==================== digest_hex_streamer
digest_hex_streamer, met2 routing:
Cells faint in the background.
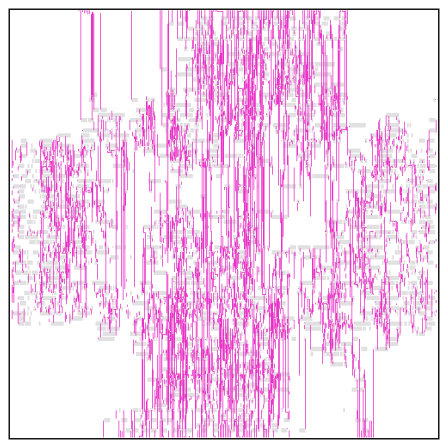
digest_hex_streamer, M1 wires:
Supply wires on this layer in grey. Cells faint in the background.
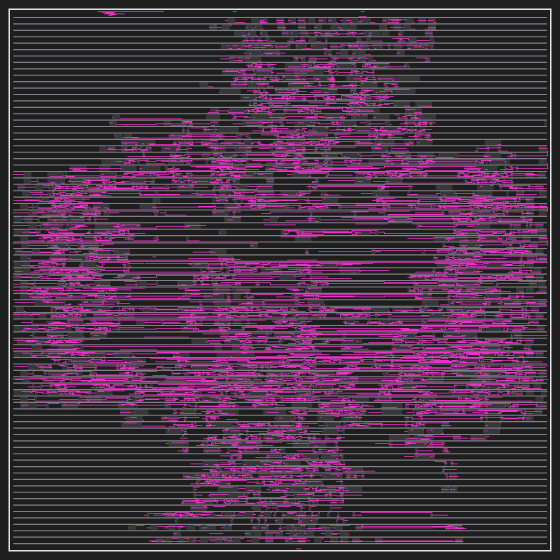
digest_hex_streamer, I/O nets highlighted:
Scale bar: 50 um.
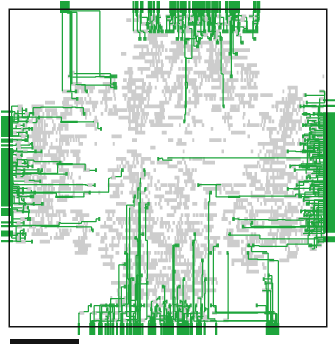
===== src/rtl/digest_hex_pkg.sv =====
// digest_hex_pkg: shared FSM state type and ASCII base constants for the digest hex streamer
package digest_hex_pkg;
  typedef enum logic {IDLE, SEND} state_t;
  localparam logic [7:0] ASCII_DIGIT = 8'h30;
  localparam logic [7:0] ASCII_ALPHA = 8'h61;
endpackage


===== src/rtl/hex_ascii_enc.sv =====
// hex_ascii_enc: combinational nibble to lowercase ASCII hex character
module hex_ascii_enc
  import digest_hex_pkg::*;
(
  input  logic [3:0] nibble,
  output logic [7:0] ascii
);
  assign ascii = (nibble < 4'd10) ? ASCII_DIGIT + {4'h0, nibble} : ASCII_ALPHA + {4'h0, nibble} - 8'd10;
endmodule


===== src/rtl/digest_hex_streamer.sv =====
// digest_hex_streamer: captures a digest and streams it one nibble per valid/ready beat
module digest_hex_streamer
  import digest_hex_pkg::*;
#(
  parameter int DIGEST_W  = 256,
  parameter int ASCII_OUT = 0,
  parameter int LSB_FIRST = 0
) (
  input  logic                Clk,
  input  logic                Reset,
  input  logic                Start,
  input  logic                Abort,
  input  logic [DIGEST_W-1:0] DigestReg,
  output logic [7:0]          HexOut,
  output logic                HexAvailable,
  input  logic                HexReady,
  output logic                EndOfDigest,
  output logic                Busy
);
  localparam int NIB = DIGEST_W / 4;
  localparam int IW = $clog2(NIB);
  localparam logic [IW-1:0] LAST = IW'(NIB - 1);
  state_t state_q, state_d;
  logic [IW-1:0] idx_q, idx_d, pos;
  logic [DIGEST_W-1:0] shadow_q, shadow_d;
  logic [3:0] nib;
  logic [7:0] chr, hex_out_q, hex_out_d;
  logic avail_q, avail_d, eod_q, eod_d;
  generate
    if (ASCII_OUT != 0) begin : g_ascii
      hex_ascii_enc u_enc (.nibble(nib), .ascii(chr));
    end else begin : g_raw
      assign chr = {4'h0, nib};
    end
  endgenerate
  always_comb begin
    state_d = state_q;
    idx_d = idx_q;
    shadow_d = shadow_q;
    if (Abort) begin
      state_d = IDLE;
      idx_d = '0;
    end else if (state_q == IDLE && Start) begin
      state_d = SEND;
      idx_d = '0;
      shadow_d = DigestReg;
    end else if (state_q == SEND && HexReady) begin
      state_d = (idx_q == LAST) ? IDLE : SEND;
      idx_d = (idx_q == LAST) ? '0 : idx_q + 1'b1;
    end
    pos = (LSB_FIRST != 0) ? idx_d : LAST - idx_d;
    nib = 4'(shadow_d >> {pos, 2'b00});
    avail_d = state_d == SEND;
    eod_d = avail_d && idx_d == LAST;
    hex_out_d = avail_d ? chr : 8'h00;
  end
  always_ff @(posedge Clk) begin
    if (Reset) begin
      state_q <= IDLE;
      idx_q <= '0;
      shadow_q <= '0;
      hex_out_q <= '0;
      avail_q <= 1'b0;
      eod_q <= 1'b0;
    end else begin
      state_q <= state_d;
      idx_q <= idx_d;
      shadow_q <= shadow_d;
      hex_out_q <= hex_out_d;
      avail_q <= avail_d;
      eod_q <= eod_d;
    end
  end
  assign HexOut = hex_out_q;
  assign HexAvailable = avail_q;
  assign EndOfDigest = eod_q;
  assign Busy = state_q == SEND;
endmodule


===== config.mk =====
export PLATFORM = sky130hd
export DESIGN_NAME = digest_hex_streamer
export DESIGN_NICKNAME = d
export VERILOG_FILES = /design/src/rtl/digest_hex_pkg.sv /design/src/rtl/hex_ascii_enc.sv /design/src/rtl/digest_hex_streamer.sv
export SDC_FILE = /design/constraint.sdc
export NUM_CORES = 1
export LEC_CHECK = 0
export ABC_AREA = 1
export CORE_UTILIZATION = 25
export CTS_CLUSTER_SIZE = 10
export DETAILED_ROUTE_END_ITERATION = 10
export SLEW_MARGIN = 40
export SYNTH_ARGS = -nofsm -noshare
export SYNTH_HDL_FRONTEND = slang
export SYNTH_SLANG_ARGS = --single-unit

===== constraint.sdc =====
create_clock -name Clk -period 4.7 [get_ports Clk]
set_input_delay 1.175 -clock Clk [delete_from_list [all_inputs] [get_ports Clk]]
set_output_delay 1.175 -clock Clk [all_outputs]
set_load 0.02 [all_outputs]

==> out/results.ini <==
[outcome]
status = complete, no violations

[placement]
io_buffers = 267
dp.cells = 2824
gp_congestion = 0.8379

[synthesis]
synthMuxAreaShare = 0
ys_cells = 1998
ys_area_um2 = 12870
ys_seq_share = 0.4167

[critical_path]
startpoint_type = input port
path_buffers = 4
crit_family = buffers and inverters
critPathMaxStageDelay_ps = 450
cpMostUsedCell = nand3_1
crit_chain = clkdlybuf4s50_1 > nand2_2 > nand2_1 > nand2_1 > nand3_4 > inv_4 > buf_12 > buf_12 > nand2_1 > nand3_1 > nand3_1 > nand3_1 > nand3_1 > nand3_1 > a21oi_1
cp_max_fo = 45

[cts]
cts-root-buf = clkbuf_16
clock.latency.late_pin_ps = 540
cts_hold_buf = 0

[power]
powerDensity_nw_per_um2 = 343.0
comb_power_uw = 939
maxPowerGroup = sequential cells

[final_layout]
fin_nets = 2451
largest_register_ffs = 256

[floorplanning]
dieArea_um2 = 52410
coreArea_um2 = 50480

[hold_path]
hold_path_class = reg2reg

[final_timing]
hold_viol_final = 0

[grt]
met3_usage = 0.03244
track_usage = 0.1783
met2_usage = 0.2875
top_usage_layer = met2
grt_pass1_vias = 12483

[drt]
ant_nets = 0
routed_via_density = 4.486

Notes on 'met2 routing' of digest_hex_streamer above:
wire length on this layer	21.7 mm
share of all routed wire	46%
main direction	vertical
nets with wire on the layer	1881
longest straight run	87.2 um

Notes on 'M1 wires' of digest_hex_streamer above:
longest straight run	114 um
main direction	horizontal
wire length on this layer	21.3 mm
nets with wire on the layer	2249
met1 GRT Util: 0.2362
DR vias: 12928
total wire length: 47480 um

Notes on 'I/O nets highlighted' of digest_hex_streamer above:
colour	port	bits	direction	edge	end cells	buffers	wire
green	`DigestReg`	256	input	69 east, 68 south, 63 north, 56 west	256	256	8090 um

worst paths after layout:
path	start	endpoint	slack (ps)	cells past startpoint
worst max-delay path	HexReady	HexOut[1]	1420	15
worst min-delay path	shadow_q[252]	shadow_q[252]	490	2
worst max register to register	HexAvailable	HexOut[1]	2060	15
worst min register to register	shadow_q[252]	shadow_q[252]	490	2
final cells by class:
cell class                 count  area, um2
clock buffer                  48      944.7
fill                        5436      33410
clock inverter                 4      63.81
sequential                   268       5365
antenna                        5      12.51
inverter                     243      915.9
timing repair buffer         291       3003
multi-input combinational   1351       5927
tap                          672      840.8

==================== rf_write_arbiter
rf_write_arbiter, met2 routing:
Cells faint in the background.
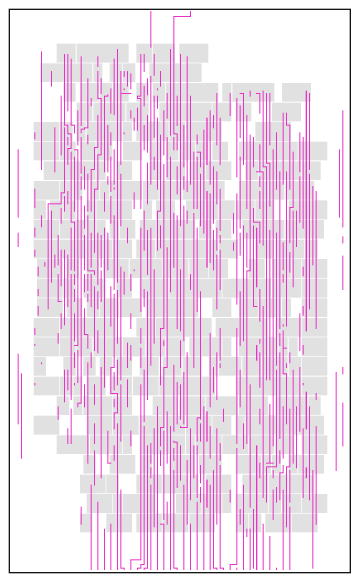
rf_write_arbiter, track usage over the die:
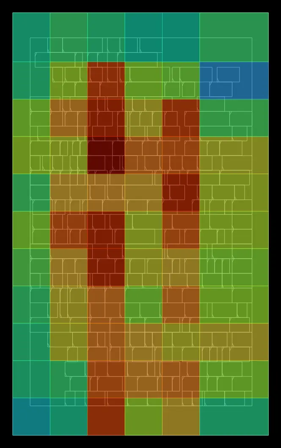
==> src/rtl/rf_write_arbiter.sv <==
// Register-file write-port owner: clears all registers after reset/CLR, then round-robin
// arbitrates NUM_REQ writers. Define RF_ARB_FIXED_PRIO_EN for fixed lowest-index priority.
module rf_write_arbiter #(
  parameter int unsigned NUM_REQ = 3,
  parameter int unsigned DATA_W  = 8,
  parameter int unsigned ADDR_W  = 5,
  parameter int unsigned DEPTH   = 32
) (
  input  logic                      i_clk,
  input  logic                      i_rst,
  input  logic                      i_clr,
  input  logic [NUM_REQ-1:0]        i_req,
  input  logic [NUM_REQ*ADDR_W-1:0] i_req_adr,
  input  logic [NUM_REQ*DATA_W-1:0] i_req_din,
  input  logic [ADDR_W-1:0]         i_cpu_adrx,
  output logic [NUM_REQ-1:0]        o_gnt,
  output logic                      o_rf_wr,
  output logic [ADDR_W-1:0]         o_rf_adrx,
  output logic [DATA_W-1:0]         o_rf_din,
  output logic                      o_busy
);

  localparam int unsigned PtrW = $clog2(NUM_REQ);

  typedef enum logic [0:0] {StClear, StArb} state_e;

  state_e            r_state, w_state_d;
  logic [ADDR_W-1:0] r_clr_ptr, w_clr_ptr_d;
  logic              w_found;
  logic [PtrW-1:0]   w_winner;
  logic [PtrW-1:0]   w_idx;

`ifdef RF_ARB_FIXED_PRIO_EN
  always_comb begin
    w_found  = 1'b0;
    w_winner = '0;
    w_idx    = '0;
    for (int unsigned k = 0; k < NUM_REQ; k++) begin
      w_idx = PtrW'(k);
      if (!w_found && i_req[w_idx]) begin
        w_found  = 1'b1;
        w_winner = w_idx;
      end
    end
  end
`else
  logic [PtrW-1:0] r_rr_ptr, w_rr_ptr_d;

  // Scan starts at r_rr_ptr and wraps, so the last winner becomes lowest priority.
  always_comb begin
    w_found  = 1'b0;
    w_winner = '0;
    w_idx    = '0;
    for (int unsigned k = 0; k < NUM_REQ; k++) begin
      w_idx = PtrW'((k + 32'(r_rr_ptr)) % NUM_REQ);
      if (!w_found && i_req[w_idx]) begin
        w_found  = 1'b1;
        w_winner = w_idx;
      end
    end
  end

  always_comb begin
    w_rr_ptr_d = r_rr_ptr;
    if (!i_rst && r_state == StArb && w_found) begin
      w_rr_ptr_d = (w_winner == PtrW'(NUM_REQ - 1)) ? '0 : w_winner + 1'b1;
    end
  end

  always_ff @(posedge i_clk) begin
    if (i_rst) begin
      r_rr_ptr <= '0;
    end else begin
      r_rr_ptr <= w_rr_ptr_d;
    end
  end
`endif

  always_comb begin
    w_state_d   = r_state;
    w_clr_ptr_d = r_clr_ptr;
    o_gnt       = '0;
    o_rf_wr     = 1'b0;
    o_rf_adrx   = i_cpu_adrx;
    o_rf_din    = '0;
    o_busy      = 1'b0;
    // During the reset cycle the outputs already look like the first clear write.
    if (i_rst) begin
      o_busy    = 1'b1;
      o_rf_wr   = 1'b1;
      o_rf_adrx = '0;
    end else begin
      unique case (r_state)
        StClear: begin
          o_busy    = 1'b1;
          o_rf_wr   = 1'b1;
          o_rf_adrx = r_clr_ptr;
          if (r_clr_ptr == ADDR_W'(DEPTH - 1)) begin
            w_state_d   = StArb;
            w_clr_ptr_d = '0;
          end else begin
            w_clr_ptr_d = r_clr_ptr + 1'b1;
          end
        end
        StArb: begin
          if (w_found) begin
            o_gnt[w_winner] = 1'b1;
            o_rf_wr         = 1'b1;
            o_rf_adrx       = i_req_adr[32'(w_winner) * ADDR_W +: ADDR_W];
            o_rf_din        = i_req_din[32'(w_winner) * DATA_W +: DATA_W];
          end
          if (i_clr) begin
            w_state_d   = StClear;
            w_clr_ptr_d = '0;
          end
        end
        default: w_state_d = StClear;
      endcase
    end
  end

  always_ff @(posedge i_clk) begin
    if (i_rst) begin
      r_state   <= StClear;
      r_clr_ptr <= '0;
    end else begin
      r_state   <= w_state_d;
      r_clr_ptr <= w_clr_ptr_d;
    end
  end

endmodule
==> config.mk <==
export PLATFORM = sky130hd
export DESIGN_NAME = rf_write_arbiter
export DESIGN_NICKNAME = d
export VERILOG_FILES = /design/src/rtl/rf_write_arbiter.sv
export SDC_FILE = /design/constraint.sdc
export NUM_CORES = 1
export LEC_CHECK = 0
export CAP_MARGIN = 30
export CORE_ASPECT_RATIO = 1.75
export CORE_MARGIN = 3
export CORE_UTILIZATION = 37
export CTS_CLUSTER_SIZE = 14
export DETAILED_ROUTE_END_ITERATION = 16
export PLACE_DENSITY = 0.9
export SLEW_MARGIN = 25
export SYNTH_ARGS = -nofsm -noshare
export SYNTH_HDL_FRONTEND = slang
export SYNTH_SLANG_ARGS = --single-unit
==> constraint.sdc <==
create_clock -name i_clk -period 3.6 [get_ports i_clk]
set_input_delay 1.08 -clock i_clk [delete_from_list [all_inputs] [get_ports i_clk]]
set_output_delay 1.08 -clock i_clk [all_outputs]
set_load 0.01 [all_outputs]
==> out/results.ini <==
[cts]
numCtsBuffers = 3
cts-root-buf = clkbuf_8
clock_sinks = 8

[power]
clkPwrFrac = 0.315
switchingPower_uw = 104.2

[critical_path]
critPathLaunch = i_req[0]
critical_path_arrival_ps = 2520
critPathSlowestCell = a211oi_1
crit_family = AND-OR/OR-AND gates
cp.depth = 9
path_buffers = 4
ff2ff_path_depth = 12

[grt]
grt_pass1_wl_um = 6872
met1_usage = 0.2827
met3_usage = 0.02752

[placement]
gp_congestion = 0.8499
dp.cells = 268

[final_layout]
inv_count = 8
finalNonFillerCells = 280
comb_cells = 133
combGateArea_um2 = 1051
drive_gt1_frac = 0.3518
lay_top_count = clkdlybuf4s50_1
n_fill_cell = 171

[drt]
routed_via_density = 5.764
vias = 1614

[final_timing]
finalSetupViolations = 1
tightest_slew_ps = 345.4
setup_slack_ps = -4.974
fmax_ghz = 0.2774

[synthesis]
common_cells = 23 x nor2_1, 14 x o21ai_0, 13 x a21oi_1
ys_area_um2 = 1099
edf_count = 0
synth_async_sr_flop_share = 0

[outcome]
failed_checks = setup timing
status = complete, but fails checks

[hold_path]
hold_end = r_clr_ptr[3]
hold_path_class = reg2reg
whs_path_depth = 2

[floorplanning]
fp.dieH_um = 78.08

Notes on 'met2 routing' of rf_write_arbiter above:
wire length on this layer	2880 um
nets with wire on the layer	271
longest straight run	41.1 um

Notes on 'track usage over the die' of rf_write_arbiter above:
gr busiest metal: met2
final core occ: 0.8054

-- power groups by stage --
stage,Combinational (uW),Clock (uW),Sequential (uW)
2_1_floorplan,44.2,0,96.3
3_3_place_gp,117,0,97.2
3_5_place_dp,119,0,97.3
4_1_cts,135,112,95.7
5_1_grt,160,119,96.1
6_report,151,114,95.9
-- registers in the layout, indices dropped and copies added, names as in the netlist --
| name | count |
|---|---|
| r_state | 1 |
| r_clr_ptr | 5 |
| r_rr_ptr | 2 |

==================== l2_request_arbiter
l2_request_arbiter, track usage over the die:
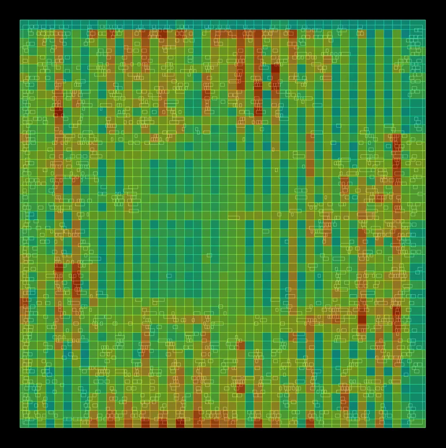
l2_request_arbiter, M1 wires:
Supply wires on this layer in grey. Cells faint in the background.
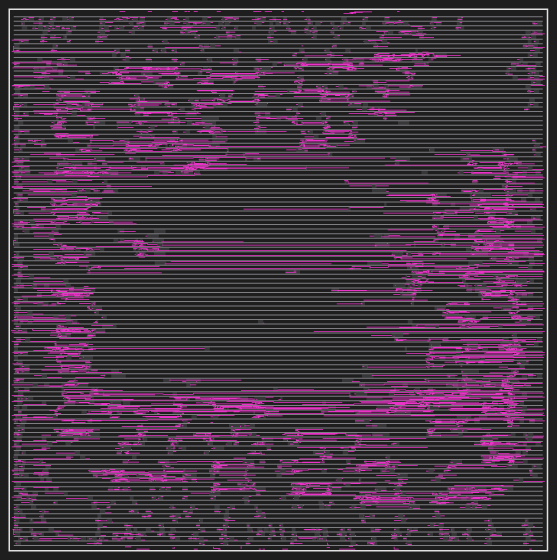
l2_request_arbiter, met2 routing:
Cells faint in the background.
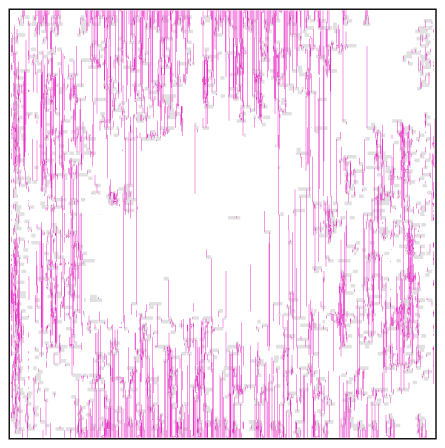
--- src/rtl/l2_request_arbiter.sv ---
// Round-robin arbiter sharing one L2 port between the instruction and data L1s.
// The granted request is captured and replayed to L2 until L2_resp. A single RELEASE cycle follows before re-arbitration.
module l2_request_arbiter #(
  parameter int ADDR_WIDTH = 16,
  parameter int LINE_WIDTH = 128
) (
  input  logic                  clk,
  input  logic                  reset,
  input  logic                  instr_read,
  input  logic                  instr_write,
  input  logic [ADDR_WIDTH-1:0] instr_addr,
  input  logic [LINE_WIDTH-1:0] instr_wdata,
  output logic [LINE_WIDTH-1:0] instr_rdata,
  output logic                  instr_resp,
  input  logic                  data_read,
  input  logic                  data_write,
  input  logic [ADDR_WIDTH-1:0] data_addr,
  input  logic [LINE_WIDTH-1:0] data_wdata,
  output logic [LINE_WIDTH-1:0] data_rdata,
  output logic                  data_resp,
  output logic                  L2_read,
  output logic                  L2_write,
  output logic [ADDR_WIDTH-1:0] L2_addr,
  output logic [LINE_WIDTH-1:0] L2_wdata,
  input  logic [LINE_WIDTH-1:0] L2_rdata,
  input  logic                  L2_resp
);

  typedef enum logic [1:0] {
    IDLE    = 2'd0,
    SERVE_I = 2'd1,
    SERVE_D = 2'd2,
    RELEASE = 2'd3
  } state_t;

  state_t                state_r, next_state_s;
  logic                  last_grant_r, next_last_grant_s;
  logic                  cap_read_r, cap_write_r;
  logic [ADDR_WIDTH-1:0] cap_addr_r;
  logic [LINE_WIDTH-1:0] cap_wdata_r;

  logic                  req_i_s, req_d_s;
  logic                  load_s, sel_data_s;
  logic                  sel_read_s, sel_write_s;
  logic [ADDR_WIDTH-1:0] sel_addr_s;
  logic [LINE_WIDTH-1:0] sel_wdata_s;
  logic                  serving_s;

  assign req_i_s = instr_read | instr_write;
  assign req_d_s = data_read | data_write;

  // Arbitration in IDLE and transaction sequencing; last_grant only moves on completion.
  always_comb begin
    next_state_s      = state_r;
    next_last_grant_s = last_grant_r;
    load_s            = 1'b0;
    sel_data_s        = 1'b0;
    case (state_r)
      IDLE: begin
        if (req_i_s && req_d_s) begin
          load_s     = 1'b1;
          sel_data_s = ~last_grant_r;
        end else if (req_i_s) begin
          load_s     = 1'b1;
          sel_data_s = 1'b0;
        end else if (req_d_s) begin
          load_s     = 1'b1;
          sel_data_s = 1'b1;
        end else begin
          load_s     = 1'b0;
          sel_data_s = 1'b0;
        end
        if (load_s) begin
          next_state_s = sel_data_s ? SERVE_D : SERVE_I;
        end else begin
          next_state_s = IDLE;
        end
      end
      SERVE_I: begin
        if (L2_resp) begin
          next_state_s      = RELEASE;
          next_last_grant_s = 1'b0;
        end else begin
          next_state_s = SERVE_I;
        end
      end
      SERVE_D: begin
        if (L2_resp) begin
          next_state_s      = RELEASE;
          next_last_grant_s = 1'b1;
        end else begin
          next_state_s = SERVE_D;
        end
      end
      RELEASE: next_state_s = IDLE;
      default: next_state_s = IDLE;
    endcase
  end

  // Select the granted port's request fields for capture.
  always_comb begin
    if (sel_data_s) begin
      sel_read_s  = data_read;
      sel_write_s = data_write;
      sel_addr_s  = data_addr;
      sel_wdata_s = data_wdata;
    end else begin
      sel_read_s  = instr_read;
      sel_write_s = instr_write;
      sel_addr_s  = instr_addr;
      sel_wdata_s = instr_wdata;
    end
  end

  // State, round-robin pointer and capture registers; write wins over read on capture.
  always_ff @(posedge clk) begin
    if (reset) begin
      state_r      <= IDLE;
      last_grant_r <= 1'b1;
      cap_read_r   <= 1'b0;
      cap_write_r  <= 1'b0;
      cap_addr_r   <= {ADDR_WIDTH{1'b0}};
      cap_wdata_r  <= {LINE_WIDTH{1'b0}};
    end else begin
      state_r      <= next_state_s;
      last_grant_r <= next_last_grant_s;
      if (load_s) begin
        cap_write_r <= sel_write_s;
        cap_read_r  <= sel_read_s & ~sel_write_s;
        cap_addr_r  <= sel_addr_s;
        cap_wdata_r <= sel_wdata_s;
      end
    end
  end

  assign serving_s   = (state_r == SERVE_I) || (state_r == SERVE_D);
  assign L2_read     = serving_s & cap_read_r;
  assign L2_write    = serving_s & cap_write_r;
  assign L2_addr     = cap_addr_r;
  assign L2_wdata    = cap_wdata_r;

  // Completion is combinational from L2_resp but suppressed while reset is asserted.
  assign instr_resp  = ~reset & (state_r == SERVE_I) & L2_resp;
  assign data_resp   = ~reset & (state_r == SERVE_D) & L2_resp;
  assign instr_rdata = L2_rdata;
  assign data_rdata  = L2_rdata;

endmodule

--- config.mk ---
export PLATFORM = sky130hd
export DESIGN_NAME = l2_request_arbiter
export DESIGN_NICKNAME = d
export VERILOG_FILES = /design/src/rtl/l2_request_arbiter.sv
export SDC_FILE = /design/constraint.sdc
export NUM_CORES = 1
export LEC_CHECK = 0
export CELL_PAD_IN_SITES_DETAIL_PLACEMENT = 0
export CELL_PAD_IN_SITES_GLOBAL_PLACEMENT = 1
export CORE_AREA = 2 2 321 323
export DETAILED_ROUTE_END_ITERATION = 10
export DIE_AREA = 0 0 323 325
export GPL_TIMING_DRIVEN = 0
export PLACE_DENSITY_LB_ADDON = 0.1
export RECOVER_POWER = 50
export SLEW_MARGIN = 20
export SYNTH_ARGS = -nofsm -noshare
export SYNTH_HDL_FRONTEND = slang
export SYNTH_SLANG_ARGS = --single-unit
--- constraint.sdc ---
create_clock -name clk -period 1.95 [get_ports clk]
set_clock_uncertainty 0.2 [all_clocks]
set_input_delay 0.2925 -clock clk [delete_from_list [all_inputs] [get_ports clk]]
set_output_delay 0.2925 -clock clk [all_outputs]
set_load 0.02 [all_outputs]
==> out/results.ini <==
[outcome]
status = complete, but fails checks
failed_checks = setup timing

[final_timing]
setup_slack_ps = -18.91
rsz0062_at_grt = yes
fmax_ghz = 0.5079
finalSetupViolations = 4

[cts]
clock_tree.buffer_depth = 2
numCtsBuffers = 17
cts_hold_buf = 0

[job]
maxCapViolCount = 0

[floorplanning]
coreArea_um2 = 101300
fp.dieH_um = 325
num_rows = 117

[final_layout]
dominant_cells = non-clock buffers
bufAreaShareNonClock = 0.5292
lay_top_count = clkdlybuf4s50_1

[hold_path]
whs_path_depth = 3

[grt]
antenna_found_initial = 15
met3_usage = 0.05659

[critical_path]
critical_path_arrival_ps = 2140
critPathLaunch = instr_read
reg2reg_from = state_r[1]
critPathMaxStageDelay_ps = 610

[power]
clkPwrFrac = 0.285
sequentialPowerShare = 0.267
intPower_uw = 8797

[synthesis]
common_cells = 257 x buf_4, 240 x o21ai_0, 149 x dfxtp_1
ys_cells = 1112
yosysWarnings = 0
top_cell_area_share = 0.3542

[drt]
ant_nets = 0
met3_length_um = 6662

[placement]
placed_area_um2 = 17120

Notes on 'track usage over the die' of l2_request_arbiter above:
GR Layer Usage met2: 0.2079
gr busiest metal: met2

Notes on 'M1 wires' of l2_request_arbiter above:
main direction	horizontal
longest straight run	151 um
wire length on this layer	23.2 mm
met1 GRT Util: 0.1174
DR vias: 10645

Notes on 'met2 routing' of l2_request_arbiter above:
main direction	vertical
longest straight run	134 um

-- power groups by stage --
stage | combinational (uW) | clock [uW] | sequential, uW
after detailed placement | 6320 | 0 | 3950
final | 6500 | 4120 | 3860
after global placement | 6350 | 0 | 3940
after CTS | 6410 | 4380 | 3880
after global routing | 7000 | 4450 | 3940
after floorplan | 2260 | 0 | 4520
-- metrics by stage --
step	utilization	std cells	setup slack, ps
floorplan	-	1112	26.88
global placement	0.1690	3178	-2307
detailed placement	0.1690	3178	-2142
CTS	0.1793	3216	-260.3
global route	0.1829	3227	-103.9
finish	0.1830	3232	-18.91

==================== fetch_stage
fetch_stage, track usage over the die:
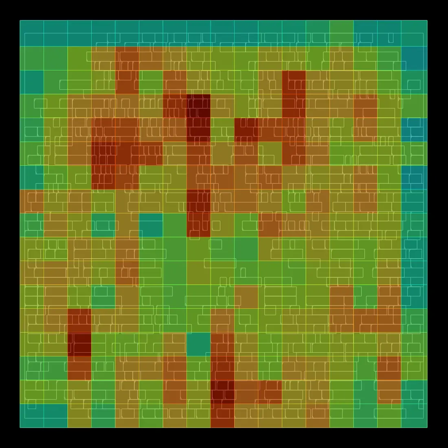
fetch_stage, met2 routing:
Cells faint in the background.
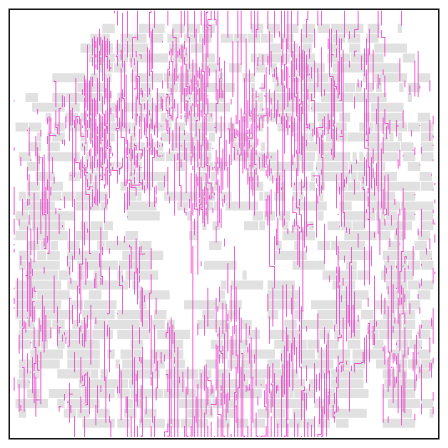
--- src/rtl/fetch_stage_pkg.sv ---
// Shared definitions for the instruction-fetch stage: data width, bubble
// encoding, fetch state encoding and IF/ID field widths.
package fetch_stage_pkg;

  localparam int XLEN = 32;

  // Bubble instruction: addi x0,x0,0
  localparam logic [XLEN-1:0] NOP_INSTR_ENC = 32'h0000_0013;

  // IF/ID pipeline register field widths
  localparam int IFID_PC_W    = XLEN;
  localparam int IFID_INSTR_W = 32;

  typedef enum logic {
    RUN    = 1'b0,
    HALTED = 1'b1
  } fetch_state_e;

endpackage

--- src/rtl/fetch_stage_if_id_reg.sv ---
// IF/ID pipeline register. A bubble has priority over a load; with neither
// asserted every field holds, which is how a stall freezes the register.
module fetch_stage_if_id_reg
  import fetch_stage_pkg::*;
#(
  parameter logic [IFID_INSTR_W-1:0] NOP_INSTR = NOP_INSTR_ENC
) (
  input  logic                    clk,
  input  logic                    reset,
  input  logic                    load,
  input  logic                    bubble,
  input  logic [IFID_PC_W-1:0]    pc_in,
  input  logic [IFID_INSTR_W-1:0] instr_in,
  input  logic [IFID_PC_W-1:0]    pc_plus4_in,
  output logic [IFID_PC_W-1:0]    ifid_pc,
  output logic [IFID_INSTR_W-1:0] ifid_instr,
  output logic [IFID_PC_W-1:0]    ifid_pc_plus4,
  output logic                    ifid_valid
);

  // Register update: reset/bubble insert a NOP, load captures the fetch
  always_ff @(posedge clk or posedge reset) begin
    if (reset) begin
      ifid_pc       <= '0;
      ifid_instr    <= NOP_INSTR;
      ifid_pc_plus4 <= '0;
      ifid_valid    <= 1'b0;
    end else if (bubble) begin
      ifid_pc       <= '0;
      ifid_instr    <= NOP_INSTR;
      ifid_pc_plus4 <= '0;
      ifid_valid    <= 1'b0;
    end else if (load) begin
      ifid_pc       <= pc_in;
      ifid_instr    <= instr_in;
      ifid_pc_plus4 <= pc_plus4_in;
      ifid_valid    <= 1'b1;
    end
  end

endmodule

--- src/rtl/fetch_stage.sv ---
// Instruction-fetch stage: PC register, next-PC selection and RUN/HALTED
// control feeding the IF/ID register.
// Optional build macro IF_MISALIGN_CHECK_EN: adds misalign_err and halts on a
// redirect to a non-word-aligned target instead of masking the low bits.
module fetch_stage
  import fetch_stage_pkg::*;
#(
  parameter logic [XLEN-1:0] RESET_PC  = 32'h0000_0000,
  parameter int unsigned     MEM_WORDS = 1024,
  parameter logic [XLEN-1:0] NOP_INSTR = NOP_INSTR_ENC
) (
  input  logic            clk,
  input  logic            reset,
  input  logic            stall,
  input  logic            redirect,
  input  logic [XLEN-1:0] redirect_target,
  output logic [XLEN-1:0] imem_pc,
  input  logic [31:0]     imem_instr,
  output logic [XLEN-1:0] ifid_pc,
  output logic [31:0]     ifid_instr,
  output logic [XLEN-1:0] ifid_pc_plus4,
  output logic            ifid_valid,
  output logic            halted
`ifdef IF_MISALIGN_CHECK_EN
  ,
  output logic            misalign_err
`endif
);

  // One extra bit so a full 4 GiB image size cannot overflow the bound
  localparam logic [XLEN:0] MEM_BYTES = {1'b0, XLEN'(MEM_WORDS)} << 2;

  fetch_state_e    state_reg, state_next;
  logic [XLEN-1:0] pc_reg, pc_next;
  logic [XLEN-1:0] pc_plus4;
  logic [XLEN-1:0] target_aligned;
  logic            out_of_range;
  logic            redirect_bad;
  logic            ifid_load, ifid_bubble;

  assign imem_pc        = pc_reg;
  assign pc_plus4       = pc_reg + 32'd4;
  assign target_aligned = {redirect_target[XLEN-1:2], 2'b00};
  assign out_of_range   = ({1'b0, pc_reg} >= MEM_BYTES);
  assign halted         = (state_reg == HALTED);

`ifdef IF_MISALIGN_CHECK_EN
  logic misalign_reg;

  assign redirect_bad = redirect && (redirect_target[1:0] != 2'b00);
  assign misalign_err = misalign_reg;

  // Sticky misalignment flag, cleared only by reset
  always_ff @(posedge clk or posedge reset) begin
    if (reset) misalign_reg <= 1'b0;
    else       misalign_reg <= misalign_reg | redirect_bad;
  end
`else
  // Target low bits are simply dropped in this build
  logic unused_target_lsbs;
  assign redirect_bad       = 1'b0;
  assign unused_target_lsbs = ^redirect_target[1:0];
`endif

  // State and PC registers
  always_ff @(posedge clk or posedge reset) begin
    if (reset) begin
      state_reg <= RUN;
      pc_reg    <= RESET_PC;
    end else begin
      state_reg <= state_next;
      pc_reg    <= pc_next;
    end
  end

  // Next-PC, next-state and IF/ID control in priority order
  always_comb begin
    state_next  = state_reg;
    pc_next     = pc_reg;
    ifid_load   = 1'b0;
    ifid_bubble = 1'b0;
    case (state_reg)
      RUN: begin
        if (redirect) begin
          ifid_bubble = 1'b1;
          if (redirect_bad) state_next = HALTED;
          else              pc_next    = target_aligned;
        end else if (!stall) begin
          if (out_of_range) begin
            ifid_bubble = 1'b1;
            pc_next     = pc_plus4;
          end else if (imem_instr == 32'h0) begin
            // End of program image: stop without advancing the PC
            ifid_bubble = 1'b1;
            state_next  = HALTED;
          end else begin
            ifid_load = 1'b1;
            pc_next   = pc_plus4;
          end
        end
      end
      HALTED: begin
        // Bubbles every cycle; only a good redirect restarts fetch
        ifid_bubble = 1'b1;
        if (redirect && !redirect_bad) begin
          pc_next    = target_aligned;
          state_next = RUN;
        end
      end
      default: state_next = RUN;
    endcase
  end

  fetch_stage_if_id_reg #(
    .NOP_INSTR (NOP_INSTR)
  ) u_if_id_reg (
    .clk           (clk),
    .reset         (reset),
    .load          (ifid_load),
    .bubble        (ifid_bubble),
    .pc_in         (pc_reg),
    .instr_in      (imem_instr),
    .pc_plus4_in   (pc_plus4),
    .ifid_pc       (ifid_pc),
    .ifid_instr    (ifid_instr),
    .ifid_pc_plus4 (ifid_pc_plus4),
    .ifid_valid    (ifid_valid)
  );

endmodule
--- config.mk ---
export PLATFORM = sky130hd
export DESIGN_NAME = fetch_stage
export DESIGN_NICKNAME = d
export VERILOG_FILES = /design/src/rtl/fetch_stage_pkg.sv /design/src/rtl/fetch_stage_if_id_reg.sv /design/src/rtl/fetch_stage.sv
export SDC_FILE = /design/constraint.sdc
export NUM_CORES = 1
export LEC_CHECK = 0
export CAP_MARGIN = 30
export CORE_UTILIZATION = 41
export DETAILED_ROUTE_END_ITERATION = 7
export PLACE_DENSITY_LB_ADDON = 0.2
export RECOVER_POWER = 100
export SLEW_MARGIN = 5
export SYNTH_ARGS = -nofsm -noshare
export SYNTH_HDL_FRONTEND = slang
export SYNTH_SLANG_ARGS = --single-unit
--- constraint.sdc ---
create_clock -name clk -period 4.5 [get_ports clk]
set_clock_uncertainty 0.1 [all_clocks]
set_input_delay 1.125 -clock clk [delete_from_list [all_inputs] [get_ports clk]]
set_output_delay 1.125 -clock clk [all_outputs]
set_load 0.005 [all_outputs]
==> out/results.ini <==
[synthesis]
topCellsByArea = dfrtp_1 55%, a22o_1 6.0%, and3_1 5.3%, nand2_1 3.1%, o21ai_0 2.6%
synth-xor-area-share = 0.02066
synth.distinct_cells = 50
top_cell = dfrtp_1
syn_area_per_cell_um2 = 10.52
edf_count = 0

[job]
maxCapViolCount = 1

[critical_path]
startpoint_type = input port

[final_layout]
largestRegisters = u_if_id_reg.ifid_instr (32), u_if_id_reg.ifid_pc (31)
syn2layout_area_growth_pct = 46.20
drive_gt1_frac = 0.06488
comb_cells = 345
final_area_um2 = 8058

[final_timing]
finalSetupTns_ps = 0
final-max-slew-violation-count = 69
hold_viol_final = 0
tightest_slew_ps = 1725

[grt]
grt_start_max_net_pins = 80
grt_pass1_vias = 4967

[power]
switchingPower_uw = 694.2

[outcome]
failed_checks = capacitance limit, slew limit
status = complete, but fails checks

[floorplanning]
fp.dieH_um = 117.9

[drt]
drc = 0

About 'track usage over the die' of fetch_stage:
met1 GRT Util: 0.3218
wire per inst: 18.02 um
GR Layer Usage met2: 0.3640
total track usage: 0.2384

About 'met2 routing' of fetch_stage:
main direction	vertical
longest straight run	52.4 um
DR vias: 4981
total wire length: 15880 um

[placed cells by master, fill, tap and decap left out, drive strengths merged, types with 3 or more instances in the layout]
cell type      instances
and3                  48
nor2                  37
a221oi                 3
a21oi                 17
o22a                   3
a2bb2oi                3
clkbuf                25
a211oi                 7
nand4                 10
nor4                  17
o21ai                 29
or2                    4
dfrtp                122
nand3                 17
a22o                  38
xor2                   4
nor3                   8
buf                    3
bufinv                 3
nand2                 45
dfstp                  3
inv                    6
xnor2                  9
clkdlybuf4s50         62
o22ai                  5
dlygate4sd3          131
clkinv                 7
and4                   4
a41oi                  3
a31oi                  9

==================== turn_controller
turn_controller, I/O nets highlighted:
Scale bar: 20 um.
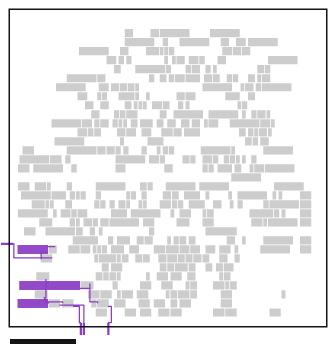
File: src/rtl/game_pkg.sv
// Shared definitions for the disappearing-piece tic-tac-toe datapath:
// cell and game-state codes, sequencer states, the winning-line table and
// a grid cell accessor.
package game_pkg;

    // Cell encoding inside the 18-bit grid (cell i lives at [2i+1:2i]).
    localparam logic [1:0] CELL_EMPTY = 2'b00;
    localparam logic [1:0] CELL_O     = 2'b01;
    localparam logic [1:0] CELL_X     = 2'b10;

    // Externally visible game phase.
    localparam logic [1:0] GS_IDLE = 2'b00;
    localparam logic [1:0] GS_PLAY = 2'b01;
    localparam logic [1:0] GS_OVER = 2'b10;

    localparam int NUM_CELLS = 9;
    localparam int NUM_LINES = 8;

    // Turn sequencer states.
    typedef enum logic [2:0] {
        S_IDLE   = 3'd0,
        S_WAIT   = 3'd1,
        S_SETTLE = 3'd2,
        S_CHECK  = 3'd3,
        S_OVER   = 3'd4
    } fsm_state_t;

    // Rows, columns, then the two diagonals, as cell-index triples.
    localparam logic [3:0] WIN_LINES [NUM_LINES][3] = '{
        '{4'd0, 4'd1, 4'd2},
        '{4'd3, 4'd4, 4'd5},
        '{4'd6, 4'd7, 4'd8},
        '{4'd0, 4'd3, 4'd6},
        '{4'd1, 4'd4, 4'd7},
        '{4'd2, 4'd5, 4'd8},
        '{4'd0, 4'd4, 4'd8},
        '{4'd2, 4'd4, 4'd6}
    };

    // Returns the code of cell idx; indices outside 0..8 read as empty so
    // callers never index past the grid.
    function automatic logic [1:0] cell_at(input logic [17:0] grid, input logic [3:0] idx);
        cell_at = CELL_EMPTY;
        for (int i = 0; i < NUM_CELLS; i++) begin
            if (idx == 4'(i)) begin
                cell_at = grid[2*i +: 2];
            end
        end
    endfunction

endpackage

File: src/rtl/win_detect.sv
// Combinational three-in-a-row detector for one symbol. Shared with the
// display and scoring blocks, so it knows nothing about whose turn it is.
module win_detect
    import game_pkg::*;
(
    input  logic [17:0] grid,
    input  logic [1:0]  sym,
    output logic        win
);

    // Any of the eight lines fully occupied by sym is a win.
    always_comb begin
        win = 1'b0;
        for (int l = 0; l < NUM_LINES; l++) begin
            if ((cell_at(grid, WIN_LINES[l][0]) == sym) &&
                (cell_at(grid, WIN_LINES[l][1]) == sym) &&
                (cell_at(grid, WIN_LINES[l][2]) == sym)) begin
                win = 1'b1;
            end
        end
    end

endmodule

File: src/rtl/turn_controller.sv
// Turn sequencer for disappearing-piece tic-tac-toe. Validates one move
// request at a time, issues a single-cycle mark to the recorder, waits for
// the grid to reflect it, checks the mover for a win and passes the turn.
//
// Interface protocol: there is no valid/ready back-pressure. start and
// move_req are single-cycle request pulses sampled on every rising clk edge;
// the controller never stalls them. A move_req that arrives while no move
// can be taken (settling, checking, game over, idle) is dropped silently.
// mark, grid_clr, move_err and timeout are single-cycle registered result
// pulses; position, whosTurn, winner and game_state are registered levels.
// fsm_state exposes the internal sequencer state for observation.
module turn_controller
    import game_pkg::*;
#(
    parameter int TURN_TIMEOUT = 30_000_000,
    parameter int TW           = 25,
    parameter int SETTLE_CYC   = 2
) (
    input  logic        clk,
    input  logic        rst,
    input  logic        start,
    input  logic        move_req,
    input  logic [3:0]  move_pos,
    input  logic [17:0] grid,
    output logic [1:0]  game_state,
    output logic        whosTurn,
    output logic [1:0]  mark,
    output logic [3:0]  position,
    output logic        grid_clr,
    output logic        move_err,
    output logic        timeout,
    output logic [1:0]  winner,
    output fsm_state_t  fsm_state
);

    localparam int SW = $clog2(SETTLE_CYC + 1);
    localparam logic [TW-1:0] TIMER_LAST  = TW'(TURN_TIMEOUT - 1);
    localparam logic [SW-1:0] SETTLE_LAST = SW'(SETTLE_CYC - 1);

    logic [TW-1:0] timer;
    logic [SW-1:0] settle_cnt;
    logic [1:0]    mover_sym;
    logic          move_ok;
    logic          mover_wins;

    // Symbol of the player to move: X=10 when whosTurn=1, O=01 otherwise.
    assign mover_sym = {whosTurn, ~whosTurn};

    // A move is legal only for an on-board cell that is currently empty.
    assign move_ok = (move_pos <= 4'd8) && (cell_at(grid, move_pos) == CELL_EMPTY);

    // Only the mover is tested: a removed opponent piece can never hand the
    // opponent a win during someone else's turn.
    win_detect u_win_detect (
        .grid (grid),
        .sym  (mover_sym),
        .win  (mover_wins)
    );

    // Sequencer with all outputs registered; start overrides every state.
    always_ff @(posedge clk or posedge rst) begin
        if (rst) begin
            fsm_state  <= S_IDLE;
            game_state <= GS_IDLE;
            whosTurn   <= 1'b1;
            mark       <= CELL_EMPTY;
            position   <= 4'd0;
            grid_clr   <= 1'b0;
            move_err   <= 1'b0;
            timeout    <= 1'b0;
            winner     <= CELL_EMPTY;
            timer      <= '0;
            settle_cnt <= '0;
        end else begin
            mark     <= CELL_EMPTY;
            grid_clr <= 1'b0;
            move_err <= 1'b0;
            timeout  <= 1'b0;

            if (start) begin
                // New game or restart; any move in flight is abandoned.
                fsm_state  <= S_WAIT;
                game_state <= GS_PLAY;
                whosTurn   <= 1'b1;
                grid_clr   <= 1'b1;
                winner     <= CELL_EMPTY;
                timer      <= '0;
                settle_cnt <= '0;
            end else begin
                case (fsm_state)
                    S_IDLE: begin
                    end

                    S_WAIT: begin
                        if (move_req && move_ok) begin
                            // A legal move beats a timer expiry in the same cycle.
                            mark       <= mover_sym;
                            position   <= move_pos;
                            settle_cnt <= '0;
                            fsm_state  <= S_SETTLE;
                        end else begin
                            if (move_req) begin
                                move_err <= 1'b1;
                            end
                            if (timer == TIMER_LAST) begin
                                timeout  <= 1'b1;
                                whosTurn <= ~whosTurn;
                                timer    <= '0;
                            end else if (timer != '1) begin
                                timer <= timer + TW'(1);
                            end
                        end
                    end

                    S_SETTLE: begin
                        // Give the recorder time to write the mark into grid.
                        if (settle_cnt == SETTLE_LAST) begin
                            fsm_state <= S_CHECK;
                        end else begin
                            settle_cnt <= settle_cnt + SW'(1);
                        end
                    end

                    S_CHECK: begin
                        if (mover_wins) begin
                            winner     <= mover_sym;
                            game_state <= GS_OVER;
                            fsm_state  <= S_OVER;
                        end else begin
                            whosTurn  <= ~whosTurn;
                            timer     <= '0;
                            fsm_state <= S_WAIT;
                        end
                    end

                    S_OVER: begin
                    end

                    default: begin
                        fsm_state <= S_IDLE;
                    end
                endcase
            end
        end
    end

endmodule

File: config.mk
export PLATFORM = sky130hd
export DESIGN_NAME = turn_controller
export DESIGN_NICKNAME = d
export VERILOG_FILES = /design/src/rtl/game_pkg.sv /design/src/rtl/win_detect.sv /design/src/rtl/turn_controller.sv
export SDC_FILE = /design/constraint.sdc
export NUM_CORES = 1
export LEC_CHECK = 0
export CAP_MARGIN = 10
export CORE_MARGIN = 2
export CORE_UTILIZATION = 34
export DETAILED_ROUTE_END_ITERATION = 10
export GPL_TIMING_DRIVEN = 0
export HOLD_SLACK_MARGIN = 0.05
export PLACE_DENSITY = 0.55
export SLEW_MARGIN = 20
export SYNTH_ARGS = -nofsm -noshare
export SYNTH_HDL_FRONTEND = slang
export SYNTH_SLANG_ARGS = --single-unit
File: constraint.sdc
create_clock -name clk -period 3.2 [get_ports clk]
set_input_delay 0.32 -clock clk [delete_from_list [all_inputs] [get_ports clk]]
set_output_delay 0.32 -clock clk [all_outputs]
set_load 0.01 [all_outputs]
==> out/results.ini <==
[outcome]
status = complete, no violations

[final_layout]
comb_cells = 250
clock_area_frac = 0.02649
syn2layout_area_growth_pct = 23.04
inv_count = 12
final_cell_mix = 43 x dfrtp_1, 41 x clkdlybuf4s50_1, 28 x nor2_1
combGateArea_um2 = 1623
dominant_cells = combinational gates
nClkBuffers = 6
fin_nets = 395
n_all_buffers = 54
drive_gt1_frac = 0.1033

[final_timing]
relSlewSlack = 0.4276
finalSetupViolations = 0
hold_ws_ps = 291.3

[critical_path]
critical_path_arrival_ps = 3040
cp.depth = 9
crit_chain = clkdlybuf4s50_1 > nor2b_1 > o21a_1 > a221oi_2 > a21oi_1 > nor3_1 > or2_2 > buf_2 > a211o_1
r2r-end = timer[6]
path_buffers = 2

[drt]
drt-met1-wl_um = 3910
drtIter0Drc = 190
ant_nets = 0
drc = 0
dr.pass1.iters = 4

[job]
maxCapViolCount = 0

[synthesis]
simple_gate_area_frac = 0.2907
ys_sh_adder = 0.008811
ys_area_um2 = 2840

[placement]
pre_cts_ws_ps = 108.9

Notes on 'I/O nets highlighted' of turn_controller above:
colour	port	bits	direction	edge	end cells	buffers	wire
purple	`position`	4	output	3 south, 1 west	4	4	78.8 um
# IOs: 43
Port-buffer cells: 41

## stage by stage
step | total power (uW) | area [um2]
after CTS | 1274 | 3495
after floorplan | 766.6 | 2840
final | 1260 | 3495
after global routing | 1328 | 3495
after global placement | 891.9 | 3382
after detailed placement | 895.0 | 3402
## registers in the layout, indices dropped and copies added, names as in the netlist
register    cells
settle_cnt      2
move_err        1
fsm_state       3
grid_clr        1
whosTurn        1
game_state      2
mark            2
position        4
winner          2
timer          25
timeout         1

==================== rty_req_arbiter
===== src/rtl/rty_pkg.sv =====
// rty_pkg: definitions shared by the RetryEngine ingress arbiter, RetryEngine
// and their benches.
//   SRC_NUM_D / SRC_NODE_W_D / PAYLD_W / QOS_W : default port geometry
//   rty_req_t : one request as presented to RetryEngine
package rty_pkg;

   localparam int SRC_NUM_D    = 4;
   localparam int SRC_NODE_W_D = 2;
   localparam int PAYLD_W      = 64;
   localparam int QOS_W        = 4;

   typedef struct packed {
      logic                    req_type;
      logic [QOS_W-1:0]        qos;
      logic [SRC_NODE_W_D-1:0] src_id;
      logic [PAYLD_W-1:0]      payload;
   } rty_req_t;

endpackage


===== src/rtl/rty_qos_rr_pick.sv =====
// rty_qos_rr_pick: combinational winner selection among requesting sources.
//   vld    : per-source request valid
//   boost  : per-source promotion flag (outranks any QoS)
//   qos    : per-source QoS, source i at [i*QW +: QW]
//   rr_ptr : first source examined when breaking ties
//   winner : index of the selected source (0 when none)
//   any    : at least one source is requesting
module rty_qos_rr_pick
   import rty_pkg::*;
#(
   parameter int N  = SRC_NUM_D,
   parameter int W  = SRC_NODE_W_D,
   parameter int QW = QOS_W
) (
   input  logic [N-1:0]    vld,
   input  logic [N-1:0]    boost,
   input  logic [N*QW-1:0] qos,
   input  logic [W-1:0]    rr_ptr,
   output logic [W-1:0]    winner,
   output logic            any
);

   logic [QW:0] best_key;
   logic [QW:0] key;
   int          idx;

   // Walk the sources in round-robin order from rr_ptr; only a strictly
   // larger {boost, qos} key displaces the current pick, so among equal keys
   // the first one met in rotation order wins.
   always_comb begin
      winner   = '0;
      any      = 1'b0;
      best_key = '0;
      key      = '0;
      idx      = 0;
      for (int k = 0; k < N; k++) begin
         idx = int'(rr_ptr) + k;
         if (idx >= N) idx = idx - N;
         key = {boost[idx], qos[idx*QW +: QW]};
         if (vld[idx] && (!any || key > best_key)) begin
            any      = 1'b1;
            best_key = key;
            winner   = W'(idx);
         end
      end
   end

endmodule


===== src/rtl/rty_req_arbiter.sv =====
// rty_req_arbiter: merges SRC_NUM source request ports into the single
// RetryEngine request port and routes RetryEngine grants back to sources.
// A granted source's next request is promoted (wins arbitration and is
// issued as req_type=0).
//   clk, rst_n                     : clock, async active-low reset
//   src_vld/src_rdy                : per-source request handshake
//   src_retry_ok/src_qos/src_payload : per-source request attributes
//   src_grant                      : one-cycle grant pulse per source
//   vld_req_in/rdy_req_in          : handshake toward RetryEngine
//   req_type/qos_type/src_id/payload_in : registered request toward RetryEngine
//   vld_out_grant/rdy_out_grant/grant_des_id : grant channel from RetryEngine
module rty_req_arbiter
   import rty_pkg::*;
#(
   parameter int SRC_NUM    = SRC_NUM_D,
   parameter int SRC_NODE_W = SRC_NODE_W_D,
   parameter int PAYLD_BW   = PAYLD_W,
   parameter int QoS_CLASS  = QOS_W
) (
   input  logic                    clk,
   input  logic                    rst_n,
   input  logic [SRC_NUM-1:0]      src_vld,
   output logic [SRC_NUM-1:0]      src_rdy,
   input  logic [SRC_NUM-1:0]      src_retry_ok,
   input  logic [SRC_NUM*QoS_CLASS-1:0] src_qos,
   input  logic [SRC_NUM*PAYLD_BW-1:0]  src_payload,
   output logic [SRC_NUM-1:0]      src_grant,
   output logic                    vld_req_in,
   input  logic                    rdy_req_in,
   output logic                    req_type,
   output logic [QoS_CLASS-1:0]    qos_type,
   output logic [SRC_NODE_W-1:0]   src_id,
   output logic [PAYLD_BW-1:0]     payload_in,
   input  logic                    vld_out_grant,
   output logic                    rdy_out_grant,
   input  logic [SRC_NODE_W-1:0]   grant_des_id
);

   logic [SRC_NUM-1:0]    granted;
   logic [SRC_NUM-1:0]    win_oh;
   logic [SRC_NUM-1:0]    grant_match;
   logic [SRC_NUM-1:0]    grant_set;
   logic [SRC_NODE_W-1:0] rr_ptr;
   logic [SRC_NODE_W-1:0] winner;
   logic                  pick_any;
   logic                  load_en;
   logic                  xfer;

   rty_qos_rr_pick #(
      .N  (SRC_NUM),
      .W  (SRC_NODE_W),
      .QW (QoS_CLASS)
   ) u_pick (
      .vld    (src_vld),
      .boost  (granted),
      .qos    (src_qos),
      .rr_ptr (rr_ptr),
      .winner (winner),
      .any    (pick_any)
   );

   // grant_match is empty for ids >= SRC_NUM, which makes such grants
   // always acceptable and then silently dropped.
   always_comb begin
      win_oh      = '0;
      grant_match = '0;
      for (int i = 0; i < SRC_NUM; i++) begin
         win_oh[i]      = (winner == SRC_NODE_W'(i));
         grant_match[i] = (grant_des_id == SRC_NODE_W'(i));
      end
   end

   assign load_en       = !vld_req_in || rdy_req_in;
   assign xfer          = rst_n && load_en && pick_any;
   assign src_rdy       = {SRC_NUM{xfer}} & win_oh;
   assign rdy_out_grant = ~|(grant_match & granted);
   assign grant_set     = {SRC_NUM{vld_out_grant && rdy_out_grant}} & grant_match;

   always_ff @(posedge clk or negedge rst_n) begin
      if (!rst_n) begin
         vld_req_in <= 1'b0;
         req_type   <= 1'b0;
         qos_type   <= '0;
         src_id     <= '0;
         payload_in <= '0;
         src_grant  <= '0;
         granted    <= '0;
         rr_ptr     <= '0;
      end else begin
         src_grant <= grant_set;
         // Set is applied after clear: a grant landing in the same cycle as
         // that source's transfer promotes the following request.
         granted   <= (granted & ~src_rdy) | grant_set;
         if (load_en) begin
            vld_req_in <= pick_any;
            if (pick_any) begin
               req_type   <= (|(granted & win_oh)) ? 1'b0 : |(src_retry_ok & win_oh);
               qos_type   <= src_qos[int'(winner)*QoS_CLASS +: QoS_CLASS];
               src_id     <= winner;
               payload_in <= src_payload[int'(winner)*PAYLD_BW +: PAYLD_BW];
               rr_ptr     <= (winner == SRC_NODE_W'(SRC_NUM-1)) ? '0 : winner + 1'b1;
            end
         end
      end
   end

endmodule


===== config.mk =====
export PLATFORM = sky130hd
export DESIGN_NAME = rty_req_arbiter
export DESIGN_NICKNAME = d
export VERILOG_FILES = /design/src/rtl/rty_pkg.sv /design/src/rtl/rty_qos_rr_pick.sv /design/src/rtl/rty_req_arbiter.sv
export SDC_FILE = /design/constraint.sdc
export NUM_CORES = 1
export LEC_CHECK = 0
export ABC_CLOCK_PERIOD_IN_PS = 19760
export CORE_AREA = 2 2 143 145
export CTS_BUF_LIST = sky130_fd_sc_hd__clkbuf_4 sky130_fd_sc_hd__clkbuf_8
export DETAILED_ROUTE_END_ITERATION = 8
export DIE_AREA = 0 0 145 147
export PLACE_DENSITY = 0.7
export SETUP_SLACK_MARGIN = 0.05
export SLEW_MARGIN = 0
export SYNTH_ARGS = -nofsm -noshare
export SYNTH_HDL_FRONTEND = slang
export SYNTH_SLANG_ARGS = --single-unit

===== constraint.sdc =====
create_clock -name clk -period 19.76 [get_ports clk]
set_input_delay 3.952 -clock clk [delete_from_list [all_inputs] [get_ports clk]]
set_output_delay 3.952 -clock clk [all_outputs]
set_load 0.01 [all_outputs]

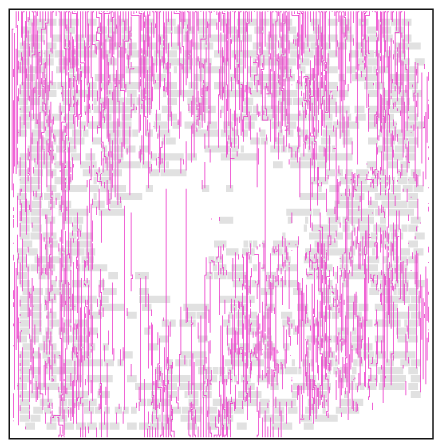
rty_req_arbiter: met2 routing
Cells faint in the background.
main direction	vertical
wire length on this layer	14000 um
share of all routed wire	50%
DR vias: 6944
total wire length: 27820 um
GR Layer Usage met2: 0.4436

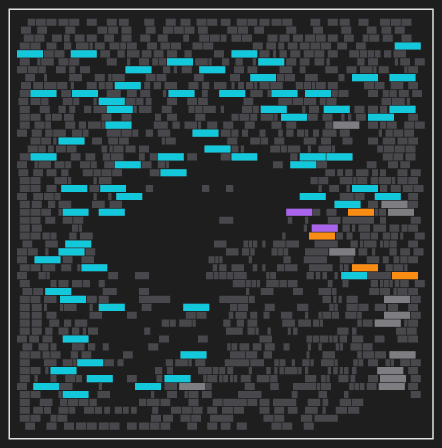
rty_req_arbiter: register map, names as in the netlist
Other sequential cells in the stronger grey, the rest of the logic in the fainter grey.
colour	name in the netlist	flops
cyan	`payload_in`	64
purple	`rr_ptr`	2
orange	`granted`	4
not coloured	12

==> out/results.ini <==
[synthesis]
common_cells = 85 x nor2_1, 82 x dfrtp_1, 73 x mux2i_1
yosys.area.top_type = dfrtp_1
synthMuxAreaShare = 0.1739
synth.distinct_cells = 59
synth_async_sr_flop_share = 1.000
ys_area_um2 = 6728
synth-xor-area-share = 0
ys_seq_share = 0.3050
ys_ff = 82

[final_timing]
relSlewSlack = 0.3488
finalSetupViolations = 0
setup_slack_ps = 3751
finalClockSkew_ps = 16.96
rsz0062_at_grt = no
period_used_share = 0.8102

[cts]
cts_resized = 0
cts_hold_buf = 0
cts_tree = done
path_clk_slew_ps = 80
clock_tree.buffer_depth = 2
cts-root-buf = clkbuf_8

[hold_path]
hold_path_class = reg2reg
hold_end = src_id[1]

[grt]
grt_start_max_net_pins = 75
grt_overflow_total = 0
grt_pass1_vias = 6779
grt_pass1_wl_um = 41520

[critical_path]
startpoint_type = input port
endpoint_kind = output pin
cp_max_fo = 56
r2r-end = payload_in[11]
reg2reg_from = rr_ptr[0]

[floorplanning]
num_rows = 52

[drt]
ant_nets = 0
drt-met1-wl_um = 11540

[final_layout]
final_util = 0.5427
regArea_um2 = 2052
drive_gt1_frac = 0.1148

[placement]
io_buffers = 366
placed_area_um2 = 10560
gp_congestion = 0.8884

[job]
warning_count = 33

[outcome]
status = complete, no violations

-- final cells by class --
type | instances | share of cell area
Sequential cell | 82 | 0.1905
Clock buffer | 11 | 0.01348
Tap cell | 270 | 0.03137
Multi-Input combinational cell | 541 | 0.4064
Inverter | 16 | 0.005809
Antenna cell | 1 | 0.0002323
Timing Repair Buffer | 375 | 0.3462
Clock inverter | 3 | 0.006041
-- flip-flops by register name, summed over array words and instances, names as in the netlist --
signal / count
payload_in: 64
granted: 4
qos_type: 4
src_grant: 4
rr_ptr: 2
src_id: 2
req_type: 1
vld_req_in: 1

==================== bcd_serial_add_ctrl
bcd_serial_add_ctrl, M1 wires:
Supply wires on this layer in grey. Cells faint in the background.
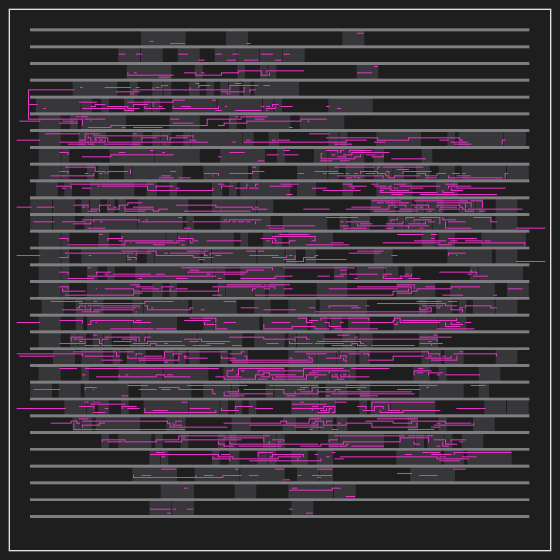
bcd_serial_add_ctrl, met2 routing:
Cells faint in the background.
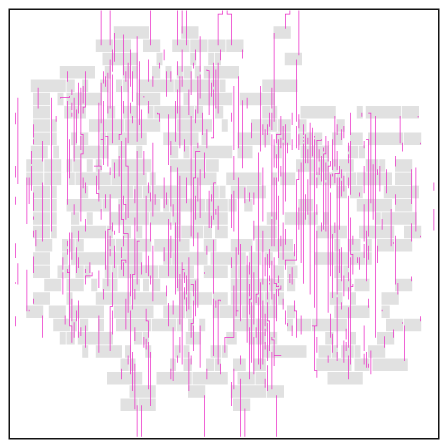
bcd_serial_add_ctrl, track usage over the die:
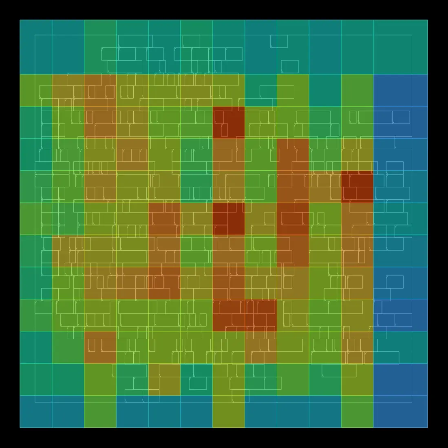
===== src/rtl/bcd_serial_add_ctrl.sv =====
// Serial packed-BCD adder: one digit per clock through a shared digit stage, LSD first.
// Optional BCD_DIGIT_CHECK_EN adds a sticky err output flagging non-decimal input digits.
module bcd_serial_add_ctrl #(
  parameter int NDIG = 4
) (
  input  logic              clk,
  input  logic              rst,
  input  logic              start,
  input  logic [4*NDIG-1:0] A,
  input  logic [4*NDIG-1:0] B,
  output logic [4*NDIG-1:0] S,
  output logic              Co,
  output logic              busy,
`ifdef BCD_DIGIT_CHECK_EN
  output logic              err,
`endif
  output logic              done
);

  localparam int W  = 4 * NDIG;
  localparam int IW = (NDIG > 1) ? $clog2(NDIG) : 1;

  localparam logic [1:0] ST_IDLE = 2'd0;
  localparam logic [1:0] ST_ADD  = 2'd1;
  localparam logic [1:0] ST_DONE = 2'd2;

  localparam logic [IW-1:0] IDX_LAST = IW'(NDIG - 1);
  localparam logic [IW-1:0] IDX_ONE  = IW'(32'd1);

  // Single-digit decimal add: returns {carry_out, digit}
  function automatic logic [4:0] bcd_digit_add(input logic [3:0] a, input logic [3:0] b,
                                               input logic cin);
    logic [4:0] t;
    logic [4:0] adj;
    logic [4:0] res;
    t = {1'b0, a} + {1'b0, b} + {4'b0000, cin};
    adj = t + 5'd6;
    if (t > 5'd9) begin
      res = {1'b1, adj[3:0]};
    end else begin
      res = {1'b0, t[3:0]};
    end
    return res;
  endfunction

  logic [1:0]    state_r;
  logic [W-1:0]  a_r;
  logic [W-1:0]  b_r;
  logic [W-1:0]  s_r;
  logic [IW-1:0] idx_r;
  logic          carry_r;
  logic          co_r;
  logic          busy_r;
  logic          done_r;
  logic          err_r;

  logic [3:0]    dig_a_s;
  logic [3:0]    dig_b_s;
  logic [4:0]    sum_s;
  logic          bad_dig_s;

  // Select the current digit pair and run it through the shared adder stage
  always_comb begin
    dig_a_s   = a_r[{idx_r, 2'b00} +: 4];
    dig_b_s   = b_r[{idx_r, 2'b00} +: 4];
    sum_s     = bcd_digit_add(dig_a_s, dig_b_s, carry_r);
    bad_dig_s = (dig_a_s > 4'd9) || (dig_b_s > 4'd9);
  end

  // Sequencer: operand capture, per-digit accumulation and handshake outputs
  always_ff @(posedge clk) begin
    if (rst) begin
      state_r <= ST_IDLE;
      a_r     <= '0;
      b_r     <= '0;
      s_r     <= '0;
      idx_r   <= '0;
      carry_r <= 1'b0;
      co_r    <= 1'b0;
      busy_r  <= 1'b0;
      done_r  <= 1'b0;
      err_r   <= 1'b0;
    end else begin
      case (state_r)
        ST_IDLE: begin
          done_r <= 1'b0;
          if (start) begin
            a_r     <= A;
            b_r     <= B;
            idx_r   <= '0;
            carry_r <= 1'b0;
            err_r   <= 1'b0;
            busy_r  <= 1'b1;
            state_r <= ST_ADD;
          end
        end
        ST_ADD: begin
          s_r[{idx_r, 2'b00} +: 4] <= sum_s[3:0];
          carry_r <= sum_s[4];
          err_r   <= err_r | bad_dig_s;
          if (idx_r == IDX_LAST) begin
            co_r    <= sum_s[4];
            busy_r  <= 1'b0;
            done_r  <= 1'b1;
            state_r <= ST_DONE;
          end else begin
            idx_r <= idx_r + IDX_ONE;
          end
        end
        ST_DONE: begin
          done_r  <= 1'b0;
          state_r <= ST_IDLE;
        end
        default: begin
          busy_r  <= 1'b0;
          done_r  <= 1'b0;
          state_r <= ST_IDLE;
        end
      endcase
    end
  end

  assign S    = s_r;
  assign Co   = co_r;
  assign busy = busy_r;
  assign done = done_r;
`ifdef BCD_DIGIT_CHECK_EN
  assign err  = err_r;
`else
  // Check flag is still tracked internally but has no consumer in this build
  logic unused_err_s;
  assign unused_err_s = err_r;
`endif

endmodule


===== config.mk =====
export PLATFORM = sky130hd
export DESIGN_NAME = bcd_serial_add_ctrl
export DESIGN_NICKNAME = d
export VERILOG_FILES = /design/src/rtl/bcd_serial_add_ctrl.sv
export SDC_FILE = /design/constraint.sdc
export NUM_CORES = 1
export LEC_CHECK = 0
export CAP_MARGIN = 20
export CORE_MARGIN = 3
export CORE_UTILIZATION = 40
export CTS_CLUSTER_DIAMETER = 120
export DETAILED_ROUTE_END_ITERATION = 8
export MAX_ROUTING_LAYER = met4
export PLACE_DENSITY = 0.74
export SYNTH_ARGS = -nofsm -noshare
export SYNTH_HDL_FRONTEND = slang
export SYNTH_SLANG_ARGS = --single-unit

===== constraint.sdc =====
create_clock -name clk -period 5.4 [get_ports clk]
set_clock_uncertainty 0.05 [all_clocks]
set_input_delay 0.81 -clock clk [delete_from_list [all_inputs] [get_ports clk]]
set_output_delay 0.81 -clock clk [all_outputs]
set_load 0.03 [all_outputs]

==> out/results.ini <==
[grt]
antenna_found_initial = 0

[synthesis]
ys_cells = 308
synth_async_sr_flop_share = 0
topCellsByArea = dfxtp_1 42%, nand2_1 11%, a21oi_1 8.1%, mux4_2 6.8%, ha_1 4.7%
synth_cells = 308
synthMuxAreaShare = 0.07949
ys_ff = 56

[final_timing]
setup_slack_ps = 1284
fin_crit_ps = 4116

[cts]
htreeDepth = 2
cts_resized = 0

[power]
ir_drop_mv = 0.1343
intPower_uw = 605.1

[outcome]
status = complete, no violations

[critical_path]
ff2ff_path_depth = 10
crit_family = adder cells
endpoint_kind = flop
reg2reg_from = idx_r[0]

[drt]
routed_via_density = 5.333

[final_layout]
final_cell_mix = 75 x nand2_1, 56 x dfxtp_1, 52 x clkdlybuf4s50_1
lay_top_count = nand2_1

[placement]
dp.cells = 420
gp_congestion = 0.8644

[floorplanning]
io-pin-count = 54

Notes on 'M1 wires' of bcd_serial_add_ctrl above:
wire length on this layer	2850 um
main direction	horizontal
longest straight run	22.3 um

Notes on 'met2 routing' of bcd_serial_add_ctrl above:
main direction	vertical
wire length on this layer	2970 um
share of all routed wire	48%
GR Layer Usage met2: 0.2822
DR vias: 2293
total wire length: 6135 um

Notes on 'track usage over the die' of bcd_serial_add_ctrl above:
M3 GR Usage: 0.03198
wire per inst: 14.27 um
gr busiest metal: met2
final core occ: 0.5221
met1 GRT Util: 0.2156

-- Yosys cell counts (3+ instances only) --
library cell	number
a21oi_1	43
a22o_1	5
a22oi_1	7
a31oi_1	3
and3_1	3
clkbuf_1	14
dfxtp_1	56
ha_1	10
inv_1	4
mux4_2	8
nand2_1	75
nand3_1	3
nor2_1	24
nor2b_1	4
nor3_1	7
o31ai_1	5
-- power by group through the flow --
stage | Clock [uW] | Combinational, uW | Sequential [uW]
after floorplan | 0 | 120 | 454
after global placement | 0 | 176 | 452
after detailed placement | 0 | 178 | 453
final | 234 | 182 | 443
after global routing | 264 | 201 | 445
after CTS | 245 | 179 | 443

==================== pipeline_hazard_ctrl
pipeline_hazard_ctrl, I/O nets highlighted:
Scale bar: 20 um.
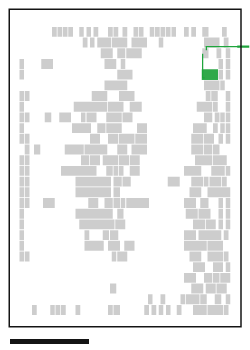
pipeline_hazard_ctrl, track usage over the die:
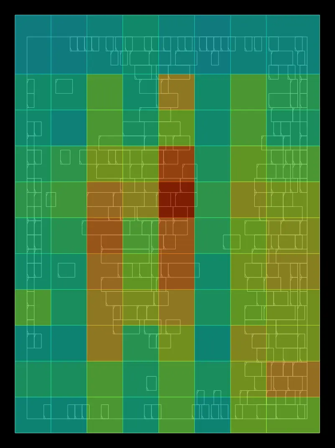
## src/rtl/pipeline_hazard_ctrl_pkg.sv

```systemverilog
`default_nettype none
// ============================================================================
// Module      : pipeline_hazard_ctrl_pkg
// Description : Shared types for the pipeline hazard controller and the
//               pipeline registers it drives (controller state, per-stage
//               load/flush control word).
// Revision    : 1.0  initial release
// ============================================================================
package pipeline_hazard_ctrl_pkg;

    typedef enum logic [1:0] {
        RUN      = 2'd0,
        MEM_WAIT = 2'd1,
        RECOVER  = 2'd2
    } hazard_state_t;

    typedef struct packed {
        logic load;
        logic flush;
    } stage_ctrl_t;

    // Recover counter only has to hold 1..3.
    localparam int c_RECOVER_CNT_W = 2;

    localparam stage_ctrl_t c_STAGE_HOLD    = '{load: 1'b0, flush: 1'b0};
    localparam stage_ctrl_t c_STAGE_ADVANCE = '{load: 1'b1, flush: 1'b0};
    localparam stage_ctrl_t c_STAGE_SQUASH  = '{load: 1'b1, flush: 1'b1};

endpackage
`default_nettype wire

```

## src/rtl/pipeline_hazard_ctrl_perf_counters.sv

```systemverilog
`default_nettype none
// ============================================================================
// Module      : hazard_perf_counters
// Description : Three saturating event counters (memory stall cycles,
//               branch mispredicts, load-use bubbles). Instantiated by
//               pipeline_hazard_ctrl only when PIPE_HAZARD_PERF_EN is defined.
// Revision    : 1.0  initial release
// ============================================================================
module hazard_perf_counters #(
    parameter int PERF_W = 32
) (
    input  logic              clk,
    input  logic              rst,
    input  logic              stall_inc,
    input  logic              mispred_inc,
    input  logic              load_use_inc,
    output logic [PERF_W-1:0] stall_cnt,
    output logic [PERF_W-1:0] mispredict_cnt,
    output logic [PERF_W-1:0] load_use_cnt
);

    logic [PERF_W-1:0] r_stall_cnt;
    logic [PERF_W-1:0] r_mispredict_cnt;
    logic [PERF_W-1:0] r_load_use_cnt;

    // Count events, holding at all-ones instead of wrapping.
    always_ff @(posedge clk or negedge rst) begin
        if (!rst) begin
            r_stall_cnt      <= '0;
            r_mispredict_cnt <= '0;
            r_load_use_cnt   <= '0;
        end else begin
            if (stall_inc && (r_stall_cnt != '1))
                r_stall_cnt <= r_stall_cnt + PERF_W'(1);
            if (mispred_inc && (r_mispredict_cnt != '1))
                r_mispredict_cnt <= r_mispredict_cnt + PERF_W'(1);
            if (load_use_inc && (r_load_use_cnt != '1))
                r_load_use_cnt <= r_load_use_cnt + PERF_W'(1);
        end
    end

    assign stall_cnt      = r_stall_cnt;
    assign mispredict_cnt = r_mispredict_cnt;
    assign load_use_cnt   = r_load_use_cnt;

endmodule
`default_nettype wire

```

## src/rtl/pipeline_hazard_ctrl.sv

```systemverilog
`default_nettype none
// ============================================================================
// Module      : pipeline_hazard_ctrl
// Description : Central stall/flush controller for a 5-stage pipeline.
//               Drives PC, IF/ID, ID/EX, EX/MEM and MEM/WB load/flush,
//               the PC redirect select and a one-shot predictor update.
//               Priority: memory stall > mispredict > load-use.
//               Optional performance counters: define PIPE_HAZARD_PERF_EN.
// Revision    : 1.0  initial release
// ============================================================================
module pipeline_hazard_ctrl
    import pipeline_hazard_ctrl_pkg::*;
#(
    parameter int REG_ADDR_W     = 5,
    parameter int RECOVER_CYCLES = 1,
    parameter int PERF_W         = 32
) (
    input  logic                  clk,
    input  logic                  rst,
    input  logic [REG_ADDR_W-1:0] id_rs1,
    input  logic [REG_ADDR_W-1:0] id_rs2,
    input  logic                  id_using_rs1,
    input  logic                  id_using_rs2,
    input  logic [REG_ADDR_W-1:0] ex_rd,
    input  logic                  ex_mem_read,
    input  logic                  ex_br,
    input  logic                  ex_jump,
    input  logic                  ex_br_taken,
    input  logic                  ex_p_outcome,
    input  logic                  imem_busy,
    input  logic                  dmem_busy,
    output logic                  pc_load,
    output logic                  if_id_load,
    output logic                  if_id_flush,
    output logic                  id_ex_load,
    output logic                  id_ex_flush,
    output logic                  ex_mem_load,
    output logic                  mem_wb_load,
    output logic                  redirect,
    output logic                  bp_update,
    output logic                  bp_mispredict,
    output logic [PERF_W-1:0]     stall_cnt,
    output logic [PERF_W-1:0]     mispredict_cnt,
    output logic [PERF_W-1:0]     load_use_cnt
);

    localparam logic [c_RECOVER_CNT_W-1:0] c_RECOVER_INIT =
        c_RECOVER_CNT_W'(RECOVER_CYCLES);

    hazard_state_t              r_state;
    hazard_state_t              w_state_nxt;
    logic [c_RECOVER_CNT_W-1:0] r_rec_cnt;
    logic [c_RECOVER_CNT_W-1:0] w_rec_cnt_nxt;
    logic                       r_resolved;

    logic        w_mem_stall;
    logic        w_load_use;
    logic        w_mispred;
    logic        w_pc_load;
    stage_ctrl_t w_if_id;
    stage_ctrl_t w_id_ex;
    logic        w_ex_mem_load;
    logic        w_mem_wb_load;
    logic        w_redirect;
    logic        w_bp_update;

    assign w_mem_stall = imem_busy | dmem_busy;
    assign w_load_use  = ex_mem_read && (ex_rd != '0) &&
                         ((id_using_rs1 && (id_rs1 == ex_rd)) ||
                          (id_using_rs2 && (id_rs2 == ex_rd)));
    assign w_mispred   = ex_jump | (ex_br & (ex_br_taken ^ ex_p_outcome));

    // Next state and per-stage controls; MEM_WAIT decides exactly like RUN
    // once the stall drops so no idle cycle is lost on release.
    always_comb begin
        w_state_nxt   = r_state;
        w_rec_cnt_nxt = r_rec_cnt;
        w_pc_load     = 1'b0;
        w_if_id       = c_STAGE_HOLD;
        w_id_ex       = c_STAGE_HOLD;
        w_ex_mem_load = 1'b0;
        w_mem_wb_load = 1'b0;
        w_redirect    = 1'b0;
        case (r_state)
            RUN, MEM_WAIT: begin
                if (w_mem_stall) begin
                    w_state_nxt = MEM_WAIT;
                end else if (w_mispred) begin
                    w_pc_load     = 1'b1;
                    w_if_id       = c_STAGE_SQUASH;
                    w_id_ex       = c_STAGE_SQUASH;
                    w_ex_mem_load = 1'b1;
                    w_mem_wb_load = 1'b1;
                    w_redirect    = 1'b1;
                    w_rec_cnt_nxt = c_RECOVER_INIT;
                    w_state_nxt   = RECOVER;
                end else if (w_load_use) begin
                    // PC and IF/ID hold; a single bubble enters EX.
                    w_id_ex       = c_STAGE_SQUASH;
                    w_ex_mem_load = 1'b1;
                    w_mem_wb_load = 1'b1;
                    w_state_nxt   = RUN;
                end else begin
                    w_pc_load     = 1'b1;
                    w_if_id       = c_STAGE_ADVANCE;
                    w_id_ex       = c_STAGE_ADVANCE;
                    w_ex_mem_load = 1'b1;
                    w_mem_wb_load = 1'b1;
                    w_state_nxt   = RUN;
                end
            end
            RECOVER: begin
                // Squash wrong-path fetches; ID only ever holds NOPs here.
                if (!w_mem_stall) begin
                    w_pc_load     = 1'b1;
                    w_if_id       = c_STAGE_SQUASH;
                    w_id_ex       = c_STAGE_ADVANCE;
                    w_ex_mem_load = 1'b1;
                    w_mem_wb_load = 1'b1;
                    if (r_rec_cnt < c_RECOVER_CNT_W'(2)) begin
                        w_rec_cnt_nxt = '0;
                        w_state_nxt   = RUN;
                    end else begin
                        w_rec_cnt_nxt = r_rec_cnt - c_RECOVER_CNT_W'(1);
                    end
                end
            end
            default: begin
                w_state_nxt   = RUN;
                w_rec_cnt_nxt = '0;
            end
        endcase
    end

    // One update per control-transfer instruction as it leaves EX.
    assign w_bp_update = (ex_br | ex_jump) & w_ex_mem_load & ~w_mem_stall & ~r_resolved;

    // State, recover counter and resolved flag (cleared when a new
    // instruction enters ID/EX so back-to-back branches each get a pulse).
    always_ff @(posedge clk or negedge rst) begin
        if (!rst) begin
            r_state    <= RUN;
            r_rec_cnt  <= '0;
            r_resolved <= 1'b0;
        end else begin
            r_state   <= w_state_nxt;
            r_rec_cnt <= w_rec_cnt_nxt;
            if (w_id_ex.load)
                r_resolved <= 1'b0;
            else if (w_bp_update)
                r_resolved <= 1'b1;
        end
    end

    // Everything is forced low while reset is asserted to freeze the pipe.
    assign pc_load       = rst & w_pc_load;
    assign if_id_load    = rst & w_if_id.load;
    assign if_id_flush   = rst & w_if_id.flush;
    assign id_ex_load    = rst & w_id_ex.load;
    assign id_ex_flush   = rst & w_id_ex.flush;
    assign ex_mem_load   = rst & w_ex_mem_load;
    assign mem_wb_load   = rst & w_mem_wb_load;
    assign redirect      = rst & w_redirect;
    assign bp_update     = rst & w_bp_update;
    assign bp_mispredict = rst & w_bp_update & w_mispred;

`ifdef PIPE_HAZARD_PERF_EN
    // A load-use bubble is the only case that squashes ID/EX while IF/ID holds.
    logic w_lu_bubble;
    assign w_lu_bubble = rst & w_id_ex.flush & ~w_if_id.load;

    hazard_perf_counters #(
        .PERF_W (PERF_W)
    ) u_perf (
        .clk            (clk),
        .rst            (rst),
        .stall_inc      (w_mem_stall),
        .mispred_inc    (bp_mispredict),
        .load_use_inc   (w_lu_bubble),
        .stall_cnt      (stall_cnt),
        .mispredict_cnt (mispredict_cnt),
        .load_use_cnt   (load_use_cnt)
    );
`else
    assign stall_cnt      = '0;
    assign mispredict_cnt = '0;
    assign load_use_cnt   = '0;
`endif

endmodule
`default_nettype wire

```

## config.mk

```make
export PLATFORM = sky130hd
export DESIGN_NAME = pipeline_hazard_ctrl
export DESIGN_NICKNAME = d
export VERILOG_FILES = /design/src/rtl/pipeline_hazard_ctrl_pkg.sv /design/src/rtl/pipeline_hazard_ctrl_perf_counters.sv /design/src/rtl/pipeline_hazard_ctrl.sv
export SDC_FILE = /design/constraint.sdc
export NUM_CORES = 1
export LEC_CHECK = 0
export CORE_ASPECT_RATIO = 1.4
export CORE_MARGIN = 2
export CORE_UTILIZATION = 28
export CTS_CLUSTER_DIAMETER = 150
export CTS_CLUSTER_SIZE = 25
export DETAILED_ROUTE_END_ITERATION = 10
export PLACE_DENSITY = 0.82
export SLEW_MARGIN = 20
export SYNTH_ARGS = -nofsm -noshare
export SYNTH_HDL_FRONTEND = slang
export SYNTH_SLANG_ARGS = --single-unit
```

## constraint.sdc

```tcl
create_clock -name clk -period 1.6 [get_ports clk]
set_input_delay 0.32 -clock clk [delete_from_list [all_inputs] [get_ports clk]]
set_output_delay 0.32 -clock clk [all_outputs]
set_load 0.005 [all_outputs]
```

==> out/results.ini <==
[synthesis]
synth-xor-area-share = 0.08262
ys_area_um2 = 1166
top_cell = buf_4
ys_sh_aoi = 0.06330

[critical_path]
ff2ff_path_depth = 9
startpoint_type = input port
critPathMaxStageDelay_ps = 510

[drt]
drc = 0
met2_length_um = 1494
routed_wl_um = 2607
drt-met1-wl_um = 653

[cts]
htreeDepth = 1
numCtsBuffers = 3

[floorplanning]
dieArea_um2 = 4704

[placement]
io_buffers = 35
gp_congestion = 0.7414
placed_area_um2 = 1304

[power]
leakagePower_uw = 0.0008841
comb_power_uw = 314
clkPwrFrac = 0.330
finalPower_uw = 699.8

[grt]
antenna_found_initial = 0

[outcome]
status = complete, but fails checks
failed_checks = setup timing

[final_timing]
finalSetupViolations = 9
setup_slack_ps = -346.7
fmax_ghz = 0.5137

[job]
warning_count = 28

[final_layout]
n_antenna_cell = 0
n_fill_cell = 415

Notes on 'I/O nets highlighted' of pipeline_hazard_ctrl above:
colour	port	bits	direction	edge	end cells	buffers	wire
green	`if_id_flush`	1	output	east	1	1	15.7 um

Notes on 'track usage over the die' of pipeline_hazard_ctrl above:
total track usage: 0.1015
GR Layer Usage met2: 0.2202

==> what timing repair did <==
item / 4_1_cts / 5_1_grt
buffers inserted: 15 / 3
setup endpoints to repair: 10 / 11
gates resized: 106 / 19
pin swaps: 24 / 13
==> flip-flops by register name (all words and copies together) (netlist names) <==
signal,count
r_rec_cnt,2
r_resolved,1
r_state,2
==> area by class of cell <==
cell class | count | area, um2 | area share
multi-input cells | 143 | 758.2 | 0.4935
repair buffers | 63 | 543.0 | 0.3534
flip-flops and latches | 5 | 126.4 | 0.08225
well taps | 43 | 53.80 | 0.03502
clock buffers | 4 | 45.04 | 0.02932
inverters | 2 | 10.01 | 0.006515

==================== udp_rx_parser
udp_rx_parser, track usage over the die:
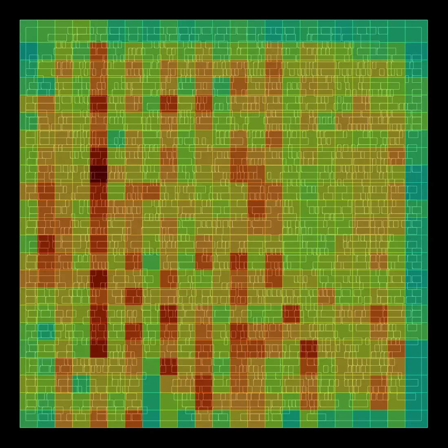
udp_rx_parser, register map, names as in the netlist:
Other sequential cells in the stronger grey, the rest of the logic in the fainter grey.
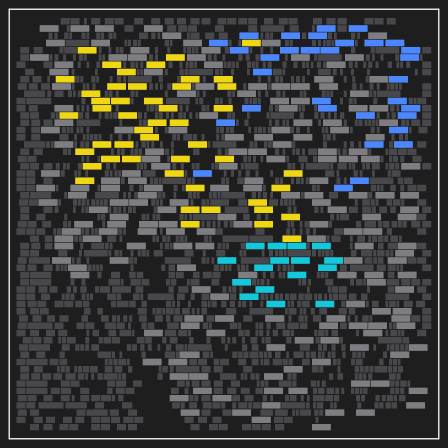
==> config.mk <==
export PLATFORM = sky130hd
export DESIGN_NAME = udp_rx_parser
export DESIGN_NICKNAME = d
export VERILOG_FILES = /design/src/rtl/udp_rx_pkg.sv /design/src/rtl/udp_rx_out_reg.sv /design/src/rtl/udp_rx_parser.sv
export SDC_FILE = /design/constraint.sdc
export NUM_CORES = 1
export LEC_CHECK = 0
export CAP_MARGIN = 25
export CORE_MARGIN = 2
export CORE_UTILIZATION = 50
export DETAILED_ROUTE_END_ITERATION = 6
export PLACE_DENSITY_LB_ADDON = 0.05
export SYNTH_ARGS = -nofsm -noshare
export SYNTH_HDL_FRONTEND = slang
export SYNTH_HIERARCHICAL = 1
export SYNTH_SLANG_ARGS = --single-unit
==> constraint.sdc <==
create_clock -name sys_clk -period 10.1 [get_ports sys_clk]
set_clock_uncertainty 0.15 [all_clocks]
set_input_delay 1.515 -clock sys_clk [delete_from_list [all_inputs] [get_ports sys_clk]]
set_output_delay 1.515 -clock sys_clk [all_outputs]
set_load 0.1 [all_outputs]
==> src/rtl/udp_rx_pkg.sv <==
// udp_rx_pkg: header offsets, protocol constants and parser state for the UDP receive path
package udp_rx_pkg;
    localparam int HDR_LEN = 42;
    localparam logic [5:0] OFF_SRC_MAC  = 6'd6;
    localparam logic [5:0] OFF_ETH_TYPE = 6'd12;
    localparam logic [5:0] OFF_VER_IHL  = 6'd14;
    localparam logic [5:0] OFF_PROTO    = 6'd23;
    localparam logic [5:0] OFF_SRC_IP   = 6'd26;
    localparam logic [5:0] OFF_DST_IP   = 6'd30;
    localparam logic [5:0] OFF_SRC_PORT = 6'd34;
    localparam logic [5:0] OFF_DST_PORT = 6'd36;
    localparam logic [5:0] OFF_UDP_LEN  = 6'd38;
    localparam logic [5:0] OFF_LAST     = 6'(HDR_LEN - 1);
    localparam logic [15:0] ETH_TYPE_IPV4 = 16'h0800;
    localparam logic [7:0] IP_VER_IHL = 8'h45;
    localparam logic [7:0] IP_PROTO_UDP = 8'h11;
    localparam logic [47:0] BCAST_MAC = 48'hffff_ffff_ffff;
    typedef enum logic [1:0] {HDR, PAYLOAD, DRAIN} state_t;
    function automatic logic [7:0] sel_byte(input logic [47:0] v, input logic [5:0] i);
        logic [47:0] t;
        t = v >> {i, 3'b000};
        return t[7:0];
    endfunction
endpackage

==> src/rtl/udp_rx_out_reg.sv <==
// udp_rx_out_reg: single-entry data/last/user register slice with valid/ready handshake
module udp_rx_out_reg (
    input  logic       clk,
    input  logic       rst,
    input  logic [7:0] in_data,
    input  logic       in_valid,
    input  logic       in_last,
    input  logic       in_user,
    output logic       in_ready,
    output logic [7:0] out_data,
    output logic       out_valid,
    output logic       out_last,
    output logic       out_user,
    input  logic       out_ready
);
    assign in_ready = !out_valid || out_ready;
    always_ff @(posedge clk) begin
        if (rst) begin
            out_data <= '0;
            out_valid <= 1'b0;
            out_last <= 1'b0;
            out_user <= 1'b0;
        end else if (in_ready) begin
            out_valid <= in_valid;
            out_last <= in_valid && in_last;
            out_user <= in_valid && in_user;
            if (in_valid) out_data <= in_data;
        end
    end
endmodule

==> src/rtl/udp_rx_parser.sv <==
// udp_rx_parser: checks Ethernet/IPv4/UDP headers against local addresses and streams out the UDP payload
module udp_rx_parser import udp_rx_pkg::*; #(
    parameter int ACCEPT_BCAST = 1,
    parameter int CHECK_IP_DST = 1,
    parameter int CHECK_UDP_PORT = 1,
    parameter int CNT_WIDTH = 16
) (
    input  logic                 sys_clk,
    input  logic                 rst,
    input  logic [47:0]          local_mac,
    input  logic [31:0]          local_ip,
    input  logic [15:0]          local_port,
    input  logic [7:0]           s_axis_tdata,
    input  logic                 s_axis_tvalid,
    output logic                 s_axis_tready,
    input  logic                 s_axis_tlast,
    input  logic                 s_axis_tuser,
    output logic [7:0]           m_axis_tdata,
    output logic                 m_axis_tvalid,
    input  logic                 m_axis_tready,
    output logic                 m_axis_tlast,
    output logic                 m_axis_tuser,
    output logic                 hdr_valid,
    output logic [47:0]          rx_src_mac,
    output logic [31:0]          rx_src_ip,
    output logic [15:0]          rx_src_port,
    output logic [15:0]          rx_len,
    output logic                 pkt_ok,
    output logic                 pkt_drop,
    output logic [CNT_WIDTH-1:0] drop_cnt
);
    state_t state;
    logic [5:0] byte_cnt, sel;
    logic [15:0] rem, len_sh, port_sh;
    logic [47:0] mac_sh;
    logic [31:0] ip_sh;
    logic fail_q, ucast_q, bcast_q, fail_n, ucast_n, bcast_n;
    logic first, in_mac, in_ip, in_port, chk, hdr_bad, beat, slice_ready, last_cnt;
    logic [7:0] want;
    always_comb begin
        first = byte_cnt == 6'd0;
        in_mac = byte_cnt < OFF_SRC_MAC;
        in_ip = byte_cnt >= OFF_DST_IP && byte_cnt < OFF_SRC_PORT;
        in_port = byte_cnt >= OFF_DST_PORT && byte_cnt < OFF_UDP_LEN;
        sel = in_mac ? 6'd5 - byte_cnt : in_ip ? OFF_DST_IP + 6'd3 - byte_cnt : OFF_DST_PORT + 6'd1 - byte_cnt;
        want = in_mac ? sel_byte(local_mac, sel) :
               in_ip ? sel_byte({16'h0, local_ip}, sel) :
               in_port ? sel_byte({32'h0, local_port}, sel) :
               byte_cnt == OFF_ETH_TYPE ? ETH_TYPE_IPV4[15:8] :
               byte_cnt == OFF_ETH_TYPE + 6'd1 ? ETH_TYPE_IPV4[7:0] :
               byte_cnt == OFF_VER_IHL ? IP_VER_IHL : IP_PROTO_UDP;
        chk = byte_cnt inside {OFF_ETH_TYPE, OFF_ETH_TYPE + 6'd1, OFF_VER_IHL, OFF_PROTO} ||
              (CHECK_IP_DST != 0 && in_ip) || (CHECK_UDP_PORT != 0 && in_port);
        // flags restart on byte 0 so no explicit clear is needed between frames
        fail_n = (!first && fail_q) || (chk && s_axis_tdata != want);
        ucast_n = (first || ucast_q) && (!in_mac || s_axis_tdata == want);
        bcast_n = (first || bcast_q) && (!in_mac || s_axis_tdata == BCAST_MAC[7:0]);
        hdr_bad = fail_q || !(ucast_q || (ACCEPT_BCAST != 0 && bcast_q)) || len_sh < 16'd8;
        beat = s_axis_tvalid && s_axis_tready;
        last_cnt = rem == 16'd1;
        s_axis_tready = !rst && (state != PAYLOAD || slice_ready);
    end
    udp_rx_out_reg u_out (
        .clk(sys_clk),
        .rst(rst),
        .in_data(s_axis_tdata),
        .in_valid(beat && state == PAYLOAD),
        .in_last(last_cnt || s_axis_tlast),
        .in_user(s_axis_tlast && (!last_cnt || s_axis_tuser)),
        .in_ready(slice_ready),
        .out_data(m_axis_tdata),
        .out_valid(m_axis_tvalid),
        .out_last(m_axis_tlast),
        .out_user(m_axis_tuser),
        .out_ready(m_axis_tready)
    );
    always_ff @(posedge sys_clk) begin
        if (rst) begin
            state <= HDR;
            byte_cnt <= '0;
            rem <= '0;
            fail_q <= 1'b0;
            ucast_q <= 1'b0;
            bcast_q <= 1'b0;
            mac_sh <= '0;
            ip_sh <= '0;
            port_sh <= '0;
            len_sh <= '0;
            hdr_valid <= 1'b0;
            pkt_ok <= 1'b0;
            pkt_drop <= 1'b0;
            rx_src_mac <= '0;
            rx_src_ip <= '0;
            rx_src_port <= '0;
            rx_len <= '0;
            drop_cnt <= '0;
        end else begin
            hdr_valid <= 1'b0;
            pkt_ok <= 1'b0;
            pkt_drop <= 1'b0;
            drop_cnt <= drop_cnt + {{(CNT_WIDTH-1){1'b0}}, pkt_drop && !(&drop_cnt)};
            if (beat) begin
                case (state)
                    HDR: begin
                        fail_q <= fail_n;
                        ucast_q <= ucast_n;
                        bcast_q <= bcast_n;
                        byte_cnt <= byte_cnt + 6'd1;
                        if (byte_cnt >= OFF_SRC_MAC && byte_cnt < OFF_ETH_TYPE) mac_sh <= {mac_sh[39:0], s_axis_tdata};
                        if (byte_cnt >= OFF_SRC_IP && byte_cnt < OFF_DST_IP) ip_sh <= {ip_sh[23:0], s_axis_tdata};
                        if (byte_cnt >= OFF_SRC_PORT && byte_cnt < OFF_DST_PORT) port_sh <= {port_sh[7:0], s_axis_tdata};
                        if (byte_cnt >= OFF_UDP_LEN && byte_cnt < OFF_UDP_LEN + 6'd2) len_sh <= {len_sh[7:0], s_axis_tdata};
                        if (byte_cnt == OFF_LAST) begin
                            byte_cnt <= '0;
                            if (hdr_bad) begin
                                pkt_drop <= 1'b1;
                                state <= s_axis_tlast ? HDR : DRAIN;
                            end else begin
                                hdr_valid <= 1'b1;
                                rx_src_mac <= mac_sh;
                                rx_src_ip <= ip_sh;
                                rx_src_port <= port_sh;
                                rx_len <= len_sh - 16'd8;
                                rem <= len_sh - 16'd8;
                                if (len_sh == 16'd8) begin
                                    pkt_ok <= 1'b1;
                                    state <= s_axis_tlast ? HDR : DRAIN;
                                end else if (s_axis_tlast) begin
                                    pkt_drop <= 1'b1;
                                end else begin
                                    state <= PAYLOAD;
                                end
                            end
                        end else if (s_axis_tlast) begin
                            byte_cnt <= '0;
                            pkt_drop <= 1'b1;
                        end
                    end
                    PAYLOAD: begin
                        rem <= rem - 16'd1;
                        if (last_cnt) begin
                            pkt_ok <= !(s_axis_tlast && s_axis_tuser);
                            pkt_drop <= s_axis_tlast && s_axis_tuser;
                            state <= s_axis_tlast ? HDR : DRAIN;
                        end else if (s_axis_tlast) begin
                            pkt_drop <= 1'b1;
                            state <= HDR;
                        end
                    end
                    DRAIN: if (s_axis_tlast) state <= HDR;
                    default: state <= HDR;
                endcase
            end
        end
    end
endmodule
==> out/results.ini <==
[critical_path]
reg2reg_from = byte_cnt[1]
r2r_slack_ps = 5280
critPathMaxStageDelay_ps = 1160
path_buffers = 3
worstSetupPathType = in2out

[final_timing]
fin_crit_ps = 5309
period_used_share = 0.5256
finalSetupTns_ps = 0
rsz0062_at_grt = no
hold_ws_ps = 292.4

[synthesis]
ys_sh_adder = 0.01183
synth_async_sr_flop_share = 0
logic_family = simple AND/OR/NAND/NOR gates
syn_area_um2 = 12270
yosysWarnings = 6
yosys.area.top_type = dfxtp_1
ys_area_um2 = 12270
synth_top_flop_cell = dfxtp_1
topCellsByArea = dfxtp_1 46%, nand2_1 14%, a21oi_1 10%, clkbuf_1 2.4%, mux4_2 2.2%

[drt]
highest_layer = met4
dr.pass1.iters = 5
drtIter0Drc = 800
drc = 0

[power]
intPower_uw = 1741
leakagePower_uw = 0.005185
powerDensity_nw_per_um2 = 142.1
switching_share = 0.2218

[outcome]
status = complete, no violations

[final_layout]
comb_cells = 1119
drive_gt1_frac = 0.06567
final_cell_mix = 472 x nand2_1, 280 x dfxtp_1, 251 x a21oi_1, 251 x clkdlybuf4s50_1, 65 x nor2_1
dominant_cells = combinational gates
seq_cells = 281

[hold_path]
hold_path_class = reg2reg

[cts]
cts-root-buf = clkbuf_16
clock_sinks = 281
cts_hold_buf = 0
cts_tree = done
cts_setup_buffers = 0

[grt]
grt_pass1_vias = 10487
antenna_found_initial = 0

[floorplanning]
die_w_um = 160.6

[placement]
post-dp-hpwl_um = 22680

About 'track usage over the die' of udp_rx_parser:
gr busiest metal: met2
total track usage: 0.2547
met1 GRT Util: 0.3474
final core occ: 0.6510

About 'register map, names as in the netlist' of udp_rx_parser:
colour	name in the netlist	flops
cyan	`len_sh`	16
yellow	`mac_sh`	48
blue	`rx_src_ip`	32
not coloured	185
Power Sequential: 1110 uW
Seq area share: 0.3575

[worst max path at each step]
stage	end	slack, ps	cells past startpoint
global route	s_axis_tready	4730	6
global placement	s_axis_tready	4780	6
floorplan	u_out/out_data[0]	4950	13
detailed placement	s_axis_tready	4790	6
finish	s_axis_tready	4790	6
CTS	s_axis_tready	4790	6
[flip-flops by register name, indices dropped and copies added, names as in the netlist, 2 cells and up]
signal          flops
u_out/out_data      8
ip_sh              32
port_sh            16
rx_src_port        16
rx_src_ip          32
rx_src_mac         48
rem                16
state               2
rx_len             16
drop_cnt           16
byte_cnt            6
len_sh             16
mac_sh             48

==================== mig_burst_if
mig_burst_if, track usage over the die:
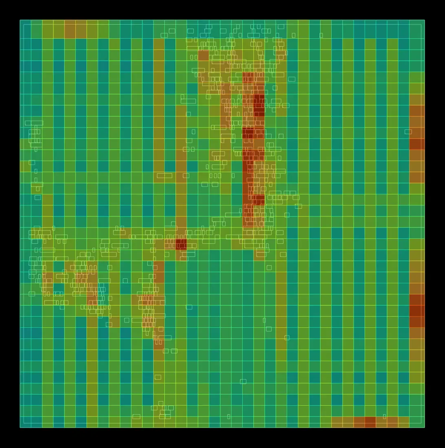
mig_burst_if, M1 wires:
Supply wires on this layer in grey. Cells faint in the background.
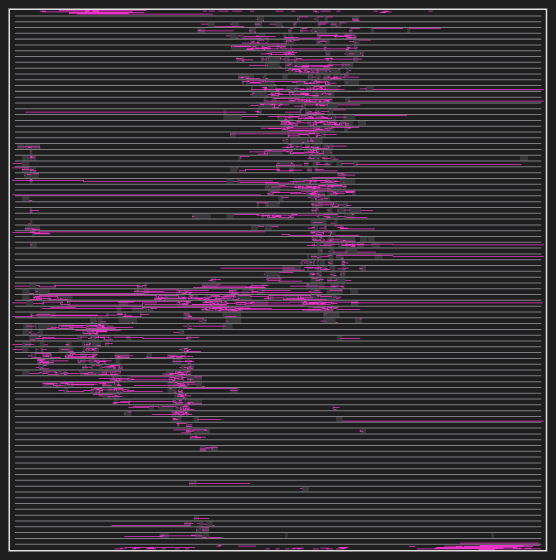
$ cat config.mk
export PLATFORM = sky130hd
export DESIGN_NAME = mig_burst_if
export DESIGN_NICKNAME = d
export VERILOG_FILES = /design/src/rtl/mig_burst_if.sv
export SDC_FILE = /design/constraint.sdc
export NUM_CORES = 1
export LEC_CHECK = 0
export ABC_AREA = 1
export CAP_MARGIN = 0
export CORE_AREA = 2 2 249 251
export CTS_CLUSTER_DIAMETER = 80
export DETAILED_ROUTE_END_ITERATION = 12
export DIE_AREA = 0 0 251 253
export GPL_ROUTABILITY_DRIVEN = 1
export PLACE_DENSITY = 0.4
export SLEW_MARGIN = 40
export SYNTH_ARGS = -nofsm -noshare
export SYNTH_HDL_FRONTEND = slang
export SYNTH_SLANG_ARGS = --single-unit
export TNS_END_PERCENT = 1
$ cat constraint.sdc
create_clock -name mclk -period 2.45 [get_ports mclk]
set_clock_uncertainty 0.1 [all_clocks]
set_input_delay 0.49 -clock mclk [delete_from_list [all_inputs] [get_ports mclk]]
set_output_delay 0.49 -clock mclk [all_outputs]
set_load 0.01 [all_outputs]
$ cat src/rtl/mig_burst_if.sv
// Bridges a request queue and write/read data queues onto the MIG app interface,
// issuing one request at a time as a burst of single-word commands.
module mig_burst_if #(
  parameter int DW        = 128,
  parameter int AW        = 28,
  parameter int LW        = 4,
  parameter int ADDR_STEP = 8,
  parameter int CW        = 5
) (
  input  logic            mclk,
  input  logic            mrst,
  output logic [AW-1:0]   app_addr,
  output logic [2:0]      app_cmd,
  output logic            app_en,
  input  logic            app_rdy,
  output logic [DW-1:0]   app_wdf_data,
  output logic [DW/8-1:0] app_wdf_mask,
  output logic            app_wdf_wren,
  output logic            app_wdf_end,
  input  logic            app_wdf_rdy,
  input  logic [DW-1:0]   app_rd_data,
  input  logic            app_rd_data_end,
  input  logic            app_rd_data_valid,
  output logic            req_rnext,
  input  logic            req_rqempty,
  input  logic [31:0]     req_qraddr,
  input  logic            req_rd_bwt,
  input  logic [LW-1:0]   req_len,
  output logic            wdq_rnext,
  input  logic            wdq_rqempty,
  input  logic [DW-1:0]   wdq_rdata,
  input  logic [DW/8-1:0] wdq_rmask,
  output logic            rdq_wen,
  output logic [DW-1:0]   rdq_wdata,
  input  logic [CW-1:0]   rdq_space,
  output logic            busy
);

  typedef enum logic [1:0] {IDLE, RD, WR} state_t;

  state_t          state_reg, state_next;
  logic [LW-1:0]   beat_reg, beat_next;
  logic [LW-1:0]   len_reg, len_next;
  logic [AW-1:0]   base_reg, base_next;
  logic            type_reg, type_next;
  logic            cmd_done_reg, cmd_done_next;
  logic            dat_done_reg, dat_done_next;
  logic [CW-1:0]   outstanding_reg, outstanding_next;

  logic rd_accept, cmd_fire, dat_fire, cmd_now, dat_now, last_beat;
  logic unused_bits;

  // The read-data end flag and upper request-address bits carry no information here.
  assign unused_bits = ^{app_rd_data_end, req_qraddr, type_reg};

  assign last_beat    = (beat_reg == len_reg);
  assign app_addr     = base_reg + AW'(beat_reg) * AW'(ADDR_STEP);
  assign app_wdf_data = wdq_rdata;
  assign app_wdf_mask = wdq_rmask;
  assign app_wdf_end  = app_wdf_wren;
  assign wdq_rnext    = dat_fire;
  assign rdq_wen      = app_rd_data_valid;
  assign rdq_wdata    = app_rd_data;
  assign busy         = ~mrst & ((state_reg != IDLE) | (outstanding_reg != '0));

  always_comb begin
    state_next    = state_reg;
    beat_next     = beat_reg;
    len_next      = len_reg;
    base_next     = base_reg;
    type_next     = type_reg;
    cmd_done_next = cmd_done_reg;
    dat_done_next = dat_done_reg;
    app_en        = 1'b0;
    app_cmd       = 3'b000;
    app_wdf_wren  = 1'b0;
    req_rnext     = 1'b0;
    rd_accept     = 1'b0;
    cmd_fire      = 1'b0;
    dat_fire      = 1'b0;
    cmd_now       = cmd_done_reg;
    dat_now       = dat_done_reg;

    case (state_reg)
      IDLE: begin
        if (!req_rqempty) begin
          req_rnext     = 1'b1;
          base_next     = req_qraddr[AW-1:0];
          len_next      = req_len;
          type_next     = req_rd_bwt;
          beat_next     = '0;
          cmd_done_next = 1'b0;
          dat_done_next = 1'b0;
          state_next    = req_rd_bwt ? RD : WR;
        end
      end
      RD: begin
        app_cmd   = 3'b001;
        // Only issue a read if the read-data queue can absorb every outstanding word.
        app_en    = (outstanding_reg < rdq_space);
        rd_accept = app_en & app_rdy;
        if (rd_accept) begin
          if (last_beat) state_next = IDLE;
          else           beat_next  = beat_reg + 1'b1;
        end
      end
      WR: begin
        app_en       = ~cmd_done_reg & (dat_done_reg | ~wdq_rqempty);
        app_wdf_wren = ~dat_done_reg & ~wdq_rqempty;
        cmd_fire     = app_en & app_rdy;
        dat_fire     = app_wdf_wren & app_wdf_rdy;
        cmd_now      = cmd_done_reg | cmd_fire;
        dat_now      = dat_done_reg | dat_fire;
        if (cmd_now && dat_now) begin
          cmd_done_next = 1'b0;
          dat_done_next = 1'b0;
          if (last_beat) state_next = IDLE;
          else           beat_next  = beat_reg + 1'b1;
        end else begin
          cmd_done_next = cmd_now;
          dat_done_next = dat_now;
        end
      end
      default: state_next = IDLE;
    endcase

    // Strobes are suppressed while reset is asserted so a burst stops immediately.
    if (mrst) begin
      app_en       = 1'b0;
      app_wdf_wren = 1'b0;
      req_rnext    = 1'b0;
      rd_accept    = 1'b0;
      cmd_fire     = 1'b0;
      dat_fire     = 1'b0;
    end
  end

  always_comb begin
    outstanding_next = outstanding_reg;
    case ({rd_accept, app_rd_data_valid})
      2'b10:   outstanding_next = outstanding_reg + 1'b1;
      2'b01:   if (outstanding_reg != '0) outstanding_next = outstanding_reg - 1'b1;
      default: outstanding_next = outstanding_reg;
    endcase
  end

  always_ff @(posedge mclk) begin
    if (mrst) begin
      state_reg       <= IDLE;
      beat_reg        <= '0;
      len_reg         <= '0;
      base_reg        <= '0;
      type_reg        <= 1'b0;
      cmd_done_reg    <= 1'b0;
      dat_done_reg    <= 1'b0;
      outstanding_reg <= '0;
    end else begin
      state_reg       <= state_next;
      beat_reg        <= beat_next;
      len_reg         <= len_next;
      base_reg        <= base_next;
      type_reg        <= type_next;
      cmd_done_reg    <= cmd_done_next;
      dat_done_reg    <= dat_done_next;
      outstanding_reg <= outstanding_next;
    end
  end

endmodule

==> out/results.ini <==
[cts]
cts_hold_buf = 0
cts-root-buf = clkbuf_16
cts_tree = done
clock_sinks = 45
clock.latency.late_pin_ps = 310

[drt]
wl_per_cell_um = 13.97
dr.pass1.iters = 4
drc = 0
routed_via_density = 2.708

[synthesis]
top_cell_area_share = 0.4212
synth.distinct_cells = 34
simple_gate_area_frac = 0.1648
synthMuxAreaShare = 0
common_cells = 279 x buf_4, 68 x nor2_1, 59 x nand2_1

[final_layout]
clock_area_frac = 0.02639
n_fill_cell = 7157
seq_cells = 45
bufAreaShareNonClock = 0.2712
final_area_um2 = 5974
drive_gt1_frac = 0.3693
nClkBuffers = 7

[job]
warning_count = 37
maxCapViolCount = 0

[power]
clkPwrFrac = 0.178
leakagePower_uw = 0.002455

[hold_path]
whs_path_depth = 2
hold_end = base_reg[2]

[grt]
track_usage = 0.05953
grt_pass1_vias = 4100
grt_overflow_total = 0

[final_timing]
final-max-slew-violation-count = 0
relSlewSlack = 0.6576
finalSetupViolations = 25
fin_crit_ps = 2756
setup_slack_ps = -305.7

[placement]
placed_area_um2 = 5433

[critical_path]
worstSetupPathType = reg2out
cpMostUsedCell = inv_2
cp_max_fo = 4
endpoint_kind = output pin
crit_chain = ha_4 > inv_2 > fa_2 > inv_2 > a31oi_4 > nor3_2 > buf_4 > nand3_2 > xnor2_2 > buf_2

[outcome]
failed_checks = setup timing
status = complete, but fails checks

[floorplanning]
taps = 790

Notes on 'track usage over the die' of mig_burst_if above:
final core occ: 0.09790
gr busiest metal: met2

Notes on 'M1 wires' of mig_burst_if above:
share of all routed wire	36%
longest straight run	116 um
nets with wire on the layer	677
wire length on this layer	6950 um
main direction	horizontal
DR vias: 3797
total wire length: 19590 um
met1 GRT Util: 0.06023

-- metal layers --
| layer | GRT usage | up-vias | wire (um) |
|---|---|---|---|
| met4 | 0.04201 | 16 | 1248 |
| met2 | 0.08666 | 259 | 8139 |
| met1 | 0.06023 | 1675 | 6954 |
| met5 | 0 | - | 99 |
| met3 | 0.04163 | 128 | 3146 |
| li1 | - | 1719 | - |
-- kinds of logic after synthesis --
logic type               after synthesis
AND-OR/OR-AND                         75
XOR/XNOR                              31
adder cells (fa/ha/maj)               18
buffers and inverters                344
flip-flops                            45
other                                  1
AND/OR/NAND/NOR                      183

==================== cache_sa_rd
cache_sa_rd, met2 routing:
Cells faint in the background.
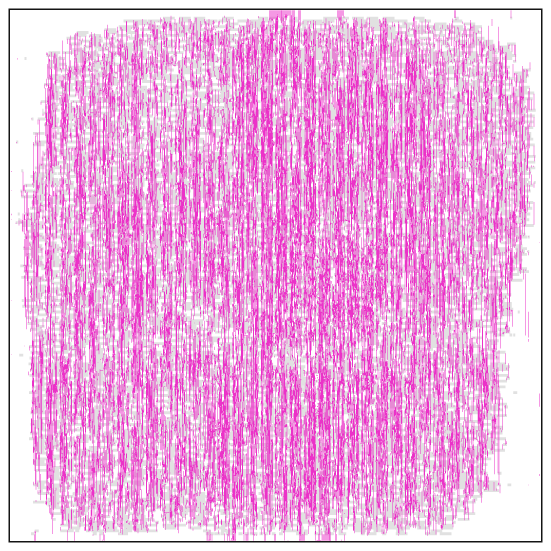
cache_sa_rd, I/O nets highlighted:
Scale bar: 200 um.
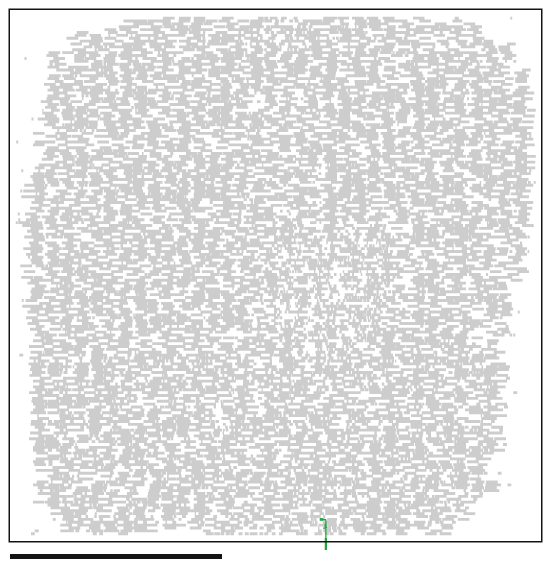
--- src/rtl/cache_sa_rd.sv ---
// Blocking set-associative read cache with true-LRU replacement and sequential flush.
// Optional hit/miss counters are built when CACHE_SA_STATS_EN is defined.
module cache_sa_rd #(
  parameter int SIZE_BLOCK = 32,
  parameter int BIT_TOTAL  = 24,
  parameter int BIT_INDEX  = 5,
  parameter int WAY        = 2
) (
  input  logic                  clk,
  input  logic                  rst_n,
  input  logic                  i_req_valid,
  output logic                  o_req_ready,
  input  logic [BIT_TOTAL-1:0]  i_addr,
  input  logic                  i_flush,
  output logic                  o_rsp_valid,
  output logic [SIZE_BLOCK-1:0] o_rsp_data,
  output logic                  o_rsp_hit,
  output logic                  o_mem_req_valid,
  input  logic                  i_mem_req_ready,
  output logic [BIT_TOTAL-1:0]  o_mem_addr,
  input  logic                  i_mem_rsp_valid,
  input  logic [SIZE_BLOCK-1:0] i_mem_rsp_data
`ifdef CACHE_SA_STATS_EN
  ,
  output logic [31:0]           o_hit_cnt,
  output logic [31:0]           o_miss_cnt
`endif
);
  localparam int SETS    = 1 << BIT_INDEX;
  localparam int BIT_TAG = BIT_TOTAL - BIT_INDEX;
  localparam int AW      = (WAY > 1) ? $clog2(WAY) : 1;

  typedef enum logic [2:0] {S_IDLE, S_LOOKUP, S_MISS_REQ, S_MISS_WAIT, S_FLUSH} state_t;

  state_t                            r_state;
  logic [BIT_TOTAL-1:0]              r_addr;
  logic [BIT_INDEX-1:0]              r_flush_idx;
  logic [SETS-1:0][WAY-1:0]          r_valid;
  logic [SETS-1:0][WAY-1:0][AW-1:0]  r_age;
  logic [BIT_TAG-1:0]                r_tag  [SETS][WAY];
  logic [SIZE_BLOCK-1:0]             r_data [SETS][WAY];
  logic                              r_rsp_valid;
  logic [SIZE_BLOCK-1:0]             r_rsp_data;

  logic [BIT_INDEX-1:0]  w_idx;
  logic [BIT_TAG-1:0]    w_tag;
  logic                  w_hit;
  logic [AW-1:0]         w_hit_way;
  logic [SIZE_BLOCK-1:0] w_hit_data;
  logic [AW-1:0]         w_vict;
  logic                  w_hit_rsp;
  logic                  w_fill;
  logic [AW-1:0]         w_acc_way;
  logic [AW-1:0]         w_acc_old;

  assign w_idx = r_addr[BIT_INDEX-1:0];
  assign w_tag = r_addr[BIT_TOTAL-1:BIT_INDEX];

  always_comb begin
    w_hit      = 1'b0;
    w_hit_way  = '0;
    w_hit_data = '0;
    for (int w = 0; w < WAY; w++) begin
      if (r_valid[w_idx][w] && r_tag[w_idx][w] == w_tag) begin
        w_hit      = 1'b1;
        w_hit_way  = AW'(w);
        w_hit_data = r_data[w_idx][w];
      end
    end
  end

  // Lowest invalid way wins; otherwise the oldest (lowest index on a tie).
  always_comb begin
    w_vict = '0;
    for (int w = WAY-1; w >= 0; w--)
      if (r_age[w_idx][w] == AW'(WAY-1)) w_vict = AW'(w);
    for (int w = WAY-1; w >= 0; w--)
      if (!r_valid[w_idx][w]) w_vict = AW'(w);
  end

  assign w_hit_rsp = (r_state == S_LOOKUP) && w_hit;
  assign w_fill    = (r_state == S_MISS_WAIT) && i_mem_rsp_valid;
  assign w_acc_way = w_hit_rsp ? w_hit_way : w_vict;
  // An invalid way counts as oldest so valid ways keep distinct, ordered ages.
  assign w_acc_old = r_valid[w_idx][w_acc_way] ? r_age[w_idx][w_acc_way] : AW'(WAY-1);

  always_ff @(posedge clk or negedge rst_n) begin
    if (!rst_n) begin
      r_state     <= S_IDLE;
      r_addr      <= '0;
      r_flush_idx <= '0;
      r_valid     <= '0;
      r_age       <= '0;
      r_rsp_valid <= 1'b0;
      r_rsp_data  <= '0;
    end else begin
      r_rsp_valid <= 1'b0;
      r_rsp_data  <= '0;
      if (w_hit_rsp || w_fill) begin
        for (int w = 0; w < WAY; w++) begin
          if (w_acc_way == AW'(w))               r_age[w_idx][w] <= '0;
          else if (r_age[w_idx][w] < w_acc_old)  r_age[w_idx][w] <= r_age[w_idx][w] + AW'(1);
        end
      end
      case (r_state)
        S_IDLE: begin
          if (i_flush) begin
            r_state     <= S_FLUSH;
            r_flush_idx <= '0;
          end else if (i_req_valid) begin
            r_addr  <= i_addr;
            r_state <= S_LOOKUP;
          end
        end
        S_LOOKUP:   r_state <= w_hit ? S_IDLE : S_MISS_REQ;
        S_MISS_REQ: if (i_mem_req_ready) r_state <= S_MISS_WAIT;
        S_MISS_WAIT: begin
          if (i_mem_rsp_valid) begin
            r_valid[w_idx][w_vict] <= 1'b1;
            r_rsp_valid            <= 1'b1;
            r_rsp_data             <= i_mem_rsp_data;
            r_state                <= S_IDLE;
          end
        end
        S_FLUSH: begin
          r_valid[r_flush_idx] <= '0;
          r_age[r_flush_idx]   <= '0;
          r_flush_idx          <= r_flush_idx + BIT_INDEX'(1);
          if (r_flush_idx == {BIT_INDEX{1'b1}}) r_state <= S_IDLE;
        end
        default: r_state <= S_IDLE;
      endcase
    end
  end

  always_ff @(posedge clk) begin
    if (w_fill) begin
      r_data[w_idx][w_vict] <= i_mem_rsp_data;
      r_tag[w_idx][w_vict]  <= w_tag;
    end
  end

`ifdef CACHE_SA_STATS_EN
  always_ff @(posedge clk or negedge rst_n) begin
    if (!rst_n) begin
      o_hit_cnt  <= '0;
      o_miss_cnt <= '0;
    end else begin
      if (w_hit_rsp && o_hit_cnt != '1)  o_hit_cnt  <= o_hit_cnt + 32'd1;
      if (w_fill && o_miss_cnt != '1)    o_miss_cnt <= o_miss_cnt + 32'd1;
    end
  end
`endif

  assign o_req_ready     = rst_n && (r_state == S_IDLE) && !i_flush;
  assign o_rsp_valid     = w_hit_rsp | r_rsp_valid;
  assign o_rsp_hit       = w_hit_rsp;
  assign o_rsp_data      = w_hit_rsp ? w_hit_data : r_rsp_data;
  assign o_mem_req_valid = (r_state == S_MISS_REQ);
  assign o_mem_addr      = r_addr;
endmodule

--- config.mk ---
export PLATFORM = sky130hd
export DESIGN_NAME = cache_sa_rd
export DESIGN_NICKNAME = d
export VERILOG_FILES = /design/src/rtl/cache_sa_rd.sv
export SDC_FILE = /design/constraint.sdc
export NUM_CORES = 2
export LEC_CHECK = 0
export CAP_MARGIN = 10
export CORE_MARGIN = 5
export CORE_UTILIZATION = 55
export DETAILED_ROUTE_END_ITERATION = 12
export PLACE_DENSITY_LB_ADDON = 0.12
export SYNTH_ARGS = -nofsm -noshare
export SYNTH_HDL_FRONTEND = slang
export SYNTH_SLANG_ARGS = --single-unit
--- constraint.sdc ---
create_clock -name clk -period 15.59 [get_ports clk]
set_input_delay 3.118 -clock clk [delete_from_list [all_inputs] [get_ports clk]]
set_output_delay 3.118 -clock clk [all_outputs]
set_load 0.03 [all_outputs]
==> out/results.ini <==
[outcome]
status = complete, no violations

[synthesis]
common_cells = 3264 x edfxtp_1, 610 x mux2i_1, 544 x mux4_2
synth_top_flop_cell = edfxtp_1
syn_area_um2 = 132800
ys_seq_share = 0.7745
ys_cells = 6516
ys_sh_aoi = 0.04779
simple_gate_area_frac = 0.02050
fp_nets = 6583

[drt]
ant_nets = 0
highest_layer = met5
met2_length_um = 185000

[cts]
cts_tree = done
clock_sinks = 3457
clock.latency.late_pin_ps = 980

[power]
switching_share = 0.3035
clkPwrFrac = 0.322
intPower_uw = 17870
leakagePower_uw = 0.04870
pg_seq_uw = 10900
combPwrFrac = 0.254

[critical_path]
startpoint_type = flop

[final_timing]
tightest_slew_ps = 1327
relSlewSlack = 0.1133
finalSetupViolations = 0
rsz0062_at_grt = no

[placement]
gp_congestion = 0.8565
pre_cts_ws_ps = 4228

[final_layout]
n_antenna_cell = 16
seq_cells = 3457
final_util = 0.6213
n_all_buffers = 317
largest_register_ffs = 2048
final_area_um2 = 149400
fin_nets = 6876
comb_cells = 2635
lay_top_count = edfxtp_1
inv_count = 37
clock_area_frac = 0.07486

[grt]
met1_usage = 0.4517
grt_start_max_net_pins = 139

[job]
maxCapViolCount = 0

[floorplanning]
coreArea_um2 = 240500

## Picture notes: 'met2 routing' of cache_sa_rd
main direction	vertical
share of all routed wire	47%
nets with wire on the layer	6016
longest straight run	159 um

## Picture notes: 'I/O nets highlighted' of cache_sa_rd
colour	port	bits	direction	edge	end cells	buffers	wire
green	`i_req_valid`	1	input	south	2	1	27.4 um
Port-buffer cells: 121
# IOs: 122

[final timing paths]
kind / depth (start not counted) / endpoint / startpoint / slack (ps)
max in group asynchronous: 2 / r_rsp_data[21] / rst_n / 11940
max reg2reg: 11 / r_data[20][7] / o_mem_addr[0] / 7080
min: 1 / r_valid[13] / r_valid[13] / 470
min in group asynchronous: 1 / o_mem_addr[14] / rst_n / 2070
max: 14 / o_rsp_data[19] / o_mem_addr[1] / 3320
min reg2reg: 1 / r_valid[13] / r_valid[13] / 470

==================== branch_flag_unit
<file path="config.mk">
export PLATFORM = sky130hd
export DESIGN_NAME = branch_flag_unit
export DESIGN_NICKNAME = d
export VERILOG_FILES = /design/src/rtl/branch_flag_unit.sv
export SDC_FILE = /design/constraint.sdc
export NUM_CORES = 1
export LEC_CHECK = 0
export ABC_AREA = 0
export CELL_PAD_IN_SITES_DETAIL_PLACEMENT = 2
export CELL_PAD_IN_SITES_GLOBAL_PLACEMENT = 2
export CORE_ASPECT_RATIO = 0.75
export CORE_UTILIZATION = 30
export DETAILED_ROUTE_END_ITERATION = 12
export GPL_ROUTABILITY_DRIVEN = 0
export PLACE_DENSITY = 0.91
export SLEW_MARGIN = 5
export SYNTH_ARGS = -nofsm -noshare
export SYNTH_HDL_FRONTEND = slang
export SYNTH_SLANG_ARGS = --single-unit
</file>
<file path="constraint.sdc">
create_clock -name clk -period 3.79 [get_ports clk]
set_input_delay 0.5685 -clock clk [delete_from_list [all_inputs] [get_ports clk]]
set_output_delay 0.5685 -clock clk [all_outputs]
set_load 0.02 [all_outputs]
</file>
<file path="src/rtl/branch_flag_unit.sv">
// Execute-stage flag register and conditional branch resolver.
// Captures ALU S/Z/C/V flags, forwards them to branches in the same cycle, and drives taken/target/flush.
module branch_flag_unit #(
    parameter int PC_W         = 16,
    parameter int FLUSH_CYCLES = 2
) (
    input  logic            clk,
    input  logic            rst_n,
    input  logic            alu_valid,
    input  logic [3:0]      alu_op,
    input  logic [3:0]      alu_szcv,
    input  logic            br_valid,
    output logic            br_ready,
    input  logic [2:0]      br_cond,
    input  logic [PC_W-1:0] br_pc,
    input  logic [7:0]      br_disp,
    output logic [3:0]      flags,
    output logic            taken,
    output logic [PC_W-1:0] target,
    output logic            flush
);

    typedef enum logic {IDLE, FLUSH} state_t;

    state_t          state, next_state;
    logic [2:0]      cnt, next_cnt;
    logic [3:0]      eff_flags;
    logic            cond_met;
    logic            take;
    logic [PC_W-1:0] br_target;
    logic            unused_alu_c;

    // The ALU carry is never architecturally kept; C is always forced to 0.
    assign unused_alu_c = alu_szcv[1];

    assign flush    = (state == FLUSH);
    assign br_ready = !flush;

    always_comb begin
        eff_flags = flags;
        if (alu_valid && !flush) begin
            case (alu_op)
                4'b0111, 4'b1100, 4'b1101, 4'b1110, 4'b1111: eff_flags = flags;
                default: eff_flags = {alu_szcv[3], alu_szcv[2], 1'b0,
                                      ((alu_op == 4'b0000) || (alu_op == 4'b0001) ||
                                       (alu_op == 4'b0101)) ? alu_szcv[0] : 1'b0};
            endcase
        end
    end

    always_comb begin
        cond_met = 1'b0;
        case (br_cond)
            3'b000:  cond_met = eff_flags[2];
            3'b001:  cond_met = eff_flags[3] ^ eff_flags[0];
            3'b010:  cond_met = eff_flags[2] | (eff_flags[3] ^ eff_flags[0]);
            3'b011:  cond_met = !eff_flags[2];
            3'b100:  cond_met = 1'b1;
            default: cond_met = 1'b0;
        endcase
    end

    assign take      = br_valid && br_ready && cond_met;
    assign br_target = br_pc + PC_W'(1) + {{(PC_W-8){br_disp[7]}}, br_disp};

    always_comb begin
        next_state = state;
        next_cnt   = cnt;
        case (state)
            IDLE: begin
                if (take) begin
                    next_state = FLUSH;
                    next_cnt   = 3'(FLUSH_CYCLES);
                end
            end
            FLUSH: begin
                if (cnt <= 3'd1) begin
                    next_state = IDLE;
                    next_cnt   = 3'd0;
                end else begin
                    next_cnt = cnt - 3'd1;
                end
            end
            default: begin
                next_state = IDLE;
                next_cnt   = 3'd0;
            end
        endcase
    end

    always_ff @(posedge clk or negedge rst_n) begin
        if (!rst_n) begin
            state  <= IDLE;
            cnt    <= 3'd0;
            flags  <= 4'b0000;
            taken  <= 1'b0;
            target <= '0;
        end else begin
            state <= next_state;
            cnt   <= next_cnt;
            flags <= eff_flags;
            taken <= take;
            if (take) begin
                target <= br_target;
            end
        end
    end

endmodule

</file>
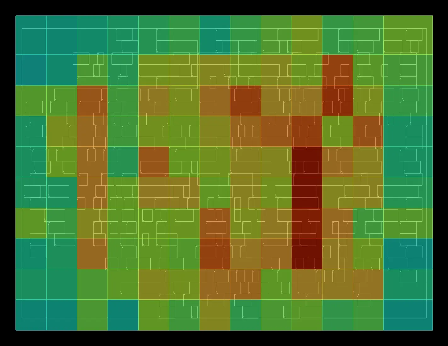
branch_flag_unit: track usage over the die
met1 GRT Util: 0.2100
wire per inst: 17.06 um

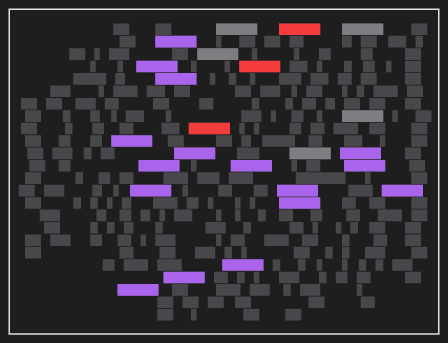
branch_flag_unit: register map, names as in the netlist
Other sequential cells in the stronger grey, the rest of the logic in the fainter grey.
colour	name in the netlist	flops
red	`cnt`	3
purple	`target`	16

==> out/results.ini <==
[hold_path]
hp-start = target[2]

[final_timing]
hold_viol_final = 0
period_used_share = 0.8315
finalSetupTns_ps = 0
fmax_ghz = 0.3173
rsz0062_at_grt = no

[power]
finalPower_uw = 1584
leakagePower_uw = 0.001175
switching_share = 0.3815
maxPowerGroup = combinational logic
combPwrFrac = 0.564

[cts]
cts_tree = done

[final_layout]
dominant_cells = combinational gates
lay_top_count = clkdlybuf4s50_1
clock_area_frac = 0.02712
largest_register_ffs = 16
comb_cells = 153
final_cell_mix = 59 x clkdlybuf4s50_1, 24 x dfrtp_1, 21 x nor2_1

[synthesis]
yosysWarnings = 0
synth_top_flop_cell = dfrtp_1
syn_area_um2 = 1897
ys_ff = 24
ys_seq_share = 0.3166

[outcome]
status = complete, no violations

[floorplanning]
die_w_um = 93.82
initial_core_util = 0.3190

[drt]
vias = 1721

[critical_path]
required_ps = 3950
critPathLaunch = br_disp[7]

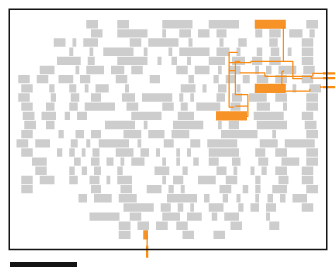
branch_flag_unit: I/O nets highlighted
Scale bar: 20 um.
colour	port	bits	direction	edge	end cells	buffers	wire
orange	`flags`	4	output	3 east, 1 south	4	3	135 um

cell families (layout without fill, tap and decap cells):
group / count (synthesis) / in the layout
compound gates: 46 / 46
xor+xnor: 14 / 14
fa+ha+maj: 18 / 18
buf+inv: 16 / 77
flops: 24 / 24
mux: 22 / 22
other cells: 1 / 1
simple gates: 52 / 52
path summary, 6_finish.rpt:
check | end | slack, ps | depth (start not counted)
worst max register to register | target[15] | 1230 | 7
worst min register to register | target[2] | 510 | 1
max in group asynchronous | cnt[2] | 2880 | 2
worst max-delay path | target[15] | 640 | 8
worst min-delay path | target[2] | 510 | 1
min in group asynchronous | taken | 660 | 2

==================== serial_cmd_decoder
serial_cmd_decoder, I/O nets highlighted:
Scale bar: 20 um.
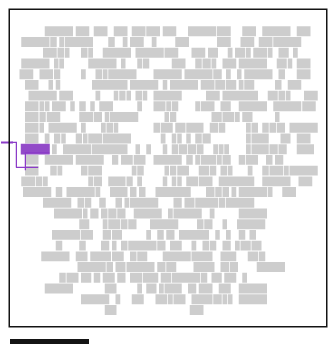
<file path="src/rtl/sercmd_pkg.sv">
// Shared opcode/response constants and FSM state encoding for the serial command decoder.
package sercmd_pkg;

    localparam logic [7:0] OP_WR   = 8'h57;
    localparam logic [7:0] OP_RD   = 8'h52;
    localparam logic [7:0] RSP_ACK = 8'h4B;
    localparam logic [7:0] RSP_BAD = 8'h3F;
    localparam logic [7:0] RSP_CHK = 8'h21;

    typedef enum logic [2:0] {
        ST_IDLE     = 3'd0,
        ST_GET_ADDR = 3'd1,
        ST_GET_DATA = 3'd2,
        ST_GET_CHK  = 3'd3,
        ST_REG_WR   = 3'd4,
        ST_REG_RD   = 3'd5,
        ST_RD_WAIT  = 3'd6,
        ST_SEND     = 3'd7
    } state_e;

    function automatic logic is_opcode(input logic [7:0] b);
        return (b == OP_WR) || (b == OP_RD);
    endfunction

endpackage

</file>
<file path="src/rtl/sercmd_timeout.sv">
// Inter-byte watchdog: reloads on clr_i, counts down while en_i, flags expiry at zero.
import sercmd_pkg::*;

module sercmd_timeout #(
    parameter int TIMEOUT_CYC = 1_000_000
) (
    input  logic clk_i,
    input  logic reset_i,
    input  logic clr_i,
    input  logic en_i,
    output logic expire_o
);

    localparam int CNT_W = (TIMEOUT_CYC > 2) ? $clog2(TIMEOUT_CYC) : 1;
    localparam logic [CNT_W-1:0] LOAD_VAL = CNT_W'(TIMEOUT_CYC - 1);

    logic [CNT_W-1:0] cnt_q;
    logic [CNT_W-1:0] cnt_d;

    // Next count: reload on a popped byte, otherwise decrement toward zero while armed.
    always_comb begin
        cnt_d = cnt_q;
        if (clr_i) begin
            cnt_d = LOAD_VAL;
        end else if (en_i && (cnt_q != '0)) begin
            cnt_d = cnt_q - CNT_W'(1);
        end else begin
            cnt_d = cnt_q;
        end
    end

    // Counter register.
    always_ff @(posedge clk_i) begin
        if (reset_i) begin
            cnt_q <= '0;
        end else begin
            cnt_q <= cnt_d;
        end
    end

    assign expire_o = en_i && !clr_i && (cnt_q == '0);

endmodule

</file>
<file path="src/rtl/serial_cmd_decoder.sv">
// Parses 'W' addr data / 'R' addr frames from the RX FIFO, drives the register bus, returns one byte.
// Optional trailing XOR checksum byte when SERCMD_CHKSUM_EN is defined.
import sercmd_pkg::*;

module serial_cmd_decoder #(
    parameter int ADDR_W      = 8,
    parameter int RD_LATENCY  = 1,
    parameter int TIMEOUT_CYC = 1_000_000
) (
    input  logic              clk_i,
    input  logic              reset_i,
    input  logic              cmdfifo_rxe,
    input  logic [7:0]        cmdfifo_drx,
    output logic              cmdfifo_rd,
    input  logic              cmdfifo_txf,
    output logic [7:0]        cmdfifo_dtx,
    output logic              cmdfifo_wr,
    output logic [ADDR_W-1:0] reg_addr,
    output logic [7:0]        reg_wdata,
    output logic              reg_we,
    output logic              reg_re,
    input  logic [7:0]        reg_rdata,
    output logic              busy_o,
    output logic              cmd_err_o
);

    state_e            state_q, state_d;
    logic              gap_q, gap_d;
    logic              is_wr_q, is_wr_d;
    logic [ADDR_W-1:0] addr_q, addr_d;
    logic [7:0]        wdata_q, wdata_d;
    logic [7:0]        rsp_q, rsp_d;
    logic              we_q, we_d, re_q, re_d, err_q, err_d, busy_q, busy_d;
    logic [2:0]        lat_q, lat_d;
`ifdef SERCMD_CHKSUM_EN
    logic [7:0]        chk_q, chk_d;
`endif
    logic in_get_s, pop_s, expire_s;

    assign in_get_s = (state_q == ST_GET_ADDR) || (state_q == ST_GET_DATA) || (state_q == ST_GET_CHK);
    // The cycle after a pop is skipped so the FIFO empty flag can settle.
    assign pop_s      = !reset_i && (in_get_s || (state_q == ST_IDLE)) && !gap_q && !cmdfifo_rxe;
    assign cmdfifo_rd = pop_s;
    assign cmdfifo_wr = !reset_i && (state_q == ST_SEND) && !cmdfifo_txf;

    sercmd_timeout #(.TIMEOUT_CYC(TIMEOUT_CYC)) u_timeout (
        .clk_i    (clk_i),
        .reset_i  (reset_i),
        .clr_i    (pop_s),
        .en_i     (in_get_s),
        .expire_o (expire_s)
    );

    // Frame-parsing FSM next-state and registered-output logic.
    always_comb begin
        state_d = state_q;
        gap_d   = pop_s;
        is_wr_d = is_wr_q;
        addr_d  = addr_q;
        wdata_d = wdata_q;
        rsp_d   = rsp_q;
        lat_d   = lat_q;
        we_d    = 1'b0;
        re_d    = 1'b0;
        err_d   = 1'b0;
`ifdef SERCMD_CHKSUM_EN
        if (pop_s) begin
            chk_d = (state_q == ST_IDLE) ? cmdfifo_drx : (chk_q ^ cmdfifo_drx);
        end else begin
            chk_d = chk_q;
        end
`endif
        case (state_q)
            ST_IDLE: begin
                if (pop_s && is_opcode(cmdfifo_drx)) begin
                    is_wr_d = (cmdfifo_drx == OP_WR);
                    state_d = ST_GET_ADDR;
                end else if (pop_s) begin
                    rsp_d   = RSP_BAD;
                    err_d   = 1'b1;
                    state_d = ST_SEND;
                end else begin
                    state_d = ST_IDLE;
                end
            end
            ST_GET_ADDR: begin
                if (pop_s) begin
                    addr_d = cmdfifo_drx[ADDR_W-1:0];
                    if (is_wr_q) begin
                        state_d = ST_GET_DATA;
                    end else begin
`ifdef SERCMD_CHKSUM_EN
                        state_d = ST_GET_CHK;
`else
                        re_d    = 1'b1;
                        state_d = ST_REG_RD;
`endif
                    end
                end else if (expire_s) begin
                    err_d   = 1'b1;
                    state_d = ST_IDLE;
                end else begin
                    state_d = ST_GET_ADDR;
                end
            end
            ST_GET_DATA: begin
                if (pop_s) begin
                    wdata_d = cmdfifo_drx;
`ifdef SERCMD_CHKSUM_EN
                    state_d = ST_GET_CHK;
`else
                    we_d    = 1'b1;
                    state_d = ST_REG_WR;
`endif
                end else if (expire_s) begin
                    err_d   = 1'b1;
                    state_d = ST_IDLE;
                end else begin
                    state_d = ST_GET_DATA;
                end
            end
            ST_GET_CHK: begin
`ifdef SERCMD_CHKSUM_EN
                if (pop_s && (cmdfifo_drx == chk_q)) begin
                    we_d    = is_wr_q;
                    re_d    = !is_wr_q;
                    state_d = is_wr_q ? ST_REG_WR : ST_REG_RD;
                end else if (pop_s) begin
                    rsp_d   = RSP_CHK;
                    err_d   = 1'b1;
                    state_d = ST_SEND;
                end else if (expire_s) begin
                    err_d   = 1'b1;
                    state_d = ST_IDLE;
                end else begin
                    state_d = ST_GET_CHK;
                end
`else
                state_d = ST_IDLE;
`endif
            end
            ST_REG_WR: begin
                rsp_d   = RSP_ACK;
                state_d = ST_SEND;
            end
            ST_REG_RD: begin
                lat_d   = 3'd1;
                state_d = ST_RD_WAIT;
            end
            ST_RD_WAIT: begin
                if (lat_q == 3'(RD_LATENCY)) begin
                    rsp_d   = reg_rdata;
                    state_d = ST_SEND;
                end else begin
                    lat_d   = lat_q + 3'd1;
                end
            end
            ST_SEND: begin
                if (!cmdfifo_txf) begin
                    state_d = ST_IDLE;
                end else begin
                    state_d = ST_SEND;
                end
            end
            default: begin
                state_d = ST_IDLE;
            end
        endcase
        busy_d = (state_d != ST_IDLE);
    end

    // State and output registers.
    always_ff @(posedge clk_i) begin
        if (reset_i) begin
            state_q <= ST_IDLE;
            gap_q   <= 1'b0;
            is_wr_q <= 1'b0;
            addr_q  <= '0;
            wdata_q <= 8'h00;
            rsp_q   <= 8'h00;
            lat_q   <= 3'd0;
            we_q    <= 1'b0;
            re_q    <= 1'b0;
            err_q   <= 1'b0;
            busy_q  <= 1'b0;
`ifdef SERCMD_CHKSUM_EN
            chk_q   <= 8'h00;
`endif
        end else begin
            state_q <= state_d;
            gap_q   <= gap_d;
            is_wr_q <= is_wr_d;
            addr_q  <= addr_d;
            wdata_q <= wdata_d;
            rsp_q   <= rsp_d;
            lat_q   <= lat_d;
            we_q    <= we_d;
            re_q    <= re_d;
            err_q   <= err_d;
            busy_q  <= busy_d;
`ifdef SERCMD_CHKSUM_EN
            chk_q   <= chk_d;
`endif
        end
    end

    assign cmdfifo_dtx = rsp_q;
    assign reg_addr    = addr_q;
    assign reg_wdata   = wdata_q;
    assign reg_we      = we_q;
    assign reg_re      = re_q;
    assign busy_o      = busy_q;
    assign cmd_err_o   = err_q;

endmodule

</file>
<file path="config.mk">
export PLATFORM = sky130hd
export DESIGN_NAME = serial_cmd_decoder
export DESIGN_NICKNAME = d
export VERILOG_FILES = /design/src/rtl/sercmd_pkg.sv /design/src/rtl/sercmd_timeout.sv /design/src/rtl/serial_cmd_decoder.sv
export SDC_FILE = /design/constraint.sdc
export NUM_CORES = 1
export LEC_CHECK = 0
export ABC_CLOCK_PERIOD_IN_PS = 2630
export CAP_MARGIN = 0
export CORE_MARGIN = 2
export CORE_UTILIZATION = 45
export CTS_BUF_LIST = sky130_fd_sc_hd__clkbuf_16
export CTS_CLUSTER_DIAMETER = 40
export CTS_CLUSTER_SIZE = 10
export DETAILED_ROUTE_END_ITERATION = 8
export GPL_TIMING_DRIVEN = 0
export PLACE_DENSITY = 0.71
export SYNTH_ARGS = -nofsm -noshare
export SYNTH_HDL_FRONTEND = slang
export SYNTH_SLANG_ARGS = --single-unit
</file>
<file path="constraint.sdc">
create_clock -name clk_i -period 2.63 [get_ports clk_i]
set_clock_uncertainty 0.1 [all_clocks]
set_input_delay 0.3945 -clock clk_i [delete_from_list [all_inputs] [get_ports clk_i]]
set_output_delay 0.3945 -clock clk_i [all_outputs]
set_load 0.02 [all_outputs]
</file>
==> out/results.ini <==
[drt]
routed_via_density = 5.563
routed_wl_um = 6608

[placement]
gp_congestion = 0.8603

[cts]
cts_hold_buf = 0

[grt]
track_usage = 0.2200
top_usage_layer = met2

[critical_path]
critPathMaxStageDelay_ps = 510
crit_family = buffers and inverters

[outcome]
status = complete, no violations

[synthesis]
ys_seq_share = 0.4289
ys_cells = 317
topCellsByArea = dfxtp_1 43%, a21oi_1 7.7%, nand2_1 6.6%, nor2_1 4.3%, xnor2_1 4.0%

[floorplanning]
fp.dieH_um = 80.21

[final_layout]
drive_gt1_frac = 0.09358

[power]
combPwrFrac = 0.494

[hold_path]
whs_path_depth = 2

Notes on 'I/O nets highlighted' of serial_cmd_decoder above:
colour	port	bits	direction	edge	end cells	buffers	wire
purple	`reg_we`	1	output	west	1	1	23.4 um

[stage by stage]
step	utilization	setup TNS (ps)	instance area, um2	setup WS (ps)
floorplan	-	0	2614	361.5
global placement	0.5731	-5809	3194	-411.9
detailed placement	0.5731	-5627	3194	-401.1
CTS	0.6011	0	3351	38.05
global route	0.6054	0	3374	53.82
finish	0.6054	0	3374	105.7
[sequential cells by signal (all words and copies together), names as in the netlist]
register         cells
busy_o               1
cmd_err_o            1
cmdfifo_dtx          8
gap_q                1
is_wr_q              1
lat_q                3
reg_addr             8
reg_re               1
reg_wdata            8
reg_we               1
state_q              3
u_timeout.cnt_q     20

==================== player_laser_ctrl
File: src/rtl/player_pkg.sv
// Shared player-side definitions: laser FSM states, screen borders, spawn row.
package player_pkg;

    typedef enum logic [2:0] {
        ST_IDLE     = 3'b001,
        ST_FLYING   = 3'b010,
        ST_COOLDOWN = 3'b100
    } laser_state_e;

    localparam int unsigned LEFT_BORDER   = 8;
    localparam int unsigned RIGHT_BORDER  = 631;
    localparam int unsigned TOP_BORDER    = 8;
    localparam int unsigned LASER_SPAWN_Y = 440;

    // Bits needed to hold values 0..max_val (at least one bit).
    function automatic int unsigned cnt_width(input int unsigned max_val);
        return (max_val < 2) ? 1 : $clog2(max_val + 1);
    endfunction

endpackage

File: src/rtl/player_laser_ctrl_counter.sv
// Generic up/down counter with clear and parallel load; clear beats load beats up beats down.
module player_laser_ctrl_counter #(
    parameter int unsigned          width_p     = 4,
    parameter logic [width_p-1:0]   reset_val_p = '0
) (
    input  logic               clk_i,
    input  logic               reset_i,
    input  logic               clear_i,
    input  logic               load_i,
    input  logic [width_p-1:0] load_val_i,
    input  logic               up_i,
    input  logic               down_i,
    output logic [width_p-1:0] count_o
);

    logic [width_p-1:0] r_count;

    always_ff @(posedge clk_i or posedge reset_i) begin
        if (reset_i) begin
            r_count <= reset_val_p;
        end else if (clear_i) begin
            r_count <= reset_val_p;
        end else if (load_i) begin
            r_count <= load_val_i;
        end else if (up_i) begin
            r_count <= r_count + 1'b1;
        end else if (down_i) begin
            r_count <= r_count - 1'b1;
        end
    end

    assign count_o = r_count;

endmodule

File: src/rtl/player_laser_ctrl.sv
// Single player laser: spawn at the gun on a fresh shoot press, climb on frame ticks,
// retire on hit or top border, then sit out a tick-counted cooldown.
module player_laser_ctrl
    import player_pkg::*;
#(
    parameter int unsigned speed_div_p  = 4,
    parameter int unsigned step_p       = 4,
    parameter int unsigned spawn_y_p    = LASER_SPAWN_Y,
    parameter int unsigned top_border_p = TOP_BORDER,
    parameter int unsigned cooldown_p   = 16
) (
    input  logic       clk_i,
    input  logic       reset_i,
    input  logic       tick_i,
    input  logic       shoot_i,
    input  logic       alive_i,
    input  logic       freeze_i,
    input  logic [9:0] gun_pos_i,
    input  logic       hit_target_i,
    output logic       laser_active_o,
    output logic [9:0] laser_x_o,
    output logic [9:0] laser_y_o,
    output logic       shot_fired_o,
    output logic       miss_o,
    output logic       busy_o,
    output logic [2:0] state_o
);

    localparam int unsigned DIV_W = cnt_width(speed_div_p - 1);
    localparam int unsigned CD_W  = cnt_width(cooldown_p);
    localparam logic [DIV_W-1:0] DIV_LAST = DIV_W'(speed_div_p - 1);
    localparam logic [CD_W-1:0]  CD_LOAD  = CD_W'(cooldown_p);
    localparam logic [10:0]      Y_GUARD  = 11'(top_border_p + step_p);
    localparam logic [9:0]       Y_STEP   = 10'(step_p);
    localparam logic [9:0]       Y_SPAWN  = 10'(spawn_y_p);

    laser_state_e r_state, w_state_nx;
    logic         r_shoot_q;
    logic         r_active, w_active_nx;
    logic [9:0]   r_x, w_x_nx;
    logic [9:0]   r_y, w_y_nx;
    logic         r_shot, w_shot_nx;
    logic         r_miss, w_miss_nx;
    logic         r_busy;

    logic             w_rise, w_tick_run;
    logic             w_div_clr, w_div_up;
    logic             w_cd_load, w_cd_dn;
    logic [DIV_W-1:0] w_div;
    logic [CD_W-1:0]  w_cd;

    assign w_rise     = shoot_i & ~r_shoot_q;
    assign w_tick_run = tick_i & ~freeze_i;

    player_laser_ctrl_counter #(
        .width_p     (DIV_W),
        .reset_val_p ('0)
    ) u_div (
        .clk_i      (clk_i),
        .reset_i    (reset_i),
        .clear_i    (w_div_clr),
        .load_i     (1'b0),
        .load_val_i ('0),
        .up_i       (w_div_up),
        .down_i     (1'b0),
        .count_o    (w_div)
    );

    player_laser_ctrl_counter #(
        .width_p     (CD_W),
        .reset_val_p ('0)
    ) u_cooldown (
        .clk_i      (clk_i),
        .reset_i    (reset_i),
        .clear_i    (1'b0),
        .load_i     (w_cd_load),
        .load_val_i (CD_LOAD),
        .up_i       (1'b0),
        .down_i     (w_cd_dn),
        .count_o    (w_cd)
    );

    always_comb begin
        w_state_nx  = r_state;
        w_active_nx = r_active;
        w_x_nx      = r_x;
        w_y_nx      = r_y;
        w_shot_nx   = 1'b0;
        w_miss_nx   = 1'b0;
        w_div_clr   = 1'b0;
        w_div_up    = 1'b0;
        w_cd_load   = 1'b0;
        w_cd_dn     = 1'b0;

        case (r_state)
            ST_IDLE: begin
                if (w_rise && alive_i && !freeze_i) begin
                    w_state_nx  = ST_FLYING;
                    w_active_nx = 1'b1;
                    w_x_nx      = gun_pos_i;
                    w_y_nx      = Y_SPAWN;
                    w_shot_nx   = 1'b1;
                    w_div_clr   = 1'b1;
                end
            end
            ST_FLYING: begin
                if (!alive_i) begin
                    w_state_nx  = ST_IDLE;
                    w_active_nx = 1'b0;
                    w_x_nx      = '0;
                    w_y_nx      = '0;
                    w_div_clr   = 1'b1;
                end else if (hit_target_i) begin
                    w_state_nx  = ST_COOLDOWN;
                    w_active_nx = 1'b0;
                    w_x_nx      = '0;
                    w_y_nx      = '0;
                    w_div_clr   = 1'b1;
                    w_cd_load   = 1'b1;
                end else if (w_tick_run) begin
                    if (w_div == DIV_LAST) begin
                        w_div_clr = 1'b1;
                        // Guard before subtracting so y never wraps below zero.
                        if ({1'b0, r_y} < Y_GUARD) begin
                            w_state_nx  = ST_COOLDOWN;
                            w_active_nx = 1'b0;
                            w_x_nx      = '0;
                            w_y_nx      = '0;
                            w_miss_nx   = 1'b1;
                            w_cd_load   = 1'b1;
                        end else begin
                            w_y_nx = r_y - Y_STEP;
                        end
                    end else begin
                        w_div_up = 1'b1;
                    end
                end
            end
            ST_COOLDOWN: begin
                if (!alive_i) begin
                    w_state_nx = ST_IDLE;
                end else if (!freeze_i) begin
                    if (w_cd == '0) begin
                        w_state_nx = ST_IDLE;
                    end else if (tick_i) begin
                        w_cd_dn = 1'b1;
                    end
                end
            end
            default: begin
                w_state_nx  = ST_IDLE;
                w_active_nx = 1'b0;
                w_x_nx      = '0;
                w_y_nx      = '0;
                w_div_clr   = 1'b1;
            end
        endcase
    end

    always_ff @(posedge clk_i or posedge reset_i) begin
        if (reset_i) begin
            r_state   <= ST_IDLE;
            r_shoot_q <= 1'b0;
            r_active  <= 1'b0;
            r_x       <= '0;
            r_y       <= '0;
            r_shot    <= 1'b0;
            r_miss    <= 1'b0;
            r_busy    <= 1'b0;
        end else begin
            r_state   <= w_state_nx;
            r_shoot_q <= shoot_i;
            r_active  <= w_active_nx;
            r_x       <= w_x_nx;
            r_y       <= w_y_nx;
            r_shot    <= w_shot_nx;
            r_miss    <= w_miss_nx;
            r_busy    <= (w_state_nx != ST_IDLE);
        end
    end

    assign laser_active_o = r_active;
    assign laser_x_o      = r_x;
    assign laser_y_o      = r_y;
    assign shot_fired_o   = r_shot;
    assign miss_o         = r_miss;
    assign busy_o         = r_busy;
    assign state_o        = r_state;

endmodule

File: config.mk
export PLATFORM = sky130hd
export DESIGN_NAME = player_laser_ctrl
export DESIGN_NICKNAME = d
export VERILOG_FILES = /design/src/rtl/player_pkg.sv /design/src/rtl/player_laser_ctrl_counter.sv /design/src/rtl/player_laser_ctrl.sv
export SDC_FILE = /design/constraint.sdc
export NUM_CORES = 1
export LEC_CHECK = 0
export CAP_MARGIN = 20
export CORE_AREA = 4 4 84 70
export CTS_CLUSTER_DIAMETER = 150
export DETAILED_ROUTE_END_ITERATION = 6
export DIE_AREA = 0 0 88 74
export PLACE_DENSITY_LB_ADDON = 0.08
export SLEW_MARGIN = 0
export SYNTH_ARGS = -nofsm -noshare
export SYNTH_HDL_FRONTEND = slang
export SYNTH_HIERARCHICAL = 1
export SYNTH_SLANG_ARGS = --single-unit
File: constraint.sdc
create_clock -name clk_i -period 3.3 [get_ports clk_i]
set_input_delay 0.99 -clock clk_i [delete_from_list [all_inputs] [get_ports clk_i]]
set_output_delay 0.99 -clock clk_i [all_outputs]
set_load 0.05 [all_outputs]
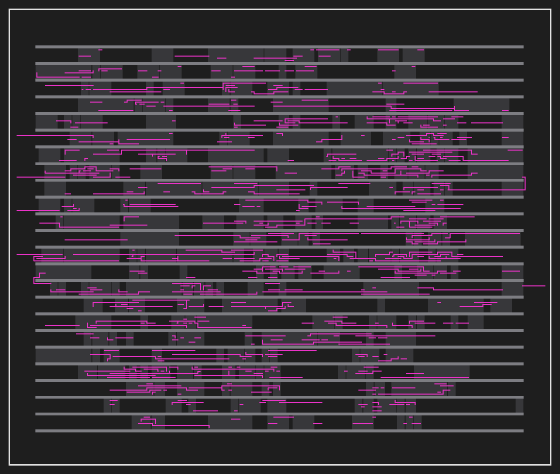
player_laser_ctrl: M1 wires
Supply wires on this layer in grey. Cells faint in the background.
nets with wire on the layer	271
wire length on this layer	2040 um
main direction	horizontal
longest straight run	29.4 um

==> out/results.ini <==
[outcome]
status = complete, no violations

[power]
comb_power_uw = 516
pg_seq_uw = 514
sequentialPowerShare = 0.388
ir_drop_mv = 0.2814
finalPower_uw = 1324

[grt]
grt_pass1_vias = 1545

[synthesis]
synth.distinct_cells = 55
ys_cells = 212
ys_area_um2 = 1972
syn_area_um2 = 1972

[final_layout]
combGateArea_um2 = 1071
finalNonFillerCells = 345
regArea_um2 = 827.0
clock_area_frac = 0.03149
seq_share = 0.3154
inv_count = 31
drive_gt1_frac = 0.08834

[cts]
clock_tree.buffer_depth = 2
cts_tree = done
cts_hold_buf = 0

[final_timing]
final-max-slew-violation-count = 0
period_used_share = 0.8076
setup_slack_ps = 634.9

[placement]
io_buffers = 41
gp_congestion = 0.7787
placed_area_um2 = 2540
pre_cts_ws_ps = 337.3
dp.cells = 337

[drt]
routed_wl_um = 4304
highest_layer = met4
drt-met1-wl_um = 2042
met2_length_um = 2018
vias = 1627

[critical_path]
reg2reg_from = laser_y_o[2]
required_ps = 3460
ff2ff_path_depth = 9
startpoint_type = input port

[floorplanning]
die_w_um = 88
taps = 62

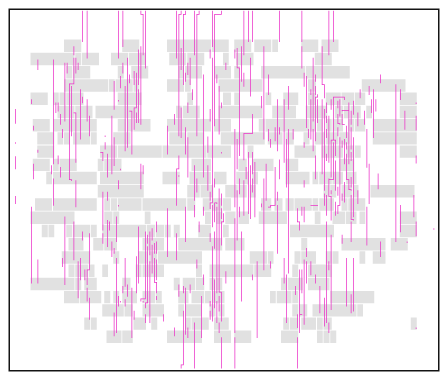
player_laser_ctrl: met2 routing
Cells faint in the background.
longest straight run	32.3 um
share of all routed wire	47%
nets with wire on the layer	238

## critical path, stage by stage
cell	delay, ps
clkdlybuf4s50_1	550
and4b_1	260
and3_1	160
o21ai_0	220
nor2_1	70
buf_4	170
nand2b_1	160
nor3_1	180
nor3b_2	70
## synth_stat cells, types with 3 or more instances
master    instances
nand2_1          20
nor3_1            4
inv_1            30
dfrtp_1          32
a21o_1            3
nor2_1           16
or3b_1            3
a31oi_1           3
a211oi_1          7
nand2b_1          3
nand3_1           3
ha_1              5
mux2i_1          11
a21oi_1           9
o21ai_0           5
o22ai_1           5
buf_4             5

==================== clk_reset_sequencer
clk_reset_sequencer, M1 wires:
Supply wires on this layer in grey. Cells faint in the background.
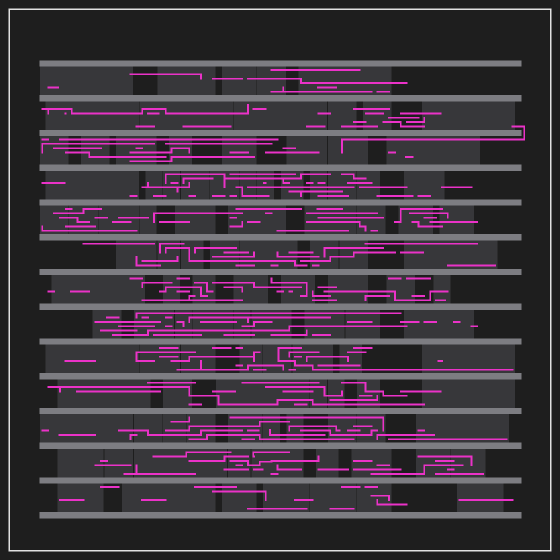
clk_reset_sequencer, met2 routing:
Cells faint in the background.
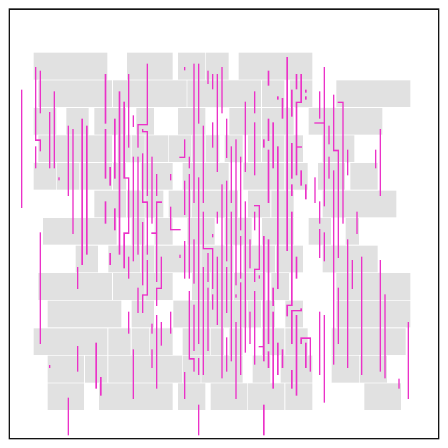
**src/rtl/clk_pkg.sv**
```systemverilog
// ============================================================================
// Module   : clk_pkg
// Purpose  : Shared definitions for the clock/reset sequencer. Holds the
//            sequencer state encoding (HOLD, WAIT_LOCK, SETTLE, RUN), the
//            default timing constants and the sequencing counter width helper.
// Ports    : none (package)
// Revision : 1.0 - initial release
// ============================================================================
`default_nettype none

package clk_pkg;

    // Default timing, in clk_33 cycles
    localparam int c_RST_CYCLES_DEF    = 16;
    localparam int c_LOCK_TIMEOUT_DEF  = 4096;
    localparam int c_SETTLE_CYCLES_DEF = 64;
    localparam int c_RETRY_W_DEF       = 4;

    // Sequencer states
    localparam logic [1:0] c_ST_HOLD      = 2'd0;
    localparam logic [1:0] c_ST_WAIT_LOCK = 2'd1;
    localparam logic [1:0] c_ST_SETTLE    = 2'd2;
    localparam logic [1:0] c_ST_RUN       = 2'd3;

    // Width of the single shared counter: enough to hold the largest
    // terminal count (max - 1). Never narrower than one bit.
    function automatic int cnt_width(input int a, input int b, input int c);
        int m;
        m = a;
        if (b > m) m = b;
        if (c > m) m = c;
        return (m > 1) ? $clog2(m) : 1;
    endfunction

endpackage

`default_nettype wire

```
**src/rtl/sync_2ff.sv**
```systemverilog
// ============================================================================
// Module   : sync_2ff
// Purpose  : Generic two-flop synchroniser for asynchronous inputs, with a
//            synchronous active-high reset to 0.
// Ports    : clk_i - destination clock
//            rst_i - synchronous active-high reset
//            d_i   - asynchronous input  [WIDTH-1:0]
//            q_o   - synchronised output [WIDTH-1:0], 2 cycles latency
// Revision : 1.0 - initial release
// ============================================================================
`default_nettype none

module sync_2ff #(
    parameter int WIDTH = 1
) (
    input  logic             clk_i,
    input  logic             rst_i,
    input  logic [WIDTH-1:0] d_i,
    output logic [WIDTH-1:0] q_o
);

    logic [WIDTH-1:0] meta_q;
    logic [WIDTH-1:0] sync_q;

    always_ff @(posedge clk_i) begin
        if (rst_i) begin
            meta_q <= '0;
            sync_q <= '0;
        end else begin
            meta_q <= d_i;
            sync_q <= meta_q;
        end
    end

    assign q_o = sync_q;

endmodule

`default_nettype wire

```
**src/rtl/clk_reset_sequencer.sv**
```systemverilog
// ============================================================================
// Module   : clk_reset_sequencer
// Purpose  : Pulses the PLL/DCM reset, waits for lock with timeout and retry,
//            requires a continuous lock-stable settle window, then releases
//            the system reset for the generated clock domains. Runs entirely
//            on the free-running board clock.
// Ports    : clk_33      in  - free-running board clock
//            rst         in  - synchronous active-high reset
//            locked      in  - asynchronous lock from the clock controller
//            clk_rst     out - PLL/DCM reset, registered
//            sys_rst     out - system reset, registered, low only in RUN
//            ready       out - registered, high only in RUN
//            retry_count out - saturating timeout-retry count (status build)
//            lock_lost   out - sticky lock loss in RUN (status build)
// Options  : CLK_RESET_SEQ_STATUS_EN adds retry_count / lock_lost
// Revision : 1.0 - initial release
// ============================================================================
`default_nettype none

module clk_reset_sequencer
    import clk_pkg::*;
#(
    parameter int RST_CYCLES    = c_RST_CYCLES_DEF,
    parameter int LOCK_TIMEOUT  = c_LOCK_TIMEOUT_DEF,
    parameter int SETTLE_CYCLES = c_SETTLE_CYCLES_DEF
`ifdef CLK_RESET_SEQ_STATUS_EN
    ,
    parameter int RETRY_W       = c_RETRY_W_DEF
`endif
) (
    input  logic               clk_33,
    input  logic               rst,
    input  logic               locked,
    output logic               clk_rst,
    output logic               sys_rst,
    output logic               ready
`ifdef CLK_RESET_SEQ_STATUS_EN
    ,
    output logic [RETRY_W-1:0] retry_count,
    output logic               lock_lost
`endif
);

    localparam int CNT_W = cnt_width(RST_CYCLES, LOCK_TIMEOUT, SETTLE_CYCLES);

    localparam logic [CNT_W-1:0] c_RST_LAST     = CNT_W'(RST_CYCLES - 1);
    localparam logic [CNT_W-1:0] c_TIMEOUT_LAST = CNT_W'(LOCK_TIMEOUT - 1);
    localparam logic [CNT_W-1:0] c_SETTLE_LAST  = CNT_W'(SETTLE_CYCLES - 1);

    logic             locked_s;
    logic [1:0]       state_q, state_d;
    logic [CNT_W-1:0] cnt_q, cnt_d;
    logic             clk_rst_q, sys_rst_q, ready_q;

    sync_2ff #(
        .WIDTH (1)
    ) u_lock_sync (
        .clk_i (clk_33),
        .rst_i (rst),
        .d_i   (locked),
        .q_o   (locked_s)
    );

    always_comb begin
        state_d = state_q;
        cnt_d   = cnt_q;
        case (state_q)
            c_ST_HOLD: begin
                if (cnt_q == c_RST_LAST) state_d = c_ST_WAIT_LOCK;
            end
            c_ST_WAIT_LOCK: begin
                // Lock takes priority over a coincident timeout.
                if (locked_s)                      state_d = c_ST_SETTLE;
                else if (cnt_q == c_TIMEOUT_LAST)  state_d = c_ST_HOLD;
            end
            c_ST_SETTLE: begin
                if (!locked_s)                     state_d = c_ST_WAIT_LOCK;
                else if (cnt_q == c_SETTLE_LAST)   state_d = c_ST_RUN;
            end
            c_ST_RUN: begin
                if (!locked_s) state_d = c_ST_HOLD;
            end
            default: state_d = c_ST_HOLD;
        endcase

        // Every state starts its count from zero. RUN has no terminal
        // count, so the counter is frozen there instead of wrapping.
        if (state_d != state_q)     cnt_d = '0;
        else if (state_q != c_ST_RUN) cnt_d = cnt_q + 1'b1;
    end

    // Outputs are decoded from next-state so they change on the same edge
    // as the state register, with no input-to-output combinational path.
    always_ff @(posedge clk_33) begin
        if (rst) begin
            state_q   <= c_ST_HOLD;
            cnt_q     <= '0;
            clk_rst_q <= 1'b1;
            sys_rst_q <= 1'b1;
            ready_q   <= 1'b0;
        end else begin
            state_q   <= state_d;
            cnt_q     <= cnt_d;
            clk_rst_q <= (state_d == c_ST_HOLD);
            sys_rst_q <= (state_d != c_ST_RUN);
            ready_q   <= (state_d == c_ST_RUN);
        end
    end

    assign clk_rst = clk_rst_q;
    assign sys_rst = sys_rst_q;
    assign ready   = ready_q;

`ifdef CLK_RESET_SEQ_STATUS_EN
    logic [RETRY_W-1:0] retry_q;
    logic               lock_lost_q;

    always_ff @(posedge clk_33) begin
        if (rst) begin
            retry_q     <= '0;
            lock_lost_q <= 1'b0;
        end else begin
            if ((state_q == c_ST_WAIT_LOCK) && (state_d == c_ST_HOLD) && (retry_q != '1))
                retry_q <= retry_q + 1'b1;
            if ((state_q == c_ST_RUN) && (state_d == c_ST_HOLD))
                lock_lost_q <= 1'b1;
        end
    end

    assign retry_count = retry_q;
    assign lock_lost   = lock_lost_q;
`endif

endmodule

`default_nettype wire

```
**config.mk**
```make
export PLATFORM = sky130hd
export DESIGN_NAME = clk_reset_sequencer
export DESIGN_NICKNAME = d
export VERILOG_FILES = /design/src/rtl/clk_pkg.sv /design/src/rtl/sync_2ff.sv /design/src/rtl/clk_reset_sequencer.sv
export SDC_FILE = /design/constraint.sdc
export NUM_CORES = 1
export LEC_CHECK = 0
export CORE_MARGIN = 2
export CORE_UTILIZATION = 64
export CTS_BUF_LIST = sky130_fd_sc_hd__clkbuf_4
export DETAILED_ROUTE_END_ITERATION = 8
export HOLD_SLACK_MARGIN = 0.1
export MAX_ROUTING_LAYER = met4
export PLACE_DENSITY = 0.85
export SLEW_MARGIN = 20
export SYNTH_ARGS = -nofsm -noshare
export SYNTH_HDL_FRONTEND = slang
export SYNTH_SLANG_ARGS = --single-unit
```
**constraint.sdc**
```tcl
create_clock -name clk_33 -period 3.5 [get_ports clk_33]
set_input_delay 1.05 -clock clk_33 [delete_from_list [all_inputs] [get_ports clk_33]]
set_output_delay 1.05 -clock clk_33 [all_outputs]
set_load 0.01 [all_outputs]
```
==> out/results.ini <==
[final_layout]
combGateArea_um2 = 511.7
finalNonFillerCells = 122
final_util = 0.7570
final_area_um2 = 1010
regArea_um2 = 380.4
drive_gt1_frac = 0.1121
syn2layout_area_growth_pct = 7.744

[grt]
top_usage_layer = met2
grt_start_max_net_pins = 13

[outcome]
status = complete, no violations

[cts]
clock_tree.buffer_depth = 2
path_clk_slew_ps = 100
cts_hold_buf = 0
cts_resized = 0

[synthesis]
yosys.area.top_type = dfxtp_1
ys_sh_adder = 0.01335
synth.distinct_cells = 36

[floorplanning]
coreArea_um2 = 1334

[power]
maxPowerGroup = sequential cells
combPwrFrac = 0.048
pg_seq_uw = 224

[critical_path]
critPathLaunch = cnt_q[0]
path_buffers = 0
reg2reg_from = cnt_q[0]
crit_family = simple AND/OR/NAND/NOR gates
cp_max_fo = 12
endpoint_kind = flop
ff2ff_path_depth = 5

[drt]
drc = 0
routed_via_density = 6.418
dr.pass1.iters = 4

[hold_path]
hold_end = u_lock_sync.q_o
whs_path_depth = 1

[final_timing]
finalSetupViolations = 0
final-max-slew-violation-count = 0
tightest_slew_ps = 531.2

Notes on 'M1 wires' of clk_reset_sequencer above:
longest straight run	20.7 um
share of all routed wire	45%
wire length on this layer	864 um
main direction	horizontal
nets with wire on the layer	100

Notes on 'met2 routing' of clk_reset_sequencer above:
nets with wire on the layer	96
main direction	vertical
longest straight run	19.0 um
wire length on this layer	888 um
share of all routed wire	46%
GR Layer Usage met2: 0.3846
DR vias: 783
total wire length: 1922 um

==> cell type report <==
type                    instances  share of cell area
multi-input cells              75              0.5068
flip-flops and latches         19              0.3767
repair buffers                  6             0.05700
clock buffers                   4             0.02974
well taps                      15             0.01859
inverters                       3             0.01115
==> state kept, by name, indices dropped and copies added (netlist names) <==
| signal | count |
|---|---|
| cnt_q | 12 |
| state_q | 2 |
| clk_rst | 1 |
| ready | 1 |
| sys_rst | 1 |
| u_lock_sync.meta_q | 1 |
| u_lock_sync.q_o | 1 |

==================== riscv_ram_lsu_ctrl
riscv_ram_lsu_ctrl, track usage over the die:
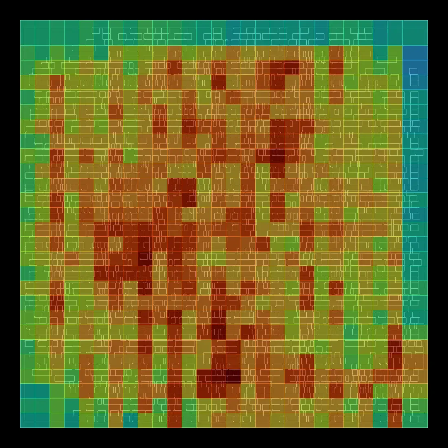
riscv_ram_lsu_ctrl, I/O nets highlighted:
Scale bar: 50 um.
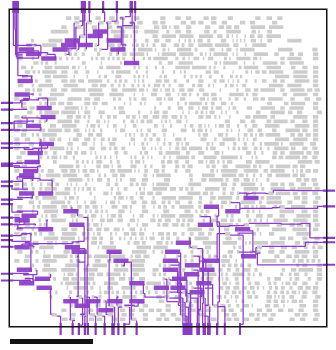
`src/rtl/riscv_ram_lsu_ctrl.sv`:
```
// ---------------------------------------------------------------------------
// riscv_ram_lsu_ctrl
//   Initiator-side controller for a single-port 64-bit data RAM with a
//   combinational read and a synchronous write, and no byte enables.
//   It accepts RV64 load/store requests (B/H/W/D, signed/unsigned) over a
//   valid/ready handshake and turns them into word-indexed RAM accesses.
//   Stores narrower than a doubleword use read-modify-write. Load data is
//   sign- or zero-extended and returned on a registered valid/ready
//   response channel.
//
//   Build option:
//     RISCV_LSU_ALIGN_CHECK_EN
//       When defined, a misaligned access faults.
//       When undefined, the byte lane is aligned down to the access size,
//       and only out-of-range accesses fault.
//
//   All outputs are registers. The output logic computes their values for
//   the next state, so each output changes on the same edge as the FSM.
// ---------------------------------------------------------------------------
module riscv_ram_lsu_ctrl #(
   parameter int                     DATA_WIDTH  = 64,
   parameter int                     DATA_DEPTH  = 4096,
   parameter int                     ADDR_WIDTH  = $clog2(DATA_DEPTH),
   parameter int                     PADDR_WIDTH = 64,
   parameter logic [PADDR_WIDTH-1:0] BASE_ADDR   = 64'h8000_0000
) (
   input  logic                   clk,
   input  logic                   rst,
   input  logic                   req_valid,
   output logic                   req_ready,
   input  logic                   req_we,
   input  logic [PADDR_WIDTH-1:0] req_addr,
   input  logic [1:0]             req_size,
   input  logic                   req_unsigned,
   input  logic [DATA_WIDTH-1:0]  req_wdata,
   output logic                   rsp_valid,
   input  logic                   rsp_ready,
   output logic [DATA_WIDTH-1:0]  rsp_rdata,
   output logic                   rsp_err,
   output logic                   ram_we,
   output logic [ADDR_WIDTH-1:0]  ram_addr,
   output logic [DATA_WIDTH-1:0]  ram_wr_data,
   input  logic [DATA_WIDTH-1:0]  ram_rd_data
);

   // Size of the mapped window, in bytes.
   localparam logic [PADDR_WIDTH-1:0] WINDOW_BYTES =
      PADDR_WIDTH'(DATA_DEPTH) * PADDR_WIDTH'(8);

   typedef enum logic [2:0] {
      ST_IDLE   = 3'd0,
      ST_LOAD   = 3'd1,
      ST_RMW_RD = 3'd2,
      ST_WRITE  = 3'd3,
      ST_RESP   = 3'd4
   } state_t;

   // -------------------------------------------------------------------
   // Helper functions
   // -------------------------------------------------------------------

   // Lane bits that must be zero for a naturally aligned access of this size.
   function automatic logic [2:0] size_mask(input logic [1:0] size);
      logic [2:0] m;
      case (size)
         2'd0:    m = 3'b000;
         2'd1:    m = 3'b001;
         2'd2:    m = 3'b011;
         default: m = 3'b111;
      endcase
      return m;
   endfunction

   // Byte-enable pattern of an access of this size, starting at lane 0.
   function automatic logic [7:0] byte_mask(input logic [1:0] size);
      logic [7:0] m;
      case (size)
         2'd0:    m = 8'h01;
         2'd1:    m = 8'h03;
         2'd2:    m = 8'h0F;
         default: m = 8'hFF;
      endcase
      return m;
   endfunction

   // Take the addressed bytes of a RAM word and extend them to 64 bits.
   function automatic logic [63:0] load_extend(input logic [63:0] word,
                                               input logic [2:0]  lane,
                                               input logic [1:0]  size,
                                               input logic        is_unsigned);
      logic [63:0] sh;
      logic [63:0] res;
      sh = word >> {lane, 3'b000};
      case (size)
         2'd0: res = is_unsigned ? {56'd0, sh[7:0]}  : {{56{sh[7]}},  sh[7:0]};
         2'd1: res = is_unsigned ? {48'd0, sh[15:0]} : {{48{sh[15]}}, sh[15:0]};
         2'd2: res = is_unsigned ? {32'd0, sh[31:0]} : {{32{sh[31]}}, sh[31:0]};
         default: res = sh;
      endcase
      return res;
   endfunction

   // Place the low bytes of the store data into the old word at the lane.
   // Only the bytes covered by the access size are replaced.
   function automatic logic [63:0] store_merge(input logic [63:0] old_word,
                                               input logic [63:0] wdata,
                                               input logic [2:0]  lane,
                                               input logic [1:0]  size);
      logic [7:0]  bmask;
      logic [63:0] sh;
      logic [63:0] res;
      bmask = byte_mask(size) << lane;
      sh    = wdata << {lane, 3'b000};
      res   = old_word;
      for (int i = 0; i < 8; i++) begin
         if (bmask[i]) begin
            res[i*8 +: 8] = sh[i*8 +: 8];
         end else begin
            res[i*8 +: 8] = old_word[i*8 +: 8];
         end
      end
      return res;
   endfunction

   // -------------------------------------------------------------------
   // Signals
   // -------------------------------------------------------------------
   state_t                  state_r;
   state_t                  state_nxt_s;

   logic [PADDR_WIDTH-1:0]  off_s;
   logic [ADDR_WIDTH-1:0]   idx_s;
   logic [2:0]              lane_raw_s;
   logic [2:0]              lane_s;
   logic                    range_err_s;
   logic                    align_err_s;
   logic                    acc_err_s;
   logic                    accept_s;

   logic [2:0]              lane_r;
   logic [1:0]              size_r;
   logic                    unsigned_r;
   logic [63:0]             wdata_r;

   logic                    req_ready_nxt_s;
   logic                    rsp_valid_nxt_s;
   logic                    rsp_err_nxt_s;
   logic [DATA_WIDTH-1:0]   rsp_rdata_nxt_s;
   logic                    ram_we_nxt_s;
   logic [ADDR_WIDTH-1:0]   ram_addr_nxt_s;
   logic [DATA_WIDTH-1:0]   ram_wr_data_nxt_s;

   // Decode the incoming byte address into a word index, a byte lane and a fault flag.
   always_comb begin
      off_s       = req_addr - BASE_ADDR;
      idx_s       = off_s[ADDR_WIDTH+2:3];
      lane_raw_s  = off_s[2:0];
      range_err_s = (req_addr < BASE_ADDR) || (off_s >= WINDOW_BYTES);
`ifdef RISCV_LSU_ALIGN_CHECK_EN
      align_err_s = ((lane_raw_s & size_mask(req_size)) != 3'd0);
      lane_s      = lane_raw_s;
`else
      align_err_s = 1'b0;
      lane_s      = lane_raw_s & ~size_mask(req_size);
`endif
      acc_err_s   = range_err_s || align_err_s;
      accept_s    = req_valid && req_ready;
   end

   // State register.
   always_ff @(posedge clk or posedge rst) begin
      if (rst) begin
         state_r <= ST_IDLE;
      end else begin
         state_r <= state_nxt_s;
      end
   end

   // Next-state logic.
   always_comb begin
      state_nxt_s = state_r;
      case (state_r)
         ST_IDLE: begin
            if (accept_s) begin
               if (acc_err_s) begin
                  state_nxt_s = ST_RESP;
               end else if (!req_we) begin
                  state_nxt_s = ST_LOAD;
               end else if (req_size == 2'd3) begin
                  state_nxt_s = ST_WRITE;
               end else begin
                  state_nxt_s = ST_RMW_RD;
               end
            end else begin
               state_nxt_s = ST_IDLE;
            end
         end
         ST_LOAD:   state_nxt_s = ST_RESP;
         ST_RMW_RD: state_nxt_s = ST_WRITE;
         ST_WRITE:  state_nxt_s = ST_RESP;
         ST_RESP: begin
            if (rsp_ready) begin
               state_nxt_s = ST_IDLE;
            end else begin
               state_nxt_s = ST_RESP;
            end
         end
         default:   state_nxt_s = ST_IDLE;
      endcase
   end

   // Output logic: compute the values the output registers take on the next edge.
   always_comb begin
      req_ready_nxt_s   = (state_nxt_s == ST_IDLE);
      rsp_valid_nxt_s   = (state_nxt_s == ST_RESP);
      ram_we_nxt_s      = (state_nxt_s == ST_WRITE);
      rsp_err_nxt_s     = rsp_err;
      rsp_rdata_nxt_s   = rsp_rdata;
      ram_addr_nxt_s    = ram_addr;
      ram_wr_data_nxt_s = ram_wr_data;
      case (state_r)
         ST_IDLE: begin
            if (accept_s) begin
               // Clear the response data here. A store or a fault then returns zero,
               // and a load overwrites the value in LOAD.
               rsp_err_nxt_s   = acc_err_s;
               rsp_rdata_nxt_s = 64'd0;
               if (acc_err_s) begin
                  ram_addr_nxt_s = ram_addr;
               end else begin
                  ram_addr_nxt_s = idx_s;
               end
               // A doubleword store writes req_wdata directly. A narrower store
               // replaces this value with the merged word in RMW_RD.
               if (!acc_err_s && req_we) begin
                  ram_wr_data_nxt_s = req_wdata;
               end else begin
                  ram_wr_data_nxt_s = ram_wr_data;
               end
            end else begin
               rsp_err_nxt_s   = rsp_err;
               rsp_rdata_nxt_s = rsp_rdata;
            end
         end
         ST_LOAD: begin
            rsp_rdata_nxt_s = load_extend(ram_rd_data, lane_r, size_r, unsigned_r);
         end
         ST_RMW_RD: begin
            ram_wr_data_nxt_s = store_merge(ram_rd_data, wdata_r, lane_r, size_r);
         end
         default: begin
            rsp_err_nxt_s = rsp_err;
         end
      endcase
   end

   // Output registers.
   always_ff @(posedge clk or posedge rst) begin
      if (rst) begin
         req_ready   <= 1'b1;
         rsp_valid   <= 1'b0;
         rsp_err     <= 1'b0;
         rsp_rdata   <= 64'd0;
         ram_we      <= 1'b0;
         ram_addr    <= '0;
         ram_wr_data <= 64'd0;
      end else begin
         req_ready   <= req_ready_nxt_s;
         rsp_valid   <= rsp_valid_nxt_s;
         rsp_err     <= rsp_err_nxt_s;
         rsp_rdata   <= rsp_rdata_nxt_s;
         ram_we      <= ram_we_nxt_s;
         ram_addr    <= ram_addr_nxt_s;
         ram_wr_data <= ram_wr_data_nxt_s;
      end
   end

   // Capture the request attributes that LOAD and RMW_RD still need after the accept.
   always_ff @(posedge clk or posedge rst) begin
      if (rst) begin
         lane_r     <= 3'd0;
         size_r     <= 2'd0;
         unsigned_r <= 1'b0;
         wdata_r    <= 64'd0;
      end else if (accept_s && !acc_err_s) begin
         lane_r     <= lane_s;
         size_r     <= req_size;
         unsigned_r <= req_unsigned;
         wdata_r    <= req_wdata;
      end else begin
         lane_r     <= lane_r;
         size_r     <= size_r;
         unsigned_r <= unsigned_r;
         wdata_r    <= wdata_r;
      end
   end

endmodule

```
`config.mk`:
```
export PLATFORM = sky130hd
export DESIGN_NAME = riscv_ram_lsu_ctrl
export DESIGN_NICKNAME = d
export VERILOG_FILES = /design/src/rtl/riscv_ram_lsu_ctrl.sv
export SDC_FILE = /design/constraint.sdc
export NUM_CORES = 1
export LEC_CHECK = 0
export CELL_PAD_IN_SITES_DETAIL_PLACEMENT = 1
export CELL_PAD_IN_SITES_GLOBAL_PLACEMENT = 1
export CORE_MARGIN = 1.5
export CORE_UTILIZATION = 38
export CTS_CLUSTER_DIAMETER = 120
export DETAILED_ROUTE_END_ITERATION = 10
export HOLD_SLACK_MARGIN = 0.03
export PLACE_DENSITY_LB_ADDON = 0.1
export SYNTH_ARGS = -nofsm -noshare
export SYNTH_HDL_FRONTEND = slang
export SYNTH_SLANG_ARGS = --single-unit
```
`constraint.sdc`:
```
create_clock -name clk -period 8.52 [get_ports clk]
set_input_delay 0.852 -clock clk [delete_from_list [all_inputs] [get_ports clk]]
set_output_delay 0.852 -clock clk [all_outputs]
set_load 0.1 [all_outputs]
```
==> out/results.ini <==
[final_layout]
combGateArea_um2 = 7500
final_area_um2 = 18020
n_all_buffers = 365
dominant_cells = combinational gates
regArea_um2 = 5440
seq_share = 0.3019
nClkBuffers = 36

[power]
finalPower_uw = 2560
combPwrFrac = 0.155
clkPwrFrac = 0.434

[synthesis]
synth.distinct_cells = 52
yosysWarnings = 0
top_cell = dfrtp_1
ys_sh_adder = 0.0009296
synth-xor-area-share = 0.001301
ys_ff = 217
ys_cells = 1456
syn_area_um2 = 13460

[floorplanning]
initial_core_util = 0.3877
taps = 455

[placement]
pre_cts_ws_ps = 2938
dp.cells = 2145
io_buffers = 343

[final_timing]
rsz0062_at_grt = no
period_used_share = 0.6016
finalSetupViolations = 0
final-max-slew-violation-count = 0
finalSetupTns_ps = 0
hold_viol_final = 0

[critical_path]
worstSetupPathType = in2reg
ff2ff_path_depth = 7
critical_path_arrival_ps = 5550
crit_family = simple AND/OR/NAND/NOR gates
cp.depth = 10

[outcome]
status = complete, no violations

[cts]
numCtsBuffers = 27
htreeDepth = 1

[grt]
track_usage = 0.3092

[job]
warning_count = 26

[drt]
dr.pass1.iters = 5
vias = 13200
wl_per_cell_um = 26.12

[hold_path]
whs_path_depth = 1

About 'track usage over the die' of riscv_ram_lsu_ctrl:
met1 GRT Util: 0.4150
gr busiest metal: met2

About 'I/O nets highlighted' of riscv_ram_lsu_ctrl:
colour	port	bits	direction	edge	end cells	buffers	wire
purple	`ram_wr_data`	64	output	27 south, 19 west, 13 north, 5 east	64	64	2590 um

## per-layer routing
layer  routed length, um  vias to the layer above  part of all wire  global-route usage
met1               24670                     6589              0.43              0.4150
met3                3166                      136             0.055             0.03580
met2               26940                      511              0.47              0.5088
met4                2443                        2             0.043              0.1214
met5                  11                        -           0.00019                   0
li1                    -                     5962                 -                   -
## sequential cells by signal, summed over array words and instances (netlist names), 2 cells and up
| signal | count |
|---|---|
| lane_r | 3 |
| ram_addr | 12 |
| ram_wr_data | 64 |
| rsp_rdata | 64 |
| size_r | 2 |
| state_r | 3 |
| wdata_r | 64 |

==================== adc_rcv_align
$ cat src/rtl/adc_rcv_align.sv
// ADC receive-line aligner: scans each line's IODELAY for the data eye, centres
// the tap in it, then bitslips until the deserialised word equals the training pattern.
module adc_rcv_align #(
    parameter int            NCH       = 4,
    parameter int            DW        = 6,
    parameter logic [DW-1:0] PATTERN   = 6'b111000,
    parameter int            TAPW      = 8,
    parameter int            SETTLE    = 8,
    parameter int            CHECK_LEN = 16,
    parameter int            MIN_EYE   = 4
) (
    input  logic                CLK,
    input  logic                RST_N,
    input  logic                START,
    input  logic [NCH*DW-1:0]   DIN,
    output logic [NCH-1:0]      BS,
    output logic [NCH-1:0]      DINC,
    output logic [NCH-1:0]      DRST,
    output logic                BUSY,
    output logic                DONE,
    output logic [NCH-1:0]      ERR,
    output logic [NCH*TAPW-1:0] TAP
);

    localparam int CHW = (NCH > 1) ? $clog2(NCH) : 1;
    localparam int CW  = $clog2(((SETTLE > CHECK_LEN) ? SETTLE : CHECK_LEN) + 1);
    localparam int SW  = $clog2(DW);
    localparam int EW  = TAPW + 1;

    localparam logic [TAPW-1:0] TAP_MAX   = {TAPW{1'b1}};
    localparam logic [CW-1:0]   SET_LAST  = CW'(SETTLE - 1);
    localparam logic [CW-1:0]   CHK_LAST  = CW'(CHECK_LEN - 1);
    localparam logic [SW-1:0]   SLIP_LAST = SW'(DW - 1);
    localparam logic [EW-1:0]   MIN_W     = EW'(MIN_EYE);
    localparam logic [CHW-1:0]  CH_LAST   = CHW'(NCH - 1);

    typedef enum logic [3:0] {
        S_IDLE, S_RSTDLY, S_WAIT, S_CHECK, S_STEP, S_DRSTERR,
        S_CRST, S_CINC, S_CGAP, S_SLIP, S_NEXT, S_FINISH
    } state_t;

    state_t                    state_q, state_d, ret_q, ret_d;
    logic [CHW-1:0]            ch_q, ch_d;
    logic [TAPW-1:0]           tap_q, tap_d, t_start_q, t_start_d;
    logic [TAPW-1:0]           center_q, center_d, inc_q, inc_d;
    logic                      in_eye_q, in_eye_d;
    logic [CW-1:0]             cnt_q, cnt_d;
    logic [DW-1:0]             ref_q, ref_d;
    logic                      mism_q, mism_d;
    logic [SW-1:0]             slips_q, slips_d;
    logic                      busy_d, done_d;
    logic [NCH-1:0]            err_d, bs_d, dinc_d, drst_d;
    logic [NCH-1:0][TAPW-1:0]  taps_q, taps_d;

    logic [DW-1:0]   din_ch, ref_eff;
    logic            first, stable, pass, open_now, closing;
    logic [TAPW-1:0] start_eff, t_end, center_c;
    logic [EW-1:0]   width, sum;

    function automatic logic is_rotation(input logic [DW-1:0] w);
        logic [DW-1:0] r;
        logic          hit;
        r   = PATTERN;
        hit = 1'b0;
        for (int i = 0; i < DW; i++) begin
            if (w == r) hit = 1'b1;
            r = {r[DW-2:0], r[DW-1]};
        end
        return hit;
    endfunction

    always_comb begin
        din_ch = '0;
        for (int n = 0; n < NCH; n++)
            if (ch_q == CHW'(n)) din_ch = DIN[n*DW +: DW];
    end

    // The word captured on the first CHECK cycle is the reference for the rest of the window.
    assign first     = (cnt_q == '0);
    assign ref_eff   = first ? din_ch : ref_q;
    assign stable    = first | (!mism_q && (din_ch == ref_q));
    assign pass      = stable && is_rotation(ref_eff);
    assign open_now  = pass && !in_eye_q;
    assign start_eff = open_now ? tap_q : t_start_q;
    assign closing   = (in_eye_q || pass) && (!pass || (tap_q == TAP_MAX));
    assign t_end     = pass ? tap_q : tap_q - TAPW'(1);
    assign width     = {1'b0, t_end} - {1'b0, start_eff} + EW'(1);
    assign sum       = {1'b0, start_eff} + {1'b0, t_end};
    assign center_c  = TAPW'(sum >> 1);

    always_comb begin
        // NOTE: every variable written here gets a default first, so no path infers a latch.
        state_d   = state_q;
        ret_d     = ret_q;
        ch_d      = ch_q;
        tap_d     = tap_q;
        t_start_d = t_start_q;
        center_d  = center_q;
        inc_d     = inc_q;
        in_eye_d  = in_eye_q;
        cnt_d     = cnt_q;
        ref_d     = ref_q;
        mism_d    = mism_q;
        slips_d   = slips_q;
        busy_d    = BUSY;
        done_d    = DONE;
        err_d     = ERR;
        taps_d    = taps_q;
        bs_d      = '0;
        dinc_d    = '0;
        drst_d    = '0;

        unique case (state_q)
            S_IDLE: begin
                if (START) begin
                    busy_d  = 1'b1;
                    done_d  = 1'b0;
                    err_d   = '0;
                    ch_d    = '0;
                    state_d = S_RSTDLY;
                end
            end
            S_RSTDLY: begin
                drst_d[ch_q] = 1'b1;
                tap_d        = '0;
                in_eye_d     = 1'b0;
                ret_d        = S_CHECK;
                state_d      = S_WAIT;
            end
            S_WAIT: begin
                if (cnt_q == SET_LAST) begin
                    cnt_d   = '0;
                    state_d = ret_q;
                end else begin
                    cnt_d = cnt_q + CW'(1);
                end
            end
            S_CHECK: begin
                ref_d  = ref_eff;
                mism_d = !stable;
                cnt_d  = cnt_q + CW'(1);
                if (cnt_q == CHK_LAST) begin
                    cnt_d     = '0;
                    in_eye_d  = (in_eye_q || pass) && !closing;
                    t_start_d = start_eff;
                    if (closing && (width >= MIN_W)) begin
                        center_d = center_c;
                        state_d  = S_CRST;
                    end else if (tap_q == TAP_MAX) begin
                        err_d[ch_q]  = 1'b1;
                        taps_d[ch_q] = '0;
                        state_d      = S_DRSTERR;
                    end else begin
                        state_d = S_STEP;
                    end
                end
            end
            S_STEP: begin
                dinc_d[ch_q] = 1'b1;
                tap_d        = tap_q + TAPW'(1);
                ret_d        = S_CHECK;
                state_d      = S_WAIT;
            end
            S_DRSTERR: begin
                drst_d[ch_q] = 1'b1;
                ret_d        = S_NEXT;
                state_d      = S_WAIT;
            end
            S_CRST: begin
                drst_d[ch_q] = 1'b1;
                inc_d        = '0;
                ret_d        = S_CINC;
                state_d      = S_WAIT;
            end
            // Centring walks the delay up from zero at one increment every other cycle.
            S_CINC: begin
                if (inc_q == center_q) begin
                    taps_d[ch_q] = center_q;
                    slips_d      = '0;
                    ret_d        = S_SLIP;
                    state_d      = S_WAIT;
                end else begin
                    dinc_d[ch_q] = 1'b1;
                    inc_d        = inc_q + TAPW'(1);
                    state_d      = S_CGAP;
                end
            end
            S_CGAP: state_d = S_CINC;
            S_SLIP: begin
                if (din_ch == PATTERN) begin
                    state_d = S_NEXT;
                end else if (slips_q == SLIP_LAST) begin
                    err_d[ch_q] = 1'b1;
                    state_d     = S_NEXT;
                end else begin
                    bs_d[ch_q] = 1'b1;
                    slips_d    = slips_q + SW'(1);
                    ret_d      = S_SLIP;
                    state_d    = S_WAIT;
                end
            end
            S_NEXT: begin
                if (ch_q == CH_LAST) begin
                    state_d = S_FINISH;
                end else begin
                    ch_d    = ch_q + CHW'(1);
                    state_d = S_RSTDLY;
                end
            end
            S_FINISH: begin
                busy_d  = 1'b0;
                done_d  = 1'b1;
                state_d = S_IDLE;
            end
            default: state_d = S_IDLE;
        endcase
    end

    // NOTE: sequential state uses non-blocking assignments so every flop samples pre-edge values.
    always_ff @(posedge CLK or negedge RST_N) begin
        if (!RST_N) begin
            state_q   <= S_IDLE;
            ret_q     <= S_IDLE;
            ch_q      <= '0;
            tap_q     <= '0;
            t_start_q <= '0;
            center_q  <= '0;
            inc_q     <= '0;
            in_eye_q  <= 1'b0;
            cnt_q     <= '0;
            ref_q     <= '0;
            mism_q    <= 1'b0;
            slips_q   <= '0;
            BUSY      <= 1'b0;
            DONE      <= 1'b0;
            ERR       <= '0;
            taps_q    <= '0;
            BS        <= '0;
            DINC      <= '0;
            DRST      <= '0;
        end else begin
            state_q   <= state_d;
            ret_q     <= ret_d;
            ch_q      <= ch_d;
            tap_q     <= tap_d;
            t_start_q <= t_start_d;
            center_q  <= center_d;
            inc_q     <= inc_d;
            in_eye_q  <= in_eye_d;
            cnt_q     <= cnt_d;
            ref_q     <= ref_d;
            mism_q    <= mism_d;
            slips_q   <= slips_d;
            BUSY      <= busy_d;
            DONE      <= done_d;
            ERR       <= err_d;
            taps_q    <= taps_d;
            BS        <= bs_d;
            DINC      <= dinc_d;
            DRST      <= drst_d;
        end
    end

    assign TAP = taps_q;

endmodule

$ cat config.mk
export PLATFORM = sky130hd
export DESIGN_NAME = adc_rcv_align
export DESIGN_NICKNAME = d
export VERILOG_FILES = /design/src/rtl/adc_rcv_align.sv
export SDC_FILE = /design/constraint.sdc
export NUM_CORES = 1
export LEC_CHECK = 0
export ABC_AREA = 1
export CORE_ASPECT_RATIO = 0.7
export CORE_UTILIZATION = 61
export DETAILED_ROUTE_END_ITERATION = 10
export MAX_ROUTING_LAYER = met4
export PLACE_DENSITY = 0.87
export SLEW_MARGIN = 20
export SYNTH_ARGS = -nofsm -noshare
export SYNTH_HDL_FRONTEND = slang
export SYNTH_SLANG_ARGS = --single-unit
$ cat constraint.sdc
create_clock -name CLK -period 7.4 [get_ports CLK]
set_input_delay 2.22 -clock CLK [delete_from_list [all_inputs] [get_ports CLK]]
set_output_delay 2.22 -clock CLK [all_outputs]
set_load 0.005 [all_outputs]
==> out/results.ini <==
[outcome]
status = complete, no violations

[final_layout]
combGateArea_um2 = 3257
n_all_buffers = 80
n_antenna_cell = 0
syn2layout_area_growth_pct = 16.46
lay_top_count = nand2_1

[grt]
met2_usage = 0.4761
met1_usage = 0.4310

[synthesis]
ys_sh_adder = 0.07441
syn_area_um2 = 6591
top_cell = nand2_1
logic_family = simple AND/OR/NAND/NOR gates
ys_cells = 864
common_cells = 239 x nand2_1, 112 x inv_1, 108 x dfrtp_1

[critical_path]
cpMostUsedCell = nand2_1
reg2reg_from = ch_q[1]

[final_timing]
setup_slack_ps = 735.6
fin_crit_ps = 6664

[cts]
clock.latency.late_pin_ps = 360

[floorplanning]
taps = 132

[placement]
dp.cells = 1053

[drt]
highest_layer = met4

-- report_power, final --
part	internal [uW]	leakage, uW	switching (uW)	total (uW)
clock network	235	0.000136	240	474
logic	20.4	0.00226	27.5	47.8
registers	591	0.00142	1.37	593
-- stage by stage --
step | area, um2 | total power [uW]
after global placement | 7391 | 651.8
after global routing | 7676 | 1143
after floorplan | 6591 | 622.8
final | 7676 | 1115
after CTS | 7676 | 1115
after detailed placement | 7391 | 652.3
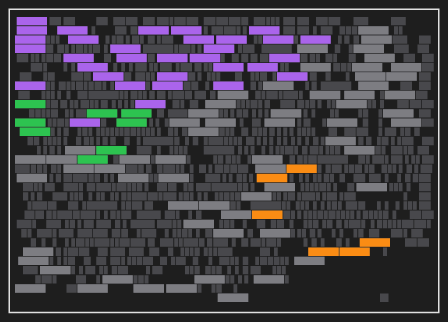
adc_rcv_align: register map, names as in the netlist
Other sequential cells in the stronger grey, the rest of the logic in the fainter grey.
colour	name in the netlist	flops
orange	`ref_q`	6
purple	`TAP`	32
green	`inc_q`	8
not coloured	62
Flop area: 2703 um2
final core occ: 0.7357
Power Sequential: 593 uW
Seq area share: 0.3521

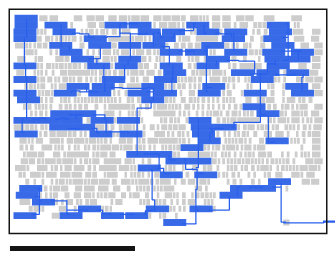
adc_rcv_align: I/O nets highlighted
Scale bar: 50 um.
colour	port	bits	direction	edge	end cells	buffers	wire
blue	`RST_N`	1	input	east	108	2	725 um


==================== uart_bus_responder
uart_bus_responder, I/O nets highlighted:
Scale bar: 20 um.
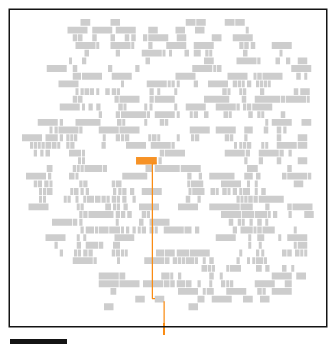
### src/rtl/uart_bus_responder.sv
// Device end of the board UART parallel strobe interface, bridging bytes to and from an 8N1 line.
// Holding/shift registers on transmit; a single receive buffer with overrun and framing flags.
module uart_bus_responder #(
    parameter int unsigned CLKS_PER_BIT = 96
) (
    input  logic       clk,
    input  logic       rst,
    input  logic       wrn,
    input  logic       rdn,
    input  logic [7:0] bus_din,
    output logic [7:0] bus_dout,
    output logic       bus_doe,
    output logic       data_ready,
    output logic       tbre,
    output logic       tsre,
    output logic       txd,
    input  logic       rxd,
    output logic       tx_ovr,
    output logic       rx_ovr,
    output logic       frm_err
);

    localparam int unsigned CW = $clog2(CLKS_PER_BIT);
    localparam logic [CW-1:0] BIT_LAST  = CW'(CLKS_PER_BIT - 1);
    localparam logic [CW-1:0] HALF_LAST = CW'(CLKS_PER_BIT / 2 - 1);

    typedef enum logic [1:0] {IDLE, START, DATA, STOP} state_t;

    logic wrn_prev;
    logic rdn_prev;
    logic wr_edge;
    logic rd_edge;

    // Strobe history follows the pins even in reset, so a strobe held low across reset is not an edge.
    always_ff @(posedge clk) begin
        wrn_prev <= wrn;
        rdn_prev <= rdn;
    end

    assign wr_edge = wrn_prev & ~wrn;
    assign rd_edge = rdn_prev & ~rdn;

    state_t          tx_state;
    logic [7:0]      thr;
    logic [7:0]      tsr;
    logic [CW-1:0]   tx_cnt;
    logic [2:0]      tx_idx;

    always_ff @(posedge clk) begin
        if (rst) begin
            tx_state <= IDLE;
            thr      <= '0;
            tsr      <= '0;
            tx_cnt   <= '0;
            tx_idx   <= '0;
            txd      <= 1'b1;
            tbre     <= 1'b1;
            tsre     <= 1'b1;
            tx_ovr   <= 1'b0;
        end else begin
            if (wr_edge) begin
                if (tbre) begin
                    thr  <= bus_din;
                    tbre <= 1'b0;
                end else begin
                    tx_ovr <= 1'b1;
                end
            end
            case (tx_state)
                IDLE: begin
                    if (!tbre) begin
                        tsr      <= thr;
                        tbre     <= 1'b1;
                        tsre     <= 1'b0;
                        txd      <= 1'b0;
                        tx_cnt   <= '0;
                        tx_state <= START;
                    end
                end
                START: begin
                    if (tx_cnt == BIT_LAST) begin
                        tx_cnt   <= '0;
                        tx_idx   <= '0;
                        txd      <= tsr[0];
                        tx_state <= DATA;
                    end else begin
                        tx_cnt <= tx_cnt + 1'b1;
                    end
                end
                DATA: begin
                    if (tx_cnt == BIT_LAST) begin
                        tx_cnt <= '0;
                        if (tx_idx == 3'd7) begin
                            txd      <= 1'b1;
                            tx_state <= STOP;
                        end else begin
                            tx_idx <= tx_idx + 1'b1;
                            tsr    <= {1'b0, tsr[7:1]};
                            txd    <= tsr[1];
                        end
                    end else begin
                        tx_cnt <= tx_cnt + 1'b1;
                    end
                end
                STOP: begin
                    if (tx_cnt == BIT_LAST) begin
                        tx_cnt <= '0;
                        // A pending byte starts its frame straight from the stop bit, no idle gap.
                        if (!tbre) begin
                            tsr      <= thr;
                            tbre     <= 1'b1;
                            txd      <= 1'b0;
                            tx_state <= START;
                        end else begin
                            tsre     <= 1'b1;
                            tx_state <= IDLE;
                        end
                    end else begin
                        tx_cnt <= tx_cnt + 1'b1;
                    end
                end
                default: tx_state <= IDLE;
            endcase
        end
    end

    logic          rxd_s1;
    logic          rxd_s2;
    state_t        rx_state;
    logic [CW-1:0] rx_cnt;
    logic [2:0]    rx_idx;
    logic [7:0]    rx_sh;
    logic [7:0]    rbr;

    always_ff @(posedge clk) begin
        if (rst) begin
            rxd_s1     <= 1'b1;
            rxd_s2     <= 1'b1;
            rx_state   <= IDLE;
            rx_cnt     <= '0;
            rx_idx     <= '0;
            rx_sh      <= '0;
            rbr        <= '0;
            data_ready <= 1'b0;
            bus_dout   <= '0;
            bus_doe    <= 1'b0;
            rx_ovr     <= 1'b0;
            frm_err    <= 1'b0;
        end else begin
            rxd_s1  <= rxd;
            rxd_s2  <= rxd_s1;
            frm_err <= 1'b0;
            if (rd_edge) begin
                bus_dout   <= rbr;
                bus_doe    <= 1'b1;
                data_ready <= 1'b0;
            end else if (rdn) begin
                bus_doe <= 1'b0;
            end
            case (rx_state)
                IDLE: begin
                    if (!rxd_s2) begin
                        rx_cnt   <= '0;
                        rx_state <= START;
                    end
                end
                START: begin
                    if (rx_cnt == HALF_LAST) begin
                        rx_cnt   <= '0;
                        rx_idx   <= '0;
                        rx_state <= rxd_s2 ? IDLE : DATA;
                    end else begin
                        rx_cnt <= rx_cnt + 1'b1;
                    end
                end
                DATA: begin
                    if (rx_cnt == BIT_LAST) begin
                        rx_cnt <= '0;
                        rx_sh  <= {rxd_s2, rx_sh[7:1]};
                        if (rx_idx == 3'd7) begin
                            rx_state <= STOP;
                        end else begin
                            rx_idx <= rx_idx + 1'b1;
                        end
                    end else begin
                        rx_cnt <= rx_cnt + 1'b1;
                    end
                end
                STOP: begin
                    if (rx_cnt == BIT_LAST) begin
                        rx_cnt   <= '0;
                        rx_state <= IDLE;
                        // Completion wins over a same-cycle read: the reader got the old byte above.
                        if (rxd_s2) begin
                            rbr        <= rx_sh;
                            data_ready <= 1'b1;
                            if (data_ready && !rd_edge) begin
                                rx_ovr <= 1'b1;
                            end
                        end else begin
                            frm_err <= 1'b1;
                        end
                    end else begin
                        rx_cnt <= rx_cnt + 1'b1;
                    end
                end
                default: rx_state <= IDLE;
            endcase
        end
    end

endmodule

### config.mk
export PLATFORM = sky130hd
export DESIGN_NAME = uart_bus_responder
export DESIGN_NICKNAME = d
export VERILOG_FILES = /design/src/rtl/uart_bus_responder.sv
export SDC_FILE = /design/constraint.sdc
export NUM_CORES = 1
export LEC_CHECK = 0
export ABC_AREA = 1
export CAP_MARGIN = 5
export CORE_MARGIN = 3
export CORE_UTILIZATION = 30
export CTS_BUF_LIST = sky130_fd_sc_hd__clkbuf_16
export DETAILED_ROUTE_END_ITERATION = 10
export PLACE_DENSITY_LB_ADDON = 0.05
export SYNTH_ARGS = -nofsm -noshare
export SYNTH_HDL_FRONTEND = slang
export SYNTH_SLANG_ARGS = --single-unit
### constraint.sdc
create_clock -name clk -period 2.9 [get_ports clk]
set_input_delay 0.58 -clock clk [delete_from_list [all_inputs] [get_ports clk]]
set_output_delay 0.58 -clock clk [all_outputs]
set_load 0.02 [all_outputs]
==> out/results.ini <==
[outcome]
status = complete, no violations

[synthesis]
ys_area_um2 = 3361
synth_top_flop_cell = dfxtp_1
ys_sh_adder = 0.04095
syn_area_um2 = 3361
common_cells = 90 x nand2_1, 76 x dfxtp_1, 50 x inv_1
synth-xor-area-share = 0.01042
synth.distinct_cells = 32
simple_gate_area_frac = 0.2502

[floorplanning]
initial_core_util = 0.3087
fp.dieH_um = 111.8

[drt]
met2_length_um = 3348
routed_via_density = 4.602
drt-met1-wl_um = 3570
highest_layer = met4

[power]
switchingPower_uw = 892.2

[final_timing]
rsz0062_at_grt = no
hold_viol_final = 0

[critical_path]
worstSetupPathType = reg2out
critPathSlowestCell = clkdlybuf4s50_1
reg2reg_from = tx_state[0]
cp_max_fo = 6

[cts]
clock_sinks = 76
clock.latency.late_pin_ps = 330
numCtsBuffers = 9
cts-root-buf = clkbuf_16

[grt]
grt_pass1_vias = 2733
met1_usage = 0.1592
grt_overflow_total = 0

[hold_path]
hold_end = rxd_s2

[job]
warning_count = 30
maxCapViolCount = 0

[final_layout]
dominant_cells = combinational gates
combGateArea_um2 = 1548
nClkBuffers = 9
finalNonFillerCells = 623
regArea_um2 = 1521

[placement]
post-dp-hpwl_um = 4915
gp_congestion = 0.7794

## Picture notes: 'I/O nets highlighted' of uart_bus_responder
colour	port	bits	direction	edge	end cells	buffers	wire
orange	`rx_ovr`	1	output	south	1	1	58.6 um

sequential cells by signal, indices dropped and copies added, names as in the netlist, 2 cells and up, named ones only:
name and count:
tx_cnt 7, rbr 8, rx_idx 3, rx_sh 8, thr 8, tx_state 2, rx_cnt 7, tx_idx 3
tsr 8, bus_dout 8
through the flow:
stage / util / setup slack, ps
2_1_floorplan: - / 1347
3_3_place_gp: 0.3445 / 984.5
5_1_grt: 0.3707 / 744.5
6_report: 0.3707 / 914.7
4_1_cts: 0.3707 / 884.8
3_5_place_dp: 0.3445 / 964.0

==================== mmio_timer_responder_flat
mmio_timer_responder_flat, met2 routing:
Cells faint in the background.
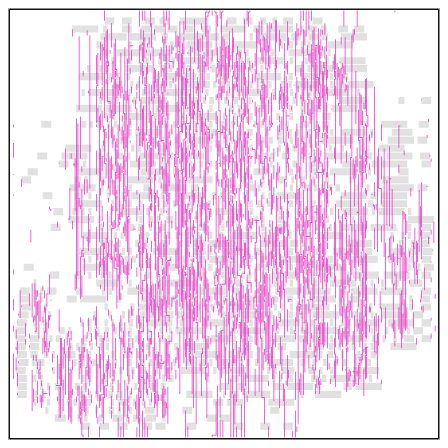
mmio_timer_responder_flat, I/O nets highlighted:
Scale bar: 50 um.
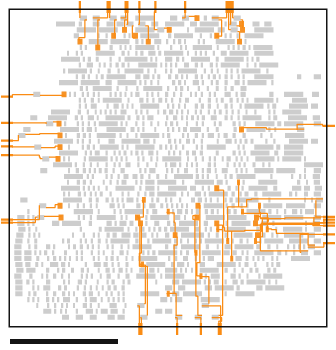
mmio_timer_responder_flat, register map, names as in the netlist:
Other sequential cells in the stronger grey, the rest of the logic in the fainter grey.
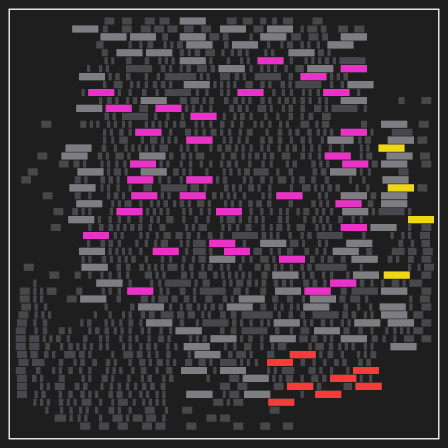
**src/rtl/mmio_timer_responder_if.sv**
```systemverilog
// Bus bundle for the MMIO timer responder: request/acknowledge word access
// channel between the load/store initiator and the responder.
interface mmio_timer_responder_if;
    logic        bus_req;
    logic        bus_we;
    logic [31:0] bus_addr;
    logic [31:0] bus_wdata;
    logic [31:0] bus_rdata;
    logic        bus_ack;
    logic        bus_err;

    modport master (
        output bus_req,
        output bus_we,
        output bus_addr,
        output bus_wdata,
        input  bus_rdata,
        input  bus_ack,
        input  bus_err
    );

    modport slave (
        input  bus_req,
        input  bus_we,
        input  bus_addr,
        input  bus_wdata,
        output bus_rdata,
        output bus_ack,
        output bus_err
    );
endinterface

```
**src/rtl/mmio_timer_responder.sv**
```systemverilog
// MMIO responder with configurable wait states in front of a prescaled 32-bit
// down-counter timer (auto-reload, sticky expiry flag, registered interrupt).
module mmio_timer_responder #(
    parameter logic [31:0] BASE        = 32'hFFFF_0000,
    parameter int          WAIT_STATES = 1,
    parameter logic [31:0] ID_VALUE    = 32'h7143_0001
) (
    input  logic                        clk,
    input  logic                        rst,
    mmio_timer_responder_if.slave       bus,
    output logic                        irq
);

    typedef enum logic [1:0] {
        ST_IDLE = 2'd0,
        ST_WAIT = 2'd1,
        ST_ACK  = 2'd2
    } state_t;

    localparam logic       NO_WAIT   = (WAIT_STATES == 0);
    localparam logic [3:0] WAIT_LOAD = 4'(WAIT_STATES - 1);

    localparam logic [2:0] IDX_CTRL   = 3'd0;
    localparam logic [2:0] IDX_LOAD   = 3'd1;
    localparam logic [2:0] IDX_COUNT  = 3'd2;
    localparam logic [2:0] IDX_STATUS = 3'd3;
    localparam logic [2:0] IDX_ID     = 3'd4;

    // Byte offset relative to BASE; unsigned wrap pushes below-window
    // addresses far out of range so one compare covers both ends.
    function automatic logic [31:0] window_offset(input logic [31:0] addr);
        return addr - BASE;
    endfunction

    function automatic logic offset_in_window(input logic [31:0] off);
        return (off[31:5] == 27'd0);
    endfunction

    state_t      state_r, state_nx_s;
    logic [3:0]  wait_cnt_r, wait_cnt_nx_s;
    logic        enter_ack_s;

    logic [31:0] off_s;
    logic        in_win_s;
    logic [2:0]  reg_idx_s;
    logic        addr_lsb_unused_s;
    logic        wr_commit_s;
    logic        wr_ctrl_s;
    logic        wr_load_s;
    logic        wr_status_s;
    logic [31:0] rd_mux_s;

    logic        en_r, auto_r, irq_en_r;
    logic [7:0]  pre_r;
    logic [7:0]  pre_cnt_r;
    logic [31:0] load_r;
    logic [31:0] count_r;
    logic        expired_r;
    logic        irq_r;
    logic        ack_r, err_r;
    logic [31:0] rdata_r;

    logic        tick_s;
    logic        count_zero_s;
    logic        expire_s;

    assign bus.bus_ack   = ack_r;
    assign bus.bus_err   = err_r;
    assign bus.bus_rdata = rdata_r;
    assign irq           = irq_r;

    // Address decode and write strobes; writes commit only on the ACK-entry edge.
    always_comb begin
        off_s             = window_offset(bus.bus_addr);
        in_win_s          = offset_in_window(off_s);
        reg_idx_s         = off_s[4:2];
        addr_lsb_unused_s = ^off_s[1:0];
        wr_commit_s       = enter_ack_s & bus.bus_we & in_win_s;
        wr_ctrl_s         = wr_commit_s & (reg_idx_s == IDX_CTRL);
        wr_load_s         = wr_commit_s & (reg_idx_s == IDX_LOAD);
        wr_status_s       = wr_commit_s & (reg_idx_s == IDX_STATUS);
    end

    // Read data mux over current (pre-edge) register values.
    always_comb begin
        rd_mux_s = 32'd0;
        if (in_win_s) begin
            case (reg_idx_s)
                IDX_CTRL:   rd_mux_s = {16'd0, pre_r, 5'd0, irq_en_r, auto_r, en_r};
                IDX_LOAD:   rd_mux_s = load_r;
                IDX_COUNT:  rd_mux_s = count_r;
                IDX_STATUS: rd_mux_s = {31'd0, expired_r};
                IDX_ID:     rd_mux_s = ID_VALUE;
                default:    rd_mux_s = 32'd0;
            endcase
        end else begin
            rd_mux_s = 32'd0;
        end
    end

    // Handshake FSM next-state logic; bus_req is only looked at in IDLE.
    always_comb begin
        state_nx_s    = state_r;
        wait_cnt_nx_s = wait_cnt_r;
        enter_ack_s   = 1'b0;
        case (state_r)
            ST_IDLE: begin
                if (bus.bus_req) begin
                    if (NO_WAIT) begin
                        state_nx_s  = ST_ACK;
                        enter_ack_s = 1'b1;
                    end else begin
                        state_nx_s    = ST_WAIT;
                        wait_cnt_nx_s = WAIT_LOAD;
                    end
                end else begin
                    state_nx_s = ST_IDLE;
                end
            end
            ST_WAIT: begin
                if (wait_cnt_r == 4'd0) begin
                    state_nx_s  = ST_ACK;
                    enter_ack_s = 1'b1;
                end else begin
                    wait_cnt_nx_s = wait_cnt_r - 4'd1;
                end
            end
            ST_ACK: begin
                state_nx_s = ST_IDLE;
            end
            default: begin
                state_nx_s = ST_IDLE;
            end
        endcase
    end

    // Handshake FSM state and wait counter registers.
    always_ff @(posedge clk or posedge rst) begin
        if (rst) begin
            state_r    <= ST_IDLE;
            wait_cnt_r <= 4'd0;
        end else begin
            state_r    <= state_nx_s;
            wait_cnt_r <= wait_cnt_nx_s;
        end
    end

    // Registered response: ack/err pulse and read data held only for the ACK cycle.
    always_ff @(posedge clk or posedge rst) begin
        if (rst) begin
            ack_r   <= 1'b0;
            err_r   <= 1'b0;
            rdata_r <= 32'd0;
        end else if (enter_ack_s) begin
            ack_r   <= 1'b1;
            err_r   <= ~in_win_s;
            rdata_r <= rd_mux_s;
        end else begin
            ack_r   <= 1'b0;
            err_r   <= 1'b0;
            rdata_r <= 32'd0;
        end
    end

    // Timer tick and zero detect use pre-edge EN/PRE/COUNT.
    always_comb begin
        tick_s       = en_r & (pre_cnt_r == pre_r);
        count_zero_s = (count_r == 32'd0);
        expire_s     = tick_s & count_zero_s;
    end

    // Prescaler: free-runs while enabled, wraps at PRE, parked at 0 when disabled.
    always_ff @(posedge clk or posedge rst) begin
        if (rst) begin
            pre_cnt_r <= 8'd0;
        end else if (!en_r || tick_s) begin
            pre_cnt_r <= 8'd0;
        end else begin
            pre_cnt_r <= pre_cnt_r + 8'd1;
        end
    end

    // CTRL register; a bus write takes precedence over one-shot EN auto-clear.
    always_ff @(posedge clk or posedge rst) begin
        if (rst) begin
            en_r     <= 1'b0;
            auto_r   <= 1'b0;
            irq_en_r <= 1'b0;
            pre_r    <= 8'd0;
        end else if (wr_ctrl_s) begin
            en_r     <= bus.bus_wdata[0];
            auto_r   <= bus.bus_wdata[1];
            irq_en_r <= bus.bus_wdata[2];
            pre_r    <= bus.bus_wdata[15:8];
        end else if (expire_s && !auto_r) begin
            en_r <= 1'b0;
        end
    end

    // LOAD register.
    always_ff @(posedge clk or posedge rst) begin
        if (rst) begin
            load_r <= 32'd0;
        end else if (wr_load_s) begin
            load_r <= bus.bus_wdata;
        end
    end

    // COUNT: a LOAD write wins over the tick; saturates at 0 in one-shot mode.
    always_ff @(posedge clk or posedge rst) begin
        if (rst) begin
            count_r <= 32'd0;
        end else if (wr_load_s) begin
            count_r <= bus.bus_wdata;
        end else if (tick_s) begin
            if (!count_zero_s) begin
                count_r <= count_r - 32'd1;
            end else if (auto_r) begin
                count_r <= load_r;
            end else begin
                count_r <= 32'd0;
            end
        end
    end

    // Sticky expiry flag; a new expiry beats a simultaneous W1C.
    always_ff @(posedge clk or posedge rst) begin
        if (rst) begin
            expired_r <= 1'b0;
        end else if (expire_s) begin
            expired_r <= 1'b1;
        end else if (wr_status_s && bus.bus_wdata[0]) begin
            expired_r <= 1'b0;
        end
    end

    // Interrupt output, registered one cycle behind expired/IRQ_EN.
    always_ff @(posedge clk or posedge rst) begin
        if (rst) begin
            irq_r <= 1'b0;
        end else begin
            irq_r <= expired_r & irq_en_r;
        end
    end

endmodule

```
**src/flat_wrapper.sv**
```systemverilog
// flat-port wrapper written by rule: the top's interface ports become plain ports
module mmio_timer_responder_flat 
#(
    parameter logic [31:0] BASE        = 32'hFFFF_0000,
    parameter int          WAIT_STATES = 1,
    parameter logic [31:0] ID_VALUE    = 32'h7143_0001
)
  (clk, rst, irq, bus_bus_req, bus_bus_we, bus_bus_addr, bus_bus_wdata, bus_bus_rdata, bus_bus_ack, bus_bus_err);
  mmio_timer_responder_if bus_i ();
  input  logic clk;
  input  logic rst;
  output logic irq;
  input wire logic [$bits(bus_i.bus_req)-1:0] bus_bus_req;
  input wire logic [$bits(bus_i.bus_we)-1:0] bus_bus_we;
  input wire logic [$bits(bus_i.bus_addr)-1:0] bus_bus_addr;
  input wire logic [$bits(bus_i.bus_wdata)-1:0] bus_bus_wdata;
  output wire logic [$bits(bus_i.bus_rdata)-1:0] bus_bus_rdata;
  output wire logic [$bits(bus_i.bus_ack)-1:0] bus_bus_ack;
  output wire logic [$bits(bus_i.bus_err)-1:0] bus_bus_err;
  assign bus_i.bus_req = bus_bus_req;
  assign bus_i.bus_we = bus_bus_we;
  assign bus_i.bus_addr = bus_bus_addr;
  assign bus_i.bus_wdata = bus_bus_wdata;
  assign bus_bus_rdata = bus_i.bus_rdata;
  assign bus_bus_ack = bus_i.bus_ack;
  assign bus_bus_err = bus_i.bus_err;
  mmio_timer_responder #(.BASE(BASE), .WAIT_STATES(WAIT_STATES), .ID_VALUE(ID_VALUE)) u_core (.clk(clk), .rst(rst), .bus(bus_i), .irq(irq));
endmodule
```
**config.mk**
```make
export PLATFORM = sky130hd
export DESIGN_NAME = mmio_timer_responder_flat
export DESIGN_NICKNAME = d
export VERILOG_FILES = /design/src/rtl/mmio_timer_responder_if.sv /design/src/rtl/mmio_timer_responder.sv /design/src/flat_wrapper.sv
export SDC_FILE = /design/constraint.sdc
export NUM_CORES = 1
export LEC_CHECK = 0
export ABC_AREA = 1
export CAP_MARGIN = 40
export CELL_PAD_IN_SITES_DETAIL_PLACEMENT = 1
export CELL_PAD_IN_SITES_GLOBAL_PLACEMENT = 1
export CORE_MARGIN = 1
export CORE_UTILIZATION = 36
export DETAILED_ROUTE_END_ITERATION = 10
export PLACE_DENSITY = 0.88
export SYNTH_ARGS = -nofsm -noshare
export SYNTH_HDL_FRONTEND = slang
export SYNTH_SLANG_ARGS = --single-unit
export TNS_END_PERCENT = 1
```
**constraint.sdc**
```tcl
create_clock -name clk -period 4.18 [get_ports clk]
set_input_delay 0.836 -clock clk [delete_from_list [all_inputs] [get_ports clk]]
set_output_delay 0.836 -clock clk [all_outputs]
set_load 0.02 [all_outputs]
```
==> out/results.ini <==
[outcome]
status = complete, no violations

[critical_path]
critical_path_arrival_ps = 3630
r2r-end = u_core.auto_r
critPathLaunch = bus_bus_addr[16]

[final_layout]
inv_count = 130
dominant_cells = combinational gates
lay_top_count = nand2_1
nClkBuffers = 18
final_area_um2 = 9474

[final_timing]
relSlewSlack = 0.4746
rsz0062_at_grt = no
hold_ws_ps = 506.5

[floorplanning]
coreArea_um2 = 20360
num_rows = 52
taps = 270
fp.dieH_um = 146.6

[job]
warning_count = 29

[synthesis]
synth.distinct_cells = 37
synth-xor-area-share = 0.02910

[cts]
clock_tree.buffer_depth = 2

[power]
leakagePower_uw = 0.004842

About 'met2 routing' of mmio_timer_responder_flat:
longest straight run	58.1 um
main direction	vertical
GR Layer Usage met2: 0.4383
total wire length: 25280 um

About 'I/O nets highlighted' of mmio_timer_responder_flat:
colour	port	bits	direction	edge	end cells	buffers	wire
orange	`bus_bus_wdata`	32	input	12 north, 7 east, 7 west, 6 south	44	32	1130 um
# IOs: 103
Port-buffer cells: 100

About 'register map, names as in the netlist' of mmio_timer_responder_flat:
colour	name in the netlist	flops
yellow	`u_core.wait_cnt_r`	4
magenta	`u_core.count_r`	32
red	`u_core.pre_cnt_r`	8
not coloured	81

## power breakdown
part	internal (uW)	total, uW	switching, uW
Combinational	125	346	221
Sequential	1240	1260	18.1
Clock	936	1510	572
Total	2300	3110	811
## critical path, stage by stage
cell and delay (ps):
clkdlybuf4s50_1 530, ha_1 250, inv_1 120, nor2_4 230, nand2_1 80, nand2_1 70, nand2_1 90, nor2_1 140
nand2_1 70, nor2_1 120, nand2_1 90, nor2_2 120, nand3_1 440, o21ai_0 360, inv_1 80

==================== alu
alu, track usage over the die:
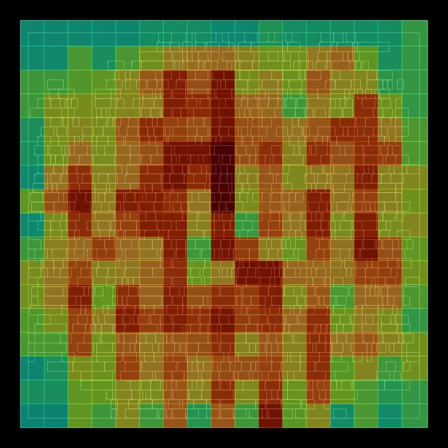
alu, M1 wires:
Supply wires on this layer in grey. Cells faint in the background.
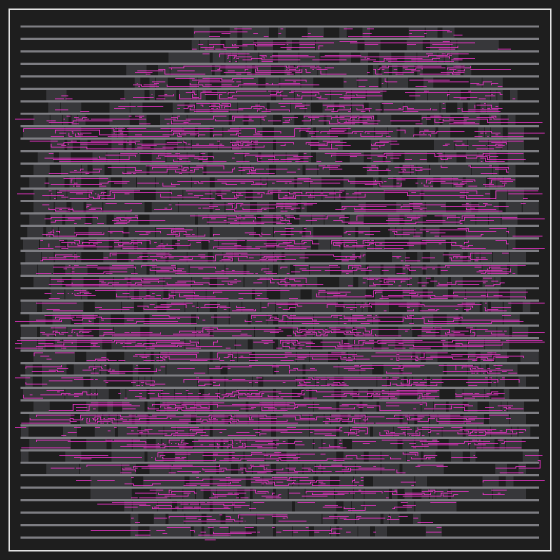
==> src/rtl/alu.sv <==
// 32-bit ALU with registered result/branch decision, 1-cycle latency, 1 op/cycle, no backpressure.
// Optional status flags (zero/negative/carry/overflow) are built only when ALU_FLAGS_EN is defined.
module alu #(
  parameter int WIDTH = 32
) (
  input  logic             clk,
  input  logic             rst_n,
  input  logic             in_valid,
  input  logic [WIDTH-1:0] ip_0,
  input  logic [WIDTH-1:0] ip_1,
  input  logic [2:0]       opcode,
  output logic [WIDTH-1:0] op_0,
  output logic             change_pc,
`ifdef ALU_FLAGS_EN
  output logic             zero,
  output logic             negative,
  output logic             carry,
  output logic             overflow,
`endif
  output logic             out_valid
);

  localparam logic [2:0] OP_NOP  = 3'd0;
  localparam logic [2:0] OP_PASS = 3'd1;
  localparam logic [2:0] OP_BEQ  = 3'd2;
  localparam logic [2:0] OP_BLT  = 3'd3;
  localparam logic [2:0] OP_ADD  = 3'd4;
  localparam logic [2:0] OP_SUB  = 3'd5;
  localparam logic [2:0] OP_AND  = 3'd6;
  localparam logic [2:0] OP_OR   = 3'd7;

  logic             sub_sel;
  logic [WIDTH-1:0] b_op;
  logic [WIDTH-1:0] sum;
  logic             ovf;
  logic             lt;
  logic [WIDTH-1:0] res_nxt;
  logic             pc_nxt;

  // One adder serves ADD, SUB and the signed BLT compare (a - b).
  assign sub_sel = (opcode == OP_SUB) || (opcode == OP_BLT);
  assign b_op    = sub_sel ? ~ip_1 : ip_1;

`ifdef ALU_FLAGS_EN
  logic [WIDTH:0] sum_ext;
  assign sum_ext = {1'b0, ip_0} + {1'b0, b_op} + {{WIDTH{1'b0}}, sub_sel};
  assign sum     = sum_ext[WIDTH-1:0];
`else
  assign sum = ip_0 + b_op + {{(WIDTH-1){1'b0}}, sub_sel};
`endif

  assign ovf = (ip_0[WIDTH-1] == b_op[WIDTH-1]) && (sum[WIDTH-1] != ip_0[WIDTH-1]);
  assign lt  = sum[WIDTH-1] ^ ovf;

  always_comb begin
    res_nxt = '0;
    pc_nxt  = 1'b0;
    case (opcode)
      OP_NOP:  res_nxt = '0;
      OP_PASS: res_nxt = ip_1;
      OP_BEQ:  pc_nxt  = (ip_0 == ip_1);
      OP_BLT:  pc_nxt  = lt;
      OP_ADD:  res_nxt = sum;
      OP_SUB:  res_nxt = sum;
      OP_AND:  res_nxt = ip_0 & ip_1;
      OP_OR:   res_nxt = ip_0 | ip_1;
      default: res_nxt = '0;
    endcase
  end

  always_ff @(posedge clk or negedge rst_n) begin
    if (!rst_n) begin
      op_0      <= '0;
      change_pc <= 1'b0;
      out_valid <= 1'b0;
    end else begin
      out_valid <= in_valid;
      if (in_valid) begin
        op_0      <= res_nxt;
        change_pc <= pc_nxt;
      end
    end
  end

`ifdef ALU_FLAGS_EN
  logic is_arith;
  assign is_arith = (opcode == OP_ADD) || (opcode == OP_SUB);

  always_ff @(posedge clk or negedge rst_n) begin
    if (!rst_n) begin
      zero     <= 1'b0;
      negative <= 1'b0;
      carry    <= 1'b0;
      overflow <= 1'b0;
    end else if (in_valid) begin
      zero     <= (res_nxt == '0);
      negative <= res_nxt[WIDTH-1];
      carry    <= is_arith & sum_ext[WIDTH];
      overflow <= is_arith & ovf;
    end
  end
`endif

endmodule

==> config.mk <==
export PLATFORM = sky130hd
export DESIGN_NAME = alu
export DESIGN_NICKNAME = d
export VERILOG_FILES = /design/src/rtl/alu.sv
export SDC_FILE = /design/constraint.sdc
export NUM_CORES = 1
export LEC_CHECK = 0
export CAP_MARGIN = 20
export CORE_MARGIN = 2
export CORE_UTILIZATION = 40
export CTS_BUF_LIST = sky130_fd_sc_hd__clkbuf_4 sky130_fd_sc_hd__clkbuf_8
export CTS_CLUSTER_DIAMETER = 40
export DETAILED_ROUTE_END_ITERATION = 8
export PLACE_DENSITY = 0.66
export SLEW_MARGIN = 20
export SYNTH_ARGS = -nofsm -noshare
export SYNTH_HDL_FRONTEND = slang
export SYNTH_SLANG_ARGS = --single-unit
==> constraint.sdc <==
create_clock -name clk -period 1.15 [get_ports clk]
set_input_delay 0.23 -clock clk [delete_from_list [all_inputs] [get_ports clk]]
set_output_delay 0.23 -clock clk [all_outputs]
set_load 0.02 [all_outputs]
==> out/results.ini <==
[synthesis]
common_cells = 98 x ha_1, 85 x inv_1, 57 x a21oi_1
synth.distinct_cells = 62

[cts]
path_clk_slew_ps = 100
cts_setup_buffers = 22
numCtsBuffers = 5

[final_timing]
final-max-slew-violation-count = 0
period_used_share = 2.420
setup_slack_ps = -1633
finalClockSkew_ps = 0
finalSetupViolations = 33

[hold_path]
hold_path_class = in2async

[critical_path]
crit_family = AND-OR/OR-AND gates
ff2ff_path_depth = 4
endpoint_kind = flop
reg2reg_from = op_0[19]
worstSetupPathType = in2reg

[placement]
placed_area_um2 = 7841
post-dp-hpwl_um = 14740
pre_cts_ws_ps = -2402
gp_congestion = 0.9452

[floorplanning]
num_rows = 41
taps = 172

[outcome]
failed_checks = setup timing
status = complete, but fails checks

[power]
powerDensity_nw_per_um2 = 959.5

[drt]
wl_per_cell_um = 19.16

About 'track usage over the die' of alu:
GR Layer Usage met2: 0.5105
met1 GRT Util: 0.3358

About 'M1 wires' of alu:
longest straight run	42.3 um
share of all routed wire	40%
wire length on this layer	8480 um
nets with wire on the layer	1004
total wire length: 21410 um
DR vias: 6110

==> logic make-up after synthesis <==
logic type	count (synthesis)	synth area share
and+or+nand+nor	127	0.1171
AOI/OAI and AO/OA	190	0.2631
adders and majority gates	99	0.2404
buffers and inverters	116	0.08641
muxes	15	0.02920
xor gates and xnor gates	59	0.09969
DFF	34	0.1641
==> report_power, final <==
part | switching, uW | internal, uW
sequential | 111 | 1370
clock | 595 | 509
combinational | 2920 | 3060
total | 3620 | 4940
==> registers in the layout, indices dropped and copies added, names as in the netlist <==
register / cells
out_valid: 1
op_0: 32
change_pc: 1

==================== win3x3_stream_former
win3x3_stream_former, met2 routing:
Cells faint in the background.
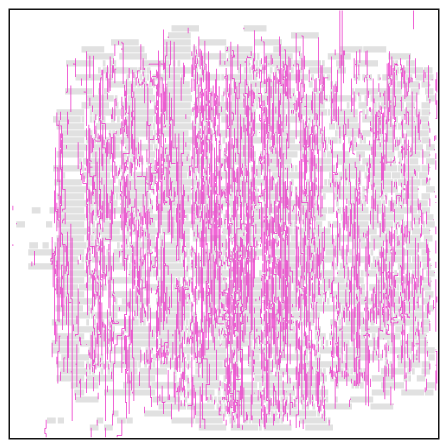
win3x3_stream_former, M1 wires:
Supply wires on this layer in grey. Cells faint in the background.
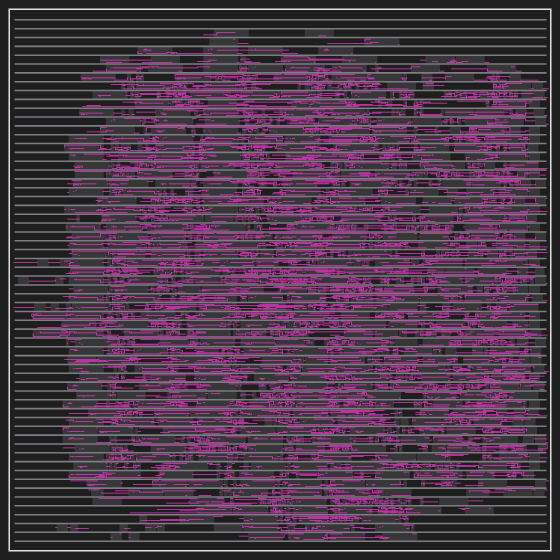
win3x3_stream_former, track usage over the die:
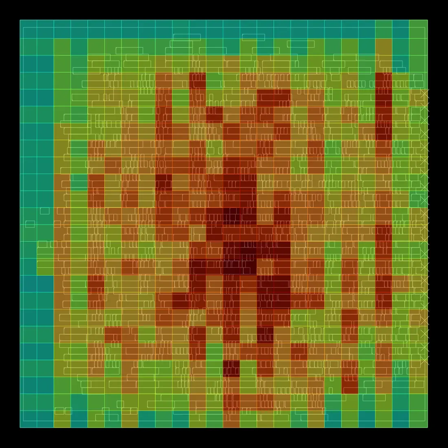
==> config.mk <==
export PLATFORM = sky130hd
export DESIGN_NAME = win3x3_stream_former
export DESIGN_NICKNAME = d
export VERILOG_FILES = /design/src/rtl/win3x3_stream_former.sv
export SDC_FILE = /design/constraint.sdc
export NUM_CORES = 1
export LEC_CHECK = 0
export ABC_AREA = 1
export ABC_CLOCK_PERIOD_IN_PS = 2140
export CAP_MARGIN = 20
export CORE_UTILIZATION = 53
export CTS_CLUSTER_SIZE = 16
export DETAILED_ROUTE_END_ITERATION = 6
export PLACE_DENSITY = 0.81
export SYNTH_ARGS = -nofsm -noshare
export SYNTH_HDL_FRONTEND = slang
export SYNTH_SLANG_ARGS = --single-unit
export TNS_END_PERCENT = 20
==> constraint.sdc <==
create_clock -name clk -period 2.14 [get_ports clk]
set_input_delay 0.535 -clock clk [delete_from_list [all_inputs] [get_ports clk]]
set_output_delay 0.535 -clock clk [all_outputs]
set_load 0.005 [all_outputs]
==> src/rtl/win3x3_stream_former.sv <==
// 3x3 sliding-window former for a raster pixel stream.
// Two line buffers hold the previous two lines. Each accepted pixel forms a new
// column {row-2, row-1, row}. That column is shifted into a 3x3 tap register.
// The register is presented as a window only when all nine taps belong to the
// current neighbourhood (row >= 2 and col >= 2).
module win3x3_stream_former #(
  parameter int unsigned DW    = 8,
  parameter int unsigned IMG_W = 16,
  parameter int unsigned IMG_H = 16,
  localparam int unsigned CW   = (IMG_W > 1) ? $clog2(IMG_W) : 1,
  localparam int unsigned RW   = (IMG_H > 1) ? $clog2(IMG_H) : 1
) (
  input  logic            clk,
  input  logic            rst_n,
  input  logic            s_valid,
  output logic            s_ready,
  input  logic [DW-1:0]   s_data,
  output logic            win_valid,
  input  logic            win_ready,
  output logic [9*DW-1:0] win_data,
  output logic [RW-1:0]   win_row,
  output logic [CW-1:0]   win_col,
  output logic            frame_done
);

  // lb_a_q holds line row-1 and lb_b_q holds line row-2, both indexed by column.
  // They have no reset: a tap is read only after two full lines have rewritten it.
  logic [DW-1:0] lb_a_q [IMG_W];
  logic [DW-1:0] lb_b_q [IMG_W];

  // Tap k = 3*r + c. Column c=2 is the newest column.
  logic [DW-1:0] tap_q [9];

  logic [CW-1:0] col_q, col_d;
  logic [RW-1:0] row_q, row_d;
  logic          win_valid_q;
  logic [RW-1:0] win_row_q;
  logic [CW-1:0] win_col_q;
  logic          frame_done_q;

  logic          accept;
  logic          col_last;
  logic          row_last;
  logic          emit;
  logic [DW-1:0] col_top;
  logic [DW-1:0] col_mid;

  // Single output stage: upstream may advance whenever the window slot is free
  // or is being drained in this same cycle.
  assign s_ready  = !win_valid_q || win_ready;
  assign accept   = s_valid && s_ready;
  assign col_last = (col_q == CW'(IMG_W - 1));
  assign row_last = (row_q == RW'(IMG_H - 1));
  assign emit     = accept && (row_q >= RW'(2)) && (col_q >= CW'(2));
  assign col_top  = lb_b_q[col_q];
  assign col_mid  = lb_a_q[col_q];

  // Raster position of the next pixel to be accepted.
  always_comb begin
    col_d = col_q;
    row_d = row_q;
    if (accept) begin
      if (col_last) begin
        col_d = '0;
        row_d = row_last ? '0 : row_q + RW'(1);
      end else begin
        col_d = col_q + CW'(1);
      end
    end
  end

  // Line buffer update: row-1 moves down to row-2, and the new pixel becomes row-1.
  always_ff @(posedge clk) begin
    if (accept) begin
      lb_b_q[col_q] <= lb_a_q[col_q];
      lb_a_q[col_q] <= s_data;
    end
  end

  // Counters, the tap shift register and the registered output stage.
  always_ff @(posedge clk or negedge rst_n) begin
    if (!rst_n) begin
      col_q        <= '0;
      row_q        <= '0;
      win_valid_q  <= 1'b0;
      win_row_q    <= '0;
      win_col_q    <= '0;
      frame_done_q <= 1'b0;
      for (int k = 0; k < 9; k++) begin
        tap_q[k] <= '0;
      end
    end else begin
      col_q        <= col_d;
      row_q        <= row_d;
      frame_done_q <= accept && col_last && row_last;
      if (accept) begin
        for (int r = 0; r < 3; r++) begin
          tap_q[3*r]     <= tap_q[3*r + 1];
          tap_q[3*r + 1] <= tap_q[3*r + 2];
        end
        tap_q[2] <= col_top;
        tap_q[5] <= col_mid;
        tap_q[8] <= s_data;
      end
      // A new window takes priority over the drain of the old one in the same cycle.
      if (emit) begin
        win_valid_q <= 1'b1;
        win_row_q   <= row_q;
        win_col_q   <= col_q;
      end else if (win_ready) begin
        win_valid_q <= 1'b0;
      end
    end
  end

  // Flatten the taps onto the window bus.
  always_comb begin
    win_data = '0;
    for (int k = 0; k < 9; k++) begin
      win_data[k*DW +: DW] = tap_q[k];
    end
  end

  assign win_valid  = win_valid_q;
  assign win_row    = win_row_q;
  assign win_col    = win_col_q;
  assign frame_done = frame_done_q;

endmodule

==> out/results.ini <==
[cts]
htreeDepth = 2
cts-root-buf = clkbuf_16
cts_tree = done

[drt]
drc = 21
dr.pass1.iters = 7
routed_via_density = 5.484

[synthesis]
synth_cells = 1404
ys_ff = 346
synth.distinct_cells = 20
synth-xor-area-share = 0.001225
syn_area_um2 = 14290
yosysWarnings = 0

[final_timing]
hold_viol_final = 0
setup_slack_ps = 44.71

[floorplanning]
die_w_um = 166.2
fp.dieH_um = 166.2

[critical_path]
cp_max_fo = 15
critPathSlowestCell = dfrtp_4
endpoint_kind = flop
startpoint_type = flop
critPathMaxStageDelay_ps = 540

[placement]
post-dp-hpwl_um = 22550

[power]
ir_drop_mv = 0.9419

[final_layout]
syn2layout_area_growth_pct = 21.85

[grt]
grt_start_max_net_pins = 68

[outcome]
failed_checks = DRC
status = complete, but fails checks

## Picture notes: 'met2 routing' of win3x3_stream_former
wire length on this layer	16300 um
share of all routed wire	46%
nets with wire on the layer	1197
longest straight run	58.5 um
main direction	vertical
GR Layer Usage met2: 0.4102
total wire length: 35610 um
DR vias: 10475

## Picture notes: 'M1 wires' of win3x3_stream_former
share of all routed wire	39%
wire length on this layer	14000 um

## Picture notes: 'track usage over the die' of win3x3_stream_former
met1 GRT Util: 0.3578
gr busiest metal: met2
total track usage: 0.2625

-- where the power goes --
group | switching (uW) | internal (uW)
clock | 2460 | 3520
combinational | 6190 | 3660
sequential | 727 | 9310
total | 9380 | 16500
-- layout make-up --
type | instances | area (um2)
clock buffer | 48 | 998.5
clock inverter | 13 | 116.4
fill | 1842 | 8862
inverter | 156 | 593.1
multi-input combinational | 838 | 3502
sequential | 346 | 9945
tap | 335 | 419.2
timing repair buffer | 174 | 1844
-- metal layers --
layer / part of all wire / GRT usage
met3: 0.10 / 0.05315
met4: 0.045 / 0.1196
met2: 0.46 / 0.4102
met1: 0.39 / 0.3578
met5: 0 / 0

==================== seq_pattern_gen_flat
seq_pattern_gen_flat, track usage over the die:
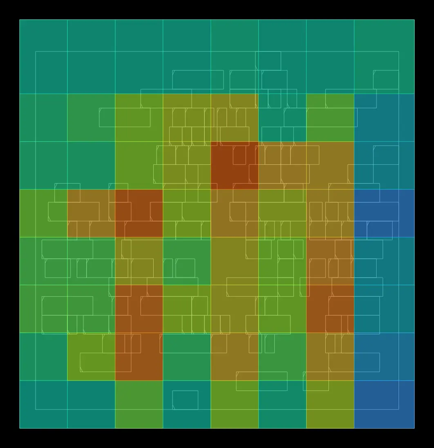
seq_pattern_gen_flat, M1 wires:
Supply wires on this layer in grey. Cells faint in the background.
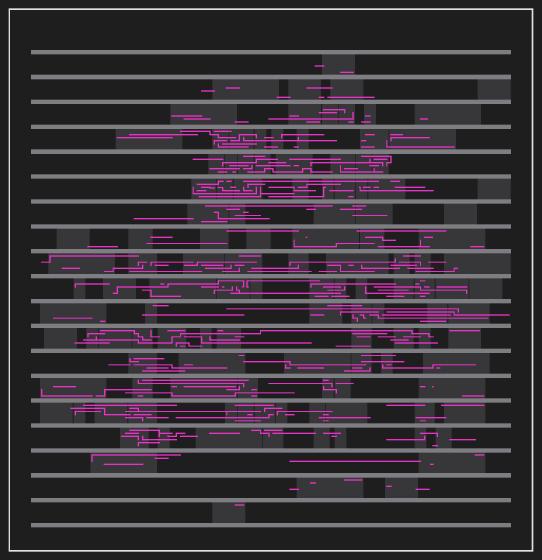
### config.mk
export PLATFORM = sky130hd
export DESIGN_NAME = seq_pattern_gen_flat
export DESIGN_NICKNAME = d
export VERILOG_FILES = /design/src/rtl/seq_pattern_gen_pkg.sv /design/src/rtl/seq_pattern_gen_if.sv /design/src/rtl/seq_pattern_gen_timer.sv /design/src/rtl/seq_pattern_gen.sv /design/src/flat_wrapper.sv
export SDC_FILE = /design/constraint.sdc
export NUM_CORES = 1
export LEC_CHECK = 0
export ABC_CLOCK_PERIOD_IN_PS = 4910
export CORE_AREA = 2 2 55 57
export DETAILED_ROUTE_END_ITERATION = 7
export DIE_AREA = 0 0 57 59
export HOLD_SLACK_MARGIN = 0.15
export SLEW_MARGIN = 20
export SYNTH_ARGS = -nofsm -noshare
export SYNTH_HDL_FRONTEND = slang
export SYNTH_SLANG_ARGS = --single-unit
### constraint.sdc
create_clock -name i_clock -period 4.91 [get_ports i_clock]
set_input_delay 1.2275 -clock i_clock [delete_from_list [all_inputs] [get_ports i_clock]]
set_output_delay 1.2275 -clock i_clock [all_outputs]
set_load 0.1 [all_outputs]
### src/rtl/seq_pattern_gen_pkg.sv
// Shared definitions for the serial pattern generator and its companion detectors.
package seq_pkg;

    typedef enum logic [1:0] {
        IDLE  = 2'd0,
        SHIFT = 2'd1,
        DONE  = 2'd2
    } state_t;

    // Default pattern, also the target of the seq_1010 detectors.
    localparam logic [3:0] PAT_1010 = 4'b1010;

endpackage

### src/rtl/seq_pattern_gen_if.sv
// Control and serial-output bundle of the pattern generator.
interface seq_pattern_gen_if #(
    parameter int PATTERN_W = 4,
    parameter int REPEAT_W  = 4
);
    logic                 i_start;
    logic                 i_abort;
    logic [PATTERN_W-1:0] i_pattern;
    logic [REPEAT_W-1:0]  i_repeat;
    logic                 o_bit;
    logic                 o_bit_valid;
    logic                 o_busy;
    logic                 o_done;

    modport master (
        output i_start, i_abort, i_pattern, i_repeat,
        input  o_bit, o_bit_valid, o_busy, o_done
    );

    modport slave (
        input  i_start, i_abort, i_pattern, i_repeat,
        output o_bit, o_bit_valid, o_busy, o_done
    );
endinterface

### src/rtl/seq_pattern_gen_timer.sv
// Per-bit hold timer: ticks on the last clock of each BIT_CYCLES-long bit period.
module seq_bit_timer #(
    parameter int BIT_CYCLES = 4
) (
    input  logic i_clock,
    input  logic i_reset,
    input  logic i_clear,
    input  logic i_en,
    output logic o_tick
);
    localparam int TW = (BIT_CYCLES > 1) ? $clog2(BIT_CYCLES) : 1;
    localparam logic [TW-1:0] TERMINAL = TW'(BIT_CYCLES - 1);

    logic [TW-1:0] count;

    assign o_tick = i_en && (count == TERMINAL);

    always_ff @(posedge i_clock) begin
        if (i_reset || i_clear) begin
            count <= '0;
        end else if (i_en) begin
            count <= o_tick ? '0 : count + TW'(1);
        end
    end
endmodule

### src/rtl/seq_pattern_gen.sv
// Serial pattern generator: shifts a latched pattern out MSB-first, repeated R times.
module seq_pattern_gen
    import seq_pkg::*;
#(
    parameter int PATTERN_W  = 4,
    parameter int BIT_CYCLES = 4,
    parameter int REPEAT_W   = 4
) (
    input  logic              i_clock,
    input  logic              i_reset,
    seq_pattern_gen_if.slave  bus
);
    localparam int BW = $clog2(PATTERN_W);
    localparam logic [BW-1:0]       LAST_BIT = BW'(PATTERN_W - 1);
    localparam logic [REPEAT_W-1:0] ONE_REP  = REPEAT_W'(1);

    state_t                state, state_next;
    logic [PATTERN_W-1:0]  shift_reg, shift_next;
    logic [PATTERN_W-1:0]  pat_copy, pat_next;
    logic [REPEAT_W-1:0]   rep_cnt, rep_next;
    logic [BW-1:0]         bit_cnt, bit_next;
    logic                  timer_clear, timer_en, tick;

    seq_bit_timer #(.BIT_CYCLES(BIT_CYCLES)) u_timer (
        .i_clock (i_clock),
        .i_reset (i_reset),
        .i_clear (timer_clear),
        .i_en    (timer_en),
        .o_tick  (tick)
    );

    always_comb begin
        state_next  = state;
        shift_next  = shift_reg;
        pat_next    = pat_copy;
        rep_next    = rep_cnt;
        bit_next    = bit_cnt;
        timer_clear = 1'b0;
        timer_en    = 1'b0;
        case (state)
            IDLE: begin
                timer_clear = 1'b1;
                if (bus.i_start && !bus.i_abort) begin
                    shift_next = bus.i_pattern;
                    pat_next   = bus.i_pattern;
                    rep_next   = (bus.i_repeat == '0) ? ONE_REP : bus.i_repeat;
                    bit_next   = '0;
                    state_next = SHIFT;
                end
            end
            SHIFT: begin
                if (bus.i_abort) begin
                    timer_clear = 1'b1;
                    state_next  = IDLE;
                end else begin
                    timer_en = 1'b1;
                    if (tick) begin
                        if (bit_cnt != LAST_BIT) begin
                            shift_next = {shift_reg[PATTERN_W-2:0], 1'b0};
                            bit_next   = bit_cnt + BW'(1);
                        end else if (rep_cnt != ONE_REP) begin
                            // Reload in the same edge so repetitions run back to back.
                            shift_next = pat_copy;
                            rep_next   = rep_cnt - REPEAT_W'(1);
                            bit_next   = '0;
                        end else begin
                            state_next = DONE;
                        end
                    end
                end
            end
            DONE: begin
                timer_clear = 1'b1;
                state_next  = IDLE;
            end
            default: begin
                timer_clear = 1'b1;
                state_next  = IDLE;
            end
        endcase
    end

    // Outputs are registered from next-state values so o_bit lands one cycle after start.
    always_ff @(posedge i_clock) begin
        if (i_reset) begin
            state           <= IDLE;
            shift_reg       <= '0;
            pat_copy        <= '0;
            rep_cnt         <= '0;
            bit_cnt         <= '0;
            bus.o_bit       <= 1'b0;
            bus.o_bit_valid <= 1'b0;
            bus.o_busy      <= 1'b0;
            bus.o_done      <= 1'b0;
        end else begin
            state           <= state_next;
            shift_reg       <= shift_next;
            pat_copy        <= pat_next;
            rep_cnt         <= rep_next;
            bit_cnt         <= bit_next;
            bus.o_bit       <= (state_next == SHIFT) && shift_next[PATTERN_W-1];
            bus.o_bit_valid <= (state_next == SHIFT);
            bus.o_busy      <= (state_next == SHIFT);
            bus.o_done      <= (state_next == DONE);
        end
    end
endmodule

### src/flat_wrapper.sv
// flat-port wrapper written by rule: the top's interface ports become plain ports
module seq_pattern_gen_flat import seq_pkg::*;
#(
    parameter int PATTERN_W  = 4,
    parameter int BIT_CYCLES = 4,
    parameter int REPEAT_W   = 4
)
  (i_clock, i_reset, bus_i_start, bus_i_abort, bus_i_pattern, bus_i_repeat, bus_o_bit, bus_o_bit_valid, bus_o_busy, bus_o_done);
  seq_pattern_gen_if #(.PATTERN_W(PATTERN_W), .REPEAT_W(REPEAT_W)) bus_i ();
  input  logic i_clock;
  input  logic i_reset;
  input wire logic [$bits(bus_i.i_start)-1:0] bus_i_start;
  input wire logic [$bits(bus_i.i_abort)-1:0] bus_i_abort;
  input wire logic [$bits(bus_i.i_pattern)-1:0] bus_i_pattern;
  input wire logic [$bits(bus_i.i_repeat)-1:0] bus_i_repeat;
  output wire logic [$bits(bus_i.o_bit)-1:0] bus_o_bit;
  output wire logic [$bits(bus_i.o_bit_valid)-1:0] bus_o_bit_valid;
  output wire logic [$bits(bus_i.o_busy)-1:0] bus_o_busy;
  output wire logic [$bits(bus_i.o_done)-1:0] bus_o_done;
  assign bus_i.i_start = bus_i_start;
  assign bus_i.i_abort = bus_i_abort;
  assign bus_i.i_pattern = bus_i_pattern;
  assign bus_i.i_repeat = bus_i_repeat;
  assign bus_o_bit = bus_i.o_bit;
  assign bus_o_bit_valid = bus_i.o_bit_valid;
  assign bus_o_busy = bus_i.o_busy;
  assign bus_o_done = bus_i.o_done;
  seq_pattern_gen #(.PATTERN_W(PATTERN_W), .BIT_CYCLES(BIT_CYCLES), .REPEAT_W(REPEAT_W)) u_core (.i_clock(i_clock), .i_reset(i_reset), .bus(bus_i));
endmodule
==> out/results.ini <==
[cts]
clock_tree.buffer_depth = 2
htreeDepth = 1
cts_resized = 0
cts_setup_buffers = 0
clock.latency.late_pin_ps = 300

[hold_path]
hold_end = u_core.u_timer.count[0]

[final_layout]
drive_gt1_frac = 0.06400
n_antenna_cell = 0
fin_nets = 142

[grt]
grt_pass1_wl_um = 3615
track_usage = 0.1394
grt_pass1_vias = 798

[floorplanning]
coreArea_um2 = 2710
num_rows = 19
io-pin-count = 16
fp.dieH_um = 59
die_w_um = 57
initial_core_util = 0.3878

[synthesis]
ys_cells = 114
ys_area_um2 = 1051
simple_gate_area_frac = 0.2464
edf_count = 0
synth.distinct_cells = 40
synth_cells = 114
top_cell_area_share = 0.4000
syn_area_per_cell_um2 = 9.219
syn_area_um2 = 1051

[final_timing]
final-max-slew-violation-count = 0

[job]
warning_count = 27

[drt]
routed_via_density = 5.641
ant_nets = 0
drtIter0Drc = 53

[power]
finalPower_uw = 315.0
switchingPower_uw = 85.13

[critical_path]
endpoint_kind = output pin
cp_max_fo = 2
critPathMaxStageDelay_ps = 1130
path_buffers = 1
ff2ff_path_depth = 5

[outcome]
status = complete, no violations

Notes on 'track usage over the die' of seq_pattern_gen_flat above:
gr busiest metal: met2
final core occ: 0.4437
M3 GR Usage: 0.04803
wire per inst: 13.84 um

Notes on 'M1 wires' of seq_pattern_gen_flat above:
wire length on this layer	1070 um
nets with wire on the layer	127
longest straight run	25.3 um
total wire length: 2159 um
DR vias: 880
met1 GRT Util: 0.1728

area by class of cell:
type	count	area, um2
Inverter	4	15.01
Fill cell	280	1508
Sequential cell	21	420.4
Clock buffer	4	26.28
Multi-Input combinational cell	81	551.8
Tap cell	31	38.79
Timing Repair Buffer	15	150.1
per-layer routing:
layer	vias up	part of all wire	global-route usage	wire length (um)
met5	-	0	0	0
met2	27	0.43	0.2365	933
met4	0	0.0079	0.02990	17
met1	403	0.49	0.1728	1067
met3	2	0.065	0.04803	141
li1	448	-	-	-

==================== cla_sub_pipe
**config.mk**
```make
export PLATFORM = sky130hd
export DESIGN_NAME = cla_sub_pipe
export DESIGN_NICKNAME = d
export VERILOG_FILES = /design/src/rtl/cla_sub_pipe.sv
export SDC_FILE = /design/constraint.sdc
export NUM_CORES = 1
export LEC_CHECK = 0
export CORE_MARGIN = 2
export CORE_UTILIZATION = 30
export CTS_BUF_LIST = sky130_fd_sc_hd__clkbuf_4
export DETAILED_ROUTE_END_ITERATION = 12
export PLACE_DENSITY = 0.62
export SLEW_MARGIN = 20
export SYNTH_ARGS = -nofsm -noshare
export SYNTH_HDL_FRONTEND = slang
export SYNTH_SLANG_ARGS = --single-unit
```
**constraint.sdc**
```tcl
create_clock -name clk -period 4.5 [get_ports clk]
set_clock_uncertainty 0.05 [all_clocks]
set_input_delay 0.45 -clock clk [delete_from_list [all_inputs] [get_ports clk]]
set_output_delay 0.45 -clock clk [all_outputs]
set_load 0.05 [all_outputs]
```
**src/rtl/cla_sub_pipe.sv**
```systemverilog
// Two-stage pipelined borrow-lookahead subtractor: diff = a - b - bin.
// The lower half resolves in S1, the upper half plus the status flags in S2.
module cla_sub_pipe #(
    parameter int WIDTH = 16
) (
    input  logic             clk,
    input  logic             rst_n,
    input  logic             in_valid,
    output logic             in_ready,
    input  logic [WIDTH-1:0] a,
    input  logic [WIDTH-1:0] b,
    input  logic             bin,
    output logic             out_valid,
    input  logic             out_ready,
    output logic [WIDTH-1:0] diff,
    output logic             bout,
    output logic             ovf,
    output logic             zero
);
    localparam int HW = WIDTH / 2;
    localparam int NG = HW / 4;

    // Returns {group generate, group propagate, 4-bit difference}.
    function automatic logic [5:0] grp_sub(input logic [3:0] ga, input logic [3:0] gb,
                                           input logic bi);
        logic [3:0] g;
        logic [3:0] p;
        logic [3:0] bw;
        logic       gg;
        logic       gp;
        g  = ~ga & gb;
        p  = ~(ga ^ gb);
        bw[0] = bi;
        bw[1] = g[0] | (p[0] & bi);
        bw[2] = g[1] | (p[1] & g[0]) | (p[1] & p[0] & bi);
        bw[3] = g[2] | (p[2] & g[1]) | (p[2] & p[1] & g[0]) | (p[2] & p[1] & p[0] & bi);
        gg = g[3] | (p[3] & g[2]) | (p[3] & p[2] & g[1]) | (p[3] & p[2] & p[1] & g[0]);
        gp = &p;
        return {gg, gp, ga ^ gb ^ bw};
    endfunction

    // Second-level lookahead across the groups of one half; returns {borrow out, diff}.
    function automatic logic [HW:0] half_sub(input logic [HW-1:0] ha, input logic [HW-1:0] hb,
                                             input logic bi);
        logic [NG:0]   bg;
        logic [HW-1:0] d;
        logic [5:0]    r;
        bg    = '0;
        d     = '0;
        bg[0] = bi;
        for (int k = 0; k < NG; k++) begin
            r            = grp_sub(ha[4*k +: 4], hb[4*k +: 4], bg[k]);
            d[4*k +: 4]  = r[3:0];
            bg[k+1]      = r[5] | (r[4] & bg[k]);
        end
        return {bg[NG], d};
    endfunction

    logic          vld_p1_q;
    logic [HW-1:0] lo_diff_p1_q;
    logic          bmid_p1_q;
    logic [HW-1:0] a_hi_p1_q;
    logic [HW-1:0] b_hi_p1_q;

    logic             vld_p2_q;
    logic [WIDTH-1:0] diff_p2_q;
    logic             bout_p2_q;
    logic             ovf_p2_q;
    logic             zero_p2_q;

    logic             out_adv;
    logic             accept;
    logic             s2_load;
    logic [HW:0]      lo_res;
    logic [HW:0]      hi_res;
    logic [WIDTH-1:0] diff_d;
    logic             ovf_d;

    assign out_adv  = ~vld_p2_q | out_ready;
    assign in_ready = ~vld_p1_q | out_adv;
    assign accept   = in_valid & in_ready;
    assign s2_load  = vld_p1_q & out_adv;

    always_comb begin
        lo_res = half_sub(a[HW-1:0], b[HW-1:0], bin);
        hi_res = half_sub(a_hi_p1_q, b_hi_p1_q, bmid_p1_q);
        diff_d = {hi_res[HW-1:0], lo_diff_p1_q};
        ovf_d  = (a_hi_p1_q[HW-1] ^ b_hi_p1_q[HW-1]) & (hi_res[HW-1] ^ a_hi_p1_q[HW-1]);
    end

    // Stage 1: lower half resolved, upper operands carried forward.
    always_ff @(posedge clk or negedge rst_n) begin
        if (!rst_n) begin
            vld_p1_q     <= 1'b0;
            lo_diff_p1_q <= '0;
            bmid_p1_q    <= 1'b0;
            a_hi_p1_q    <= '0;
            b_hi_p1_q    <= '0;
        end else begin
            if (accept) begin
                vld_p1_q     <= 1'b1;
                lo_diff_p1_q <= lo_res[HW-1:0];
                bmid_p1_q    <= lo_res[HW];
                a_hi_p1_q    <= a[WIDTH-1:HW];
                b_hi_p1_q    <= b[WIDTH-1:HW];
            end else if (s2_load) begin
                vld_p1_q <= 1'b0;
            end
        end
    end

    // Stage 2: upper half and flags into the output registers.
    always_ff @(posedge clk or negedge rst_n) begin
        if (!rst_n) begin
            vld_p2_q  <= 1'b0;
            diff_p2_q <= '0;
            bout_p2_q <= 1'b0;
            ovf_p2_q  <= 1'b0;
            zero_p2_q <= 1'b0;
        end else begin
            if (s2_load) begin
                vld_p2_q  <= 1'b1;
                diff_p2_q <= diff_d;
                bout_p2_q <= hi_res[HW];
                ovf_p2_q  <= ovf_d;
                zero_p2_q <= (diff_d == '0);
            end else if (out_ready) begin
                vld_p2_q <= 1'b0;
            end
        end
    end

    assign out_valid = vld_p2_q;
    assign diff      = diff_p2_q;
    assign bout      = bout_p2_q;
    assign ovf       = ovf_p2_q;
    assign zero      = zero_p2_q;
endmodule

```
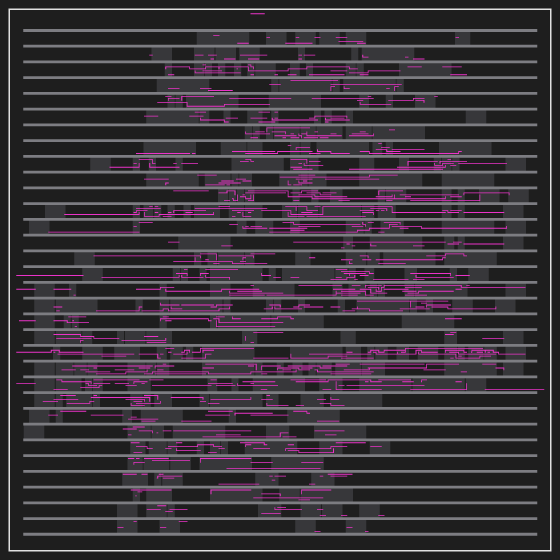
cla_sub_pipe: M1 wires
Supply wires on this layer in grey. Cells faint in the background.
longest straight run	26.2 um
share of all routed wire	47%
nets with wire on the layer	309
wire length on this layer	2360 um
main direction	horizontal

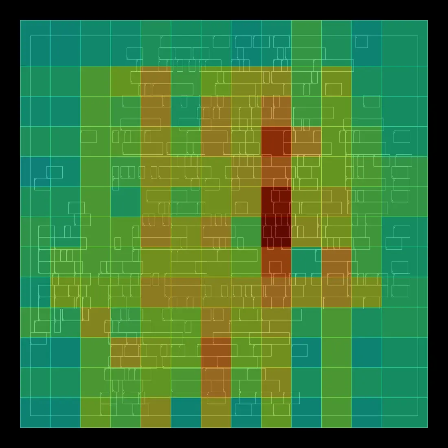
cla_sub_pipe: track usage over the die
final core occ: 0.4069
M3 GR Usage: 0.03223

[power by group]
group	leakage [uW]	switching [uW]	total, uW	internal (uW)
logic	0.000836	417	677	259
registers	0.000557	56.5	567	510
clock network	0.0000374	138	255	117
total	0.00143	612	1500	886
[synthesized netlist by cell type (4+ instances only)]
cell type   n  area share
nand2_1    56       0.088
dfrtp_1    46        0.48
o21ai_0    25       0.052
inv_1      22       0.035
ha_1       16       0.084
nor2_1     10       0.016
mux2_2      9       0.042
a21oi_1     8       0.017
clkbuf_1    7       0.011
xnor2_1     5       0.018
fa_1        4       0.033
nand2b_1    4       0.010
==> out/results.ini <==
[floorplanning]
initial_core_util = 0.3096

[critical_path]
r2r_slack_ps = 1790
required_ps = 4760
critPathSlowestCell = dfrtp_1
critical_path_arrival_ps = 2970
critPathLaunch = a_hi_p1_q[0]

[placement]
io_buffers = 57
gp_congestion = 0.7283

[power]
leakagePower_uw = 0.001431

[final_timing]
final-max-slew-violation-count = 0
hold_viol_final = 0
finalSetupTns_ps = 0

[drt]
drc = 0
highest_layer = met4
wl_per_cell_um = 12.18
vias = 1854

[job]
maxCapViolCount = 0

[outcome]
status = complete, no violations

[final_layout]
largest_register_ffs = 16
final_cell_mix = 56 x nand2_1, 56 x clkdlybuf4s50_1, 46 x dfrtp_1
n_all_buffers = 57
inv_count = 22

[grt]
grt_pass1_wl_um = 8362
grt_overflow_total = 0
antenna_found_initial = 0

[hold_path]
hold_path_class = in2async

[synthesis]
ys_cells = 248
edf_count = 0

[cts]
cts-root-buf = clkbuf_4
clock_tree.buffer_depth = 2


==================== conv_frame_ctrl
--- config.mk ---
export PLATFORM = sky130hd
export DESIGN_NAME = conv_frame_ctrl
export DESIGN_NICKNAME = d
export VERILOG_FILES = /design/src/rtl/conv_frame_ctrl.sv
export SDC_FILE = /design/constraint.sdc
export NUM_CORES = 1
export LEC_CHECK = 0
export ABC_CLOCK_PERIOD_IN_PS = 3600
export CORE_MARGIN = 2
export CORE_UTILIZATION = 54
export CTS_CLUSTER_DIAMETER = 40
export DETAILED_ROUTE_END_ITERATION = 10
export GPL_TIMING_DRIVEN = 1
export PLACE_DENSITY = 0.91
export SETUP_SLACK_MARGIN = 0.02
export SKIP_CTS_REPAIR_TIMING = 1
export SYNTH_ARGS = -nofsm -noshare
export SYNTH_HDL_FRONTEND = slang
export SYNTH_SLANG_ARGS = --single-unit
--- constraint.sdc ---
create_clock -name clk -period 3.6 [get_ports clk]
set_input_delay 0.72 -clock clk [delete_from_list [all_inputs] [get_ports clk]]
set_output_delay 0.72 -clock clk [all_outputs]
set_load 0.005 [all_outputs]
--- src/rtl/conv_frame_ctrl.sv ---
// Frame-level sequencer for the 3x3 Sobel convolution engine.
// Accepts a raw pixel stream, forwards it to the engine with x/y coordinates,
// latches the filter direction per frame, counts filtered output pixels, and
// reports frame completion or abort (early SOF, drain timeout).
module conv_frame_ctrl #(
  parameter int WIDTH         = 1280,
  parameter int HEIGHT        = 960,
  parameter int DATA_W        = 12,
  parameter int DRAIN_TIMEOUT = 8192
) (
  input  logic              clk,
  input  logic              rst_n,
  input  logic              start,
  input  logic              mode_req,
  input  logic              pix_valid,
  input  logic              pix_sof,
  input  logic [DATA_W-1:0] pix_data,
  output logic              conv_read,
  output logic [10:0]       conv_x,
  output logic [10:0]       conv_y,
  output logic [DATA_W-1:0] conv_data_in,
  output logic              conv_vertical,
  input  logic              conv_valid,
  input  logic [DATA_W-1:0] conv_data_out,
  output logic              out_valid,
  output logic [DATA_W-1:0] out_data,
  output logic              busy,
  output logic              frame_done,
  output logic [1:0]        err
);

  localparam int CNT_W  = 21;
  localparam int IDLE_W = $clog2(DRAIN_TIMEOUT + 1);
  localparam logic [CNT_W-1:0]  TOTAL  = CNT_W'(WIDTH * HEIGHT);
  localparam logic [10:0]       LAST_X = 11'(WIDTH - 1);
  localparam logic [10:0]       LAST_Y = 11'(HEIGHT - 1);
  localparam logic [IDLE_W-1:0] TO_M1  = IDLE_W'(DRAIN_TIMEOUT - 1);

  typedef enum logic [2:0] {
    S_IDLE   = 3'd0,
    S_ARM    = 3'd1,
    S_STREAM = 3'd2,
    S_DRAIN  = 3'd3,
    S_DONE   = 3'd4
  } state_t;

  state_t             state_q, state_d;
  // x_q/y_q hold the position the next accepted STREAM pixel will take
  logic [10:0]        x_q, x_d, y_q, y_d;
  logic [CNT_W-1:0]   cnt_q, cnt_d;
  logic [IDLE_W-1:0]  idle_q, idle_d;
  logic               read_q, read_d;
  logic [10:0]        cx_q, cx_d, cy_q, cy_d;
  logic [DATA_W-1:0]  cdata_q, cdata_d;
  logic               vert_q, vert_d;
  logic               oval_q, oval_d;
  logic [DATA_W-1:0]  odata_q, odata_d;
  logic               busy_q, busy_d;
  logic               done_q, done_d;
  logic [1:0]         err_q, err_d;

  logic [10:0]        px, py;
  logic               is_last, accept, reached;

  // Next-state and registered-output computation for the frame sequencer
  always_comb begin
    state_d = state_q;
    x_d     = x_q;
    y_d     = y_q;
    cnt_d   = cnt_q;
    idle_d  = idle_q;
    read_d  = 1'b0;
    cx_d    = cx_q;
    cy_d    = cy_q;
    cdata_d = cdata_q;
    vert_d  = vert_q;
    oval_d  = 1'b0;
    odata_d = odata_q;
    err_d   = err_q;

    // The SOF pixel accepted in ARM is always (0,0), whatever x_q/y_q hold
    px      = (state_q == S_ARM) ? 11'd0 : x_q;
    py      = (state_q == S_ARM) ? 11'd0 : y_q;
    is_last = (px == LAST_X) && (py == LAST_Y);
    accept  = pix_valid && (((state_q == S_ARM) && pix_sof) ||
                            ((state_q == S_STREAM) && !pix_sof));

    // Engine outputs are forwarded and counted only while a frame is live
    if (((state_q == S_STREAM) || (state_q == S_DRAIN)) && conv_valid) begin
      oval_d  = 1'b1;
      odata_d = conv_data_out;
      if (cnt_q != '1) cnt_d = cnt_q + 1'b1;
    end
    if ((state_q == S_ARM) && accept) cnt_d = '0;
    reached = (cnt_d >= TOTAL);

    if (accept) begin
      read_d  = 1'b1;
      cx_d    = px;
      cy_d    = py;
      cdata_d = pix_data;
      idle_d  = '0;
      if (px == LAST_X) begin
        x_d = 11'd0;
        y_d = py + 11'd1;
      end else begin
        x_d = px + 11'd1;
        y_d = py;
      end
    end

    case (state_q)
      S_IDLE: begin
        if (start) begin
          err_d   = 2'b00;
          vert_d  = mode_req;
          state_d = S_ARM;
        end
      end
      S_ARM, S_STREAM: begin
        if ((state_q == S_STREAM) && pix_valid && pix_sof) begin
          err_d[0] = 1'b1;
          state_d  = S_IDLE;
        end else if (accept) begin
          if (!is_last)     state_d = S_STREAM;
          else if (reached) state_d = S_DONE;
          else              state_d = S_DRAIN;
        end
      end
      S_DRAIN: begin
        // Completion is checked first so it wins over a coincident timeout
        if (reached) begin
          state_d = S_DONE;
        end else if (conv_valid) begin
          idle_d = '0;
        end else if (idle_q == TO_M1) begin
          err_d[1] = 1'b1;
          state_d  = S_IDLE;
        end else begin
          idle_d = idle_q + 1'b1;
        end
      end
      S_DONE:  state_d = S_IDLE;
      default: state_d = S_IDLE;
    endcase

    done_d = (state_d == S_DONE);
    busy_d = (state_d != S_IDLE);
  end

  // State and output registers, asynchronously cleared
  always_ff @(posedge clk or negedge rst_n) begin
    if (!rst_n) begin
      state_q <= S_IDLE;
      x_q     <= '0;
      y_q     <= '0;
      cnt_q   <= '0;
      idle_q  <= '0;
      read_q  <= 1'b0;
      cx_q    <= '0;
      cy_q    <= '0;
      cdata_q <= '0;
      vert_q  <= 1'b0;
      oval_q  <= 1'b0;
      odata_q <= '0;
      busy_q  <= 1'b0;
      done_q  <= 1'b0;
      err_q   <= 2'b00;
    end else begin
      state_q <= state_d;
      x_q     <= x_d;
      y_q     <= y_d;
      cnt_q   <= cnt_d;
      idle_q  <= idle_d;
      read_q  <= read_d;
      cx_q    <= cx_d;
      cy_q    <= cy_d;
      cdata_q <= cdata_d;
      vert_q  <= vert_d;
      oval_q  <= oval_d;
      odata_q <= odata_d;
      busy_q  <= busy_d;
      done_q  <= done_d;
      err_q   <= err_d;
    end
  end

  assign conv_read     = read_q;
  assign conv_x        = cx_q;
  assign conv_y        = cy_q;
  assign conv_data_in  = cdata_q;
  assign conv_vertical = vert_q;
  assign out_valid     = oval_q;
  assign out_data      = odata_q;
  assign busy          = busy_q;
  assign frame_done    = done_q;
  assign err           = err_q;

endmodule
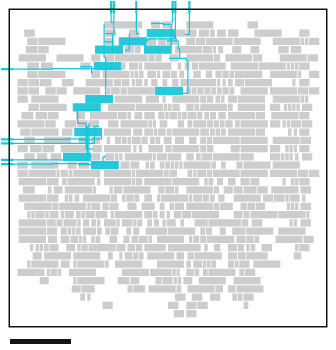
conv_frame_ctrl: I/O nets highlighted
Scale bar: 20 um.
colour	port	bits	direction	edge	end cells	buffers	wire
cyan	`conv_y`	11	output	6 north, 5 west	11	11	380 um

==> out/results.ini <==
[outcome]
status = complete, no violations

[critical_path]
crit_chain = or3b_2 > and2_1 > ha_1 > and3_1 > nand4_1 > or4_1 > nor3_1 > nand4_1 > nand3_1 > o21ai_0 > a31o_2
worstSetupPathType = reg2reg
ff2ff_path_depth = 11
required_ps = 4000

[drt]
routed_wl_um = 13690
vias = 4690

[final_timing]
period_used_share = 0.9244
tightest_slew_ps = 670.5
finalSetupTns_ps = 0

[placement]
post-dp-hpwl_um = 8991
io_buffers = 83

[synthesis]
simple_gate_area_frac = 0.2168
fp_nets = 568
edf_count = 0
top_cell = dfrtp_1
synth_top_flop_cell = dfrtp_1
synth_async_sr_flop_share = 1.000
syn_area_per_cell_um2 = 10.17

[power]
powerDensity_nw_per_um2 = 672.0
finalPower_uw = 4724

[final_layout]
fin_nets = 658
top_register = cnt_q
comb_area_frac = 0.3467
combGateArea_um2 = 2437
lay_top_count = dfrtp_1

[floorplanning]
initial_core_util = 0.5545

[cts]
cts_tree = done
cts-root-buf = clkbuf_8

[grt]
met2_usage = 0.4539

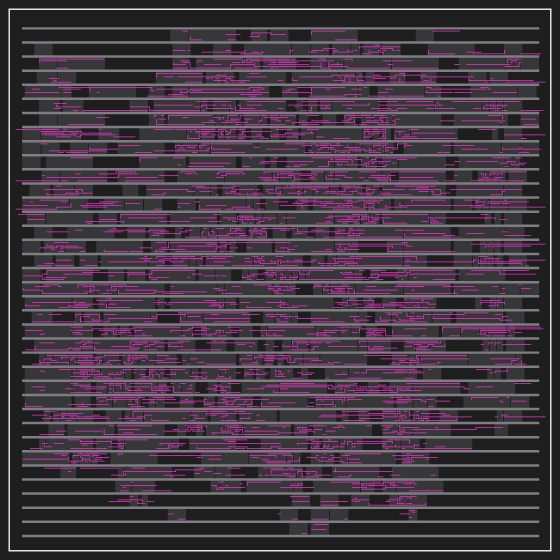
conv_frame_ctrl: M1 wires
Supply wires on this layer in grey. Cells faint in the background.
longest straight run	23.5 um
share of all routed wire	39%
nets with wire on the layer	600
wire length on this layer	5360 um

## power groups by stage
| stage | Combinational (uW) | Sequential [uW] | Clock (uW) |
|---|---|---|---|
| after floorplan | 665 | 1720 | 0 |
| after global placement | 1230 | 1720 | 0 |
| after detailed placement | 1290 | 1740 | 0 |
| after CTS | 1310 | 1730 | 1700 |
| after global routing | 1420 | 1770 | 1760 |
| final | 1300 | 1730 | 1690 |
## critical path, delay by kind of cell, from the launching register on
family	cells	cell delay, ps
AOI/OAI and AO/OA	2	300
adders and majority gates	1	240
DFF	1	480
and+or+nand+nor	8	2190

==================== shift_add_mul_flat
File: src/rtl/shift_add_mul_if.sv
// Handshake/data bundle for shift_add_mul.
//   master: drives start, data_a, data_b (and sgn when SIGNED_MUL_EN is defined)
//   slave : drives product, busy, done
// Macro SIGNED_MUL_EN adds the sgn signal to the bundle.
interface shift_add_mul_if #(
    parameter int unsigned WIDTH = 16
);
    logic                 start;
    logic [WIDTH-1:0]     data_a;
    logic [WIDTH-1:0]     data_b;
`ifdef SIGNED_MUL_EN
    logic                 sgn;
`endif
    logic [2*WIDTH-1:0]   product;
    logic                 busy;
    logic                 done;

`ifdef SIGNED_MUL_EN
    modport master (output start, data_a, data_b, sgn, input product, busy, done);
    modport slave  (input start, data_a, data_b, sgn, output product, busy, done);
`else
    modport master (output start, data_a, data_b, input product, busy, done);
    modport slave  (input start, data_a, data_b, output product, busy, done);
`endif
endinterface

File: src/rtl/shift_add_mul.sv
// Sequential shift-and-add multiplier, one multiplier bit per clock.
// Ports:
//   clk    - rising-edge clock
//   rst_n  - asynchronous active-low reset
//   bus    - shift_add_mul_if.slave: start/data_a/data_b[/sgn] in,
//            product (registered, 2*WIDTH), busy, done (1-cycle pulse) out
// Optional feature: define SIGNED_MUL_EN to add the sgn input; sgn=1 at accept
// multiplies two's-complement operands (magnitudes, result negated on sign mismatch).
module shift_add_mul #(
    parameter int unsigned WIDTH = 16
) (
    input  logic           clk,
    input  logic           rst_n,
    shift_add_mul_if.slave bus
);
    localparam int unsigned PW = 2 * WIDTH;
    localparam int unsigned CW = $clog2(WIDTH + 1);

    localparam logic [1:0] S_IDLE = 2'd0;
    localparam logic [1:0] S_RUN  = 2'd1;
    localparam logic [1:0] S_DONE = 2'd2;

    logic [1:0]       state_q,   state_d;
    logic [PW-1:0]    mcand_q,   mcand_d;
    logic [WIDTH-1:0] mplier_q,  mplier_d;
    logic [PW-1:0]    acc_q,     acc_d;
    logic [CW-1:0]    cnt_q,     cnt_d;
    logic [PW-1:0]    product_q, product_d;
    logic             busy_q,    busy_d;
    logic             done_q,    done_d;
    logic [WIDTH-1:0] mag_a, mag_b;
    logic [PW-1:0]    sum;

`ifdef SIGNED_MUL_EN
    logic             neg_q,     neg_d;
    logic             neg_in;

    // Magnitudes of the incoming operands; -2^(WIDTH-1) maps to 2^(WIDTH-1) unsigned.
    always_comb begin
        mag_a  = (bus.sgn && bus.data_a[WIDTH-1]) ? WIDTH'(~bus.data_a + WIDTH'(1)) : bus.data_a;
        mag_b  = (bus.sgn && bus.data_b[WIDTH-1]) ? WIDTH'(~bus.data_b + WIDTH'(1)) : bus.data_b;
        neg_in = bus.sgn && (bus.data_a[WIDTH-1] ^ bus.data_b[WIDTH-1]);
    end
`else
    always_comb begin
        mag_a = bus.data_a;
        mag_b = bus.data_b;
    end
`endif

    // Accumulator value after the current RUN iteration.
    always_comb begin
        sum = acc_q + (mplier_q[0] ? mcand_q : PW'(0));
    end

    // Next-state and datapath control.
    always_comb begin
        state_d   = state_q;
        mcand_d   = mcand_q;
        mplier_d  = mplier_q;
        acc_d     = acc_q;
        cnt_d     = cnt_q;
        product_d = product_q;
`ifdef SIGNED_MUL_EN
        neg_d     = neg_q;
`endif
        case (state_q)
            S_IDLE: begin
                if (bus.start) begin
                    mcand_d  = PW'(mag_a);
                    mplier_d = mag_b;
                    acc_d    = '0;
                    cnt_d    = CW'(WIDTH);
`ifdef SIGNED_MUL_EN
                    neg_d    = neg_in;
`endif
                    // Zero operand skips the iterations entirely.
                    if (bus.data_a == '0 || bus.data_b == '0) begin
                        state_d   = S_DONE;
                        product_d = '0;
                    end else begin
                        state_d   = S_RUN;
                    end
                end
            end
            S_RUN: begin
                acc_d    = sum;
                mcand_d  = mcand_q << 1;
                mplier_d = mplier_q >> 1;
                cnt_d    = cnt_q - CW'(1);
                // Last iteration: result goes straight into product on DONE entry.
                if (cnt_q == CW'(1)) begin
                    state_d   = S_DONE;
`ifdef SIGNED_MUL_EN
                    product_d = neg_q ? PW'(-sum) : sum;
`else
                    product_d = sum;
`endif
                end
            end
            S_DONE: begin
                state_d = S_IDLE;
            end
            default: begin
                state_d = S_IDLE;
            end
        endcase
        busy_d = (state_d != S_IDLE);
        done_d = (state_d == S_DONE);
    end

    // State and output registers.
    always_ff @(posedge clk or negedge rst_n) begin
        if (!rst_n) begin
            state_q   <= S_IDLE;
            mcand_q   <= '0;
            mplier_q  <= '0;
            acc_q     <= '0;
            cnt_q     <= '0;
            product_q <= '0;
            busy_q    <= 1'b0;
            done_q    <= 1'b0;
`ifdef SIGNED_MUL_EN
            neg_q     <= 1'b0;
`endif
        end else begin
            state_q   <= state_d;
            mcand_q   <= mcand_d;
            mplier_q  <= mplier_d;
            acc_q     <= acc_d;
            cnt_q     <= cnt_d;
            product_q <= product_d;
            busy_q    <= busy_d;
            done_q    <= done_d;
`ifdef SIGNED_MUL_EN
            neg_q     <= neg_d;
`endif
        end
    end

    assign bus.product = product_q;
    assign bus.busy    = busy_q;
    assign bus.done    = done_q;

endmodule
File: src/flat_wrapper.sv
// flat-port wrapper written by rule: the top's interface ports become plain ports
module shift_add_mul_flat 
#(
    parameter int unsigned WIDTH = 16
)
  (clk, rst_n, bus_start, bus_data_a, bus_data_b, bus_product, bus_busy, bus_done);
  shift_add_mul_if #(.WIDTH(WIDTH)) bus_i ();
  input  logic clk;
  input  logic rst_n;
  input wire logic [$bits(bus_i.start)-1:0] bus_start;
  input wire logic [$bits(bus_i.data_a)-1:0] bus_data_a;
  input wire logic [$bits(bus_i.data_b)-1:0] bus_data_b;
  output wire logic [$bits(bus_i.product)-1:0] bus_product;
  output wire logic [$bits(bus_i.busy)-1:0] bus_busy;
  output wire logic [$bits(bus_i.done)-1:0] bus_done;
  assign bus_i.start = bus_start;
  assign bus_i.data_a = bus_data_a;
  assign bus_i.data_b = bus_data_b;
  assign bus_product = bus_i.product;
  assign bus_busy = bus_i.busy;
  assign bus_done = bus_i.done;
  shift_add_mul #(.WIDTH(WIDTH)) u_core (.clk(clk), .rst_n(rst_n), .bus(bus_i));
endmodule
File: config.mk
export PLATFORM = sky130hd
export DESIGN_NAME = shift_add_mul_flat
export DESIGN_NICKNAME = d
export VERILOG_FILES = /design/src/rtl/shift_add_mul_if.sv /design/src/rtl/shift_add_mul.sv /design/src/flat_wrapper.sv
export SDC_FILE = /design/constraint.sdc
export NUM_CORES = 1
export LEC_CHECK = 0
export ABC_CLOCK_PERIOD_IN_PS = 2430
export CAP_MARGIN = 20
export CORE_ASPECT_RATIO = 1.1
export CORE_UTILIZATION = 50
export DETAILED_ROUTE_END_ITERATION = 8
export MAX_ROUTING_LAYER = met4
export PLACE_DENSITY = 0.74
export SLEW_MARGIN = 20
export SYNTH_ARGS = -nofsm -noshare
export SYNTH_HDL_FRONTEND = slang
export SYNTH_SLANG_ARGS = --single-unit
File: constraint.sdc
create_clock -name clk -period 2.43 [get_ports clk]
set_input_delay 0.243 -clock clk [delete_from_list [all_inputs] [get_ports clk]]
set_output_delay 0.243 -clock clk [all_outputs]
set_load 0.01 [all_outputs]
==> out/results.ini <==
[outcome]
failed_checks = DRC, setup timing
status = complete, but fails checks

[grt]
met3_usage = 0.06765

[drt]
routed_via_density = 5.596
drc = 1
dr.pass1.iters = 7

[placement]
io_buffers = 68

[final_timing]
finalSetupViolations = 39
relSlewSlack = 0.6661
setup_slack_ps = -330.7
hold_ws_ps = 298.6
finalSetupTns_ps = -6570

[cts]
cts_setup_buffers = 2
cts_hold_buf = 1

[synthesis]
synth_top_flop_cell = dfrtp_1
syn_area_per_cell_um2 = 9.081
top_cell = nand2_1

[final_layout]
n_antenna_cell = 0

[job]
maxCapViolCount = 0

[cells by family after synthesis]
logic type,share of synthesized area
compound gates,0.1840
buf+inv,0.03266
xor+xnor,0.04017
simple gates,0.2223
fa+ha+maj,0.06495
mux,0.001689
flops,0.4543
[state kept, by name, summed over array words and instances (netlist names)]
name,flops
u_core.acc_q,32
u_core.bus.busy,1
u_core.bus.done,1
u_core.bus.product,32
u_core.cnt_q,5
u_core.mcand_q,32
u_core.mplier_q,16
u_core.state_q,2
[power by group]
part | switching (uW) | internal [uW] | total, uW
clock network | 983 | 1460 | 2440
logic | 4810 | 4800 | 9600
registers | 672 | 2970 | 3640
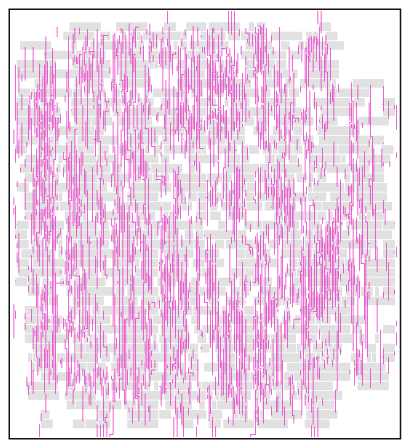
shift_add_mul_flat: met2 routing
Cells faint in the background.
nets with wire on the layer	845
longest straight run	58.4 um
main direction	vertical
wire length on this layer	9060 um
DR vias: 6105
total wire length: 18240 um
GR Layer Usage met2: 0.4705

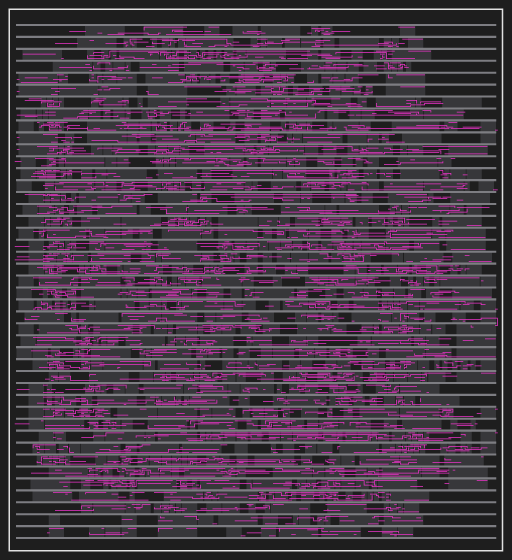
shift_add_mul_flat: M1 wires
Supply wires on this layer in grey. Cells faint in the background.
nets with wire on the layer	910
wire length on this layer	7770 um



==> layout pictures side by side <==
Met2 routing.
Cells faint in the background.
Plate I
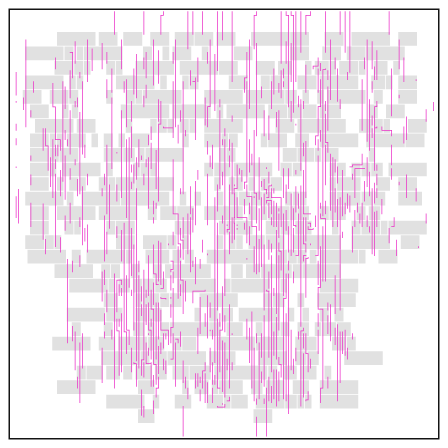
Plate II
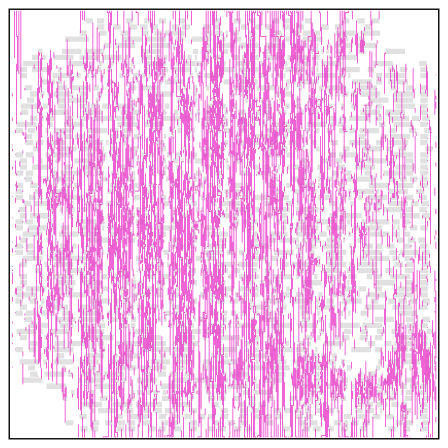
Plate III
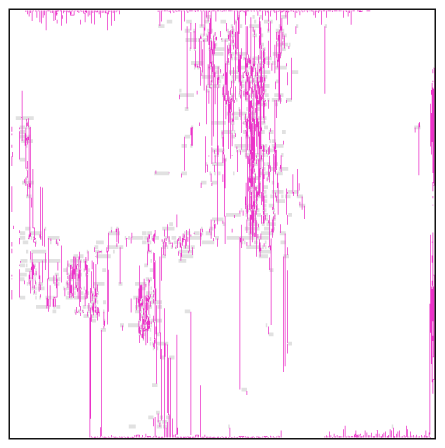
Plate IV
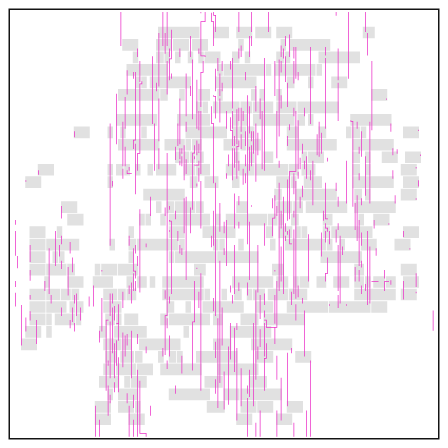
Plate V
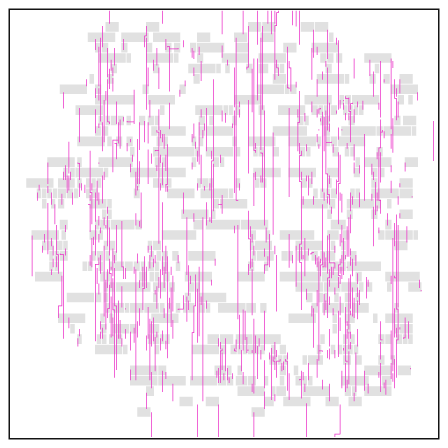
Plate VI
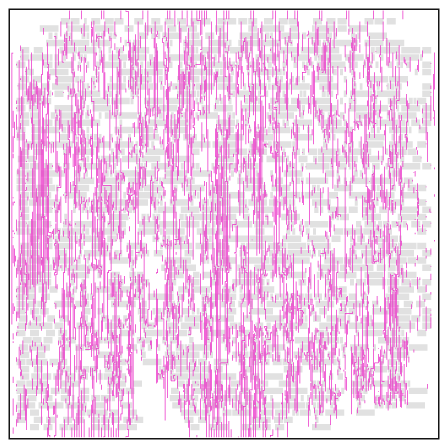
serial_cmd_decoder is Plate I.
riscv_ram_lsu_ctrl is Plate II.
udp_rx_parser is Plate VI.
uart_bus_responder is Plate V.
mig_burst_if is Plate III.
cla_sub_pipe is Plate IV.

Key to Plate IV:
share of all routed wire	45%
nets with wire on the layer	293


==> notes/layouts.md <==
Pictures saved along the way, in no particular order.

I/O pins on the die edge.
Scale bar: 20 um. Pins as bars across the die edge, other pins in grey.
picture 1
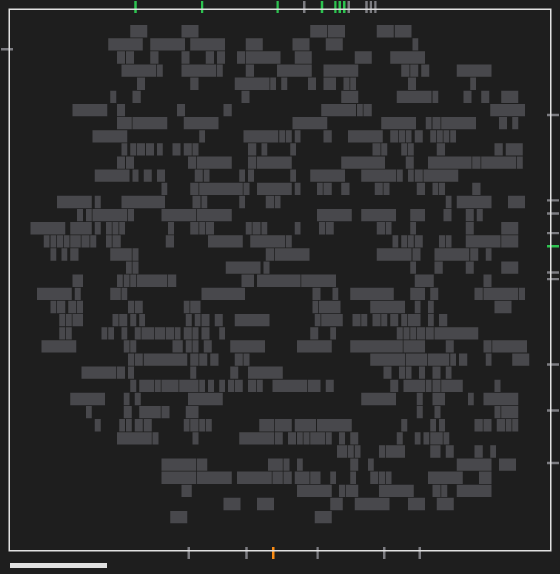
picture 2
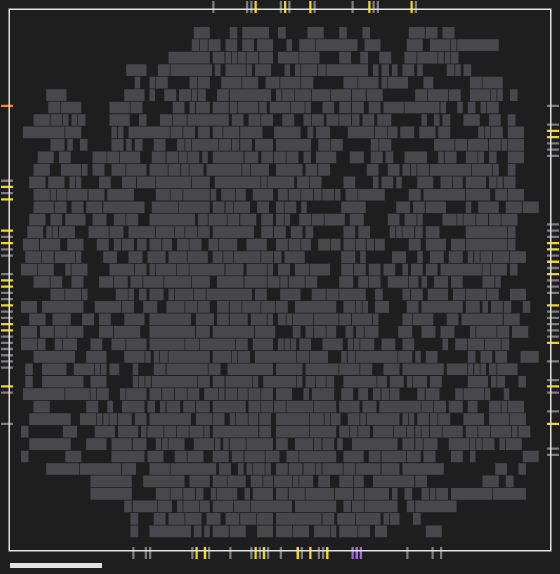
picture 3
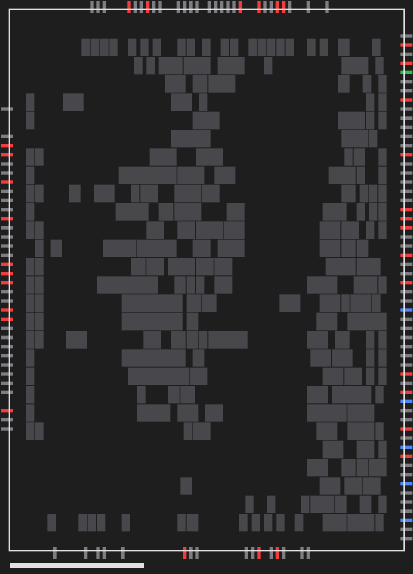
Of these, smallest die: picture 3
Picture 3 is pipeline_hazard_ctrl.
Picture 2 is alu.
Picture 1 is uart_bus_responder.

Key to picture 2:
colour	port	pins	direction	edge
orange	`clk`	1	input	west
yellow	`ip_1`	32	input	10 west, 10 east, 7 south, 5 north
purple	`opcode`	3	input	south

No activity file was given, so power comes from the tool's default toggle rates.
